# design 1

### Cell outlines without signal wires, design 1

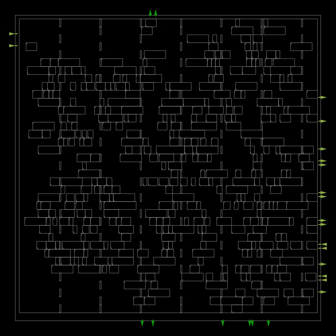

File: src/rtl/tile_board_scanner.sv
// tile_board_scanner
//   Display-side reader of the 16-entry block-type table. Generates VGA raster
//   timing from a divided pixel tick and maps each active pixel onto a 4x4 board
//   of square tiles. It drives BlockID for the table lookup, samples the returned
//   BlockType one tick later and outputs the palette colour.
//   The raster-to-pins pipeline is two pixel ticks deep:
//     stage 0 : counters and combinational decode
//     stage 1 : BlockID / flags
//     stage 2 : colour and sync pins
//   Sync is delayed by the same two ticks so that it lines up with colour.
//
// Ports
//   clk          system clock
//   rst          synchronous, active-high reset
//   BlockID      tile index {row[1:0], col[1:0]} for the block-table lookup
//   BlockType    tile content for BlockID, combinational from the table
//   vga_r/g/b    4-bit colour channels
//   vga_hs       horizontal sync, active low
//   vga_vs       vertical sync, active low
//   frame_start  one-clk pulse on the pixel tick at h_cnt=0, v_cnt=0
//
// Configuration macro
//   TILE_GRID_EN : when defined, board pixels with tx<2 or ty<2 show a grid colour.
module tile_board_scanner #(
    parameter int PIX_DIV  = 4,
    parameter int H_ACTIVE = 640,
    parameter int H_FP     = 16,
    parameter int H_SYNC   = 96,
    parameter int H_BP     = 48,
    parameter int V_ACTIVE = 480,
    parameter int V_FP     = 10,
    parameter int V_SYNC   = 2,
    parameter int V_BP     = 33,
    parameter int BOARD_X0 = 160,
    parameter int BOARD_Y0 = 80,
    parameter int TILE_PX  = 80
) (
    input  logic       clk,
    input  logic       rst,
    output logic [3:0] BlockID,
    input  logic [3:0] BlockType,
    output logic [3:0] vga_r,
    output logic [3:0] vga_g,
    output logic [3:0] vga_b,
    output logic       vga_hs,
    output logic       vga_vs,
    output logic       frame_start
);
    localparam int H_TOTAL = H_ACTIVE + H_FP + H_SYNC + H_BP;
    localparam int V_TOTAL = V_ACTIVE + V_FP + V_SYNC + V_BP;
    localparam int HW      = $clog2(H_TOTAL + 32'sd1);
    localparam int VW      = $clog2(V_TOTAL + 32'sd1);
    localparam int TW      = $clog2(TILE_PX + 32'sd1);
    localparam int DW      = (PIX_DIV > 32'sd1) ? $clog2(PIX_DIV) : 32'sd1;

    localparam logic [DW-1:0] DIV_LAST = DW'(PIX_DIV - 32'sd1);
    localparam logic [DW-1:0] DIV_ONE  = DW'(32'sd1);
    localparam logic [HW-1:0] H_ONE    = HW'(32'sd1);
    localparam logic [HW-1:0] H_LAST   = HW'(H_TOTAL - 32'sd1);
    localparam logic [HW-1:0] H_ACT    = HW'(H_ACTIVE);
    localparam logic [HW-1:0] HS_START = HW'(H_ACTIVE + H_FP);
    localparam logic [HW-1:0] HS_END   = HW'(H_ACTIVE + H_FP + H_SYNC);
    localparam logic [HW-1:0] BX0      = HW'(BOARD_X0);
    localparam logic [HW-1:0] BX0_PRE  = HW'(BOARD_X0 - 32'sd1);
    localparam logic [HW-1:0] BX1      = HW'(BOARD_X0 + 32'sd4 * TILE_PX);
    localparam logic [VW-1:0] V_ONE    = VW'(32'sd1);
    localparam logic [VW-1:0] V_LAST   = VW'(V_TOTAL - 32'sd1);
    localparam logic [VW-1:0] V_ACT    = VW'(V_ACTIVE);
    localparam logic [VW-1:0] VS_START = VW'(V_ACTIVE + V_FP);
    localparam logic [VW-1:0] VS_END   = VW'(V_ACTIVE + V_FP + V_SYNC);
    localparam logic [VW-1:0] BY0      = VW'(BOARD_Y0);
    localparam logic [VW-1:0] BY0_PRE  = VW'(BOARD_Y0 - 32'sd1);
    localparam logic [VW-1:0] BY1      = VW'(BOARD_Y0 + 32'sd4 * TILE_PX);
    localparam logic [TW-1:0] T_ONE    = TW'(32'sd1);
    localparam logic [TW-1:0] T_LAST   = TW'(TILE_PX - 32'sd1);
`ifdef TILE_GRID_EN
    localparam logic [TW-1:0] T_TWO    = TW'(32'sd2);
`endif

    // 12-bit RGB palette indexed by block type
    function automatic logic [11:0] palette_lookup(input logic [3:0] block_type);
        logic [11:0] rgb;
        case (block_type)
            4'h0:    rgb = 12'hCCB;
            4'h1:    rgb = 12'hEED;
            4'h2:    rgb = 12'hEEC;
            4'h3:    rgb = 12'hFB7;
            4'h4:    rgb = 12'hF96;
            4'h5:    rgb = 12'hF75;
            4'h6:    rgb = 12'hF53;
            4'h7:    rgb = 12'hEC7;
            4'h8:    rgb = 12'hEC6;
            4'h9:    rgb = 12'hEC5;
            4'hA:    rgb = 12'hEC3;
            4'hB:    rgb = 12'hEC2;
            default: rgb = 12'h333;
        endcase
        return rgb;
    endfunction

    logic [DW-1:0] div_r;
    logic [HW-1:0] h_cnt_r;
    logic [VW-1:0] v_cnt_r;
    logic [TW-1:0] tx_r, ty_r;
    logic [1:0]    col_r, row_r;
    logic          in_board_1_r, active_1_r, hs_1_r, vs_1_r;
`ifdef TILE_GRID_EN
    logic [TW-1:0] tx_1_r, ty_1_r;
`endif
    logic [3:0]    block_id_r;
    logic [11:0]   rgb_r;
    logic          hs_r, vs_r, frame_start_r;

    logic tick_s, h_last_s, v_last_s, hs_n_s, vs_n_s;
    logic h_in_s, v_in_s, in_board_s, active_s;
    logic [11:0] colour_s;

    // Stage 0: tick, wrap and region decode of the current raster position
    always_comb begin
        tick_s     = (div_r == DIV_LAST);
        h_last_s   = (h_cnt_r == H_LAST);
        v_last_s   = (v_cnt_r == V_LAST);
        hs_n_s     = !((h_cnt_r >= HS_START) && (h_cnt_r < HS_END));
        vs_n_s     = !((v_cnt_r >= VS_START) && (v_cnt_r < VS_END));
        h_in_s     = (h_cnt_r >= BX0) && (h_cnt_r < BX1);
        v_in_s     = (v_cnt_r >= BY0) && (v_cnt_r < BY1);
        in_board_s = h_in_s && v_in_s;
        active_s   = (h_cnt_r < H_ACT) && (v_cnt_r < V_ACT);
    end

    // Stage 2 colour select; BlockType is consumed only at the tick edge
    always_comb begin
        colour_s = 12'h000;
        if (in_board_1_r) begin
`ifdef TILE_GRID_EN
            if ((tx_1_r < T_TWO) || (ty_1_r < T_TWO)) begin
                colour_s = 12'h776;
            end else begin
                colour_s = palette_lookup(BlockType);
            end
`else
            colour_s = palette_lookup(BlockType);
`endif
        end else if (active_1_r) begin
            colour_s = 12'h444;
        end else begin
            colour_s = 12'h000;
        end
    end

    // Pixel-tick divider and raster counters
    always_ff @(posedge clk) begin
        if (rst) begin
            div_r   <= {DW{1'b0}};
            h_cnt_r <= {HW{1'b0}};
            v_cnt_r <= {VW{1'b0}};
        end else begin
            if (tick_s) begin
                div_r <= {DW{1'b0}};
                if (h_last_s) begin
                    h_cnt_r <= {HW{1'b0}};
                    if (v_last_s) begin
                        v_cnt_r <= {VW{1'b0}};
                    end else begin
                        v_cnt_r <= v_cnt_r + V_ONE;
                    end
                end else begin
                    h_cnt_r <= h_cnt_r + H_ONE;
                end
            end else begin
                div_r <= div_r + DIV_ONE;
            end
        end
    end

    // Tile sub-counters: col/row follow the raster without a divider and are
    // re-zeroed on the tick just before the board edge is reached
    always_ff @(posedge clk) begin
        if (rst) begin
            tx_r  <= {TW{1'b0}};
            ty_r  <= {TW{1'b0}};
            col_r <= 2'd0;
            row_r <= 2'd0;
        end else if (tick_s) begin
            if (h_cnt_r == BX0_PRE) begin
                tx_r  <= {TW{1'b0}};
                col_r <= 2'd0;
            end else if (h_in_s) begin
                if (tx_r == T_LAST) begin
                    tx_r  <= {TW{1'b0}};
                    col_r <= col_r + 2'd1;
                end else begin
                    tx_r <= tx_r + T_ONE;
                end
            end else begin
                tx_r <= tx_r;
            end
            if (h_last_s && (v_cnt_r == BY0_PRE)) begin
                ty_r  <= {TW{1'b0}};
                row_r <= 2'd0;
            end else if (h_last_s && v_in_s) begin
                if (ty_r == T_LAST) begin
                    ty_r  <= {TW{1'b0}};
                    row_r <= row_r + 2'd1;
                end else begin
                    ty_r <= ty_r + T_ONE;
                end
            end else begin
                ty_r <= ty_r;
            end
        end else begin
            tx_r <= tx_r;
        end
    end

    // Stages 1 and 2 of the pixel pipeline plus the frame-start pulse
    always_ff @(posedge clk) begin
        if (rst) begin
            block_id_r    <= 4'd0;
            in_board_1_r  <= 1'b0;
            active_1_r    <= 1'b0;
            hs_1_r        <= 1'b1;
            vs_1_r        <= 1'b1;
            rgb_r         <= 12'h000;
            hs_r          <= 1'b1;
            vs_r          <= 1'b1;
            frame_start_r <= 1'b0;
`ifdef TILE_GRID_EN
            tx_1_r        <= {TW{1'b0}};
            ty_1_r        <= {TW{1'b0}};
`endif
        end else if (tick_s) begin
            // BlockID keeps the last board tile while the beam is off-board
            if (in_board_s) begin
                block_id_r <= {row_r, col_r};
            end else begin
                block_id_r <= block_id_r;
            end
            in_board_1_r  <= in_board_s;
            active_1_r    <= active_s;
            hs_1_r        <= hs_n_s;
            vs_1_r        <= vs_n_s;
`ifdef TILE_GRID_EN
            tx_1_r        <= tx_r;
            ty_1_r        <= ty_r;
`endif
            rgb_r         <= colour_s;
            hs_r          <= hs_1_r;
            vs_r          <= vs_1_r;
            frame_start_r <= (h_cnt_r == {HW{1'b0}}) && (v_cnt_r == {VW{1'b0}});
        end else begin
            frame_start_r <= 1'b0;
        end
    end

    assign BlockID     = block_id_r;
    assign vga_r       = rgb_r[11:8];
    assign vga_g       = rgb_r[7:4];
    assign vga_b       = rgb_r[3:0];
    assign vga_hs      = hs_r;
    assign vga_vs      = vs_r;
    assign frame_start = frame_start_r;
endmodule

File: config.mk
export PLATFORM = sky130hd
export DESIGN_NAME = tile_board_scanner
export DESIGN_NICKNAME = d
export VERILOG_FILES = /design/src/rtl/tile_board_scanner.sv
export SDC_FILE = /design/constraint.sdc
export NUM_CORES = 1
export LEC_CHECK = 0
export CORE_UTILIZATION = 30
export DETAILED_ROUTE_END_ITERATION = 6
export PLACE_DENSITY_LB_ADDON = 0.08
export REMOVE_ABC_BUFFERS = 1
export SETUP_SLACK_MARGIN = 0.1
export SLEW_MARGIN = 10
export SYNTH_ARGS = -nofsm -noshare
export SYNTH_HDL_FRONTEND = slang
export SYNTH_SLANG_ARGS = --single-unit
File: constraint.sdc
create_clock -name clk -period 2.5 [get_ports clk]
set_clock_uncertainty 0.1 [all_clocks]
set_input_delay 0.375 -clock clk [delete_from_list [all_inputs] [get_ports clk]]
set_output_delay 0.375 -clock clk [all_outputs]
set_load 0.01 [all_outputs]
# design 2

[src/rtl/fetch_unit.sv]
// rtl/fetch_unit.sv - instruction fetch stage: imem req/gnt issue, in-order response tagging, flush discard, output FIFO
// Optional build macro: FETCH_MISALIGN_CHECK_EN adds inst_misalign_o.
module fetch_unit #(
   parameter int DEPTH           = 4,
   parameter int MAX_OUTSTANDING = 2
) (
   input  logic        clk,
   input  logic        rst,
   input  logic [31:0] pc_i,
   input  logic        pc_valid_i,
   output logic        pc_ready_o,
   input  logic        flush_i,
   output logic        imem_req_o,
   output logic [31:0] imem_addr_o,
   input  logic        imem_gnt_i,
   input  logic        imem_rvalid_i,
   input  logic [31:0] imem_rdata_i,
   output logic        inst_valid_o,
   input  logic        inst_ready_i,
   output logic [31:0] inst_o,
`ifdef FETCH_MISALIGN_CHECK_EN
   output logic        inst_misalign_o,
`endif
   output logic [31:0] inst_pc_o
);

   localparam int PW = $clog2(DEPTH);
   localparam int CW = PW + 1;
   localparam int TW = (MAX_OUTSTANDING > 1) ? $clog2(MAX_OUTSTANDING) : 1;

   localparam logic [CW-1:0] MAX_C   = CW'(MAX_OUTSTANDING);
   localparam logic [CW:0]   DEPTH_C = (CW+1)'(DEPTH);
   localparam logic [TW-1:0] TLAST_C = TW'(MAX_OUTSTANDING - 1);

   localparam logic [0:0] ST_FETCH   = 1'b0;
   localparam logic [0:0] ST_DISCARD = 1'b1;

   logic [0:0]    state_q, state_d;
   logic [CW-1:0] out_q, out_d;
   logic [CW-1:0] cnt_q, cnt_d;
   logic [CW-1:0] disc_q, disc_d;
   logic [PW-1:0] wr_q, wr_d, rd_q, rd_d;
   logic [TW-1:0] twr_q, twr_d, trd_q, trd_d;

   logic [31:0] tag_q      [MAX_OUTSTANDING];
   logic [31:0] mem_inst_q [DEPTH];
   logic [31:0] mem_pc_q   [DEPTH];
   logic [31:0] last_inst_q, last_pc_q;

   logic          can_issue, grant, rsp, discard_rsp, push, pop;
   logic [CW-1:0] out_after;
   logic [31:0]   tag_head;

   function automatic logic [TW-1:0] tag_inc(input logic [TW-1:0] p);
      return (p == TLAST_C) ? '0 : p + 1'b1;
   endfunction

   // Credit counts in-flight requests against FIFO space so every response has a slot.
   assign can_issue   = (out_q < MAX_C) && (({1'b0, out_q} + {1'b0, cnt_q}) < DEPTH_C);
   assign imem_req_o  = rst & pc_valid_i & can_issue & (state_q == ST_FETCH) & ~flush_i;
   assign imem_addr_o = rst ? {pc_i[31:2], 2'b00} : 32'h0;
   assign pc_ready_o  = imem_req_o & imem_gnt_i;
   assign grant       = pc_ready_o;

   assign rsp         = rst & imem_rvalid_i;
   assign discard_rsp = rsp & (disc_q != '0);
   assign push        = rsp & ~discard_rsp & ~flush_i;
   assign pop         = (cnt_q != '0) & inst_ready_i & ~flush_i;
   assign out_after   = out_q + CW'(grant) - CW'(rsp);
   assign tag_head    = tag_q[trd_q];

   always_comb begin
      state_d = state_q;
      disc_d  = disc_q;
      out_d   = out_after;
      cnt_d   = cnt_q + CW'(push) - CW'(pop);
      wr_d    = wr_q + PW'(push);
      rd_d    = rd_q + PW'(pop);
      twr_d   = grant ? tag_inc(twr_q) : twr_q;
      trd_d   = push ? tag_inc(trd_q) : trd_q;
      if (flush_i) begin
         // The response landing in the flush cycle is already counted out of out_after and dropped.
         disc_d  = out_after;
         state_d = (out_after != '0) ? ST_DISCARD : ST_FETCH;
         cnt_d   = '0;
         wr_d    = '0;
         rd_d    = '0;
         twr_d   = '0;
         trd_d   = '0;
      end else if (discard_rsp) begin
         disc_d = disc_q - 1'b1;
         if (disc_q == CW'(1)) state_d = ST_FETCH;
      end
   end

   always_ff @(posedge clk or negedge rst) begin
      if (!rst) begin
         state_q     <= ST_FETCH;
         out_q       <= '0;
         cnt_q       <= '0;
         disc_q      <= '0;
         wr_q        <= '0;
         rd_q        <= '0;
         twr_q       <= '0;
         trd_q       <= '0;
         last_inst_q <= '0;
         last_pc_q   <= '0;
      end else begin
         state_q <= state_d;
         out_q   <= out_d;
         cnt_q   <= cnt_d;
         disc_q  <= disc_d;
         wr_q    <= wr_d;
         rd_q    <= rd_d;
         twr_q   <= twr_d;
         trd_q   <= trd_d;
         if (inst_valid_o) begin
            last_inst_q <= mem_inst_q[rd_q];
            last_pc_q   <= mem_pc_q[rd_q];
         end
      end
   end

   always_ff @(posedge clk) begin
      if (grant) tag_q[twr_q] <= pc_i;
      if (push) begin
         mem_inst_q[wr_q] <= imem_rdata_i;
         mem_pc_q[wr_q]   <= tag_head;
      end
   end

   // Empty FIFO shows the last head entry rather than stale storage.
   assign inst_valid_o = (cnt_q != '0);
   assign inst_o       = inst_valid_o ? mem_inst_q[rd_q] : last_inst_q;
   assign inst_pc_o    = inst_valid_o ? mem_pc_q[rd_q]   : last_pc_q;

`ifdef FETCH_MISALIGN_CHECK_EN
   logic mem_mis_q [DEPTH];
   logic last_mis_q;

   always_ff @(posedge clk) begin
      if (push) mem_mis_q[wr_q] <= (tag_head[1:0] != 2'b00);
   end

   always_ff @(posedge clk or negedge rst) begin
      if (!rst) begin
         last_mis_q <= 1'b0;
      end else if (inst_valid_o) begin
         last_mis_q <= mem_mis_q[rd_q];
      end
   end

   assign inst_misalign_o = inst_valid_o ? mem_mis_q[rd_q] : last_mis_q;
`endif

endmodule

[config.mk]
export PLATFORM = sky130hd
export DESIGN_NAME = fetch_unit
export DESIGN_NICKNAME = d
export VERILOG_FILES = /design/src/rtl/fetch_unit.sv
export SDC_FILE = /design/constraint.sdc
export NUM_CORES = 1
export LEC_CHECK = 0
export CAP_MARGIN = 0
export CORE_AREA = 10 10 160 192
export CTS_CLUSTER_DIAMETER = 40
export DETAILED_ROUTE_END_ITERATION = 8
export DIE_AREA = 0 0 170 202
export PLACE_DENSITY = 0.81
export SYNTH_ARGS = -nofsm -noshare
export SYNTH_HDL_FRONTEND = slang
export SYNTH_SLANG_ARGS = --single-unit
[constraint.sdc]
create_clock -name clk -period 16.9 [get_ports clk]
set_clock_uncertainty 0.1 [all_clocks]
set_input_delay 1.69 -clock clk [delete_from_list [all_inputs] [get_ports clk]]
set_output_delay 1.69 -clock clk [all_outputs]
set_load 0.01 [all_outputs]
# design 3

===== src/rtl/bcd_display_pkg.sv =====
// Shared constants, state type and helpers for the binary-to-BCD display path.
package bcd_display_pkg;

   localparam int unsigned DEF_BIN_W  = 20;
   localparam int unsigned DEF_DIGITS = 6;

   // Segment pattern for a blanked digit (active-low segments, all off)
   localparam logic [7:0] DISP_OFF = 8'hFF;

   // Double-dabble correction: digits at or above ADJ_MIN get ADJ_ADD
   localparam logic [3:0] ADJ_MIN = 4'd5;
   localparam logic [3:0] ADJ_ADD = 4'd3;

   typedef enum logic {
      IDLE    = 1'b0,
      CONVERT = 1'b1
   } state_e;

   // 10^n, used to derive the largest displayable value
   function automatic longint unsigned pow10(input int unsigned n);
      longint unsigned r;
      r = 64'd1;
      for (int unsigned i = 0; i < n; i++) begin
         r = r * 64'd10;
      end
      return r;
   endfunction

   // Blanking mux applied in front of each seven-segment digit
   function automatic logic [7:0] seg_mask(input logic [7:0] seg, input logic blank);
      return blank ? DISP_OFF : seg;
   endfunction

endpackage


===== src/rtl/bcd_digit_adj.sv =====
// One BCD digit correction cell: add 3 when the digit is 5 or more.
module bcd_digit_adj
   import bcd_display_pkg::*;
(
   input  logic [3:0] digit,
   output logic [3:0] adjusted_c
);

   // Per-nibble correction, no carry out of the nibble
   always_comb begin
      adjusted_c = (digit >= ADJ_MIN) ? 4'(digit + ADJ_ADD) : digit;
   end

endmodule


===== src/rtl/bcd_display_converter.sv =====
// Sequential double-dabble converter producing saturated BCD digits,
// a leading-zero blanking mask and an overflow flag for the HEX displays.
module bcd_display_converter
   import bcd_display_pkg::*;
#(
   parameter int unsigned BIN_W  = DEF_BIN_W,
   parameter int unsigned DIGITS = DEF_DIGITS
) (
   input  logic                  clk,
   input  logic                  resetN,
   input  logic                  start_i,
   input  logic [BIN_W-1:0]      bin_i,
   output logic                  busy_o,
   output logic                  done_o,
   output logic [4*DIGITS-1:0]   bcd_o,
   output logic [DIGITS-1:0]     blank_o,
   output logic                  overflow_o
);

   localparam int unsigned     BCD_W     = 4 * DIGITS;
   localparam int unsigned     CNT_W     = (BIN_W > 1) ? $clog2(BIN_W) : 1;
   localparam longint unsigned MAX_VAL   = pow10(DIGITS) - 64'd1;
   localparam logic [CNT_W-1:0] CNT_LAST = CNT_W'(BIN_W - 1);
   localparam logic [DIGITS-1:0] BLANK_RST = ~DIGITS'(1);

   state_e             state_q, state_d;
   logic [BIN_W-1:0]   shift_q, shift_d;
   logic [BCD_W-1:0]   scratch_q, scratch_d;
   logic [CNT_W-1:0]   cnt_q, cnt_d;
   logic               ovf_pend_q, ovf_pend_d;
   logic               busy_d, done_d, overflow_d;
   logic [BCD_W-1:0]   bcd_d;
   logic [DIGITS-1:0]  blank_d;

   logic [BCD_W-1:0]       adj_c;
   logic [BCD_W+BIN_W-1:0] shifted_c;
   logic [BCD_W-1:0]       scratch_nx_c;
   logic [DIGITS-1:0]      blank_nx_c;
   logic                   in_ovf_c;
   logic [BIN_W-1:0]       sat_c;

   // Add-3 correction on every scratch digit
   for (genvar g = 0; g < DIGITS; g++) begin : g_adj
      bcd_digit_adj u_adj (
         .digit      (scratch_q[4*g +: 4]),
         .adjusted_c (adj_c[4*g +: 4])
      );
   end

   // Corrected scratch and binary shift left together; binary MSB enters scratch
   assign shifted_c    = {adj_c, shift_q} << 1;
   assign scratch_nx_c = shifted_c[BCD_W+BIN_W-1:BIN_W];

   // Input saturation to the largest displayable value
   assign in_ovf_c = 64'(bin_i) > MAX_VAL;
   assign sat_c    = in_ovf_c ? BIN_W'(MAX_VAL) : bin_i;

   // Leading-zero mask: digit k blanks when it and every higher digit are zero
   always_comb begin
      logic all_zero;
      blank_nx_c = '0;
      all_zero   = 1'b1;
      for (int k = DIGITS - 1; k >= 1; k--) begin
         all_zero      = all_zero & (scratch_nx_c[4*k +: 4] == 4'd0);
         blank_nx_c[k] = all_zero;
      end
   end

   // Next-state and output decode
   always_comb begin
      state_d    = state_q;
      shift_d    = shift_q;
      scratch_d  = scratch_q;
      cnt_d      = cnt_q;
      ovf_pend_d = ovf_pend_q;
      busy_d     = busy_o;
      done_d     = 1'b0;
      bcd_d      = bcd_o;
      blank_d    = blank_o;
      overflow_d = overflow_o;

      case (state_q)
         IDLE: begin
            if (start_i) begin
               shift_d    = sat_c;
               ovf_pend_d = in_ovf_c;
               scratch_d  = '0;
               cnt_d      = '0;
               busy_d     = 1'b1;
               state_d    = CONVERT;
            end
         end
         CONVERT: begin
            shift_d   = shifted_c[BIN_W-1:0];
            scratch_d = scratch_nx_c;
            cnt_d     = CNT_W'(cnt_q + CNT_W'(1));
            if (cnt_q == CNT_LAST) begin
               bcd_d      = scratch_nx_c;
               blank_d    = blank_nx_c;
               overflow_d = ovf_pend_q;
               done_d     = 1'b1;
               busy_d     = 1'b0;
               cnt_d      = '0;
               state_d    = IDLE;
            end
         end
         default: begin
            state_d = IDLE;
            busy_d  = 1'b0;
         end
      endcase
   end

   // State, datapath and output registers
   always_ff @(posedge clk or negedge resetN) begin
      if (!resetN) begin
         state_q    <= IDLE;
         shift_q    <= '0;
         scratch_q  <= '0;
         cnt_q      <= '0;
         ovf_pend_q <= 1'b0;
         busy_o     <= 1'b0;
         done_o     <= 1'b0;
         bcd_o      <= '0;
         blank_o    <= BLANK_RST;
         overflow_o <= 1'b0;
      end else begin
         state_q    <= state_d;
         shift_q    <= shift_d;
         scratch_q  <= scratch_d;
         cnt_q      <= cnt_d;
         ovf_pend_q <= ovf_pend_d;
         busy_o     <= busy_d;
         done_o     <= done_d;
         bcd_o      <= bcd_d;
         blank_o    <= blank_d;
         overflow_o <= overflow_d;
      end
   end

endmodule

===== config.mk =====
export PLATFORM = sky130hd
export DESIGN_NAME = bcd_display_converter
export DESIGN_NICKNAME = d
export VERILOG_FILES = /design/src/rtl/bcd_display_pkg.sv /design/src/rtl/bcd_digit_adj.sv /design/src/rtl/bcd_display_converter.sv
export SDC_FILE = /design/constraint.sdc
export NUM_CORES = 1
export LEC_CHECK = 0
export CORE_ASPECT_RATIO = 0.8
export CORE_MARGIN = 4
export CORE_UTILIZATION = 49
export DETAILED_ROUTE_END_ITERATION = 8
export GPL_TIMING_DRIVEN = 1
export PLACE_DENSITY = 0.87
export SLEW_MARGIN = 20
export SYNTH_ARGS = -nofsm -noshare
export SYNTH_HDL_FRONTEND = slang
export SYNTH_SLANG_ARGS = --single-unit

===== constraint.sdc =====
create_clock -name clk -period 1.91 [get_ports clk]
set_input_delay 0.191 -clock clk [delete_from_list [all_inputs] [get_ports clk]]
set_output_delay 0.191 -clock clk [all_outputs]
set_load 0.01 [all_outputs]

# design 4

<file path="src/rtl/membus_rr_arbiter_pkg.sv">
// Shared memory-interface definitions: requester indices, bus transaction
// types and small index helpers used by the round-robin arbiter.
package membus_rr_arbiter_pkg;

  localparam int MB_N_REQ  = 3;
  localparam int MB_ADDR_W = 32;
  localparam int MB_DATA_W = 32;

  localparam logic [1:0] MB_ICACHE = 2'd0;
  localparam logic [1:0] MB_DCACHE = 2'd1;
  localparam logic [1:0] MB_AUX    = 2'd2;

  typedef struct packed {
    logic [MB_ADDR_W-1:0] addr;
    logic                 wen;
    logic [MB_DATA_W-1:0] wdata;
  } MemBusReq;

  typedef struct packed {
    logic [MB_DATA_W-1:0] rdata;
  } MemBusResp;

  // Next requester index in round-robin order (wraps aux back to icache).
  function automatic logic [1:0] mb_next_idx(input logic [1:0] idx);
    return (idx == MB_AUX) ? MB_ICACHE : idx + 2'd1;
  endfunction

  // One-hot requester vector for an index.
  function automatic logic [2:0] mb_onehot(input logic [1:0] idx);
    return 3'b001 << idx;
  endfunction

endpackage

</file>
<file path="src/rtl/membus_rr_arbiter_pick.sv">
// Combinational round-robin winner selection over three requesters: scans
// from ptr upward (mod 3) and returns the first valid, unmasked requester.
module rr_pick3
  import membus_rr_arbiter_pkg::*;
(
  input  logic [2:0] valid,
  input  logic [1:0] ptr,
  input  logic [2:0] mask,
  output logic [2:0] grant,
  output logic [1:0] idx,
  output logic       found
);

  logic [2:0] elig;
  logic [1:0] cand;

  // Walk the three candidates starting at ptr; the first eligible one wins.
  always_comb begin
    elig  = valid & mask;
    grant = '0;
    idx   = ptr;
    found = 1'b0;
    cand  = ptr;
    for (int i = 0; i < MB_N_REQ; i++) begin
      if (!found && elig[cand]) begin
        found = 1'b1;
        idx   = cand;
      end
      cand = mb_next_idx(cand);
    end
    if (found) grant = mb_onehot(idx);
  end

endmodule

</file>
<file path="src/rtl/membus_rr_arbiter.sv">
// Three-port round-robin arbiter for the main-memory bus. One transaction is
// outstanding at a time; responses are routed back to the granted requester,
// and a requester may lock the bus across several transactions.
module membus_rr_arbiter
  import membus_rr_arbiter_pkg::*;
#(
  parameter int ADDR_WIDTH = MB_ADDR_W,
  parameter int DATA_WIDTH = MB_DATA_W
) (
  input  logic                       clk,
  input  logic                       rst,
  input  logic [2:0]                 req_valid,
  output logic [2:0]                 req_ready,
  input  logic [2:0][ADDR_WIDTH-1:0] req_addr,
  input  logic [2:0]                 req_wen,
  input  logic [2:0][DATA_WIDTH-1:0] req_wdata,
  input  logic [2:0]                 req_lock,
  output logic [2:0]                 resp_valid,
  output logic [DATA_WIDTH-1:0]      resp_rdata,
  output logic                       mem_req_valid,
  input  logic                       mem_req_ready,
  output logic [ADDR_WIDTH-1:0]      mem_req_addr,
  output logic                       mem_req_wen,
  output logic [DATA_WIDTH-1:0]      mem_req_wdata,
  input  logic                       mem_resp_valid,
  input  logic [DATA_WIDTH-1:0]      mem_resp_rdata
);

  typedef enum logic [1:0] {
    IDLE,
    ISSUE,
    WAIT
  } state_t;

  state_t     state;
  state_t     state_next;
  logic [1:0] rr_ptr;
  logic [1:0] grant;
  logic [1:0] lock_owner;
  logic       locked;
  logic [2:0] lock_mask;
  logic [2:0] pick_grant;
  logic [1:0] pick_idx;
  logic       pick_found;
  logic       accept;
  logic       resp_done;

  // While locked only the owner may win; otherwise everyone is eligible.
  assign lock_mask = locked ? mb_onehot(lock_owner) : 3'b111;
  assign accept    = (state == IDLE) && pick_found;
  assign resp_done = (state == WAIT) && mem_resp_valid;

  rr_pick3 u_pick (
    .valid (req_valid),
    .ptr   (rr_ptr),
    .mask  (lock_mask),
    .grant (pick_grant),
    .idx   (pick_idx),
    .found (pick_found)
  );

  // State register.
  always_ff @(posedge clk or posedge rst) begin
    if (rst) state <= IDLE;
    else     state <= state_next;
  end

  // Next-state: accept -> issue until memory takes it -> wait for response.
  always_comb begin
    state_next = state;
    unique case (state)
      IDLE:    if (pick_found)     state_next = ISSUE;
      ISSUE:   if (mem_req_ready)  state_next = WAIT;
      WAIT:    if (mem_resp_valid) state_next = IDLE;
      default:                     state_next = IDLE;
    endcase
  end

  // Requester accept is the only combinational output; offered only in IDLE.
  always_comb begin
    req_ready = '0;
    if (state == IDLE) req_ready = pick_grant;
  end

  // Latch the winning request and hold it on the memory port until accepted.
  always_ff @(posedge clk or posedge rst) begin
    if (rst) begin
      mem_req_valid <= 1'b0;
      mem_req_addr  <= '0;
      mem_req_wen   <= 1'b0;
      mem_req_wdata <= '0;
      grant         <= MB_ICACHE;
    end else if (accept) begin
      mem_req_valid <= 1'b1;
      mem_req_addr  <= req_addr[pick_idx];
      mem_req_wen   <= req_wen[pick_idx];
      mem_req_wdata <= req_wdata[pick_idx];
      grant         <= pick_idx;
    end else if ((state == ISSUE) && mem_req_ready) begin
      mem_req_valid <= 1'b0;
    end
  end

  // Return the memory response to the granted requester as a one-cycle pulse.
  always_ff @(posedge clk or posedge rst) begin
    if (rst) begin
      resp_valid <= '0;
      resp_rdata <= '0;
    end else begin
      resp_valid <= '0;
      if (resp_done) begin
        resp_valid <= mb_onehot(grant);
        resp_rdata <= mem_resp_rdata;
      end
    end
  end

  // Advance the round-robin pointer and update the lock on each completion;
  // an idle owner that drops both valid and lock also frees the bus.
  always_ff @(posedge clk or posedge rst) begin
    if (rst) begin
      rr_ptr     <= MB_ICACHE;
      locked     <= 1'b0;
      lock_owner <= MB_ICACHE;
    end else if (resp_done) begin
      rr_ptr     <= mb_next_idx(grant);
      locked     <= req_lock[grant];
      lock_owner <= grant;
    end else if ((state == IDLE) && locked && !req_valid[lock_owner] && !req_lock[lock_owner]) begin
      locked <= 1'b0;
    end
  end

endmodule

</file>
<file path="config.mk">
export PLATFORM = sky130hd
export DESIGN_NAME = membus_rr_arbiter
export DESIGN_NICKNAME = d
export VERILOG_FILES = /design/src/rtl/membus_rr_arbiter_pkg.sv /design/src/rtl/membus_rr_arbiter_pick.sv /design/src/rtl/membus_rr_arbiter.sv
export SDC_FILE = /design/constraint.sdc
export NUM_CORES = 1
export LEC_CHECK = 0
export CORE_UTILIZATION = 26
export CTS_CLUSTER_DIAMETER = 120
export CTS_CLUSTER_SIZE = 28
export DETAILED_ROUTE_END_ITERATION = 7
export PLACE_DENSITY = 0.64
export SLEW_MARGIN = 30
export SYNTH_ARGS = -nofsm -noshare
export SYNTH_HDL_FRONTEND = slang
export SYNTH_SLANG_ARGS = --single-unit
</file>
<file path="constraint.sdc">
create_clock -name clk -period 8.38 [get_ports clk]
set_clock_uncertainty 0.2 [all_clocks]
set_input_delay 1.257 -clock clk [delete_from_list [all_inputs] [get_ports clk]]
set_output_delay 1.257 -clock clk [all_outputs]
set_load 0.02 [all_outputs]
</file>
### Placed cells, one color a class, design 1

Scale bar: 20 um. Fill, decap, tap and diode cells in gray.
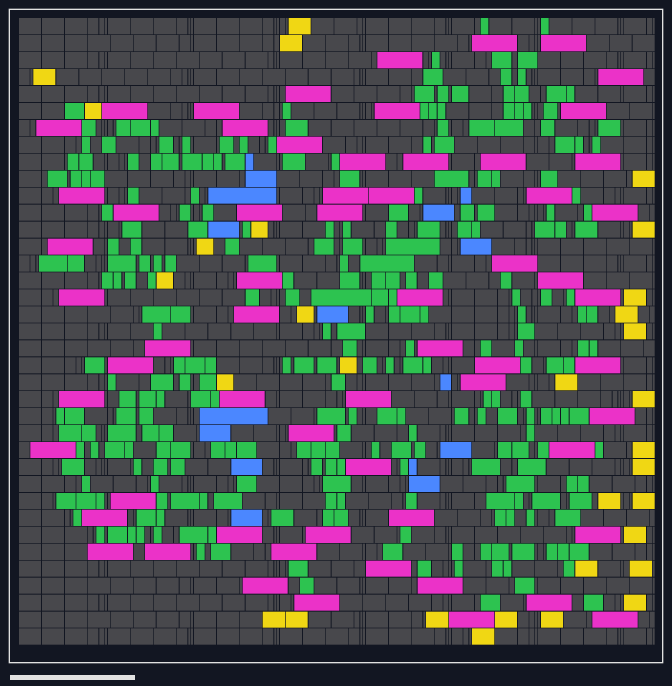
| color | class | cells | share of their area |
|---|---|---|---|
| green | all other logic | 282 | 51% |
| yellow | other buffers and delay cells | 31 | 8.2% |
| magenta | flip-flops | 62 | 35% |
| blue | clock drivers and dummy loads | 16 | 6.0% |

## Picture notes: 'Cell outlines without signal wires' of design 1
Flops: 62
Non-Filler Instances: 527
# rows: 37
core area: 10300 um^2
fin util: 36.5%

==> changes_impl.md, design 1 <==
## Implementation

- Hold EP: div_r[0]
- Synth top cells by count: 62 x dfxtp_1, 41 x nor2_1, 29 x nand2_1
- Inverters: 21
- Cell depth of the worst setup path: 4
- Yosys stat chip area: 3160 um^2
- Setup crit end: v_cnt_r[5]
- Largest net degree at the start of global routing: 21
- Crit-path slowest cell: o21bai_1
- Fill count: 1112
- Crit start category: flip-flop
- FF-to-FF Start: h_cnt_r[5]
- Status: finished clean
- Delay-heaviest family, CP: simple AND/OR/NAND/NOR gates
- Final setup fails: 0
- Antenna-violating nets left: 0
- Synth top cell by count: dfxtp_1
- Largest cell class by area: combinational gates
- Ys flop type: dfxtp_1
- R2R depth: 4
- Logic share of the area: between 40% and 50%
- Initial DRC Count: 51
- Register area: ~1200 um^2
- # Taps: 136
- Bufs w/o clock: 31
- Flop pwr share: a little under half
- Cell taking the most area after synthesis: dfxtp_1
- Fraction of registers with async set/reset: 0%
- Commonest non-fill, non-tap cells in the layout: 62 x dfxtp_1, 41 x nor2_1, 29 x nand2_1
- Hold Path Origin: div_r[0]
- Post-synth EDFFs: 0
- Comb power frac: 5.0%
- Root Driver: clkbuf_8
- Biggest regs: rgb_r x11, h_cnt_r x10, v_cnt_r x10
- Ys cells: 364
- Switching Fraction: 22.4%
- CP startpoint: h_cnt_r[5]
- Die area: 10900 um^2
- Syn. warnings: 0
- Clock network area share: under 10%
==> design 1: logic make-up after synthesis <==
kind of cell               count (synthesis)  share of synthesized area [%]
AOI/OAI and AO/OA                         73                           16.4
xor gates and xnor gates                  23                           6.38
adders and majority gates                 13                           5.15
buffers and inverters                     41                           5.31
DFF                                       62                           39.3
muxes                                      7                           2.26
and+or+nand+nor                          145                           25.2
==> design 1: through the flow <==
stage	cells	worst slack, ns	cell area, um^2
after floorplan	344	0.119	3070
after global routing	527	0.193	3750
final	527	0.373	3750
after global placement	511	0.402	3530
after CTS	527	0.355	3750
after detailed placement	511	0.376	3530
==> design 1: power by group through the flow <==
stage	registers (mW)	clock network, mW	logic [mW]
2_1_floorplan	1.03	0	0.0497
3_3_place_gp	1.02	0	0.106
6_report	1.00	0.988	0.104
3_5_place_dp	1.02	0	0.106
5_1_grt	1.00	1.06	0.117
4_1_cts	1.00	1.02	0.106
==> design 1: metal layers <==
layer | part of all wire (%) | vias to the layer above | global-route usage [%]
li1 | - | 1331 | -
met1 | 50 | 1205 | 18.1
met2 | 44 | 44 | 22.9
met3 | 3.6 | 12 | 3.93
met4 | 1.5 | 0 | 4.83
met5 | 0 | - | 0
### Clock distribution, design 3

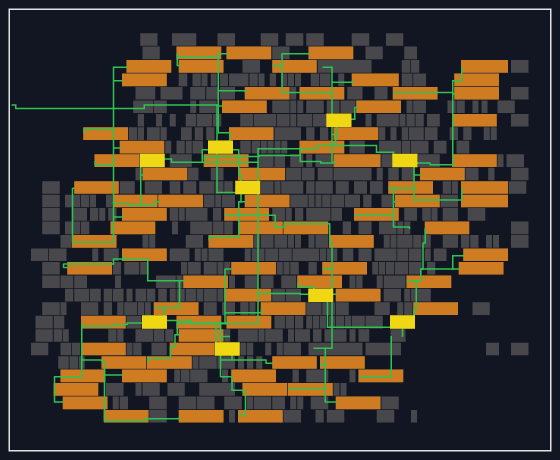
[green] clock wires | length: 930 um
[yellow] cells driving clock nets | count: 9
[orange] flip-flops | count: 83
flops lie: widely spread
routed clock nets: 10
clk pwr: 1.36 mW
clock latency on the worst-skew pair: 0.35 ns
clock power share: 15.5%
clock skew: 0.0108 ns

==> changes_impl.md, design 3 <==
## Implementation

- Total net switching power: 3.35 mW
- Bufs w/o clock: 91
- Top post-synthesis cells by area: dfrtp_1 49%, nand2_1 8.3%, o21ai_0 5.2%
- Fmax: 538 MHz
- Largest logic family: AND-OR/OR-AND gates
- Layout non-clock buf frac: between 10% and 20%
- Largest cell class by area: flip-flops and latches
- GPL Wtd Cong: 0.874
- Cell depth of the worst setup path: 6
- Crit path kind: flip-flop to flip-flop
- Status: finished clean
- Fill count: around 630
- Syn Inst Count: roughly 420
- Post-synth cell types: 44
- Post-synth EDFFs: 0
- # Taps: 108
- Synth top cell by count: nand2_1
- Cts bufs inserted: 9
- Initial DRC Count: 159
- R2R depth: 6
- Residual DRC: 0
- Largest type area fraction: around 49%
- Crit Path Max Fanout: 9
- Clock slew at reported path FFs: 0.09 ns
- Synth Seq Share: between 50 and 60%
- Crit start category: flip-flop
- # nets final: 535
- Avg Cell Area, Syn: about 9.6 um^2
## design 3: layer usage
layer  global-route usage [%]  wire (um)
met1                     25.5       3820
met2                     36.0       4940
met3                     6.14        710
met4                     6.19        204
met5                        0          0
## design 3: registers in the layout, summed over array words and instances, names as in the netlist
signal,count
overflow_o,1
ovf_pend_q,1
state_q,1
done_o,1
scratch_q,24
busy_o,1
cnt_q,5
blank_o,5
shift_q,20
bcd_o,24
## design 3: cells in the final DEF, fill, tap and decap left out, types with 10 or more instances in the layout
cell type,count
nand2_1,89
dfrtp_1,76
clkdlybuf4s50_1,53
o21ai_0,42
buf_4,35
inv_1,19
a21oi_1,15
o22ai_1,13
mux2i_1,12
ha_1,11
nor2_1,10
## design 3: metrics by stage
step | instances | area, um^2 | util (%) | hold slack (ns) | setup WS (ns)
2_1_floorplan | 418 | 4010 | - | -0.105 | 0.0648
3_3_place_gp | 590 | 4860 | 61.1 | 0.199 | 0.0727
3_5_place_dp | 590 | 4860 | 61.1 | 0.207 | -0.0387
4_1_cts | 607 | 5080 | 63.9 | 0.371 | 0.0113
5_1_grt | 612 | 5170 | 65.0 | 0.408 | -0.106
6_report | 612 | 5170 | 65.0 | 0.363 | 0.0528
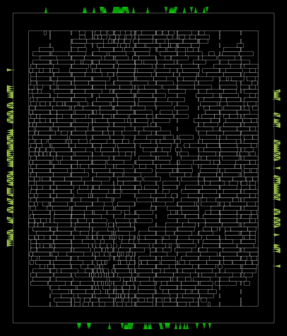
*Cell outlines without signal wires, design 2*
Non-Filler Instances: 1271
# rows: 66

==> changes_impl.md, design 2 <==
## Implementation

- Status: finished clean
- Placed insts: 1188
- Post-CTS Resized: 0
- CP arrival: 3.87 ns
- GRT Total Usage: 17.3%
- Uppermost routed layer: met5
- Crit-path slowest cell: clkdlybuf4s50_1
- Largest type area fraction: 62.4%
- Fmax: 177 MHz
- WP data required: about 15 ns
- Max-Cap Viols: 0
- Met1 Use GR: 21.0%
- Fill count: 1633
- FF-to-FF End: cnt_q[2]
- Crit path kind: input pin to primary output
- Register area: approximately 12000 um^2
- Top pwr grp: registers
- CP cell instances: clkdlybuf4s50_1, nor4b_1, nand4_1, inv_1, clkdlybuf4s50_1
- Antenna-violating nets left: 0
- Crit Path Max Fanout: 12
- R2R setup slack: 13.51 ns
- Init Core Util: 57.4%
- Final hold vios: 0
- GPL Wtd Cong: 0.741
- Log Warnings: 28
- Cts-stage hold buffer count: 0
- Clock latency on the worst-skew pair: 0.54 ns
- DR pass1 iterations: 4
- Die height: 202 um
- Post-synth EDFFs: 320
- DR vias/cell: roughly 5.6
- DRT met1 WL: 11800 um
- Comb area: ~3500 um^2
- Ys cells: 701
- Top post-synthesis cells by area: edfxtp_1 62%, dfrtp_1 13%, mux4_2 8.8%
- Post-synth cell types: 39
- Cell area power density: 158 nW/um^2
- DR WL met3: ~2100 um
- Met2 routed WL: 14700 um
- R2R depth: 10
- Fin area: 18900 um^2
- Logic power comb: 0.765 mW
- Total net switching power: 0.751 mW
- Hold EP: last_inst_q[25]
- Share of cells above drive strength 1: 26.7%
design 2: cell families after synthesis:
logic type	count (synthesis)	synth area share, %
AOI/OAI and AO/OA	9	0.358
DFF	400	75.4
buffers and inverters	48	2.19
xor gates and xnor gates	6	0.341
and+or+nand+nor	62	2.44
muxes	161	18.0
other	1	0.0244
adders and majority gates	14	1.24
design 2: worst max-delay path: cells and delay by family:
| family | cells | cell delay [ns] |
|---|---|---|
| and+or+nand+nor | 2 | 0.83 |
| buffers and inverters | 3 | 1.36 |
design 2: layout by cell type, fill, tap and decap left out, types with 6 or more instances in the layout:
cell type	instances
edfxtp_1	320
clkdlybuf4s50_1	166
dfrtp_1	78
mux4_2	60
mux2_4	60
clkbuf_16	47
mux2_2	36
and2_1	30
inv_1	16
ha_1	12
buf_4	11
nor2_1	7
bufinv_16	7
clkbuf_1	7
inv_8	6
design 2: final cells by class:
| cell class | instances | share of cell area [%] |
|---|---|---|
| inverter | 17 | 0.337 |
| clock inverter | 28 | 1.98 |
| tap | 340 | 2.25 |
| timing repair buffer | 177 | 9.21 |
| sequential | 400 | 61.4 |
| clock buffer | 55 | 6.42 |
| multi-input combinational | 254 | 18.4 |
### Clock distribution, design 4

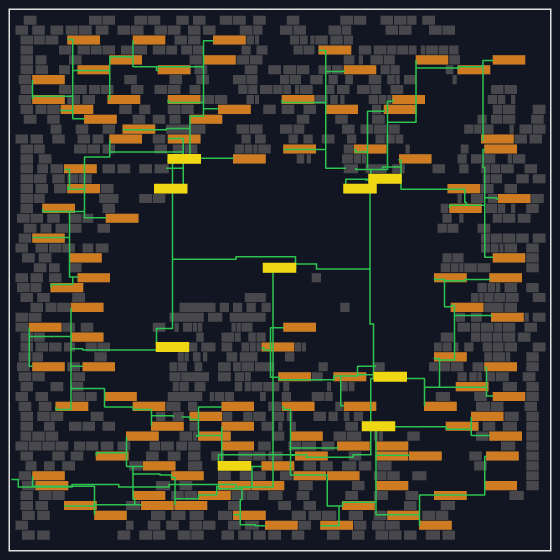
[green] clock wires | length: 1710 um
[orange] flip-flops | count: 110
[yellow] cells driving clock nets | count: 9
routed clock nets: 10

==> changes_impl.md, design 4 <==
## Implementation

- Min Tclk post-route: 5.42 ns
- Log Warnings: 26
- First-pass GRT wire length: 31700 um
- Cell-internal power: 2.01 mW
- Non-Filler Instances: 1079
- CP arrival: just under 4 ns
- Syn Inst Count: 484
- Antenna-violating nets left: 0
- WP data required: 6.92 ns
- H-tree depth: 3
- R2R setup slack: 5.34 ns
- Crit path kind: input pin to primary output
- Syn_nets: around 720
- M3 GR Usage: 5.58%
- DR pass1 iterations: 5
- GRT Total Usage: 18.7%
- Synth Seq Share: 49.4%
- Hold Crit Depth: 2
- Post-synth EDFFs: 0
- Bufs w/o clock: 352
- Placed insts: 1061
- Final setup TNS: 0 ns
- Final setup fails: 0
- Ys flop type: dfrtp_1
- CTS tree: built
- Inverters: 7
- Total net switching power: roughly 1.4 mW
- I/O Buffers: approximately 340
- Wirelength per Cell: 19.4 um
- Clock slew at reported path FFs: 0.08 ns
- Clock network area share: 3.30%
- Area delta synth->final: 71.7%
- Cts-stage hold buffer count: 0
- Leak: 3.69 nW
- R2R depth: 6
- Flop pwr share: 28.2%
- Logic power comb: roughly 2.0 mW
- Post-CTS Resized: 0
- Flop share of the area: 28.8%
- Setup crit end: req_ready[2]
- Die height: approximately 150 um
- Largest net degree at the start of global routing: roughly 59
- # Taps: 275
- Status: finished clean
- Cell area power density: 357 nW/um^2
- Comb gates: approximately 320
- Register area: 2750 um^2
- # nets final: ~1000
## design 4: kinds of logic after synthesis
kind of cell    after synthesis  synth area share, %
flops                       110                 49.4
mux                          35                 7.12
simple gates                 60                 5.15
buf+inv                      55                 4.83
compound gates              224                 33.5
## design 4: metrics by stage
stage               hold slack [ns]  total power, mW  utilization, %  setup WS (ns)  cell area (um^2)
floorplan                     0.289             2.10               -           4.02              5570
global placement              0.273             2.93            43.8           2.77              9210
detailed placement            0.267             2.95            43.8           2.76              9210
CTS                           0.287             3.43            45.3           2.75              9530
global route                  0.301             3.62            45.5           2.77              9560
finish                        0.278             3.41            45.5           2.96              9560
## design 4: sequential cells by signal, summed over array words and instances, names as in the netlist
name,count
mem_req_wen,1
lock_owner,2
locked,1
mem_req_addr,32
mem_req_wdata,32
state,2
rr_ptr,2
resp_rdata,32
mem_req_valid,1
resp_valid,3
grant,2
## design 4: worst max-delay path: cells and delay by family
family	cells	cell delay [ns]
AOI/OAI and AO/OA	2	0.44
buffers and inverters	4	1.76
and+or+nand+nor	1	0.49
## design 4: per-layer routing
layer | part of all wire, % | wire length (um)
met1 | 40 | 8460
met5 | 0 | 0
met3 | 9.6 | 2000
met2 | 49 | 10200
met4 | 1.1 | 235

# design 5

### Met2 routing, design 5

Scale bar: 20 um.
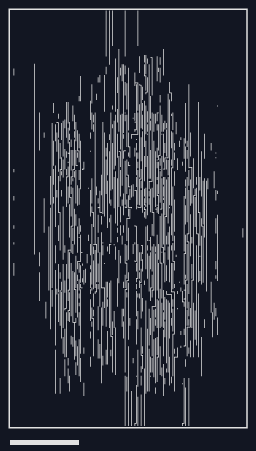

`src/rtl/qei_vel_pkg.sv`:
```
// Shared types and default build constants for the qei velocity estimator.
// Latency: n/a (declarations only).
// Backpressure: n/a.
package qei_vel_pkg;

  // Position counter width from the qei block.
  localparam int QEI_RES    = 16;
  // Signed velocity output width.
  localparam int VEL_RES    = 12;
  // Clock cycles per velocity sample: 1 kHz at 48 MHz.
  localparam int VEL_PERIOD = 48000;

  // The first sample after reset/clear only records a reference position.
  typedef enum logic {
    UNPRIMED = 1'b0,
    PRIMED   = 1'b1
  } primeState_e;

endpackage

```
`src/rtl/qei_vel_if.sv`:
```
// Bundles the control inputs and velocity result of one qei_vel instance.
// Latency: n/a (wiring only).
// Backpressure: none; the result is a one-cycle strobe the consumer must take.
interface qei_vel_if #(
  parameter int nbits = 16,
  parameter int vbits = 12
);
  logic                    en;
  logic                    clr;
  logic [nbits-1:0]        pos;
  logic signed [vbits-1:0] vel;
  logic                    valid;
  logic                    sat;

  modport master (output en, clr, pos, input vel, valid, sat);
  modport slave  (input en, clr, pos, output vel, valid, sat);
endinterface

```
`src/rtl/qei_vel_sat.sv`:
```
// Signed clamp of an inw-bit value into outw bits, with a flag when clamped.
// Latency: combinational.
// Backpressure: none.
module sat_s #(
  parameter int inw  = 18,
  parameter int outw = 12
) (
  input  logic signed [inw-1:0]  din,
  output logic signed [outw-1:0] dout,
  output logic                   clamped
);

  generate
    if (inw > outw) begin : gClamp
      localparam logic signed [inw-1:0] maxVal = {{(inw-outw+1){1'b0}}, {(outw-1){1'b1}}};
      localparam logic signed [inw-1:0] minVal = ~maxVal;

      // Pass in-range values through; pin anything outside to the nearest rail
      always_comb begin
        dout    = din[outw-1:0];
        clamped = 1'b0;
        if (din > maxVal) begin
          dout    = maxVal[outw-1:0];
          clamped = 1'b1;
        end else if (din < minVal) begin
          dout    = minVal[outw-1:0];
          clamped = 1'b1;
        end
      end
    end else begin : gPass
      // Output is at least as wide as the input: sign-extend, never clamps
      assign dout    = outw'(din);
      assign clamped = 1'b0;
    end
  endgenerate

endmodule

```
`src/rtl/qei_vel.sv`:
```
// Per-wheel velocity: wrap-corrected position delta per period, saturated; QEI_VEL_AVG_EN adds a 4-sample mean.
// Latency: vel/sat/valid registered, visible one cycle after the sample edge.
// Backpressure: none; valid is a one-cycle strobe, vel and sat hold until the next sample.
module qei_vel
  import qei_vel_pkg::*;
#(
  parameter int nbits  = QEI_RES,
  parameter int vbits  = VEL_RES,
  parameter int period = VEL_PERIOD
) (
  input logic      clk,
  input logic      rst,
  qei_vel_if.slave bus
);

  localparam int            tw       = $clog2(period);
  localparam logic [tw-1:0] tickLast = tw'(period - 1);

  logic [tw-1:0]           tick;
  primeState_e             primeState, primeNext;
  logic [nbits-1:0]        prev;
  logic                    sampleEv;
  logic                    emitEv;
  logic signed [nbits-1:0] delta;
  logic signed [vbits-1:0] velNext, velQ;
  logic                    satNext, satQ, validQ;

  assign sampleEv = bus.en && (tick == tickLast);
  assign emitEv   = sampleEv && (primeState == PRIMED);
  // Modulo subtraction read as signed makes counter wrap transparent
  assign delta    = $signed(bus.pos - prev);

  // Sample-period counter: holds while en is low, wraps after the sample cycle
  always_ff @(posedge clk or negedge rst) begin
    if (!rst)                tick <= '0;
    else if (bus.clr)        tick <= '0;
    else if (bus.en)         tick <= (tick == tickLast) ? '0 : tick + 1'b1;
  end

  // Priming state register
  always_ff @(posedge clk or negedge rst) begin
    if (!rst) primeState <= UNPRIMED;
    else      primeState <= primeNext;
  end

  // Priming next state: clear wins, any sample leaves us primed
  always_comb begin
    primeNext = primeState;
    if (bus.clr)       primeNext = UNPRIMED;
    else if (sampleEv) primeNext = PRIMED;
  end

  // Reference position for the next delta
  always_ff @(posedge clk or negedge rst) begin
    if (!rst)          prev <= '0;
    else if (bus.clr)  prev <= '0;
    else if (sampleEv) prev <= bus.pos;
  end

`ifdef QEI_VEL_AVG_EN
  localparam int sw = nbits + 2;

  // Three past deltas; the current delta is the fourth term of the mean
  logic signed [nbits-1:0] hist0, hist1, hist2;
  logic signed [sw-1:0]    sum, avg;

  assign sum = sw'(delta) + sw'(hist0) + sw'(hist1) + sw'(hist2);
  assign avg = sum >>> 2;

  // Delta history shifts only on emitted samples; zeros make the mean ramp in
  always_ff @(posedge clk or negedge rst) begin
    if (!rst) begin
      hist0 <= '0;
      hist1 <= '0;
      hist2 <= '0;
    end else if (bus.clr) begin
      hist0 <= '0;
      hist1 <= '0;
      hist2 <= '0;
    end else if (emitEv) begin
      hist0 <= delta;
      hist1 <= hist0;
      hist2 <= hist1;
    end
  end

  sat_s #(.inw(sw), .outw(vbits)) uSat (
    .din     (avg),
    .dout    (velNext),
    .clamped (satNext)
  );
`else
  sat_s #(.inw(nbits), .outw(vbits)) uSat (
    .din     (delta),
    .dout    (velNext),
    .clamped (satNext)
  );
`endif

  // Result registers: valid pulses per emitted sample, vel/sat hold between
  always_ff @(posedge clk or negedge rst) begin
    if (!rst) begin
      velQ   <= '0;
      satQ   <= 1'b0;
      validQ <= 1'b0;
    end else if (bus.clr) begin
      velQ   <= '0;
      satQ   <= 1'b0;
      validQ <= 1'b0;
    end else begin
      validQ <= emitEv;
      if (emitEv) begin
        velQ <= velNext;
        satQ <= satNext;
      end
    end
  end

  assign bus.vel   = velQ;
  assign bus.sat   = satQ;
  assign bus.valid = validQ;

endmodule

```
`src/flat_wrapper.sv`:
```
// flat-port wrapper written by rule: the top's interface ports become plain ports
module qei_vel_flat import qei_vel_pkg::*;
#(
  parameter int nbits  = QEI_RES,
  parameter int vbits  = VEL_RES,
  parameter int period = VEL_PERIOD
)
  (clk, rst, bus_en, bus_clr, bus_pos, bus_vel, bus_valid, bus_sat);
  qei_vel_if #(.nbits(nbits), .vbits(vbits)) bus_i ();
  input logic clk;
  input logic rst;
  input wire logic [$bits(bus_i.en)-1:0] bus_en;
  input wire logic [$bits(bus_i.clr)-1:0] bus_clr;
  input wire logic [$bits(bus_i.pos)-1:0] bus_pos;
  output wire logic [$bits(bus_i.vel)-1:0] bus_vel;
  output wire logic [$bits(bus_i.valid)-1:0] bus_valid;
  output wire logic [$bits(bus_i.sat)-1:0] bus_sat;
  assign bus_i.en = bus_en;
  assign bus_i.clr = bus_clr;
  assign bus_i.pos = bus_pos;
  assign bus_vel = bus_i.vel;
  assign bus_valid = bus_i.valid;
  assign bus_sat = bus_i.sat;
  qei_vel #(.nbits(nbits), .vbits(vbits), .period(period)) u_core (.clk(clk), .rst(rst), .bus(bus_i));
endmodule
```
`config.mk`:
```
export PLATFORM = sky130hd
export DESIGN_NAME = qei_vel_flat
export DESIGN_NICKNAME = d
export VERILOG_FILES = /design/src/rtl/qei_vel_pkg.sv /design/src/rtl/qei_vel_if.sv /design/src/rtl/qei_vel_sat.sv /design/src/rtl/qei_vel.sv /design/src/flat_wrapper.sv
export SDC_FILE = /design/constraint.sdc
export NUM_CORES = 1
export LEC_CHECK = 0
export ABC_AREA = 0
export ABC_CLOCK_PERIOD_IN_PS = 3300
export CAP_MARGIN = 30
export CORE_ASPECT_RATIO = 2
export CORE_MARGIN = 8
export CORE_UTILIZATION = 55
export CTS_CLUSTER_DIAMETER = 50
export DETAILED_ROUTE_END_ITERATION = 10
export PLACE_DENSITY = 0.85
export SETUP_SLACK_MARGIN = 0.1
export SLEW_MARGIN = 20
export SYNTH_ARGS = -nofsm -noshare
export SYNTH_HDL_FRONTEND = slang
export SYNTH_SLANG_ARGS = --single-unit
```
`constraint.sdc`:
```
create_clock -name clk -period 3.3 [get_ports clk]
set_input_delay 0.66 -clock clk [delete_from_list [all_inputs] [get_ports clk]]
set_output_delay 0.66 -clock clk [all_outputs]
set_load 0.02 [all_outputs]
```
# design 6

[config.mk]
export PLATFORM = sky130hd
export DESIGN_NAME = burst_rr_arbiter
export DESIGN_NICKNAME = d
export VERILOG_FILES = /design/src/rtl/burst_rr_arbiter.sv
export SDC_FILE = /design/constraint.sdc
export NUM_CORES = 1
export LEC_CHECK = 0
export CAP_MARGIN = 10
export CELL_PAD_IN_SITES_DETAIL_PLACEMENT = 0
export CELL_PAD_IN_SITES_GLOBAL_PLACEMENT = 1
export CORE_ASPECT_RATIO = 0.8
export CORE_MARGIN = 2
export CORE_UTILIZATION = 32
export CTS_CLUSTER_DIAMETER = 200
export DETAILED_ROUTE_END_ITERATION = 6
export PLACE_DENSITY_LB_ADDON = 0.2
export SETUP_SLACK_MARGIN = 0.15
export SYNTH_ARGS = -nofsm -noshare
export SYNTH_HDL_FRONTEND = slang
export SYNTH_SLANG_ARGS = --single-unit
[constraint.sdc]
create_clock -name BUS_CLK -period 6.8 [get_ports BUS_CLK]
set_clock_uncertainty 0.15 [all_clocks]
set_input_delay 1.02 -clock BUS_CLK [delete_from_list [all_inputs] [get_ports BUS_CLK]]
set_output_delay 1.02 -clock BUS_CLK [all_outputs]
set_load 0.01 [all_outputs]
[src/rtl/burst_rr_arbiter.sv]
`default_nettype none
// +----------------------------------------------------------------------------+
// | burst_rr_arbiter: round-robin arbiter granting bursts of up to BURST_LEN   |
// | words from one FWFT source into a single registered output stage.          |
// | Revision: 1.0                                                              |
// +----------------------------------------------------------------------------+
module burst_rr_arbiter #(
   parameter int WIDTH  = 10,
   parameter int DATA_W = 32
) (
   input  logic                    BUS_CLK,
   input  logic                    BUS_RST,
   input  logic [WIDTH-1:0]        WRITE_REQ,
   input  logic [WIDTH-1:0]        HOLD_REQ,
   input  logic [WIDTH*DATA_W-1:0] DATA_IN,
   input  logic [7:0]              BURST_LEN,
   output logic [WIDTH-1:0]        READ_GRANT,
   input  logic                    READY_OUT,
   output logic                    WRITE_OUT,
   output logic [DATA_W-1:0]       DATA_OUT,
   output logic [3:0]              OWNER,
   output logic                    BUSY
);

   typedef enum logic [0:0] {
      S_IDLE  = 1'b0,
      S_BURST = 1'b1
   } state_t;

   state_t              r_state;
   state_t              w_state_nxt;
   logic [3:0]          r_owner;
   logic [3:0]          w_pick;
   logic [3:0]          w_scan;
   logic                w_found;
   logic [8:0]          r_cnt;
   logic [8:0]          r_len;
   logic [8:0]          w_cnt_nxt;
   logic                w_pop;
   logic                w_release;
   logic                w_own_req;
   logic                w_own_hold;
   logic                r_wout;
   logic [DATA_W-1:0]   r_dout;
   logic [DATA_W-1:0]   w_src [WIDTH];

   for (genvar gi = 0; gi < WIDTH; gi++) begin : g_slice
      assign w_src[gi] = DATA_IN[gi*DATA_W +: DATA_W];
   end

   assign w_own_req  = WRITE_REQ[r_owner];
   assign w_own_hold = HOLD_REQ[r_owner];

   // Scan downward in distance so the nearest requester after r_owner wins.
   always_comb begin
      w_found = 1'b0;
      w_pick  = r_owner;
      w_scan  = '0;
      for (int k = WIDTH; k >= 1; k--) begin
         w_scan = 4'((int'(r_owner) + k) % WIDTH);
         if (WRITE_REQ[w_scan]) begin
            w_found = 1'b1;
            w_pick  = w_scan;
         end
      end
   end

   always_ff @(posedge BUS_CLK) begin
      if (BUS_RST) begin
         r_state <= S_IDLE;
      end else begin
         r_state <= w_state_nxt;
      end
   end

   always_comb begin
      w_state_nxt = r_state;
      w_pop       = 1'b0;
      w_release   = 1'b0;
      w_cnt_nxt   = r_cnt;
      READ_GRANT  = '0;
      case (r_state)
         S_IDLE: begin
            if (w_found) w_state_nxt = S_BURST;
         end
         S_BURST: begin
            // No pop in a reset cycle, so sources keep their words.
            w_pop = !BUS_RST && w_own_req && (!r_wout || READY_OUT) &&
                    (w_own_hold || (r_cnt < r_len));
            if (w_pop && (r_cnt != 9'd255)) w_cnt_nxt = r_cnt + 9'd1;
            READ_GRANT[r_owner] = w_pop;
            // >= rather than == so a hold that ran past the limit still releases.
            w_release = !w_own_hold && (!w_own_req || (w_cnt_nxt >= r_len));
            if (w_release) w_state_nxt = S_IDLE;
         end
         default: w_state_nxt = S_IDLE;
      endcase
   end

   always_ff @(posedge BUS_CLK) begin
      if (BUS_RST) begin
         r_owner <= 4'(WIDTH - 1);
         r_len   <= 9'd1;
         r_cnt   <= '0;
         r_wout  <= 1'b0;
         r_dout  <= '0;
      end else begin
         if ((r_state == S_IDLE) && w_found) begin
            r_owner <= w_pick;
            r_len   <= (BURST_LEN == 8'd0) ? 9'd1 : {1'b0, BURST_LEN};
            r_cnt   <= '0;
         end else begin
            r_cnt   <= w_cnt_nxt;
         end
         if (w_pop) begin
            r_wout <= 1'b1;
            r_dout <= w_src[r_owner];
         end else if (r_wout && READY_OUT) begin
            r_wout <= 1'b0;
         end
      end
   end

   assign WRITE_OUT = r_wout;
   assign DATA_OUT  = r_dout;
   assign OWNER     = r_owner;
   assign BUSY      = (r_state == S_BURST);

endmodule
`default_nettype wire

# design 7

<file path="src/rtl/pipe_stage_reg.sv">
// Pipeline stage register with valid/ready handshake, flush and NOP-bubble control.
// Define PIPE_STAGE_SKID_EN to add a one-entry skid buffer with a registered in_ready_o.
module pipe_stage_reg #(
  parameter int unsigned DATA_W = 32,
  parameter int unsigned CTRL_W = 4,
  parameter int unsigned REG_W  = 5
) (
  input  logic              clk,
  input  logic              rst,
  input  logic              flush_i,
  input  logic              in_valid_i,
  output logic              in_ready_o,
  input  logic [CTRL_W-1:0] ctrl_i,
  input  logic [DATA_W-1:0] data_a_i,
  input  logic [DATA_W-1:0] data_b_i,
  input  logic [REG_W-1:0]  dst_i,
  output logic              out_valid_o,
  input  logic              out_ready_i,
  output logic [CTRL_W-1:0] ctrl_o,
  output logic [DATA_W-1:0] data_a_o,
  output logic [DATA_W-1:0] data_b_o,
  output logic [REG_W-1:0]  dst_o
);

  logic              valid_q,  valid_d;
  logic [CTRL_W-1:0] ctrl_q,   ctrl_d;
  logic [DATA_W-1:0] data_a_q, data_a_d;
  logic [DATA_W-1:0] data_b_q, data_b_d;
  logic [REG_W-1:0]  dst_q,    dst_d;
  logic              accept;
  logic              retire;

  assign retire = valid_q & out_ready_i;

`ifdef PIPE_STAGE_SKID_EN
  logic              rdy_q,       rdy_d;
  logic              skid_full_q, skid_full_d;
  logic [CTRL_W-1:0] skid_ctrl_q, skid_ctrl_d;
  logic [DATA_W-1:0] skid_a_q,    skid_a_d;
  logic [DATA_W-1:0] skid_b_q,    skid_b_d;
  logic [REG_W-1:0]  skid_dst_q,  skid_dst_d;

  // Ready comes straight from a flop: no path from out_ready_i.
  assign in_ready_o = rdy_q;
  assign accept     = in_valid_i & rdy_q;

  always_comb begin
    valid_d     = valid_q;
    ctrl_d      = ctrl_q;
    data_a_d    = data_a_q;
    data_b_d    = data_b_q;
    dst_d       = dst_q;
    skid_full_d = skid_full_q;
    skid_ctrl_d = skid_ctrl_q;
    skid_a_d    = skid_a_q;
    skid_b_d    = skid_b_q;
    skid_dst_d  = skid_dst_q;
    if (flush_i) begin
      valid_d     = 1'b0;
      ctrl_d      = '0;
      skid_full_d = 1'b0;
    end else if (skid_full_q) begin
      if (retire) begin
        valid_d     = 1'b1;
        ctrl_d      = skid_ctrl_q;
        data_a_d    = skid_a_q;
        data_b_d    = skid_b_q;
        dst_d       = skid_dst_q;
        skid_full_d = 1'b0;
      end
    end else if (accept) begin
      if (!valid_q || out_ready_i) begin
        valid_d  = 1'b1;
        ctrl_d   = ctrl_i;
        data_a_d = data_a_i;
        data_b_d = data_b_i;
        dst_d    = dst_i;
      end else begin
        skid_full_d = 1'b1;
        skid_ctrl_d = ctrl_i;
        skid_a_d    = data_a_i;
        skid_b_d    = data_b_i;
        skid_dst_d  = dst_i;
      end
    end else if (retire) begin
      valid_d = 1'b0;
      ctrl_d  = '0;
    end
    rdy_d = ~skid_full_d;
  end

  always_ff @(posedge clk or posedge rst) begin
    if (rst) begin
      rdy_q       <= 1'b1;
      skid_full_q <= 1'b0;
      skid_ctrl_q <= '0;
      skid_a_q    <= '0;
      skid_b_q    <= '0;
      skid_dst_q  <= '0;
    end else begin
      rdy_q       <= rdy_d;
      skid_full_q <= skid_full_d;
      skid_ctrl_q <= skid_ctrl_d;
      skid_a_q    <= skid_a_d;
      skid_b_q    <= skid_b_d;
      skid_dst_q  <= skid_dst_d;
    end
  end
`else
  // Backpressure passes straight through: accept whenever the slot frees this edge.
  assign in_ready_o = out_ready_i | ~valid_q;
  assign accept     = in_valid_i & in_ready_o;

  always_comb begin
    valid_d  = valid_q;
    ctrl_d   = ctrl_q;
    data_a_d = data_a_q;
    data_b_d = data_b_q;
    dst_d    = dst_q;
    if (flush_i) begin
      valid_d = 1'b0;
      ctrl_d  = '0;
    end else if (accept) begin
      valid_d  = 1'b1;
      ctrl_d   = ctrl_i;
      data_a_d = data_a_i;
      data_b_d = data_b_i;
      dst_d    = dst_i;
    end else if (retire) begin
      valid_d = 1'b0;
      ctrl_d  = '0;
    end
  end
`endif

  // Output stage; ctrl is cleared whenever the stage empties so it reads as a NOP.
  always_ff @(posedge clk or posedge rst) begin
    if (rst) begin
      valid_q  <= 1'b0;
      ctrl_q   <= '0;
      data_a_q <= '0;
      data_b_q <= '0;
      dst_q    <= '0;
    end else begin
      valid_q  <= valid_d;
      ctrl_q   <= ctrl_d;
      data_a_q <= data_a_d;
      data_b_q <= data_b_d;
      dst_q    <= dst_d;
    end
  end

  assign out_valid_o = valid_q;
  assign ctrl_o      = ctrl_q;
  assign data_a_o    = data_a_q;
  assign data_b_o    = data_b_q;
  assign dst_o       = dst_q;

endmodule

</file>
<file path="config.mk">
export PLATFORM = sky130hd
export DESIGN_NAME = pipe_stage_reg
export DESIGN_NICKNAME = d
export VERILOG_FILES = /design/src/rtl/pipe_stage_reg.sv
export SDC_FILE = /design/constraint.sdc
export NUM_CORES = 1
export LEC_CHECK = 0
export CORE_ASPECT_RATIO = 1.25
export CORE_MARGIN = 4
export CORE_UTILIZATION = 25
export CTS_CLUSTER_SIZE = 16
export DETAILED_ROUTE_END_ITERATION = 16
export GPL_ROUTABILITY_DRIVEN = 0
export MAX_ROUTING_LAYER = met4
export SLEW_MARGIN = 20
export SYNTH_ARGS = -nofsm -noshare
export SYNTH_HDL_FRONTEND = slang
export SYNTH_SLANG_ARGS = --single-unit
</file>
<file path="constraint.sdc">
create_clock -name clk -period 2.85 [get_ports clk]
set_input_delay 0.57 -clock clk [delete_from_list [all_inputs] [get_ports clk]]
set_output_delay 0.57 -clock clk [all_outputs]
set_load 0.005 [all_outputs]
</file>
### Supply network, design 5

Pins as bars on the die edge. Tap cells in gray.
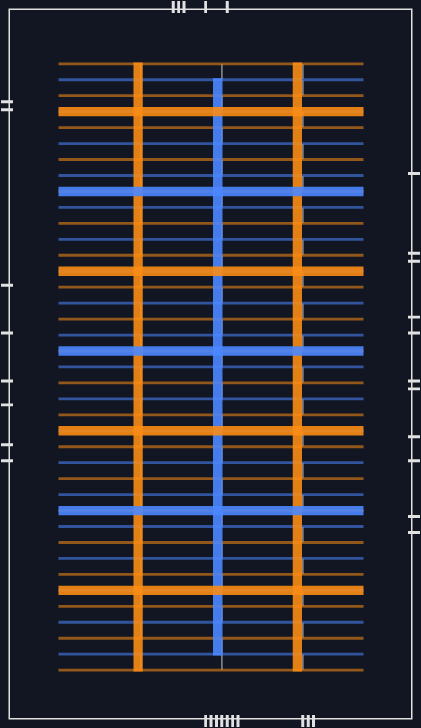
| color | net |
|---|---|
| blue | VDD |
| orange | VSS |
met1 rails: 39
rows: 38

### Cell outlines without signal wires, design 5

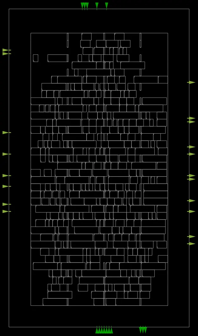
core area: 5370 um^2
# Taps: 60

## Picture notes: 'Met2 routing' of design 5
nets with wire on the layer: 381
wire length on this layer: 4350 um
share of all routed wire: 57%

==> changes_impl.md, design 5 <==
## Implementation

- Post-CTS Setup Inserts: 0
- Fill count: 391
- I/O Buffers: 33
- Sequential power: 0.580 mW
- H-tree depth: 2
- DRT met1 WL: 2660 um
- CP arrival: 3.42 ns
- Clock skew: approximately 0.0030 ns
- Min Tclk post-route: about 3.2 ns
- Cell taking the most area after synthesis: dfrtp_1
- Cts-stage hold buffer count: 0
- Ys flop type: dfrtp_1
- Die X: about 68 um
- Logic power comb: 0.214 mW
- Area delta synth->final: 26.0%
- Most used cell along the critical path: buf_4
- Post-synth cell types: 51
- R2R setup slack: 0.48 ns
- Synth Cell Area: 3010 um^2
- Leak: 1.63 nW
- Ys cells: 328
- Fraction of registers with async set/reset: 100%
- Status: finished clean
- Register area: roughly 1200 um^2
- Residual DRC: 0
- CP Buf/Inv Count: 3
- CTS tree: built
- Fa+ha+maj area frac: 7.31%
- Die area: slightly above 8000 um^2
- Unrepaired setup endpoints after global routing: true
- Cts bufs inserted: 5
- Top pwr grp: registers
- Met2 routed WL: 4350 um
- Hold Crit Class: input pin to asynchronous set/reset pin
- Flop share of the area: between 30% and 40%
- Largest net degree at the start of global routing: 31
- Flops & latches, synth: 47
- Final hold vios: 0
- Fmax: 312 MHz
- Comb area: 1800 um^2
- Final WL: 7590 um
- Antenna-violating nets left: 0
- # rows: 38
- FF-to-FF Start: u_core.prev[9]
- Non-Filler Instances: 447
- Total net switching power: between 0.3 and 0.4 mW
==> design 5: sequential cells by signal, summed over array words and instances (netlist names) <==
name / cells
u_core.bus.sat: 1
u_core.bus.valid: 1
u_core.bus.vel: 12
u_core.prev: 16
u_core.primeState: 1
u_core.tick: 16
==> design 5: cells in the mapped netlist (3+ instances only) <==
cell and instances:
a21o_1 9, a21oi_1 16, a31oi_1 3, and3_1 5
clkbuf_1 7, dfrtp_1 47, ha_1 16, inv_1 17
mux2i_1 17, nand2_1 28, nand2b_1 3, nand3_1 9
nand4_1 7, nor2_1 46, nor2b_1 4, nor3_1 4
o2111ai_1 3, o211ai_1 11, o211ai_2 3, o21ai_0 14
o31ai_1 4, xnor2_1 7, xor2_1 13
==> design 5: stage by stage <==
stage	hold slack (ns)	instance area, um^2	setup slack, ns
CTS	0.280	3660	0.112
detailed placement	0.470	3560	-0.207
finish	0.272	3800	0.0981
floorplan	0.364	3010	0.423
global route	0.297	3800	0.0474
global placement	0.464	3540	-0.0966
==> design 5: metal layers <==
metal | up-vias | track usage (%)
met5 | - | 0
met4 | 0 | 14.1
met3 | 32 | 3.06
met2 | 100 | 33.4
met1 | 1340 | 17.5
li1 | 1293 | -
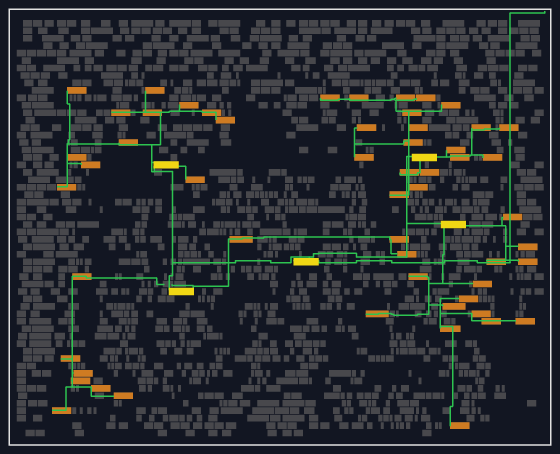
*Clock distribution, design 6*
[orange] flip-flops | count: 55
[yellow] cells driving clock nets | count: 5
[green] clock wires | length: 1210 um
flops lie: widely spread
routed clock nets: 6
clock power share: 4.9%
clock latency on the worst-skew pair: 0.33 ns
clk pwr: 0.302 mW

==> changes_impl.md, design 6 <==
## Implementation

- Status: finished clean
- Comb power frac: 86.2%
- Initial DRC Count: 1068
- Final setup fails: 0
- Hold Path Origin: r_len[4]
- CP startpoint: OWNER[2]
- R2R setup slack: between 1 and 1.5 ns
- CTS Sinks: between 50 and 60
- M3 GR Usage: 5.25%
- Total net switching power: 3.42 mW
- Logic power comb: 5.29 mW
- FF-to-FF Start: OWNER[2]
- Die height: 159 um
- Ys flop type: dfxtp_1
- Antenna-violating nets left: 0
- Basic Gates by Area: 19.6%
- I/O pin total: approximately 400
- Synth Cell Area: between 9000 and 10000 um^2
- Fraction of registers with async set/reset: 0%
- CP cell instances: inv_1, buf_4, ha_1, nand2b_1, xnor2_2, nand2_1, ha_1, nor2b_1, o21ai_0, a2111oi_0, a21o_1, a41oi_1, a21oi_2, nand4_1, o41ai_2, buf_4, nor2_1, a31oi_1
- Synth Seq Share: 11.5%
- Wirelength per Cell: approximately 24 um
- Cell-internal power: 2.72 mW
- CP endpoint kind: flip-flop
- Synth top cells by count: 109 x nand2_1, 102 x nor2_1, 75 x o21ai_0
- Met1 Use GR: 39.2%
- Crit path kind: flip-flop to flip-flop
- Pre-CTS WS: 1.15 ns
- Fraction of synthesized cell area in xor and xnor cells: 3.85%
- Slew Viols, Final: 0
- Crit start category: flip-flop
- FF-to-FF End: OWNER[1]
- Largest logic family: AND-OR/OR-AND gates
- Multiplexer share: 26.1%
- Final WL: 45500 um
- GRT Total Usage: 27.8%
- Max-Cap Viols: 0
- Cts-stage hold buffer count: 0
- Cts bufs inserted: 5
- Setup crit end: OWNER[1]
- # nets final: 1897
-- design 6: area by class of cell --
type | instances | area [um^2]
Tap cell | 377 | 472
Sequential cell | 55 | 1110
Clock buffer | 5 | 125
Clock inverter | 3 | 26.3
Multi-Input combinational cell | 978 | 7920
Inverter | 34 | 128
Antenna cell | 3 | 7.51
Fill cell | 2853 | 15400
Timing Repair Buffer | 424 | 4170
-- design 6: registers in the layout (all words and copies together) (netlist names) --
register and count:
WRITE_OUT 1, OWNER 4, r_len 8, r_cnt 9
BUSY 1, DATA_OUT 32
-- design 6: kinds of logic (layout without fill, tap and decap cells) --
group / count (synthesis) / in the layout
AND-OR/OR-AND: 360 / 360
XOR/XNOR: 36 / 36
adder cells (fa/ha/maj): 52 / 52
buffers and inverters: 126 / 466
flip-flops: 55 / 55
multiplexers: 148 / 148
other: 0 / 3
AND/OR/NAND/NOR: 382 / 382
-- design 6: layer usage --
layer / vias up / routed length (um)
met5: - / 41
met2: 481 / 21200
met3: 28 / 3400
li1: 5169 / -
met1: 5360 / 20400
met4: 6 / 462
### Placed cells, one color a class, design 7

Scale bar: 20 um. Fill, decap, tap and diode cells in gray.
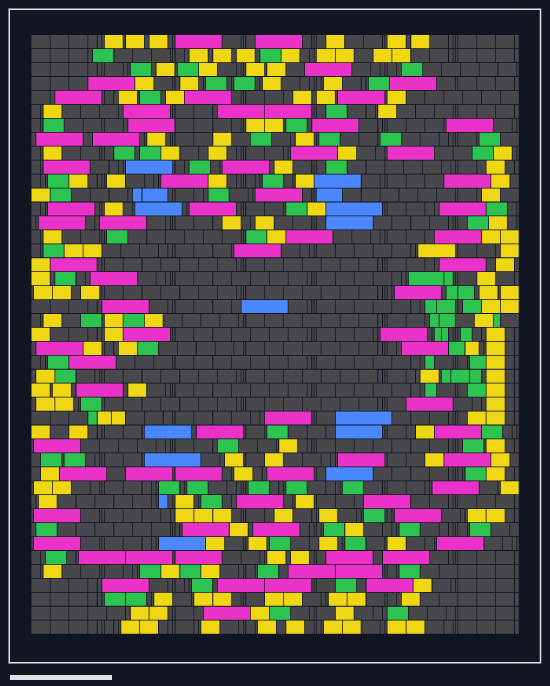
| color | class | cells | share of their area |
|---|---|---|---|
| magenta | flip-flops | 74 | 39% |
| blue | clock drivers and dummy loads | 16 | 7.5% |
| yellow | other buffers and delay cells | 156 | 33% |
| green | all other logic | 91 | 20% |

==> changes_impl.md, design 7 <==
## Implementation

- CTS tree: built
- # rows: 43
- Log Warnings: 26
- Crit Path Max Fanout: 7
- Final hold vios: 0
- Initial DRC Count: 36
- Clock network area share: between 7 and 8%
- Area delta synth->final: 71.5%
- Cell depth of the worst setup path: 4
- Most used cell along the critical path: clkdlybuf4s50_1
- Die area: between 10000 and 15000 um^2
- Status: finished clean
- Via count: 2048
- Uppermost routed layer: met4
- Post-synth cell types: 14
- Syn_nets: around 250
- CP arrival: 2.10 ns
- Period utilization: 93.6%
- Die height: between 100 and 150 um
- Hold Slack: 0.485 ns
- Slowest stage delay, CP: 0.49 ns
- Most frequent logic cell in the layout: clkdlybuf4s50_1
- Inverters: 2
- Synth Cell Area: around 2800 um^2
- Non-Filler Instances: 472
- FF-to-FF End: data_a_o[5]
- DP Area: around 4500 um^2
- Ys cells: 174
- Final setup TNS: 0 ns
- R2R depth: 4
- Antenna-violating nets left: 0
- GRT overflow: 0
- Fin worst setup slack: 0.184 ns
- Hold Path Origin: data_b_o[25]
- Residual DRC: 0
- Wirelength per Cell: 15.4 um
## design 7: cells in the mapped netlist
library cell	count	area share (%)
nor2_1	2	0.26
mux2_2	59	23
nor2b_1	1	0.22
nor3b_4	1	0.66
dfrtp_1	74	65
buf_4	1	0.26
buf_2	7	1.2
a32oi_1	4	1.2
a21oi_1	4	0.70
buf_6	1	0.40
mux2_1	10	4.0
or2_2	4	0.88
mux2i_1	4	1.4
inv_1	2	0.26
## design 7: sequential cells by signal (all words and copies together) (netlist names)
signal,flops
data_b_o,32
ctrl_o,4
data_a_o,32
dst_o,5
out_valid_o,1
## design 7: cells by family (layout without fill, tap and decap cells)
group,after synthesis,count (layout)
flip-flops,74,74
multiplexers,73,73
buffers and inverters,11,174
AND-OR/OR-AND,8,8
AND/OR/NAND/NOR,8,8
## design 7: power groups by stage
stage / Clock, mW / Combinational [mW] / Sequential, mW
final: 1.32 / 0.728 / 1.31
after global routing: 1.42 / 0.787 / 1.33
after CTS: 1.37 / 0.748 / 1.31
after detailed placement: 0 / 0.745 / 1.33
after global placement: 0 / 0.739 / 1.32
after floorplan: 0 / 0.209 / 1.34

# design 8

===== config.mk =====
export PLATFORM = sky130hd
export DESIGN_NAME = regfile_bus_master
export DESIGN_NICKNAME = d
export VERILOG_FILES = /design/src/rtl/regfile_bus_master.sv
export SDC_FILE = /design/constraint.sdc
export NUM_CORES = 1
export LEC_CHECK = 0
export ABC_AREA = 1
export CORE_MARGIN = 3
export CORE_UTILIZATION = 46
export CTS_BUF_LIST = sky130_fd_sc_hd__clkbuf_4 sky130_fd_sc_hd__clkbuf_8
export CTS_CLUSTER_DIAMETER = 40
export DETAILED_ROUTE_END_ITERATION = 16
export PLACE_DENSITY = 0.89
export SETUP_SLACK_MARGIN = 0.2
export SLEW_MARGIN = 25
export SYNTH_ARGS = -nofsm -noshare
export SYNTH_HDL_FRONTEND = slang
export SYNTH_SLANG_ARGS = --single-unit

===== constraint.sdc =====
create_clock -name clk_i -period 3.6 [get_ports clk_i]
set_input_delay 0.72 -clock clk_i [delete_from_list [all_inputs] [get_ports clk_i]]
set_output_delay 0.72 -clock clk_i [all_outputs]
set_load 0.01 [all_outputs]

===== src/rtl/regfile_bus_master.sv =====
// rtl/regfile_bus_master.sv - APB-style initiator driving the matrix-multiplier register file
// One command per handshake, one SETUP+ACCESS transfer, response with error/timeout status.
module regfile_bus_master #(
  parameter int DATA_WIDTH     = 32,
  parameter int BUS_WIDTH      = 64,
  parameter int ADDR_WIDTH     = 32,
  parameter int TIMEOUT_CYCLES = 255,
  localparam int MAX_DIM       = BUS_WIDTH / DATA_WIDTH
) (
  input  logic                  clk_i,
  input  logic                  rst_ni,
  input  logic                  cmd_valid_i,
  output logic                  cmd_ready_o,
  input  logic                  cmd_write_i,
  input  logic [ADDR_WIDTH-1:0] cmd_addr_i,
  input  logic [BUS_WIDTH-1:0]  cmd_wdata_i,
  input  logic [MAX_DIM-1:0]    cmd_strb_i,
  output logic                  rsp_valid_o,
  input  logic                  rsp_ready_i,
  output logic [BUS_WIDTH-1:0]  rsp_rdata_o,
  output logic                  rsp_err_o,
  output logic                  rsp_timeout_o,
  output logic                  psel_o,
  output logic                  penable_o,
  output logic                  pwrite_o,
  output logic [ADDR_WIDTH-1:0] paddr_o,
  output logic [BUS_WIDTH-1:0]  pwdata_o,
  output logic [MAX_DIM-1:0]    pstrb_o,
  input  logic                  pready_i,
  input  logic [BUS_WIDTH-1:0]  prdata_i,
  input  logic                  pslverr_i,
  output logic                  busy_o
);

  localparam int ALIGN = $clog2(BUS_WIDTH / 8);
  localparam int CNT_W = (TIMEOUT_CYCLES > 0) ? $clog2(TIMEOUT_CYCLES + 1) : 1;
  localparam logic [CNT_W-1:0] CNT_LAST = CNT_W'((TIMEOUT_CYCLES > 0) ? TIMEOUT_CYCLES - 1 : 0);

  typedef enum logic [1:0] {IDLE, SETUP, ACCESS, RESP} state_t;

  state_t           state, state_next;
  logic [CNT_W-1:0] cnt;
  logic             accept;
  logic             misaligned;
  logic             timeout_hit;

  assign accept     = cmd_valid_i & cmd_ready_o;
  assign misaligned = |cmd_addr_i[ALIGN-1:0];
  // cnt counts completed wait cycles, so the last allowed ACCESS cycle sees TIMEOUT_CYCLES-1.
  assign timeout_hit = (TIMEOUT_CYCLES != 0) && !pready_i && (cnt == CNT_LAST);

  always_comb begin
    state_next = state;
    case (state)
      IDLE:    if (accept) state_next = misaligned ? RESP : SETUP;
      SETUP:   state_next = ACCESS;
      ACCESS:  if (pready_i || timeout_hit) state_next = RESP;
      RESP:    if (rsp_ready_i) state_next = IDLE;
      default: state_next = IDLE;
    endcase
  end

  always_ff @(posedge clk_i) begin
    if (!rst_ni) state <= IDLE;
    else         state <= state_next;
  end

  always_ff @(posedge clk_i) begin
    if (!rst_ni) begin
      cmd_ready_o   <= 1'b0;
      rsp_valid_o   <= 1'b0;
      rsp_rdata_o   <= '0;
      rsp_err_o     <= 1'b0;
      rsp_timeout_o <= 1'b0;
      psel_o        <= 1'b0;
      penable_o     <= 1'b0;
      pwrite_o      <= 1'b0;
      paddr_o       <= '0;
      pwdata_o      <= '0;
      pstrb_o       <= '0;
      busy_o        <= 1'b0;
      cnt           <= '0;
    end else begin
      busy_o <= (state_next != IDLE);
      case (state)
        IDLE: begin
          cmd_ready_o <= !accept;
          if (accept) begin
            if (misaligned) begin
              rsp_valid_o   <= 1'b1;
              rsp_err_o     <= 1'b1;
              rsp_timeout_o <= 1'b0;
              rsp_rdata_o   <= '0;
            end else begin
              psel_o    <= 1'b1;
              penable_o <= 1'b0;
              pwrite_o  <= cmd_write_i;
              paddr_o   <= cmd_addr_i;
              pwdata_o  <= cmd_wdata_i;
              pstrb_o   <= cmd_write_i ? cmd_strb_i : '0;
              cnt       <= '0;
            end
          end
        end
        SETUP: penable_o <= 1'b1;
        ACCESS: begin
          if (pready_i) begin
            psel_o        <= 1'b0;
            penable_o     <= 1'b0;
            rsp_valid_o   <= 1'b1;
            rsp_rdata_o   <= (pwrite_o || pslverr_i) ? '0 : prdata_i;
            rsp_err_o     <= pslverr_i;
            rsp_timeout_o <= 1'b0;
          end else if (timeout_hit) begin
            psel_o        <= 1'b0;
            penable_o     <= 1'b0;
            rsp_valid_o   <= 1'b1;
            rsp_rdata_o   <= '0;
            rsp_err_o     <= 1'b1;
            rsp_timeout_o <= 1'b1;
          end else begin
            cnt <= cnt + CNT_W'(1);
          end
        end
        RESP: begin
          if (rsp_ready_i) begin
            rsp_valid_o   <= 1'b0;
            rsp_rdata_o   <= '0;
            rsp_err_o     <= 1'b0;
            rsp_timeout_o <= 1'b0;
            cmd_ready_o   <= 1'b1;
          end
        end
        default: ;
      endcase
    end
  end

endmodule


# design 9

`config.mk`:
```
export PLATFORM = sky130hd
export DESIGN_NAME = serial_adder
export DESIGN_NICKNAME = d
export VERILOG_FILES = /design/src/rtl/serial_adder.sv
export SDC_FILE = /design/constraint.sdc
export NUM_CORES = 1
export LEC_CHECK = 0
export ABC_AREA = 1
export CORE_UTILIZATION = 56
export DETAILED_ROUTE_END_ITERATION = 12
export PLACE_DENSITY = 0.87
export SLEW_MARGIN = 20
export SYNTH_ARGS = -nofsm -noshare
export SYNTH_HDL_FRONTEND = slang
export SYNTH_SLANG_ARGS = --single-unit
```
`constraint.sdc`:
```
create_clock -name clk -period 2.3 [get_ports clk]
set_input_delay 0.23 -clock clk [delete_from_list [all_inputs] [get_ports clk]]
set_output_delay 0.23 -clock clk [all_outputs]
set_load 0.01 [all_outputs]
```
`src/rtl/serial_adder.sv`:
```
// Bit-serial add/subtract unit: one bit per clock, LSB first.
// Start/ready/done handshake; S/COUT/OVF held until next completion.
module serial_adder #(
  parameter int WIDTH = 8
) (
  input  logic             clk,
  input  logic             rst,
  input  logic             start,
  input  logic [WIDTH-1:0] A,
  input  logic [WIDTH-1:0] B,
  input  logic             CIN,
  input  logic             SUB,
  output logic             ready,
  output logic             busy,
  output logic             done,
  output logic [WIDTH-1:0] S,
  output logic             COUT,
  output logic             OVF
);

  localparam int CW = $clog2(WIDTH + 1);
  localparam logic [CW-1:0] LAST = CW'(WIDTH - 1);
  localparam logic [CW-1:0] MSB_IN =
    (WIDTH > 1) ? CW'(WIDTH - 2) : '0;

  typedef enum logic [1:0] {
    IDLE,
    RUN,
    DONE
  } state_e;

  state_e           state_q;
  logic [WIDTH-1:0] a_q;
  logic [WIDTH-1:0] b_q;
  logic [WIDTH-1:0] r_q;
  logic             c_q;
  logic             cmsb_q;
  logic [CW-1:0]    cnt_q;
  logic [WIDTH-1:0] s_q;
  logic             cout_q;
  logic             ovf_q;
  logic             ready_q;
  logic             busy_q;
  logic             done_q;

  logic             s_bit;
  logic             c_d;
  logic [WIDTH:0]   cat;
  logic [WIDTH-1:0] r_d;

  // Full-adder cell: the half-adder XOR/AND pair plus a carry-in term
  assign s_bit = a_q[0] ^ b_q[0] ^ c_q;
  assign c_d   = (a_q[0] & b_q[0]) | (c_q & (a_q[0] ^ b_q[0]));
  assign cat   = {s_bit, r_q};
  assign r_d   = cat[WIDTH:1];

  always_ff @(posedge clk) begin
    if (rst) begin
      state_q <= IDLE;
      a_q     <= '0;
      b_q     <= '0;
      r_q     <= '0;
      c_q     <= 1'b0;
      cmsb_q  <= 1'b0;
      cnt_q   <= '0;
      s_q     <= '0;
      cout_q  <= 1'b0;
      ovf_q   <= 1'b0;
      ready_q <= 1'b1;
      busy_q  <= 1'b0;
      done_q  <= 1'b0;
    end else begin
      unique case (state_q)
        IDLE, DONE: begin
          done_q <= 1'b0;
          if (start) begin
            a_q     <= A;
            b_q     <= SUB ? ~B : B;
            c_q     <= SUB ? ~CIN : CIN;
            // WIDTH=1: carry into the MSB is the initial carry
            cmsb_q  <= SUB ? ~CIN : CIN;
            cnt_q   <= '0;
            state_q <= RUN;
            busy_q  <= 1'b1;
            ready_q <= 1'b0;
          end else begin
            state_q <= IDLE;
            busy_q  <= 1'b0;
            ready_q <= 1'b1;
          end
        end
        RUN: begin
          a_q   <= a_q >> 1;
          b_q   <= b_q >> 1;
          c_q   <= c_d;
          r_q   <= r_d;
          cnt_q <= cnt_q + 1'b1;
          if ((WIDTH > 1) && (cnt_q == MSB_IN)) begin
            cmsb_q <= c_d;
          end
          if (cnt_q == LAST) begin
            state_q <= DONE;
            s_q     <= r_d;
            cout_q  <= c_d;
            ovf_q   <= c_d ^ cmsb_q;
            done_q  <= 1'b1;
            busy_q  <= 1'b0;
            ready_q <= 1'b1;
          end
        end
        default: begin
          state_q <= IDLE;
          busy_q  <= 1'b0;
          ready_q <= 1'b1;
          done_q  <= 1'b0;
        end
      endcase
    end
  end

  assign ready = ready_q;
  assign busy  = busy_q;
  assign done  = done_q;
  assign S     = s_q;
  assign COUT  = cout_q;
  assign OVF   = ovf_q;

endmodule
```
# design 10

**src/rtl/fetch_stage_if.sv**
```systemverilog
// Instruction-memory handshake bundle between the fetch stage (master)
// and a variable-latency instruction memory (slave).
interface fetch_stage_if;
    logic        imem_req;
    logic [31:0] imem_addr;
    logic        imem_ready;
    logic [31:0] imem_rdata;

    modport master (
        output imem_req,
        output imem_addr,
        input  imem_ready,
        input  imem_rdata
    );

    modport slave (
        input  imem_req,
        input  imem_addr,
        output imem_ready,
        output imem_rdata
    );
endinterface

```
**src/rtl/fetch_stage.sv**
```systemverilog
// MIPS instruction-fetch stage: PC, next-PC selection, imem handshake and
// the IF/ID pipeline register.
// Optional macro FETCH_PERF_CNT_EN builds the fetched/stalled counters;
// without it both perf ports read 0.
module fetch_stage #(
    parameter logic [31:0] RESET_PC = 32'h0000_0000
) (
    input  logic         clk,
    input  logic         rst,
    fetch_stage_if.master imem,
    input  logic         stall,
    input  logic         branch_taken,
    input  logic [31:0]  branch_target,
    input  logic         jump,
    output logic [31:0]  pc,
    output logic [31:0]  ifid_instr,
    output logic [31:0]  ifid_pc4,
    output logic         ifid_valid,
    output logic [5:0]   ifid_op,
    output logic [31:0]  perf_fetched,
    output logic [31:0]  perf_stall
);

    typedef enum logic [1:0] {IDLE, REQ, HOLD, DRAIN} state_t;

    state_t      state, state_nxt;
    logic [31:0] pc_nxt, instr_nxt, pc4_nxt;
    logic        valid_nxt;
    logic [31:0] hold_instr, hold_pc4, hold_instr_nxt, hold_pc4_nxt;
    logic [31:0] drain_addr, drain_nxt;
    logic        load_valid;

    logic        redirect;
    logic [31:0] redirect_target;
    logic [31:0] pc_plus4;

    // The branch is older than the jump in IF/ID, so it wins the redirect.
    assign redirect        = branch_taken | jump;
    assign redirect_target = branch_taken ? branch_target
                                          : {ifid_pc4[31:28], ifid_instr[25:0], 2'b00};
    assign pc_plus4        = pc + 32'd4;

    assign imem.imem_req  = (state == REQ) || (state == DRAIN);
    assign imem.imem_addr = (state == DRAIN) ? drain_addr : pc;
    assign ifid_op        = ifid_instr[31:26];

    // Next-state and datapath selection; redirect overrides PC and IF/ID last.
    always_comb begin
        state_nxt      = state;
        pc_nxt         = pc;
        instr_nxt      = ifid_instr;
        pc4_nxt        = ifid_pc4;
        valid_nxt      = ifid_valid;
        hold_instr_nxt = hold_instr;
        hold_pc4_nxt   = hold_pc4;
        drain_nxt      = drain_addr;
        load_valid     = 1'b0;

        case (state)
            IDLE: state_nxt = REQ;
            REQ: begin
                if (redirect) begin
                    // An outstanding request cannot be aborted; wait it out.
                    if (!imem.imem_ready) begin
                        drain_nxt = pc;
                        state_nxt = DRAIN;
                    end
                end else if (imem.imem_ready) begin
                    pc_nxt = pc_plus4;
                    if (stall) begin
                        hold_instr_nxt = imem.imem_rdata;
                        hold_pc4_nxt   = pc_plus4;
                        state_nxt      = HOLD;
                    end else begin
                        instr_nxt  = imem.imem_rdata;
                        pc4_nxt    = pc_plus4;
                        valid_nxt  = 1'b1;
                        load_valid = 1'b1;
                    end
                end
            end
            HOLD: begin
                if (redirect) begin
                    state_nxt = REQ;
                end else if (!stall) begin
                    instr_nxt  = hold_instr;
                    pc4_nxt    = hold_pc4;
                    valid_nxt  = 1'b1;
                    load_valid = 1'b1;
                    state_nxt  = REQ;
                end
            end
            DRAIN: begin
                if (imem.imem_ready) state_nxt = REQ;
            end
            default: state_nxt = IDLE;
        endcase

        if (redirect) begin
            pc_nxt    = redirect_target;
            valid_nxt = 1'b0;
            instr_nxt = '0;
        end
    end

    // State, PC, IF/ID and buffer registers.
    always_ff @(posedge clk) begin
        if (rst) begin
            state      <= IDLE;
            pc         <= RESET_PC;
            ifid_instr <= '0;
            ifid_pc4   <= '0;
            ifid_valid <= 1'b0;
            hold_instr <= '0;
            hold_pc4   <= '0;
            drain_addr <= '0;
        end else begin
            state      <= state_nxt;
            pc         <= pc_nxt;
            ifid_instr <= instr_nxt;
            ifid_pc4   <= pc4_nxt;
            ifid_valid <= valid_nxt;
            hold_instr <= hold_instr_nxt;
            hold_pc4   <= hold_pc4_nxt;
            drain_addr <= drain_nxt;
        end
    end

`ifdef FETCH_PERF_CNT_EN
    // Performance counters: valid IF/ID loads and stalled cycles, wrapping.
    always_ff @(posedge clk) begin
        if (rst) begin
            perf_fetched <= '0;
            perf_stall   <= '0;
        end else begin
            if (load_valid)          perf_fetched <= perf_fetched + 32'd1;
            if (stall && ifid_valid) perf_stall   <= perf_stall + 32'd1;
        end
    end
`else
    logic unused_load_valid;
    assign unused_load_valid = load_valid;
    assign perf_fetched      = '0;
    assign perf_stall        = '0;
`endif

endmodule

```
**src/flat_wrapper.sv**
```systemverilog
// flat-port wrapper written by rule: the top's interface ports become plain ports
module fetch_stage_flat 
#(
    parameter logic [31:0] RESET_PC = 32'h0000_0000
)
  (clk, rst, stall, branch_taken, branch_target, jump, pc, ifid_instr, ifid_pc4, ifid_valid, ifid_op, perf_fetched, perf_stall, imem_imem_req, imem_imem_addr, imem_imem_ready, imem_imem_rdata);
  fetch_stage_if imem_i ();
  input  logic clk;
  input  logic rst;
  input  logic stall;
  input  logic branch_taken;
  input  logic [31:0] branch_target;
  input  logic jump;
  output logic [31:0] pc;
  output logic [31:0] ifid_instr;
  output logic [31:0] ifid_pc4;
  output logic ifid_valid;
  output logic [5:0] ifid_op;
  output logic [31:0] perf_fetched;
  output logic [31:0] perf_stall;
  output wire logic [$bits(imem_i.imem_req)-1:0] imem_imem_req;
  output wire logic [$bits(imem_i.imem_addr)-1:0] imem_imem_addr;
  input wire logic [$bits(imem_i.imem_ready)-1:0] imem_imem_ready;
  input wire logic [$bits(imem_i.imem_rdata)-1:0] imem_imem_rdata;
  assign imem_imem_req = imem_i.imem_req;
  assign imem_imem_addr = imem_i.imem_addr;
  assign imem_i.imem_ready = imem_imem_ready;
  assign imem_i.imem_rdata = imem_imem_rdata;
  fetch_stage #(.RESET_PC(RESET_PC)) u_core (.clk(clk), .rst(rst), .imem(imem_i), .stall(stall), .branch_taken(branch_taken), .branch_target(branch_target), .jump(jump), .pc(pc), .ifid_instr(ifid_instr), .ifid_pc4(ifid_pc4), .ifid_valid(ifid_valid), .ifid_op(ifid_op), .perf_fetched(perf_fetched), .perf_stall(perf_stall));
endmodule
```
**config.mk**
```make
export PLATFORM = sky130hd
export DESIGN_NAME = fetch_stage_flat
export DESIGN_NICKNAME = d
export VERILOG_FILES = /design/src/rtl/fetch_stage_if.sv /design/src/rtl/fetch_stage.sv /design/src/flat_wrapper.sv
export SDC_FILE = /design/constraint.sdc
export NUM_CORES = 1
export LEC_CHECK = 0
export ABC_AREA = 1
export CORE_ASPECT_RATIO = 1.25
export CORE_MARGIN = 2
export CORE_UTILIZATION = 44
export CTS_CLUSTER_SIZE = 12
export DETAILED_ROUTE_END_ITERATION = 16
export HOLD_SLACK_MARGIN = 0.03
export PLACE_DENSITY_LB_ADDON = 0.12
export SLEW_MARGIN = 30
export SYNTH_ARGS = -nofsm -noshare
export SYNTH_HDL_FRONTEND = slang
export SYNTH_SLANG_ARGS = --single-unit
```
**constraint.sdc**
```tcl
create_clock -name clk -period 1.61 [get_ports clk]
set_clock_uncertainty 0.1 [all_clocks]
set_input_delay 0.161 -clock clk [delete_from_list [all_inputs] [get_ports clk]]
set_output_delay 0.161 -clock clk [all_outputs]
set_load 0.05 [all_outputs]
```
# design 11

## config.mk

```make
export PLATFORM = sky130hd
export DESIGN_NAME = wb_burst_reader
export DESIGN_NICKNAME = d
export VERILOG_FILES = /design/src/rtl/wb_burst_reader_pkg.sv /design/src/rtl/wb_burst_reader_fifo.sv /design/src/rtl/wb_burst_reader.sv
export SDC_FILE = /design/constraint.sdc
export NUM_CORES = 1
export LEC_CHECK = 0
export CELL_PAD_IN_SITES_DETAIL_PLACEMENT = 2
export CELL_PAD_IN_SITES_GLOBAL_PLACEMENT = 2
export CORE_UTILIZATION = 30
export CTS_BUF_LIST = sky130_fd_sc_hd__clkbuf_2
export CTS_CLUSTER_SIZE = 25
export DETAILED_ROUTE_END_ITERATION = 10
export PLACE_DENSITY_LB_ADDON = 0.08
export RECOVER_POWER = 50
export SLEW_MARGIN = 20
export SYNTH_ARGS = -nofsm -noshare
export SYNTH_HDL_FRONTEND = slang
export SYNTH_SLANG_ARGS = --single-unit
```

## constraint.sdc

```tcl
create_clock -name wb_clk_i -period 3.1 [get_ports wb_clk_i]
set_input_delay 0.465 -clock wb_clk_i [delete_from_list [all_inputs] [get_ports wb_clk_i]]
set_output_delay 0.465 -clock wb_clk_i [all_outputs]
set_load 0.05 [all_outputs]
```

## src/rtl/wb_burst_reader_pkg.sv

```systemverilog
// Shared definitions for wb_burst_reader: state encoding and the FIFO pointer-width helper.
package wb_burst_reader_pkg;

    localparam logic [1:0] ST_IDLE = 2'd0;
    localparam logic [1:0] ST_REQ  = 2'd1;
    localparam logic [1:0] ST_GAP  = 2'd2;

    typedef enum logic [1:0] {
        S_IDLE = ST_IDLE,
        S_REQ  = ST_REQ,
        S_GAP  = ST_GAP
    } state_e;

    function automatic int ptrWidth(input int depth);
        return (depth > 1) ? $clog2(depth) : 1;
    endfunction

endpackage

```

## src/rtl/wb_burst_reader_fifo.sv

```systemverilog
// Synchronous FIFO holding words read from the bus until the stream consumer takes them.
module wb_burst_reader_fifo
    import wb_burst_reader_pkg::*;
#(
    parameter  int DW    = 32,
    parameter  int DEPTH = 4,
    localparam int PW    = ptrWidth(DEPTH)
) (
    input  logic          clk_i,
    input  logic          reset_n_i,
    input  logic          push_i,
    input  logic [DW-1:0] push_data_i,
    input  logic          pop_i,
    output logic [DW-1:0] head_data_o,
    output logic          empty_o,
    output logic          full_o,
    output logic [PW:0]   count_o
);

    localparam int CW = PW + 1;

    logic [DW-1:0] mem_q [DEPTH];
    logic [PW-1:0] wrPtr_q;
    logic [PW-1:0] rdPtr_q;
    logic [PW:0]   count_q;
    logic          doPush;
    logic          doPop;

    assign empty_o     = (count_q == '0);
    assign full_o      = (count_q == CW'(DEPTH));
    assign count_o     = count_q;
    assign head_data_o = mem_q[rdPtr_q];

    // A pop frees a slot in the same edge, so push is also allowed when full and popping.
    assign doPop  = pop_i && !empty_o;
    assign doPush = push_i && (!full_o || doPop);

    always_ff @(posedge clk_i) begin
        if (!reset_n_i) begin
            wrPtr_q <= '0;
            rdPtr_q <= '0;
            count_q <= '0;
        end else begin
            if (doPush) begin
                wrPtr_q <= wrPtr_q + PW'(1);
            end
            if (doPop) begin
                rdPtr_q <= rdPtr_q + PW'(1);
            end
            case ({doPush, doPop})
                2'b10:   count_q <= count_q + CW'(1);
                2'b01:   count_q <= count_q - CW'(1);
                default: count_q <= count_q;
            endcase
        end
    end

    always_ff @(posedge clk_i) begin
        if (doPush) begin
            mem_q[wrPtr_q] <= push_data_i;
        end
    end

endmodule

```

## src/rtl/wb_burst_reader.sv

```systemverilog
// Wishbone classic block reader streaming LEN words through a FIFO.
// Define WB_BURST_READER_ERR_EN to add the wb_err_i abort path.
module wb_burst_reader
    import wb_burst_reader_pkg::*;
#(
    parameter int AW         = 32,
    parameter int DW         = 32,
    parameter int LEN_W      = 16,
    parameter int FIFO_DEPTH = 4
) (
    input  logic              wb_clk_i,
    input  logic              wb_reset_n_i,
    input  logic              start_i,
    input  logic [AW-1:0]     base_adr_i,
    input  logic [LEN_W-1:0]  len_i,
    output logic              busy_o,
    output logic              done_o,
    output logic              err_o,
    output logic [AW-1:0]     wb_adr_o,
    output logic [DW-1:0]     wb_dat_o,
    output logic              wb_we_o,
    output logic [DW/8-1:0]   wb_sel_o,
    output logic              wb_cyc_o,
    output logic              wb_stb_o,
    input  logic              wb_ack_i,
    input  logic [DW-1:0]     wb_dat_i,
`ifdef WB_BURST_READER_ERR_EN
    input  logic              wb_err_i,
`endif
    output logic [DW-1:0]     m_data_o,
    output logic              m_valid_o,
    input  logic              m_ready_i
);

    localparam int PW = ptrWidth(FIFO_DEPTH);

    state_e           state_q, state_d;
    logic [AW-1:0]    adr_q, adr_d;
    logic [LEN_W-1:0] remain_q, remain_d;
    logic             busy_q, busy_d;
    logic             done_q, done_d;
    logic             err_q, err_d;
    logic             cyc_q, cyc_d;

    logic             fifoPush;
    logic             fifoEmpty;
    logic             fifoFull;
    logic [PW:0]      fifoCount;
    logic             busErr;

`ifdef WB_BURST_READER_ERR_EN
    assign busErr = wb_err_i;
`else
    assign busErr = 1'b0;
`endif

    assign busy_o    = busy_q;
    assign done_o    = done_q;
    assign err_o     = err_q;
    assign wb_adr_o  = adr_q;
    assign wb_cyc_o  = cyc_q;
    assign wb_stb_o  = cyc_q;
    assign wb_dat_o  = '0;
    assign wb_we_o   = 1'b0;
    assign wb_sel_o  = '1;
    assign m_valid_o = !fifoEmpty;

    always_ff @(posedge wb_clk_i) begin
        if (!wb_reset_n_i) begin
            state_q  <= S_IDLE;
            adr_q    <= '0;
            remain_q <= '0;
            busy_q   <= 1'b0;
            done_q   <= 1'b0;
            err_q    <= 1'b0;
            cyc_q    <= 1'b0;
        end else begin
            state_q  <= state_d;
            adr_q    <= adr_d;
            remain_q <= remain_d;
            busy_q   <= busy_d;
            done_q   <= done_d;
            err_q    <= err_d;
            cyc_q    <= cyc_d;
        end
    end

    always_comb begin
        state_d  = state_q;
        adr_d    = adr_q;
        remain_d = remain_q;
        busy_d   = busy_q;
        done_d   = 1'b0;
        err_d    = 1'b0;
        fifoPush = 1'b0;
        unique case (state_q)
            S_IDLE: begin
                if (start_i) begin
                    if (len_i != '0) begin
                        adr_d    = base_adr_i;
                        remain_d = len_i;
                        busy_d   = 1'b1;
                        state_d  = fifoFull ? S_GAP : S_REQ;
                    end else begin
                        done_d = 1'b1;
                    end
                end
            end
            S_REQ: begin
                // Error wins over a simultaneous ack; the word is dropped.
                if (busErr) begin
                    state_d = S_IDLE;
                    busy_d  = 1'b0;
                    done_d  = 1'b1;
                    err_d   = 1'b1;
                end else if (wb_ack_i) begin
                    fifoPush = 1'b1;
                    adr_d    = adr_q + AW'(1);
                    remain_d = remain_q - LEN_W'(1);
                    if (remain_q == LEN_W'(1)) begin
                        state_d = S_IDLE;
                        busy_d  = 1'b0;
                        done_d  = 1'b1;
                    end else begin
                        state_d = S_GAP;
                    end
                end
            end
            S_GAP: begin
                if (fifoCount < (PW+1)'(FIFO_DEPTH)) begin
                    state_d = S_REQ;
                end
            end
            default: state_d = S_IDLE;
        endcase
        cyc_d = (state_d == S_REQ);
    end

    wb_burst_reader_fifo #(
        .DW    (DW),
        .DEPTH (FIFO_DEPTH)
    ) u_fifo (
        .clk_i       (wb_clk_i),
        .reset_n_i   (wb_reset_n_i),
        .push_i      (fifoPush),
        .push_data_i (wb_dat_i),
        .pop_i       (m_ready_i),
        .head_data_o (m_data_o),
        .empty_o     (fifoEmpty),
        .full_o      (fifoFull),
        .count_o     (fifoCount)
    );

endmodule

```

### Supply network, design 10

Pins as bars on the die edge. Tap cells in gray.
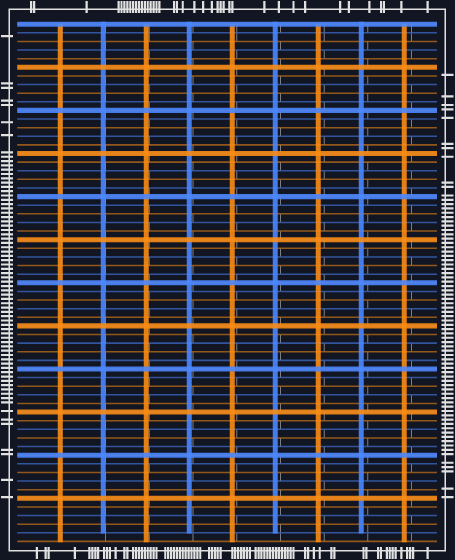
| color | net |
|---|---|
| blue | VDD |
| orange | VSS |
signal pins: 270
met5 straps: 12
rows: 60
met4 straps: 9
tap cells: 279
Max VDD drop: 0.831 mV
die height: 170 um
Die X: 137 um
core area: 21600 um^2

==> changes_impl.md, design 10 <==
## Implementation

- Status: finished with violations
- Failing checks: negative setup slack
- Via count: 10900
- Vias in the first global route: 9694
- Crit path kind: flip-flop to primary output
- Hold Path Origin: branch_target[0]
- Log Warnings: 31
- Top post-synthesis cells by area: dfxtp_1 40%, o21ai_0 13%, nand2_1 9.9%
- CP Buf/Inv Count: 4
- Cell-internal power: 9.03 mW
- I/O pin total: 270
- Crit Path Max Fanout: 6
- Final setup fails: 225
- Syn Inst Count: 1389
- Period utilization: 123%
- Flops & latches, synth: between 150 and 200
- WP data required: 1.35 ns
- Most used cell along the critical path: buf_6
- Hold Crit Class: input pin to flip-flop
- Synth top cells by count: 256 x nand2_1, 256 x o21ai_0, 195 x dfxtp_1
- Antenna-violating nets left: 0
- First-pass GRT wire length: 55100 um
- R2R depth: 11
- Basic Gates by Area: 16.4%
- Init Core Util: 45.1%
- Switching Fraction: 36.3%
- Clk pwr: 4.27 mW
- FF-to-FF Start: u_core.state[1]
- Yosys aoi share: 26.3%
- Post-synth cell types: 38
- Residual DRC: 0
- Pwr Total: 14.2 mW
- CTS Sinks: a little under 200
- Antenna violations before repair: 0
- Yosys stat chip area: 9750 um^2
- Cts-stage hold buffer count: 0
- # diodes: 0
- GRT Total Usage: 31.1%
- Fin worst setup slack: -0.365 ns
- Relative slew slack: 47.5%
## design 10: cells in the final DEF, fill, tap and decap left out, types with 57 or more instances in the layout
cell,synthesis,routed
o21ai_1,1,59
dfxtp_1,195,167
a21oi_1,184,143
conb_1,1,64
o21ai_2,0,70
clkdlybuf4s50_1,0,68
buf_4,77,171
nor2_1,70,57
buf_12,0,68
o21ai_0,256,105
inv_1,136,131
nand2_1,256,228
## design 10: routing by layer
layer  vias to the layer above  track usage (%)  wire length (um)
met1                      5239             38.0             15000
met5                         -                0                 0
li1                       5057                -                 -
met3                       123             5.99              2940
met4                         0             13.5              1960
met2                       523             52.8             19900
## design 10: registers in the layout (all words and copies together), names as in the netlist
name	count
u_core.drain_addr	32
u_core.hold_instr	32
u_core.hold_pc4	32
u_core.ifid_instr	32
u_core.ifid_pc4	32
u_core.pc	32
u_core.state	2
u_core.ifid_valid	1
## design 10: area by class of cell
cell class              count  area share [%]
flip-flops and latches    195            24.8
multi-input cells         954            35.5
clock buffers              18            2.75
well taps                 279            2.19
clock inverters            14           0.909
repair buffers            387            30.2
inverters                 143            3.60
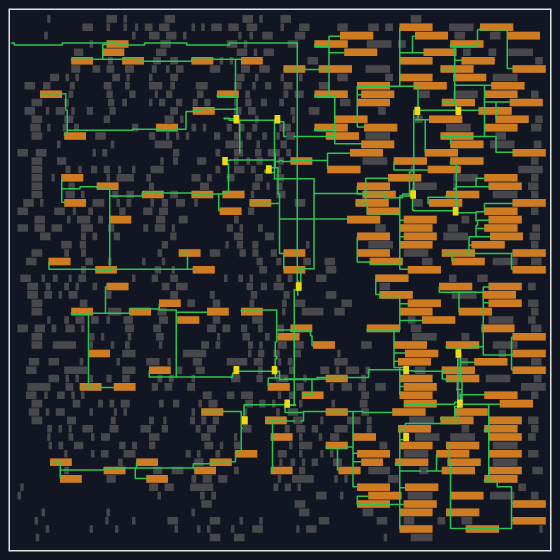
*Clock distribution, design 11*
[orange] flip-flops | count: 190
[green] clock wires | length: 2530 um
[yellow] cells driving clock nets | count: 17
routed clock nets: 18
flops lie: widely spread
clk pwr: 1.15 mW
clock skew: 0.0597 ns
clock power share: 15.7%
clock latency on the worst-skew pair: 0.82 ns

==> changes_impl.md, design 11 <==
## Implementation

- Fill count: 3119
- Core area: 29600 um^2
- DR WL met3: between 1000 and 1500 um
- Status: finished clean
- Pre-CTS WS: 0.529 ns
- Syn Inst Count: roughly 730
- Cts bufs inserted: 17
- Most used routing layer: met2
- Uppermost routed layer: met5
- Antenna-violating nets left: 0
- Antenna violations before repair: 4
- Final setup TNS: 0 ns
- I/O pin total: 192
- Hold EP: wb_adr_o[1]
- Slew Viols, Final: 0
- Maximum clock path buffer count: 2
- Met1 Use GR: 23.0%
- Unrepaired setup endpoints after global routing: false
- Fa+ha+maj area frac: 1.33%
- Top post-synthesis cells by area: edfxtp_1 43%, dfxtp_1 14%, mux4_2 8.0%
- GRT overflow: 0
- # nets final: about 970
- Post-synth EDFFs: 128
- DR pass1 iterations: 4
- Cell depth of the worst setup path: 2
- Multiplexer share: roughly 8.4%
- Ys flop type: edfxtp_1
- Die X: about 180 um
## design 11: flip-flops by register name, summed over array words and instances, names as in the netlist, named ones only
| signal | flops |
|---|---|
| busy_o | 1 |
| done_o | 1 |
| remain_q | 16 |
| state_q | 2 |
| u_fifo.count_o | 3 |
| u_fifo.mem_q | 128 |
| u_fifo.rdPtr_q | 2 |
| u_fifo.wrPtr_q | 2 |
| wb_adr_o | 32 |
| wb_cyc_o | 1 |
## design 11: area by class of cell
cell class	instances	area share [%]
well taps	390	4.44
repair buffers	175	14.9
clock inverters	14	0.990
clock buffers	18	0.820
flip-flops and latches	190	46.3
multi-input cells	479	32.0
diodes	4	0.0911
inverters	15	0.512
## design 11: where the power goes
group / internal, mW / switching, mW / total [mW]
Combinational: 1.05 / 1.94 / 2.99
Sequential: 2.92 / 0.266 / 3.19
Clock: 0.228 / 0.919 / 1.15
## design 11: tightest hold or removal path, stage by stage
cell and delay, ns:
clkdlybuf4s50_1 0.40, nand2_1 0.07, a311oi_1 0.08
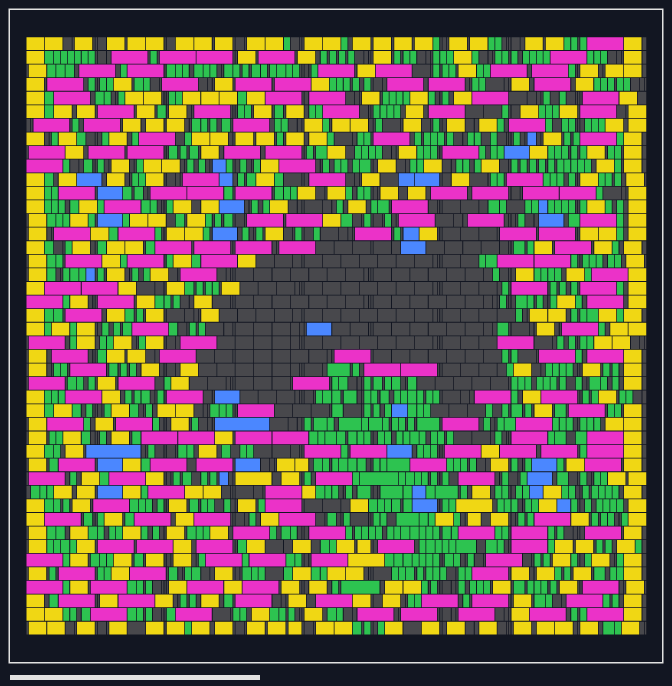
*Placed cells, one color a class, design 8*
Scale bar: 50 um. Fill, decap, tap and diode cells in gray.
| color | class | cells | share of their area |
|---|---|---|---|
| magenta | flip-flops | 180 | 34% |
| yellow | other buffers and delay cells | 345 | 32% |
| blue | clock drivers and dummy loads | 32 | 3.7% |
| green | all other logic | 766 | 30% |

==> changes_impl.md, design 8 <==
## Implementation

- Status: finished clean
- First-pass GRT wire length: between 30000 and 40000 um
- Met1 Use GR: a little over a quarter
- Clock latency on the worst-skew pair: 0.44 ns
- Met2 global-route usage: 42.1%
- Die area: 17000 um^2
- GRT Total Usage: roughly 25%
- Cell-internal power: approximately 4.6 mW
- Syn_nets: 1183
- Fraction of registers with async set/reset: 0%
- Crit start category: flip-flop
- Slowest stage delay, CP: 0.43 ns
- R2R depth: 11
- DR pass1 iterations: 5
- Yosys stat chip area: 7130 um^2
- Slew Viols, Final: 0
- CP startpoint: state[0]
- Min Tclk post-route: 2.27 ns
- Via count: 7273
- GRT overflow: 0
- Top pwr grp: combinational logic
- CTS Sinks: 180
- I/O pin total: approximately 340
- Post-CTS Setup Inserts: 0
- Fill count: 1103
- CP endpoint kind: flip-flop
- Hold Path Origin: paddr_o[1]
- Area delta synth->final: 53.1%
- CP cell instances: inv_1, ha_1, inv_2, nor2_1, nand2_1, nand2_1, nor2_4, buf_12, nand2_1, nand2_1, nor2_1
- Largest net degree at the start of global routing: 109
- Cts bufs inserted: 17
- Final WL: 22100 um
- Vias in the first global route: about 6600
- Share of cells above drive strength 1: 5.29%
- Unrepaired setup endpoints after global routing: false
- Log Warnings: 35
## design 8: layout make-up
cell class	instances	area (um^2)	area share (%)
Tap cell	184	230	2.11
Sequential cell	180	3600	33.0
Clock buffer	20	263	2.41
Clock inverter	12	129	1.18
Timing Repair Buffer	345	3470	31.8
Multi-Input combinational cell	739	3120	28.6
Inverter	27	103	0.940
## design 8: cells in the mapped netlist, types with 7 or more instances
library cell	instances	area (um^2)
nand2_1	253	950
nor2_2	23	144
o21ai_0	75	375
a21oi_1	15	75.1
inv_1	24	90.1
dfxtp_1	180	3600
buf_2	18	90.1
nor2_1	316	1190
nand3_1	15	75.1
o21ai_1	26	130
clkbuf_1	31	116
ha_1	7	87.6
## design 8: kinds of logic (layout without fill, tap and decap cells)
logic type / after synthesis / in the layout / synth area share, %
compound gates: 117 / 117 / 8.25
fa+ha+maj: 7 / 7 / 1.23
buf+inv: 88 / 404 / 5.84
flops: 180 / 180 / 50.5
simple gates: 615 / 615 / 34.1
## design 8: tightest hold or removal path, cell delays in order, from the launching register on
cell and delay [ns]:
dfxtp_1 0.31, nand2_1 0.05, nor2_1 0.04
### Met2 routing, design 9

Scale bar: 20 um.
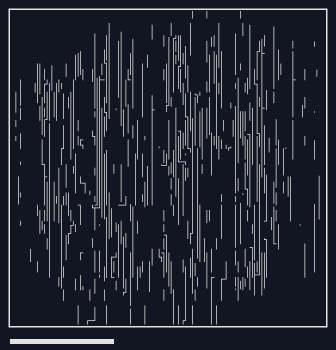
nets with wire on the layer: 245
wire length on this layer: 1810 um
final WL: 3720 um
met2 global-route usage: 43.0%

### Cell outlines without signal wires, design 9

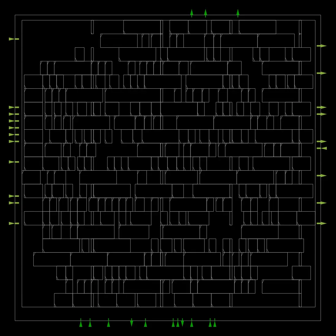
# Taps: 46
flop share of the area: 36.9%
fin util: 70.0%
Non-Filler Instances: 343

==> changes_impl.md, design 9 <==
## Implementation

- Commonest non-fill, non-tap cells in the layout: 89 x nand2_1, 43 x dfxtp_1, 38 x nor2_1
- Max-Cap Viols: 0
- Clock skew: approximately 0.011 ns
- Clock slew at reported path FFs: ~0.12 ns
- CP arrival: 1.41 ns
- Init Core Util: 58.2%
- H-tree depth: 2
- Ys flop type: dfxtp_1
- DR vias/cell: 4.90
- Status: finished clean
- Area delta synth->final: 20.3%
- Ys cells: 266
- Cts bufs inserted: 5
- Syn Inst Count: 266
- Cell taking the most area after synthesis: dfxtp_1
- Synth Cell Area: 1940 um^2
- Post-synth cell types: 26
- Pre-CTS WS: 0.651 ns
- Min Tclk post-route: 1.64 ns
- Basic Gates by Area: 35.1%
- Final setup TNS: 0 ns
- CTS tree: built
- Cell-internal power: 1.10 mW
- CP Buf/Inv Count: 1
- FF-to-FF End: OVF
- DRT met1 WL: between 1500 and 2000 um
- Crit Path Max Fanout: 4
- CTS Sinks: 43
- Most frequent logic cell in the layout: nand2_1
- Maximum clock path buffer count: 2
- Uppermost routed layer: met4
- Hold Crit Class: input pin to flip-flop
## design 9: kinds of logic (layout without fill, tap and decap cells)
logic type,after synthesis,count (layout)
buf+inv,27,58
simple gates,155,155
compound gates,34,34
fa+ha+maj,3,3
flops,43,43
xor+xnor,4,4
## design 9: area by class of cell
cell class | count | area, um^2
sequential | 43 | 861
clock buffer | 6 | 41.3
inverter | 17 | 66.3
fill | 302 | 1000
multi-input combinational | 196 | 942
tap | 46 | 57.6
clock inverter | 1 | 30.0
timing repair buffer | 34 | 338
## design 9: stage by stage
step / area (um^2) / std cells / total power, mW / util, % / hold WS, ns
after global routing: 2340 / 343 / 1.56 / 70.0 / 0.438
after global placement: 2260 / 336 / 1.04 / 67.9 / 0.447
after floorplan: 1940 / 266 / 0.983 / - / 0.378
after detailed placement: 2260 / 336 / 1.05 / 67.9 / 0.455
after CTS: 2340 / 343 / 1.49 / 70.0 / 0.430
final: 2340 / 343 / 1.49 / 70.0 / 0.429
## design 9: flip-flops by register name (all words and copies together), names as in the netlist
signal   cells
COUT         1
b_q          8
ready        1
state_q      1
S            8
done         1
cmsb_q       1
busy         1
r_q          7
a_q          8
OVF          1
c_q          1
cnt_q        4

# design 12

### Supply network, design 12

Pins as bars on the die edge. Tap cells in gray.
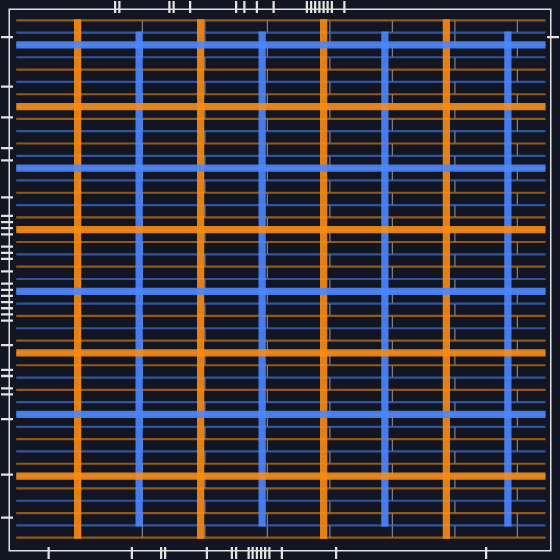

--- config.mk ---
export PLATFORM = sky130hd
export DESIGN_NAME = calendar_date_counter
export DESIGN_NICKNAME = d
export VERILOG_FILES = /design/src/rtl/calendar_date_counter.sv
export SDC_FILE = /design/constraint.sdc
export NUM_CORES = 1
export LEC_CHECK = 0
export ABC_AREA = 1
export CAP_MARGIN = 10
export CORE_UTILIZATION = 45
export CTS_BUF_LIST = sky130_fd_sc_hd__clkbuf_16
export DETAILED_ROUTE_END_ITERATION = 6
export DONT_BUFFER_PORTS = 1
export SYNTH_ARGS = -nofsm -noshare
export SYNTH_HDL_FRONTEND = slang
export SYNTH_SLANG_ARGS = --single-unit
--- constraint.sdc ---
create_clock -name clk_i -period 8.1 [get_ports clk_i]
set_clock_uncertainty 0.2 [all_clocks]
set_input_delay 2.025 -clock clk_i [delete_from_list [all_inputs] [get_ports clk_i]]
set_output_delay 2.025 -clock clk_i [all_outputs]
set_load 0.005 [all_outputs]
--- src/rtl/calendar_date_counter.sv ---
// Day/month/year calendar counter with Gregorian leap handling, manual field edits and a
// parallel load followed by a multi-cycle resync of the leap-year mod counters.
module calendar_date_counter #(
    parameter int unsigned YEAR_W    = 14,
    parameter int unsigned YEAR_MIN  = 0,
    parameter int unsigned YEAR_MAX  = 9999,
    parameter int unsigned RST_YEAR  = 2024,
    parameter int unsigned RST_MONTH = 1,
    parameter int unsigned RST_DAY   = 1
) (
    input  logic              clk_i,
    input  logic              rst_i,
    input  logic              day_tick_i,
    input  logic              inc_manual_i,
    input  logic              dec_manual_i,
    input  logic [1:0]        field_sel_i,
    input  logic              load_i,
    input  logic [YEAR_W-1:0] load_year_i,
    input  logic [3:0]        load_month_i,
    input  logic [4:0]        load_day_i,
    output logic [YEAR_W-1:0] year_o,
    output logic [3:0]        month_o,
    output logic [4:0]        day_o,
    output logic              leap_o,
    output logic [4:0]        dim_o,
    output logic              year_wrap_o,
    output logic              busy_o,
    output logic              load_err_o
);

    localparam logic [YEAR_W-1:0] YearMin  = YEAR_W'(YEAR_MIN);
    localparam logic [YEAR_W-1:0] YearMax  = YEAR_W'(YEAR_MAX);
    localparam logic [YEAR_W-1:0] RstYear  = YEAR_W'(RST_YEAR);
    localparam logic [YEAR_W-1:0] Sub400   = YEAR_W'(400);
    localparam logic [YEAR_W-1:0] Sub100   = YEAR_W'(100);
    localparam logic [1:0] MinMod4   = 2'(YEAR_MIN % 4);
    localparam logic [6:0] MinMod100 = 7'(YEAR_MIN % 100);
    localparam logic [8:0] MinMod400 = 9'(YEAR_MIN % 400);
    localparam logic [1:0] MaxMod4   = 2'(YEAR_MAX % 4);
    localparam logic [6:0] MaxMod100 = 7'(YEAR_MAX % 100);
    localparam logic [8:0] MaxMod400 = 9'(YEAR_MAX % 400);
    localparam logic [1:0] RstMod4   = 2'(RST_YEAR % 4);
    localparam logic [6:0] RstMod100 = 7'(RST_YEAR % 100);
    localparam logic [8:0] RstMod400 = 9'(RST_YEAR % 400);

    typedef enum logic [1:0] {StIdle, StR400, StR100} state_e;

    state_e            state_q;
    logic [YEAR_W-1:0] year_q, r_q;
    logic [3:0]        month_q;
    logic [4:0]        day_q;
    logic [1:0]        mod4_q;
    logic [6:0]        mod100_q;
    logic [8:0]        mod400_q;
    logic              pend_q, year_wrap_q, load_err_q;

    logic              leap_cur, tick, man_inc, man_dec, man_year_leap, exit_leap;
    logic [YEAR_W-1:0] yinc_year, ydec_year;
    logic [1:0]        yinc_m4, ydec_m4;
    logic [6:0]        yinc_m100, ydec_m100;
    logic [8:0]        yinc_m400, ydec_m400;
    logic              yinc_wrap, ydec_wrap, yinc_leap, ydec_leap;
    logic [3:0]        man_month;
    logic [4:0]        man_dim, man_day, ld_dim;
    logic              year_lo_ok, load_ok;

    function automatic logic [4:0] dim_of(input logic [3:0] m, input logic lp);
        unique case (m)
            4'd2:                      dim_of = lp ? 5'd29 : 5'd28;
            4'd4, 4'd6, 4'd9, 4'd11:   dim_of = 5'd30;
            default:                   dim_of = 5'd31;
        endcase
    endfunction

    // A zero lower bound makes the comparison trivially true; keep it out of the netlist.
    if (YEAR_MIN == 0) begin : g_min_zero
        assign year_lo_ok = 1'b1;
    end else begin : g_min_cmp
        assign year_lo_ok = (load_year_i >= YearMin);
    end

    always_comb begin
        leap_cur = ((mod4_q == 2'd0) && (mod100_q != 7'd0)) || (mod400_q == 9'd0);
        leap_o   = (state_q == StIdle) && leap_cur;
        dim_o    = dim_of(month_q, leap_o);
        tick     = day_tick_i | pend_q;
        man_inc  = inc_manual_i & ~dec_manual_i;
        man_dec  = dec_manual_i & ~inc_manual_i;

        if (year_q == YearMax) begin
            yinc_year = YearMin;
            yinc_m4   = MinMod4;
            yinc_m100 = MinMod100;
            yinc_m400 = MinMod400;
            yinc_wrap = 1'b1;
        end else begin
            yinc_year = year_q + YEAR_W'(1);
            yinc_m4   = mod4_q + 2'd1;
            yinc_m100 = (mod100_q == 7'd99) ? 7'd0 : mod100_q + 7'd1;
            yinc_m400 = (mod400_q == 9'd399) ? 9'd0 : mod400_q + 9'd1;
            yinc_wrap = 1'b0;
        end
        if (year_q == YearMin) begin
            ydec_year = YearMax;
            ydec_m4   = MaxMod4;
            ydec_m100 = MaxMod100;
            ydec_m400 = MaxMod400;
            ydec_wrap = 1'b1;
        end else begin
            ydec_year = year_q - YEAR_W'(1);
            ydec_m4   = mod4_q - 2'd1;
            ydec_m100 = (mod100_q == 7'd0) ? 7'd99 : mod100_q - 7'd1;
            ydec_m400 = (mod400_q == 9'd0) ? 9'd399 : mod400_q - 9'd1;
            ydec_wrap = 1'b0;
        end
        yinc_leap     = ((yinc_m4 == 2'd0) && (yinc_m100 != 7'd0)) || (yinc_m400 == 9'd0);
        ydec_leap     = ((ydec_m4 == 2'd0) && (ydec_m100 != 7'd0)) || (ydec_m400 == 9'd0);
        man_year_leap = man_inc ? yinc_leap : ydec_leap;

        if (man_inc) man_month = (month_q == 4'd12) ? 4'd1 : month_q + 4'd1;
        else         man_month = (month_q == 4'd1) ? 4'd12 : month_q - 4'd1;
        man_dim = dim_of(man_month, leap_o);
        if (man_inc) man_day = (day_q >= dim_o) ? 5'd1 : day_q + 5'd1;
        else         man_day = (day_q <= 5'd1) ? dim_o : day_q - 5'd1;

        // r_q holds year % 100 on the R100 exit cycle; mod400_q is already final.
        exit_leap = ((r_q[1:0] == 2'd0) && (r_q[6:0] != 7'd0)) || (mod400_q == 9'd0);

        // Feb accepts 29 here; the resync exit trims it for non-leap years.
        ld_dim  = dim_of(load_month_i, 1'b1);
        load_ok = year_lo_ok && (load_year_i <= YearMax) &&
                  (load_month_i >= 4'd1) && (load_month_i <= 4'd12) &&
                  (load_day_i != 5'd0) && (load_day_i <= ld_dim);
    end

    always_ff @(posedge clk_i) begin
        if (rst_i) begin
            state_q     <= StIdle;
            year_q      <= RstYear;
            month_q     <= 4'(RST_MONTH);
            day_q       <= 5'(RST_DAY);
            mod4_q      <= RstMod4;
            mod100_q    <= RstMod100;
            mod400_q    <= RstMod400;
            r_q         <= '0;
            pend_q      <= 1'b0;
            year_wrap_q <= 1'b0;
            load_err_q  <= 1'b0;
        end else begin
            year_wrap_q <= 1'b0;
            load_err_q  <= 1'b0;
            unique case (state_q)
                StIdle: begin
                    pend_q <= 1'b0;
                    if (load_i) begin
                        if (load_ok) begin
                            year_q  <= load_year_i;
                            month_q <= load_month_i;
                            day_q   <= load_day_i;
                            r_q     <= load_year_i;
                            state_q <= StR400;
                        end else begin
                            load_err_q <= 1'b1;
                        end
                    end else if (tick) begin
                        if (day_q < dim_o) begin
                            day_q <= day_q + 5'd1;
                        end else begin
                            day_q <= 5'd1;
                            if (month_q == 4'd12) begin
                                month_q     <= 4'd1;
                                year_q      <= yinc_year;
                                mod4_q      <= yinc_m4;
                                mod100_q    <= yinc_m100;
                                mod400_q    <= yinc_m400;
                                year_wrap_q <= yinc_wrap;
                            end else begin
                                month_q <= month_q + 4'd1;
                            end
                        end
                    end else if (man_inc || man_dec) begin
                        unique case (field_sel_i)
                            2'd0: day_q <= man_day;
                            2'd1: begin
                                month_q <= man_month;
                                if (day_q > man_dim) day_q <= man_dim;
                            end
                            2'd2: begin
                                year_q      <= man_inc ? yinc_year : ydec_year;
                                mod4_q      <= man_inc ? yinc_m4 : ydec_m4;
                                mod100_q    <= man_inc ? yinc_m100 : ydec_m100;
                                mod400_q    <= man_inc ? yinc_m400 : ydec_m400;
                                year_wrap_q <= man_inc ? yinc_wrap : ydec_wrap;
                                if (month_q == 4'd2 && day_q == 5'd29 && !man_year_leap) begin
                                    day_q <= 5'd28;
                                end
                            end
                            default: ;
                        endcase
                    end
                end
                StR400: begin
                    if (day_tick_i) pend_q <= 1'b1;
                    if (r_q >= Sub400) begin
                        r_q <= r_q - Sub400;
                    end else begin
                        mod400_q <= r_q[8:0];
                        state_q  <= StR100;
                    end
                end
                StR100: begin
                    if (day_tick_i) pend_q <= 1'b1;
                    if (r_q >= Sub100) begin
                        r_q <= r_q - Sub100;
                    end else begin
                        mod100_q <= r_q[6:0];
                        mod4_q   <= r_q[1:0];
                        state_q  <= StIdle;
                        if (month_q == 4'd2 && day_q == 5'd29 && !exit_leap) day_q <= 5'd28;
                    end
                end
                default: state_q <= StIdle;
            endcase
        end
    end

    assign year_o      = year_q;
    assign month_o     = month_q;
    assign day_o       = day_q;
    assign year_wrap_o = year_wrap_q;
    assign load_err_o  = load_err_q;
    assign busy_o      = (state_q != StIdle);

endmodule

# design 13

===== src/rtl/id_ex_stage_reg_if.sv =====
// Decode-to-execute bundle: D-side fields and hazard controls driven by the master,
// registered E-side copies driven by the pipeline register (slave).
interface id_ex_stage_reg_if #(
    parameter int unsigned XLEN = 32
);
    logic            stallE;
    logic            flushE;

    logic            validD;
    logic [XLEN-1:0] pcD;
    logic [XLEN-1:0] pcplusD;
    logic [XLEN-1:0] rd1D;
    logic [XLEN-1:0] rd2D;
    logic [XLEN-1:0] immextD;
    logic [4:0]      Rs1D;
    logic [4:0]      Rs2D;
    logic [4:0]      RdD;
    logic            regwriteD;
    logic            memwriteD;
    logic            jumpD;
    logic            branchD;
    logic            alusrcD;
    logic [1:0]      resultsrcD;
    logic [2:0]      alucontrolD;

    logic            validE;
    logic [XLEN-1:0] pcE;
    logic [XLEN-1:0] pcplusE;
    logic [XLEN-1:0] rd1E;
    logic [XLEN-1:0] rd2E;
    logic [XLEN-1:0] immextE;
    logic [4:0]      Rs1E;
    logic [4:0]      Rs2E;
    logic [4:0]      RdE;
    logic            regwriteE;
    logic            memwriteE;
    logic            jumpE;
    logic            branchE;
    logic            alusrcE;
    logic [1:0]      resultsrcE;
    logic [2:0]      alucontrolE;

    modport master (
        output stallE, flushE,
        output validD, pcD, pcplusD, rd1D, rd2D, immextD, Rs1D, Rs2D, RdD,
        output regwriteD, memwriteD, jumpD, branchD, alusrcD, resultsrcD, alucontrolD,
        input  validE, pcE, pcplusE, rd1E, rd2E, immextE, Rs1E, Rs2E, RdE,
        input  regwriteE, memwriteE, jumpE, branchE, alusrcE, resultsrcE, alucontrolE
    );

    modport slave (
        input  stallE, flushE,
        input  validD, pcD, pcplusD, rd1D, rd2D, immextD, Rs1D, Rs2D, RdD,
        input  regwriteD, memwriteD, jumpD, branchD, alusrcD, resultsrcD, alucontrolD,
        output validE, pcE, pcplusE, rd1E, rd2E, immextE, Rs1E, Rs2E, RdE,
        output regwriteE, memwriteE, jumpE, branchE, alusrcE, resultsrcE, alucontrolE
    );
endinterface


===== src/rtl/id_ex_stage_reg.sv =====
// ID/EX pipeline register with flush-to-bubble, stall-hold and dead-slot masking.
// Define IDEX_PERF_CNT_EN to add bubble_cnt/stall_cnt performance counters.
module id_ex_stage_reg #(
    parameter int unsigned XLEN  = 32,
    parameter int unsigned CNT_W = 32
) (
    input  logic             clk,
    input  logic             rst_n,
    id_ex_stage_reg_if.slave bus
`ifdef IDEX_PERF_CNT_EN
    ,
    output logic [CNT_W-1:0] bubble_cnt,
    output logic [CNT_W-1:0] stall_cnt
`endif
);

    if (CNT_W == 0) begin : g_cnt_w_chk
        $error("CNT_W must be at least 1");
    end

    typedef struct packed {
        logic            valid;
        logic [XLEN-1:0] pc;
        logic [XLEN-1:0] pcplus;
        logic [XLEN-1:0] rd1;
        logic [XLEN-1:0] rd2;
        logic [XLEN-1:0] immext;
        logic [4:0]      rs1;
        logic [4:0]      rs2;
        logic [4:0]      rd;
        logic            regwrite;
        logic            memwrite;
        logic            jump;
        logic            branch;
        logic            alusrc;
        logic [1:0]      resultsrc;
        logic [2:0]      alucontrol;
    } stage_t;

    stage_t load_d;
    stage_t stage_d;
    stage_t stage_q;

    always_comb begin
        load_d.valid      = bus.validD;
        load_d.pc         = bus.pcD;
        load_d.pcplus     = bus.pcplusD;
        load_d.rd1        = bus.rd1D;
        load_d.rd2        = bus.rd2D;
        load_d.immext     = bus.immextD;
        load_d.rs1        = bus.Rs1D;
        load_d.rs2        = bus.Rs2D;
        load_d.rd         = bus.RdD;
        load_d.regwrite   = bus.regwriteD;
        load_d.memwrite   = bus.memwriteD;
        load_d.jump       = bus.jumpD;
        load_d.branch     = bus.branchD;
        load_d.alusrc     = bus.alusrcD;
        load_d.resultsrc  = bus.resultsrcD;
        load_d.alucontrol = bus.alucontrolD;
        // A dead slot must never write state nor look like a load to the hazard unit.
        if (!bus.validD) begin
            load_d.regwrite     = 1'b0;
            load_d.memwrite     = 1'b0;
            load_d.jump         = 1'b0;
            load_d.branch       = 1'b0;
            load_d.rd           = 5'd0;
            load_d.resultsrc[0] = 1'b0;
        end
    end

    always_comb begin
        stage_d = stage_q;
        if (bus.flushE) begin
            stage_d = '0;
        end else if (!bus.stallE) begin
            stage_d = load_d;
        end
    end

`ifdef IDEX_PERF_CNT_EN
    localparam logic [CNT_W-1:0] CntOne = {{(CNT_W - 1){1'b0}}, 1'b1};

    logic [CNT_W-1:0] bubble_cnt_d;
    logic [CNT_W-1:0] bubble_cnt_q;
    logic [CNT_W-1:0] stall_cnt_d;
    logic [CNT_W-1:0] stall_cnt_q;

    always_comb begin
        bubble_cnt_d = bubble_cnt_q;
        stall_cnt_d  = stall_cnt_q;
        if (bus.flushE || (!bus.stallE && !bus.validD)) begin
            bubble_cnt_d = bubble_cnt_q + CntOne;
        end
        if (bus.stallE && !bus.flushE) begin
            stall_cnt_d = stall_cnt_q + CntOne;
        end
    end

    assign bubble_cnt = bubble_cnt_q;
    assign stall_cnt  = stall_cnt_q;
`endif

    always_ff @(posedge clk or negedge rst_n) begin
        if (!rst_n) begin
            stage_q      <= '0;
`ifdef IDEX_PERF_CNT_EN
            bubble_cnt_q <= '0;
            stall_cnt_q  <= '0;
`endif
        end else begin
            stage_q      <= stage_d;
`ifdef IDEX_PERF_CNT_EN
            bubble_cnt_q <= bubble_cnt_d;
            stall_cnt_q  <= stall_cnt_d;
`endif
        end
    end

    assign bus.validE      = stage_q.valid;
    assign bus.pcE         = stage_q.pc;
    assign bus.pcplusE     = stage_q.pcplus;
    assign bus.rd1E        = stage_q.rd1;
    assign bus.rd2E        = stage_q.rd2;
    assign bus.immextE     = stage_q.immext;
    assign bus.Rs1E        = stage_q.rs1;
    assign bus.Rs2E        = stage_q.rs2;
    assign bus.RdE         = stage_q.rd;
    assign bus.regwriteE   = stage_q.regwrite;
    assign bus.memwriteE   = stage_q.memwrite;
    assign bus.jumpE       = stage_q.jump;
    assign bus.branchE     = stage_q.branch;
    assign bus.alusrcE     = stage_q.alusrc;
    assign bus.resultsrcE  = stage_q.resultsrc;
    assign bus.alucontrolE = stage_q.alucontrol;

endmodule


===== src/flat_wrapper.sv =====
// flat-port wrapper written by rule: the top's interface ports become plain ports
module id_ex_stage_reg_flat 
#(
    parameter int unsigned XLEN  = 32,
    parameter int unsigned CNT_W = 32
)
  (clk, rst_n, bus_stallE, bus_flushE, bus_validD, bus_pcD, bus_pcplusD, bus_rd1D, bus_rd2D, bus_immextD, bus_Rs1D, bus_Rs2D, bus_RdD, bus_regwriteD, bus_memwriteD, bus_jumpD, bus_branchD, bus_alusrcD, bus_resultsrcD, bus_alucontrolD, bus_validE, bus_pcE, bus_pcplusE, bus_rd1E, bus_rd2E, bus_immextE, bus_Rs1E, bus_Rs2E, bus_RdE, bus_regwriteE, bus_memwriteE, bus_jumpE, bus_branchE, bus_alusrcE, bus_resultsrcE, bus_alucontrolE);
  id_ex_stage_reg_if #(.XLEN(XLEN)) bus_i ();
  input  logic clk;
  input  logic rst_n;
  input wire logic [$bits(bus_i.stallE)-1:0] bus_stallE;
  input wire logic [$bits(bus_i.flushE)-1:0] bus_flushE;
  input wire logic [$bits(bus_i.validD)-1:0] bus_validD;
  input wire logic [$bits(bus_i.pcD)-1:0] bus_pcD;
  input wire logic [$bits(bus_i.pcplusD)-1:0] bus_pcplusD;
  input wire logic [$bits(bus_i.rd1D)-1:0] bus_rd1D;
  input wire logic [$bits(bus_i.rd2D)-1:0] bus_rd2D;
  input wire logic [$bits(bus_i.immextD)-1:0] bus_immextD;
  input wire logic [$bits(bus_i.Rs1D)-1:0] bus_Rs1D;
  input wire logic [$bits(bus_i.Rs2D)-1:0] bus_Rs2D;
  input wire logic [$bits(bus_i.RdD)-1:0] bus_RdD;
  input wire logic [$bits(bus_i.regwriteD)-1:0] bus_regwriteD;
  input wire logic [$bits(bus_i.memwriteD)-1:0] bus_memwriteD;
  input wire logic [$bits(bus_i.jumpD)-1:0] bus_jumpD;
  input wire logic [$bits(bus_i.branchD)-1:0] bus_branchD;
  input wire logic [$bits(bus_i.alusrcD)-1:0] bus_alusrcD;
  input wire logic [$bits(bus_i.resultsrcD)-1:0] bus_resultsrcD;
  input wire logic [$bits(bus_i.alucontrolD)-1:0] bus_alucontrolD;
  output wire logic [$bits(bus_i.validE)-1:0] bus_validE;
  output wire logic [$bits(bus_i.pcE)-1:0] bus_pcE;
  output wire logic [$bits(bus_i.pcplusE)-1:0] bus_pcplusE;
  output wire logic [$bits(bus_i.rd1E)-1:0] bus_rd1E;
  output wire logic [$bits(bus_i.rd2E)-1:0] bus_rd2E;
  output wire logic [$bits(bus_i.immextE)-1:0] bus_immextE;
  output wire logic [$bits(bus_i.Rs1E)-1:0] bus_Rs1E;
  output wire logic [$bits(bus_i.Rs2E)-1:0] bus_Rs2E;
  output wire logic [$bits(bus_i.RdE)-1:0] bus_RdE;
  output wire logic [$bits(bus_i.regwriteE)-1:0] bus_regwriteE;
  output wire logic [$bits(bus_i.memwriteE)-1:0] bus_memwriteE;
  output wire logic [$bits(bus_i.jumpE)-1:0] bus_jumpE;
  output wire logic [$bits(bus_i.branchE)-1:0] bus_branchE;
  output wire logic [$bits(bus_i.alusrcE)-1:0] bus_alusrcE;
  output wire logic [$bits(bus_i.resultsrcE)-1:0] bus_resultsrcE;
  output wire logic [$bits(bus_i.alucontrolE)-1:0] bus_alucontrolE;
  assign bus_i.stallE = bus_stallE;
  assign bus_i.flushE = bus_flushE;
  assign bus_i.validD = bus_validD;
  assign bus_i.pcD = bus_pcD;
  assign bus_i.pcplusD = bus_pcplusD;
  assign bus_i.rd1D = bus_rd1D;
  assign bus_i.rd2D = bus_rd2D;
  assign bus_i.immextD = bus_immextD;
  assign bus_i.Rs1D = bus_Rs1D;
  assign bus_i.Rs2D = bus_Rs2D;
  assign bus_i.RdD = bus_RdD;
  assign bus_i.regwriteD = bus_regwriteD;
  assign bus_i.memwriteD = bus_memwriteD;
  assign bus_i.jumpD = bus_jumpD;
  assign bus_i.branchD = bus_branchD;
  assign bus_i.alusrcD = bus_alusrcD;
  assign bus_i.resultsrcD = bus_resultsrcD;
  assign bus_i.alucontrolD = bus_alucontrolD;
  assign bus_validE = bus_i.validE;
  assign bus_pcE = bus_i.pcE;
  assign bus_pcplusE = bus_i.pcplusE;
  assign bus_rd1E = bus_i.rd1E;
  assign bus_rd2E = bus_i.rd2E;
  assign bus_immextE = bus_i.immextE;
  assign bus_Rs1E = bus_i.Rs1E;
  assign bus_Rs2E = bus_i.Rs2E;
  assign bus_RdE = bus_i.RdE;
  assign bus_regwriteE = bus_i.regwriteE;
  assign bus_memwriteE = bus_i.memwriteE;
  assign bus_jumpE = bus_i.jumpE;
  assign bus_branchE = bus_i.branchE;
  assign bus_alusrcE = bus_i.alusrcE;
  assign bus_resultsrcE = bus_i.resultsrcE;
  assign bus_alucontrolE = bus_i.alucontrolE;
  id_ex_stage_reg #(.XLEN(XLEN), .CNT_W(CNT_W)) u_core (.clk(clk), .rst_n(rst_n), .bus(bus_i));
endmodule

===== config.mk =====
export PLATFORM = sky130hd
export DESIGN_NAME = id_ex_stage_reg_flat
export DESIGN_NICKNAME = d
export VERILOG_FILES = /design/src/rtl/id_ex_stage_reg_if.sv /design/src/rtl/id_ex_stage_reg.sv /design/src/flat_wrapper.sv
export SDC_FILE = /design/constraint.sdc
export NUM_CORES = 1
export LEC_CHECK = 0
export CAP_MARGIN = 20
export CORE_AREA = 2 2 146 148
export DETAILED_ROUTE_END_ITERATION = 10
export DIE_AREA = 0 0 148 150
export PLACE_DENSITY = 0.77
export RECOVER_POWER = 25
export SLEW_MARGIN = 15
export SYNTH_ARGS = -nofsm -noshare
export SYNTH_HDL_FRONTEND = slang
export SYNTH_SLANG_ARGS = --single-unit

===== constraint.sdc =====
create_clock -name clk -period 0.97 [get_ports clk]
set_input_delay 0.291 -clock clk [delete_from_list [all_inputs] [get_ports clk]]
set_output_delay 0.291 -clock clk [all_outputs]
set_load 0.01 [all_outputs]

# design 14

$ cat config.mk
export PLATFORM = sky130hd
export DESIGN_NAME = mha_head_scheduler
export DESIGN_NICKNAME = d
export VERILOG_FILES = /design/src/rtl/mha_head_scheduler.sv
export SDC_FILE = /design/constraint.sdc
export NUM_CORES = 1
export LEC_CHECK = 0
export CAP_MARGIN = 20
export CORE_ASPECT_RATIO = 0.9
export CORE_MARGIN = 4
export CORE_UTILIZATION = 48
export DETAILED_ROUTE_END_ITERATION = 7
export PLACE_DENSITY = 0.74
export SLEW_MARGIN = 20
export SYNTH_ARGS = -nofsm -noshare
export SYNTH_HDL_FRONTEND = slang
export SYNTH_SLANG_ARGS = --single-unit
$ cat constraint.sdc
create_clock -name clk -period 2.4 [get_ports clk]
set_clock_uncertainty 0.2 [all_clocks]
set_input_delay 0.48 -clock clk [delete_from_list [all_inputs] [get_ports clk]]
set_output_delay 0.48 -clock clk [all_outputs]
set_load 0.01 [all_outputs]
$ cat src/rtl/mha_head_scheduler.sv
// mha_head_scheduler: round-robin time-multiplexing of one shared matmul core across attention-head buffer controllers
module mha_head_scheduler #(
  parameter int NUM_HEADS = 4,
  parameter int TILES_PER_GRANT = 2,
  parameter int MAX_FLAG = 16,
  localparam int HW = NUM_HEADS > 1 ? $clog2(NUM_HEADS) : 1,
  localparam int CW = $clog2(MAX_FLAG + 1),
  localparam int GW = $clog2(TILES_PER_GRANT + 1)
) (
  input  logic                 clk,
  input  logic                 rst_n,
  input  logic                 start,
  input  logic [NUM_HEADS-1:0] req,
  input  logic                 acc_done,
  output logic [NUM_HEADS-1:0] grant,
  output logic [HW-1:0]        grant_idx,
  output logic                 core_enable,
  output logic                 core_rst_n,
  output logic [NUM_HEADS-1:0] head_out_valid,
  output logic [NUM_HEADS-1:0] head_done,
  output logic                 all_done,
  output logic                 busy
);
  typedef enum logic [2:0] {S_IDLE, S_ARB, S_SWITCH, S_RUN, S_DONE} state_e;
  state_e               state_q;
  logic [HW-1:0]        grant_idx_q;
  logic [HW-1:0]        rr_ptr_q;
  logic [GW-1:0]        grant_cnt_q;
  logic [CW-1:0]        head_cnt_q [NUM_HEADS];
  logic [NUM_HEADS-1:0] head_done_q;
  logic [NUM_HEADS-1:0] head_out_valid_q;
  logic                 acc_done_dly_q;
  logic [NUM_HEADS-1:0] eligible;
  logic [HW-1:0]        scan_idx;
  logic [HW-1:0]        arb_idx;
  logic                 arb_hit;
  logic                 acc_rise;
  logic                 tile_last;
  logic                 grant_last;
  logic [HW-1:0]        next_ptr;
  // first eligible head at or after rr_ptr; scanning backwards leaves the nearest hit last
  always_comb begin
    eligible = req & ~head_done_q;
    arb_hit = 1'b0;
    arb_idx = '0;
    scan_idx = '0;
    for (int i = NUM_HEADS - 1; i >= 0; i--) begin
      scan_idx = HW'((int'(rr_ptr_q) + i) % NUM_HEADS);
      if (eligible[scan_idx]) begin
        arb_hit = 1'b1;
        arb_idx = scan_idx;
      end
    end
  end
  assign acc_rise   = acc_done & ~acc_done_dly_q;
  assign tile_last  = head_cnt_q[grant_idx_q] >= CW'(MAX_FLAG - 1);
  assign grant_last = grant_cnt_q >= GW'(TILES_PER_GRANT - 1);
  assign next_ptr   = grant_idx_q == HW'(NUM_HEADS - 1) ? '0 : grant_idx_q + 1'b1;
  // scheduler FSM: arbitrate, flush the core for one cycle, run until the quota or the head's pass completes
  always_ff @(posedge clk) begin
    if (!rst_n) begin
      state_q          <= S_IDLE;
      grant_idx_q      <= '0;
      rr_ptr_q         <= '0;
      grant_cnt_q      <= '0;
      head_cnt_q       <= '{default: '0};
      head_done_q      <= '0;
      head_out_valid_q <= '0;
      acc_done_dly_q   <= 1'b0;
    end else begin
      acc_done_dly_q   <= acc_done;
      head_out_valid_q <= '0;
      case (state_q)
        S_IDLE, S_DONE: if (start) begin
          state_q     <= S_ARB;
          rr_ptr_q    <= '0;
          grant_cnt_q <= '0;
          head_cnt_q  <= '{default: '0};
          head_done_q <= '0;
        end
        S_ARB: if (&head_done_q) state_q <= S_DONE;
          else if (arb_hit) begin
            grant_idx_q <= arb_idx;
            state_q     <= S_SWITCH;
          end
        S_SWITCH: state_q <= S_RUN;
        S_RUN: if (acc_rise) begin
          head_out_valid_q[grant_idx_q] <= 1'b1;
          head_cnt_q[grant_idx_q] <= tile_last ? CW'(MAX_FLAG) : head_cnt_q[grant_idx_q] + 1'b1;
          grant_cnt_q <= grant_cnt_q + 1'b1;
          if (tile_last) head_done_q[grant_idx_q] <= 1'b1;
          if (tile_last || grant_last) begin
            rr_ptr_q    <= next_ptr;
            grant_cnt_q <= '0;
            state_q     <= S_ARB;
          end
        end
        default: state_q <= S_IDLE;
      endcase
    end
  end
  assign grant          = (state_q == S_SWITCH || state_q == S_RUN) ? NUM_HEADS'(1) << grant_idx_q : '0;
  assign grant_idx      = grant_idx_q;
  assign core_enable    = state_q == S_RUN;
  assign core_rst_n     = state_q == S_RUN;
  assign head_out_valid = head_out_valid_q;
  assign head_done      = head_done_q;
  assign all_done       = state_q == S_DONE;
  assign busy           = !(state_q == S_IDLE || state_q == S_DONE);
endmodule
# design 15

$ cat config.mk
export PLATFORM = sky130hd
export DESIGN_NAME = status_flag_unit
export DESIGN_NICKNAME = d
export VERILOG_FILES = /design/src/rtl/status_flag_unit.sv
export SDC_FILE = /design/constraint.sdc
export NUM_CORES = 1
export LEC_CHECK = 0
export ABC_AREA = 1
export CAP_MARGIN = 25
export CORE_AREA = 2 2 100 102
export DETAILED_ROUTE_END_ITERATION = 8
export DIE_AREA = 0 0 102 104
export GPL_ROUTABILITY_DRIVEN = 0
export PLACE_DENSITY = 0.78
export SLEW_MARGIN = 20
export SYNTH_ARGS = -nofsm -noshare
export SYNTH_HDL_FRONTEND = slang
export SYNTH_SLANG_ARGS = --single-unit
$ cat constraint.sdc
create_clock -name clk -period 4.8 [get_ports clk]
set_input_delay 0.72 -clock clk [delete_from_list [all_inputs] [get_ports clk]]
set_output_delay 0.72 -clock clk [all_outputs]
set_load 0.005 [all_outputs]
$ cat src/rtl/status_flag_unit.sv
// NZCV condition-flag producer for the execute stage. Computes flags from the
// current operation, holds them in the status register, exposes the next
// value for forwarding and pulses a change indicator one cycle after update.
module status_flag_unit #(
  parameter int unsigned WIDTH = 32
) (
  input  logic             clk,
  input  logic             rst,
  input  logic             valid,
  input  logic             s_bit,
  input  logic [2:0]       op_class,
  input  logic [WIDTH-1:0] op_a,
  input  logic [WIDTH-1:0] op_b,
  input  logic [WIDTH-1:0] logic_result,
  input  logic             shifter_carry,
  input  logic             freeze,
  input  logic             flush,
  input  logic             msr_we,
  input  logic [3:0]       msr_data,
  output logic [3:0]       condition_check,
  output logic [3:0]       flags_next,
  output logic             flags_changed
);

  localparam logic [2:0] OpLogic = 3'd0;
  localparam logic [2:0] OpAdd   = 3'd1;
  localparam logic [2:0] OpAdc   = 3'd2;
  localparam logic [2:0] OpSub   = 3'd3;
  localparam logic [2:0] OpSbc   = 3'd4;
  localparam logic [2:0] OpRsb   = 3'd5;

  logic [3:0]       flags_q, flags_d;
  logic             changed_q, changed_d;
  logic [WIDTH-1:0] add_x, add_y;
  logic             add_cin;
  logic [WIDTH:0]   sum;
  logic [3:0]       arith_flags, logic_flags, op_flags;
  logic             upd;

  // Adder operand selection; subtraction forms invert one input.
  // Carry-in for ADC/SBC is the registered C, not the forwarded value.
  always_comb begin
    add_x   = op_a;
    add_y   = op_b;
    add_cin = 1'b0;
    case (op_class)
      OpAdd: begin
        add_cin = 1'b0;
      end
      OpAdc: begin
        add_cin = flags_q[1];
      end
      OpSub: begin
        add_y   = ~op_b;
        add_cin = 1'b1;
      end
      OpSbc: begin
        add_y   = ~op_b;
        add_cin = flags_q[1];
      end
      OpRsb: begin
        add_x   = op_b;
        add_y   = ~op_a;
        add_cin = 1'b1;
      end
      default: begin
        add_x   = op_a;
        add_y   = op_b;
        add_cin = 1'b0;
      end
    endcase
  end

  // WIDTH+1-bit sum: bit WIDTH is the carry, never folded into N or Z.
  always_comb begin
    sum = {1'b0, add_x} + {1'b0, add_y} + {{WIDTH{1'b0}}, add_cin};
    arith_flags[3] = sum[WIDTH-1];
    arith_flags[2] = (sum[WIDTH-1:0] == '0);
    arith_flags[1] = sum[WIDTH];
    arith_flags[0] = (add_x[WIDTH-1] == add_y[WIDTH-1]) && (sum[WIDTH-1] != add_x[WIDTH-1]);
  end

  // Logic ops take C from the shifter and keep the current V.
  always_comb begin
    logic_flags = {logic_result[WIDTH-1], (logic_result == '0), shifter_carry, flags_q[0]};
    op_flags    = (op_class == OpLogic) ? logic_flags : arith_flags;
    upd         = valid & s_bit & ~flush & ~freeze & (op_class <= OpRsb);
  end

  // Write priority: freeze holds, then MSR write, then instruction update.
  always_comb begin
    flags_d = flags_q;
    if (freeze) begin
      flags_d = flags_q;
    end else if (msr_we) begin
      flags_d = msr_data;
    end else if (upd) begin
      flags_d = op_flags;
    end
    changed_d = ~freeze & (flags_d != flags_q);
  end

  // Status register and change pulse.
  always_ff @(posedge clk or posedge rst) begin
    if (rst) begin
      flags_q   <= 4'b0000;
      changed_q <= 1'b0;
    end else begin
      flags_q   <= flags_d;
      changed_q <= changed_d;
    end
  end

  // Change pulse is suppressed for the whole duration of a freeze.
  always_comb begin
    condition_check = flags_q;
    flags_next      = flags_d;
    flags_changed   = changed_q & ~freeze;
  end

endmodule

### Placed cells, one color a class, design 15

Scale bar: 20 um. Fill, decap, tap and diode cells in gray.
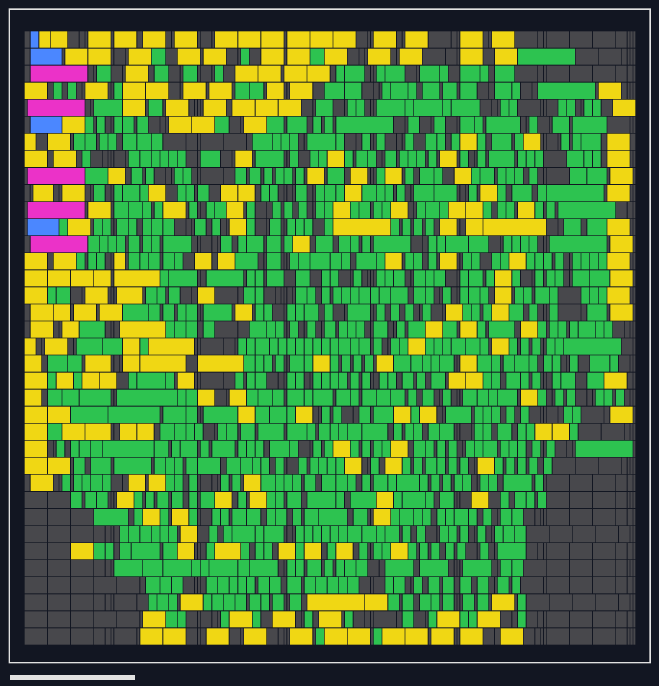
| color | class | cells | share of their area |
|---|---|---|---|
| green | all other logic | 821 | 66% |
| blue | clock drivers and dummy loads | 4 | 0.68% |
| yellow | other buffers and delay cells | 221 | 31% |
| magenta | flip-flops | 5 | 1.9% |

==> changes_impl.md, design 15 <==
## Implementation

- CP endpoint kind: primary output
- # nets final: 1196
- Synth Cell Area: 4170 um^2
- First-pass GRT wire length: 23000 um
- Fraction of registers with async set/reset: 100%
- Period utilization: 97.7%
- Pwr Total: 1.36 mW
- Post-CTS Resized: 36
- # diodes: 0
- Crit Path Max Fanout: 13
- DR vias/cell: 5.11
- Final setup fails: 0
- Init Core Util: a little over two fifths
- CP arrival: roughly 4 ns
- Slowest stage delay, CP: about 0.24 ns
- Fmax: 213 MHz
- Cell taking the most area after synthesis: nand2_1
- Synth top cell by count: nand2_1
- Maximum clock path buffer count: 2
- R2R setup slack: 1.68 ns
- Residual DRC: 0
- Vias in the first global route: around 5500
- M3 GR Usage: 2.15%
- CTS Sinks: 5
- Total net switching power: 0.691 mW
- Clk pwr: 0.0757 mW
- Largest type area fraction: between 20% and 30%
- Non-Filler Instances: 1184
- FF-to-FF End: changed_q
- Comb power frac: 90.5%
- Synth top cells by count: 311 x nand2_1, 155 x inv_1, 60 x a21oi_1, 60 x nor2_1, 44 x nand3_1
- Status: finished clean
- Antenna violations before repair: 0
- Antenna-violating nets left: 0
- Largest net degree at the start of global routing: 40
- Cell-internal power: 0.673 mW
- Hpwl dp: between 10000 and 15000 um
- Die area: 10600 um^2
- Ys cells: 843
- I/O Buffers: ~120
- Clock power share: 5.6%
- Max-Cap Viols: 0
- FF-to-FF Start: condition_check[1]
- Hold Path Origin: condition_check[2]
[design 15: area by class of cell]
| cell class | count | area (um^2) |
|---|---|---|
| Fill cell | 883 | 2790 |
| Multi-Input combinational cell | 664 | 3760 |
| Tap cell | 133 | 166 |
| Inverter | 157 | 602 |
| Sequential cell | 5 | 125 |
| Clock buffer | 4 | 45.0 |
| Timing Repair Buffer | 221 | 2060 |
[design 15: worst max path at each step]
stage | start | endpoint | slack [ns] | depth (start not counted)
6_report | op_class[1] | flags_next[2] | 0.11 | 27
5_1_grt | op_class[0] | flags_next[2] | -0.1 | 28
4_1_cts | op_class[1] | flags_next[2] | -0.03 | 26
3_5_place_dp | op_class[2] | flags_next[2] | -0.77 | 27
3_3_place_gp | op_class[1] | flags_next[2] | -0.64 | 29
2_1_floorplan | op_class[2] | flags_next[2] | 0.15 | 27
[design 15: per-stage QoR]
stage | hold WS [ns] | setup slack, ns | utilization [%]
2_1_floorplan | 0.499 | 0.148 | -
3_3_place_gp | 0.606 | -0.645 | 64.3
3_5_place_dp | 0.617 | -0.769 | 64.3
4_1_cts | 0.628 | -0.0282 | 66.6
5_1_grt | 0.676 | -0.0973 | 70.8
6_report | 0.624 | 0.112 | 70.8
### Met2 routing, design 14

Scale bar: 20 um.
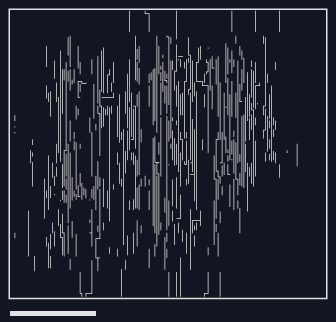
share of all routed wire: 46%
longest straight run: 27.5 um
nets with wire on the layer: 222

### Clock distribution, design 14

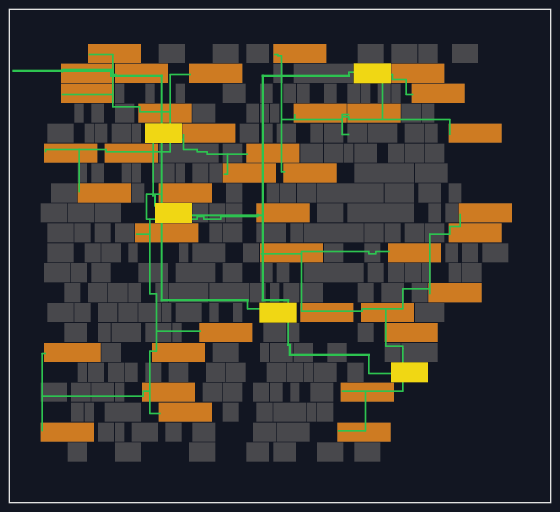
[yellow] cells driving clock nets | count: 5
[orange] flip-flops | count: 38
[green] clock wires | length: 495 um
routed clock nets: 6

==> changes_impl.md, design 14 <==
## Implementation

- Status: finished clean
- Flop pwr share: between 50% and 60%
- R2R depth: 8
- Area delta synth->final: 33.2%
- Hold Path Origin: head_cnt_q[12]
- WP data required: 2.44 ns
- Layout non-clock buf frac: 17.3%
- Die X: 73.7 um
- Crit start category: flip-flop
- Delay-heaviest family, CP: simple AND/OR/NAND/NOR gates
- Crit Path Max Fanout: 5
- Maximum clock path buffer count: 2
- Max-Cap Viols: 0
- # Taps: 46
- Logic share of the area: a little over two fifths
- DR vias/cell: between 5 and 6
- Largest register FFs: 20
- Top post-synthesis cells by area: dfxtp_1 41%, mux4_2 6.0%, ha_1 4.7%
- Hold Crit Class: flip-flop to flip-flop
- Crit-path slowest cell: mux4_2
- Slew Viols, Final: 0
- Period utilization: 97.6%
- Antenna violations before repair: 0
- Largest net degree at the start of global routing: 22
- Most used cell along the critical path: ha_4
- Synth Seq Share: 40.8%
- Basic Gates by Area: between 20% and 30%
- Hpwl dp: 3340 um
- DR pass1 iterations: 5
- Syn. warnings: 0
- Antenna-violating nets left: 0
- Fa+ha+maj area frac: 4.70%
- Init Core Util: between 40% and 50%
- Relative slew slack: about 74%
- FF-to-FF Start: grant_idx[0]
- Fill count: 308
- # rows: 21
- Sequential power: 0.646 mW
- Fmax: roughly 430 MHz
- Worst-Margin Slew: 0.395 ns
- Comb power frac: between 10% and 20%
- Initial DRC Count: 118
- # diodes: 0
- CP Buf/Inv Count: 0
- Leak: around 1.0 nW
- Log Warnings: 30
- Ys cells: ~200
- Die area: around 5000 um^2
- Syn Inst Count: 204
- Total net switching power: 0.320 mW
- Clk pwr: about 0.46 mW
- CTS Sinks: 38
- Placed insts: 289
- Crit path kind: flip-flop to flip-flop
- FF-to-FF End: head_cnt_q[10]
- Fin worst setup slack: about 0.059 ns
- Hold Slack: between 0.2 and 0.3 ns
design 14: per-layer routing:
layer  global-route usage (%)  wire (um)  vias up
met1                     25.4       2150      778
met4                     11.1         79        0
met2                     29.4       2040       46
li1                         -          -      824
met5                        0          0        -
met3                     4.98        208        7
design 14: cell usage in the layout, fill, tap and decap left out, types with 3 or more instances in the layout:
| cell type | instances |
|---|---|
| dfxtp_1 | 35 |
| buf_4 | 24 |
| clkdlybuf4s50_1 | 21 |
| nand3_1 | 16 |
| inv_1 | 12 |
| nor2_1 | 12 |
| nor2b_1 | 11 |
| nand2_1 | 9 |
| and2_1 | 8 |
| a21oi_1 | 7 |
| and3_1 | 6 |
| o21ai_1 | 6 |
| clkbuf_8 | 6 |
| mux4_2 | 5 |
| a31oi_1 | 4 |
| o31ai_1 | 3 |
| a21o_1 | 3 |
| o21a_1 | 3 |
| o2bb2ai_1 | 3 |
| ha_2 | 3 |
| dlygate4sd2_1 | 3 |
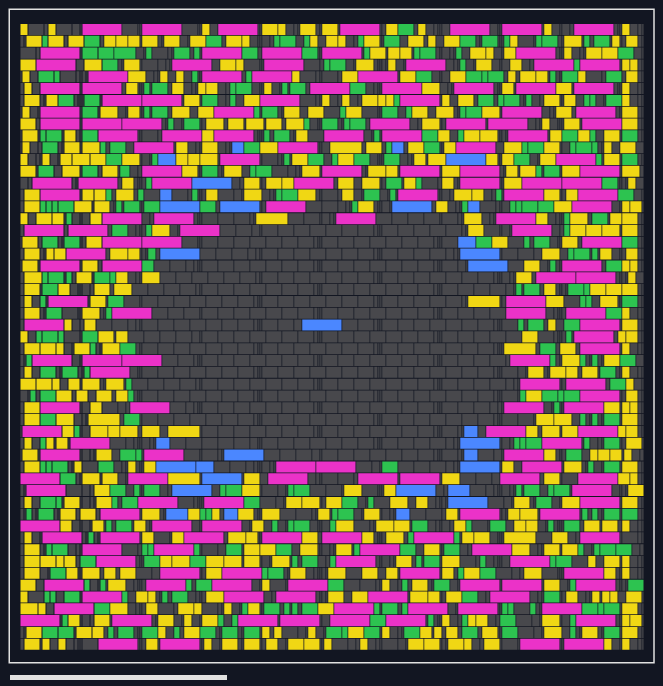
*Placed cells, one color a class, design 13*
Scale bar: 50 um. Fill, decap, tap and diode cells in gray.
| color | class | cells | share of their area |
|---|---|---|---|
| magenta | flip-flops | 186 | 38% |
| yellow | other buffers and delay cells | 508 | 36% |
| green | all other logic | 367 | 21% |
| blue | clock drivers and dummy loads | 31 | 4.6% |

==> changes_impl.md, design 13 <==
## Implementation

- Multiplexer share: 23.4%
- Status: finished with violations
- Syn. warnings: 0
- Post-synth cell types: 15
- Clock power share: 36.2%
- Final setup fails: around 500
- GRT overflow: 0
- Fraction of synthesized cell area in xor and xnor cells: 0%
- Ys cells: 595
- R2R depth: 4
- Failing checks: negative setup slack
- Switching Fraction: 26.3%
- CP startpoint: u_core.bus.memwriteE
- Synth top cells by count: 186 x dfrtp_1, 176 x mux2i_1, 176 x nor2_1
- Max VDD drop: roughly 1.1 mV
- Hold Crit Class: input pin to flip-flop
- Fin worst setup slack: -0.314 ns
- FF-to-FF Start: u_core.bus.rd2E[21]
- Met1 Use GR: a little under a quarter
- Initial DRC Count: 170
- Synth Cell Area: about 7500 um^2
- Root Driver: clkbuf_16
- Ys flop type: dfrtp_1
- Period utilization: 132%
- Most used routing layer: met2
- Syn Inst Count: 595
## design 13: power groups by stage
stage | sequential, mW | clock, mW | combinational [mW]
after detailed placement | 8.56 | 0 | 3.38
after floorplan | 8.75 | 0 | 1.01
after global placement | 8.54 | 0 | 3.34
final | 8.44 | 6.72 | 3.39
after global routing | 8.48 | 7.25 | 3.65
after CTS | 8.42 | 6.90 | 3.24
## design 13: repair_timing
action / in CTS / in global routing
resized: 811 / 35
pin swaps: 0 / 6
hold buffers: 1 / 0
endpoints found under the setup margin: 195 / 195
buffers inserted: 34 / 45
hold endpoints to repair: 113 / 0
## design 13: metrics by stage
stage	power, mW	utilization (%)	worst slack [ns]	hold slack (ns)
after global placement	11.9	57.4	-0.635	0.153
after CTS	18.6	58.6	-0.341	0.215
after global routing	19.4	60.8	-0.358	0.222
after detailed placement	11.9	57.4	-0.603	0.156
final	18.6	60.8	-0.314	0.241
after floorplan	9.76	-	-0.0511	-0.00459
## design 13: area by class of cell
cell class	instances	area, um^2	area share (%)
repair buffers	508	4460	35.5
flip-flops and latches	186	4650	37.0
inverters	1	3.75	0.0299
clock inverters	12	108	0.856
well taps	275	344	2.74
multi-input cells	366	2550	20.3
clock buffers	19	453	3.60
### Met2 routing, design 12

Scale bar: 20 um.
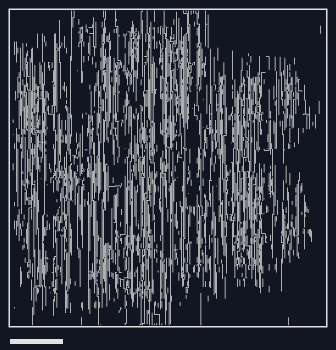
nets with wire on the layer: 803
share of all routed wire: 47%

### Cell outlines without signal wires, design 12

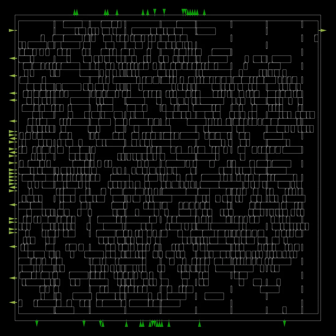
# rows: 42
flop share of the area: 18.4%

## Picture notes: 'Supply network' of design 12
| color | net |
|---|---|
| blue | VDD |
| orange | VSS |
rows: 42
met1 rails: 43
met5 straps: 8

==> changes_impl.md, design 12 <==
## Implementation

- Status: finished clean
- # Taps: 176
- Logic power comb: 1.48 mW
- Post-CTS Resized: 0
- Clock Buffer Count: 9
- Non-Filler Instances: 1183
- Antenna-violating nets left: 0
- Post-CTS Setup Inserts: 0
- Multiplexer share: 0%
- Flop pwr share: 23.7%
- Fraction of synthesized cell area in xor and xnor cells: 3.82%
- Residual DRC: 0
- Antenna violations before repair: 0
- Via count: 6816
- Slew Viols, Final: 0
- Hold Crit Class: flip-flop to flip-flop
- Pre-CTS WS: 2.96 ns
- Top pwr grp: combinational logic
- Total net switching power: 1.31 mW
- Placed insts: between 1000 and 1500
- Fin worst setup slack: 3.24 ns
- Avg Cell Area, Syn: 6.00 um^2
- Most frequent logic cell in the layout: nand2_1
- Ys cells: slightly above 1000
- Logic share of the area: 65.2%
- Worst-Margin Slew: 1.02 ns
- I/O pin total: 63
- Die area: 14200 um^2
- M3 GR Usage: 4.26%
- Crit start category: input pin
- Clock network area share: 4.85%
- # nets final: 1069
- Syn Inst Count: 1030
- Syn. warnings: 0
- Largest logic family: simple AND/OR/NAND/NOR gates
- Crit Path Max Fanout: 11
- Clk pwr: between 0.4 and 0.5 mW
- Hold Path Origin: mod4_q[1]
- Hold Crit Depth: 2
- Die height: 119 um
- Init Core Util: 46.3%
- R2R depth: 21
- DR vias/cell: 5.76
- Post-synth cell types: 45
- Comb gates: between 700 and 800
- Die X: 119 um
- Commonest non-fill, non-tap cells in the layout: 200 x nand2_1, 117 x nor2_1, 113 x inv_1
design 12: Yosys cell counts (all sizes together):
| cell | instances | area (um^2) |
|---|---|---|
| a21oi | 89 | 449 |
| dfxtp | 60 | 1200 |
| nand2 | 208 | 811 |
| clkbuf | 20 | 78.8 |
| o311ai | 3 | 26.3 |
| or2 | 1 | 6.26 |
| nor2 | 131 | 537 |
| a31oi | 11 | 68.8 |
| o21a | 1 | 7.51 |
| nand4 | 18 | 113 |
| and3 | 1 | 6.26 |
| o22ai | 4 | 25.0 |
| a41oi | 1 | 8.76 |
| o211ai | 22 | 165 |
| o21ai | 87 | 435 |
| a211oi | 15 | 118 |
| inv | 128 | 480 |
| o221ai | 6 | 52.6 |
| conb | 1 | 3.75 |
| o221a | 1 | 11.3 |
| nor3b | 1 | 7.51 |
| nor3 | 18 | 95.1 |
| xnor2 | 5 | 43.8 |
| ha | 36 | 450 |
| a2111oi | 1 | 8.76 |
| xor2 | 22 | 193 |
| a22oi | 1 | 7.51 |
| nand3 | 93 | 480 |
| buf | 24 | 150 |
| clkinv | 8 | 30.0 |
| a221oi | 13 | 114 |


==> gallery <==
Supply network.
Pins as bars on the die edge. Tap cells in gray.
panel A
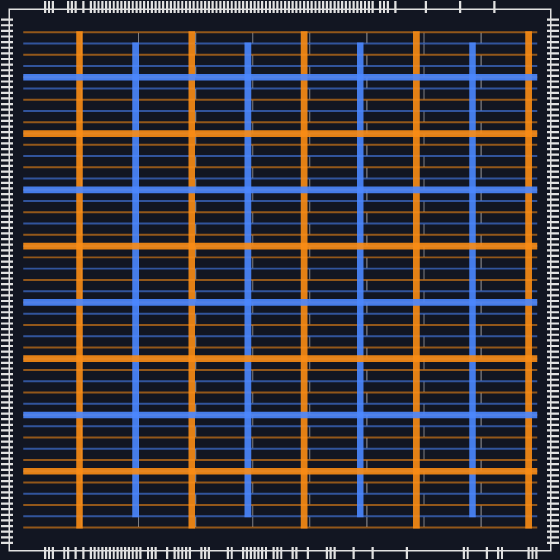
panel B
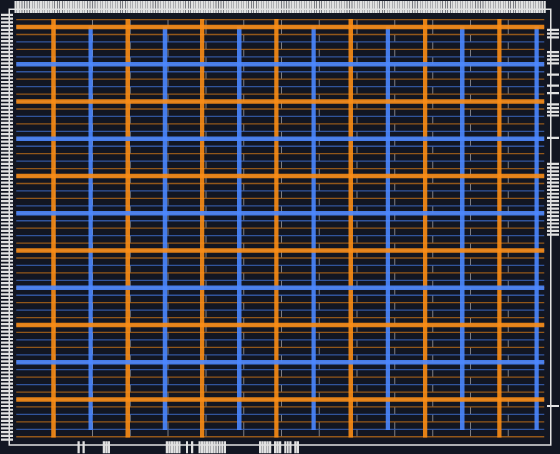
panel C
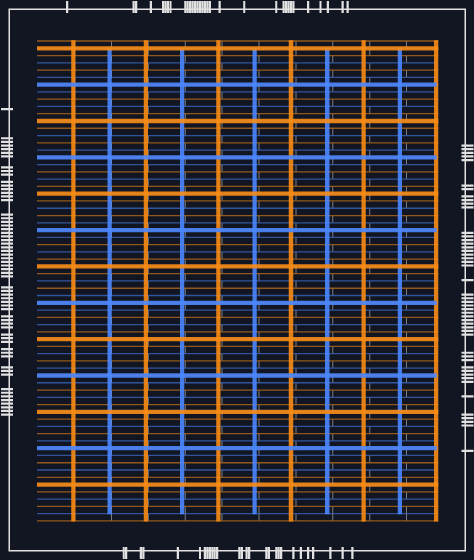
panel D
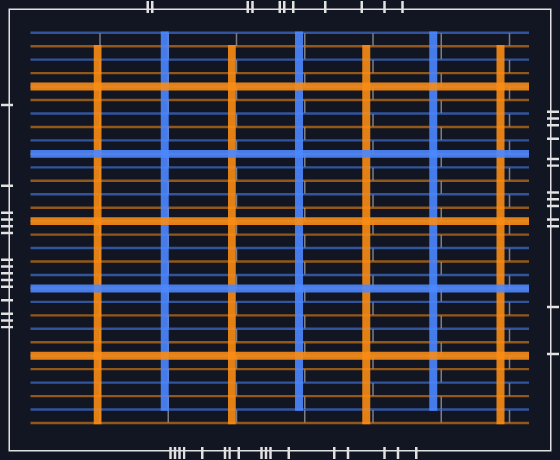
panel E
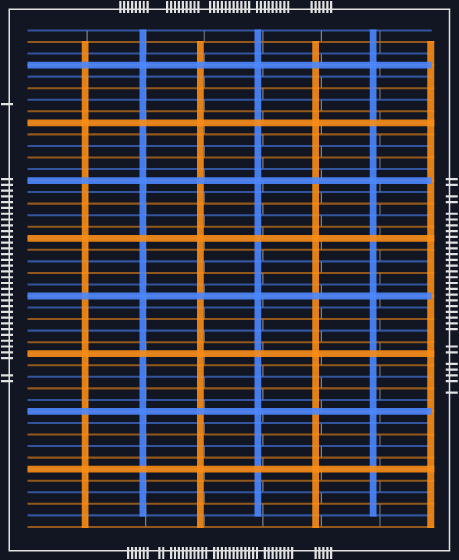
panel F
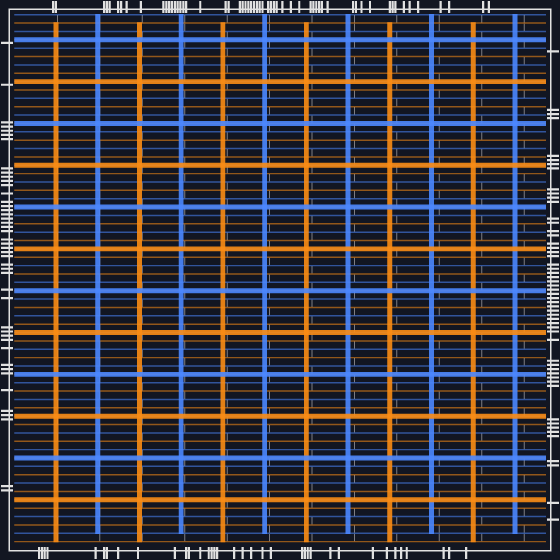
panel D -> design 3
panel E -> design 7
panel C -> design 2
panel A -> design 8
panel B -> design 6
panel F -> design 11
- fewest pins: panel D
- most pins: panel B

Key to panel C:
| color | net |
|---|---|
| orange | VSS |
| blue | VDD |
rows: 66
met5 straps: 13
signal pins: 170


==> screenshots <==
Placed cells, one color a class.
Plate I
Scale bar: 20 um. Fill, decap, tap and diode cells in gray.
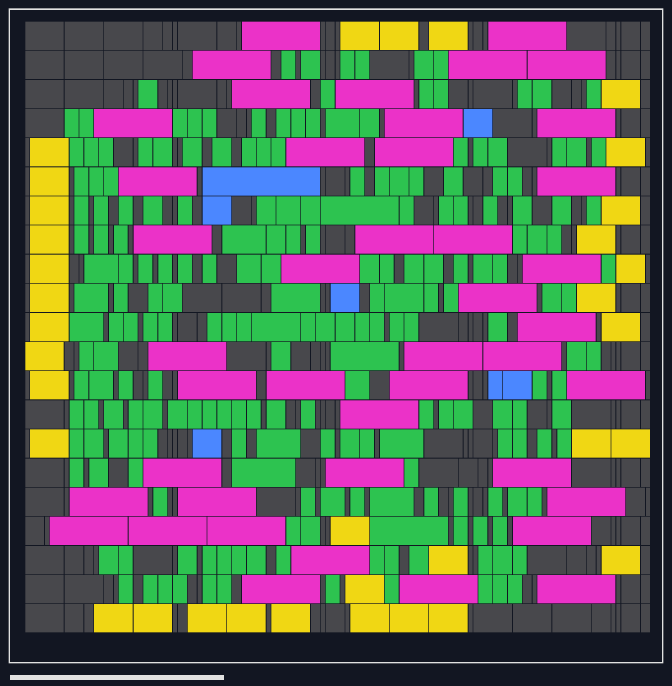
Plate II
Scale bar: 20 um. Fill, decap, tap and diode cells in gray.
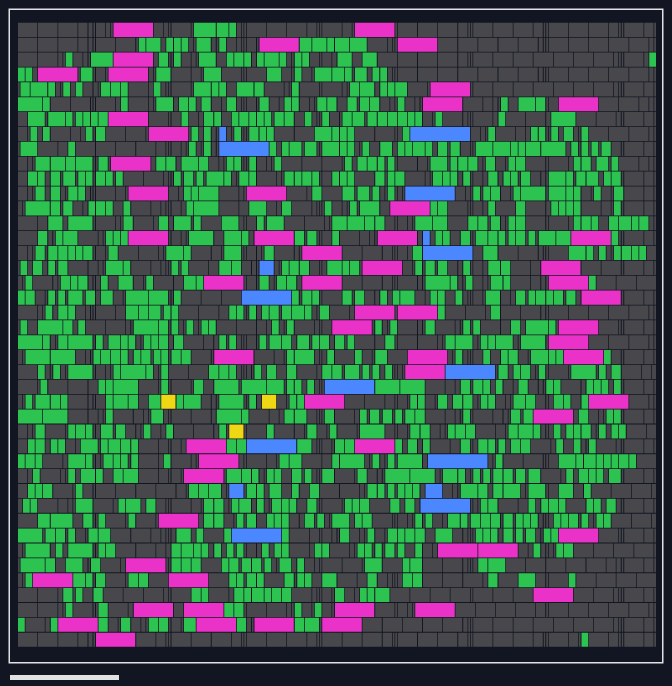
Plate III
Scale bar: 50 um. Fill, decap, tap and diode cells in gray.
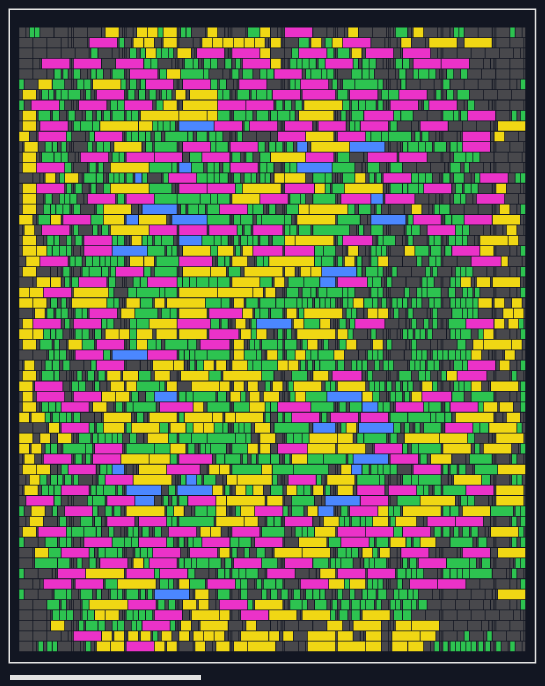
Plate IV
Scale bar: 20 um. Fill, decap, tap and diode cells in gray.
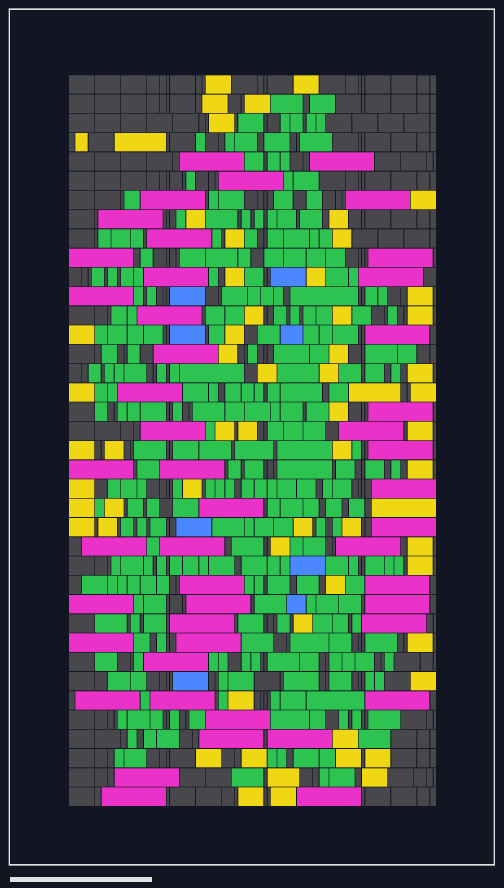
Plate V
Scale bar: 50 um. Fill, decap, tap and diode cells in gray.
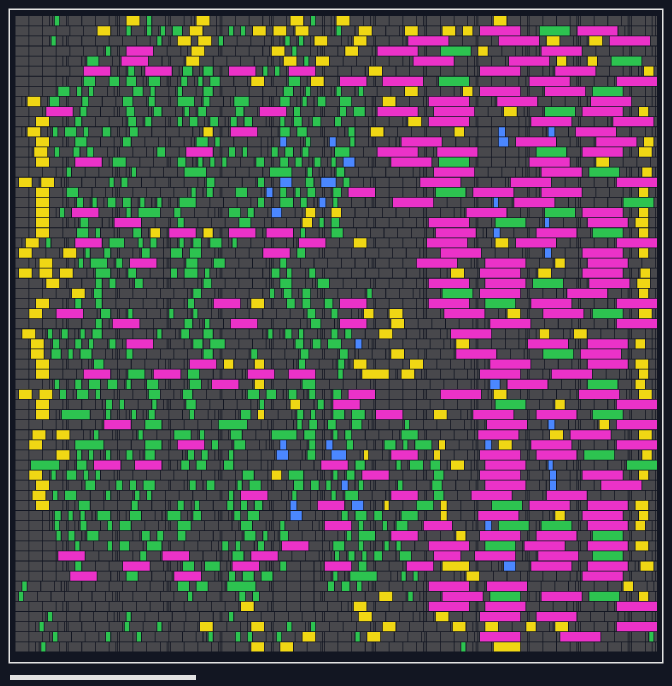
Plate VI
Scale bar: 50 um. Fill, decap, tap and diode cells in gray.
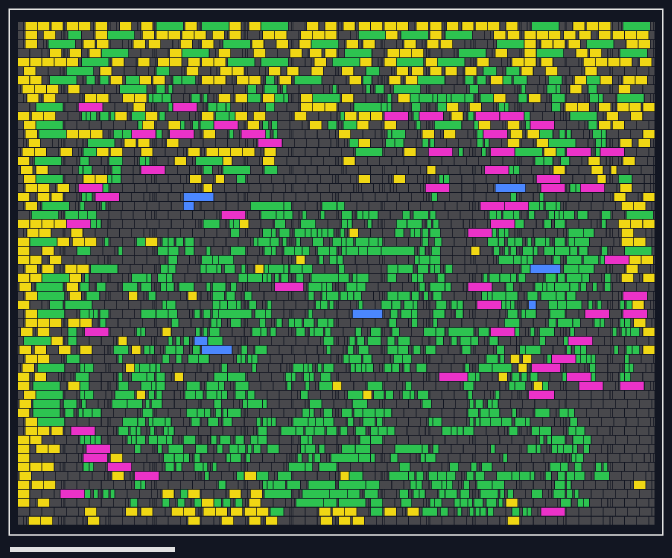
- lowest utilization: Plate V
| picture | from |
|---|---|
| Plate IV | design 5 |
| Plate I | design 9 |
| Plate V | design 11 |
| Plate VI | design 6 |
| Plate III | design 10 |
| Plate II | design 12 |

No activity file was given, so power comes from the tool's default toggle rates.
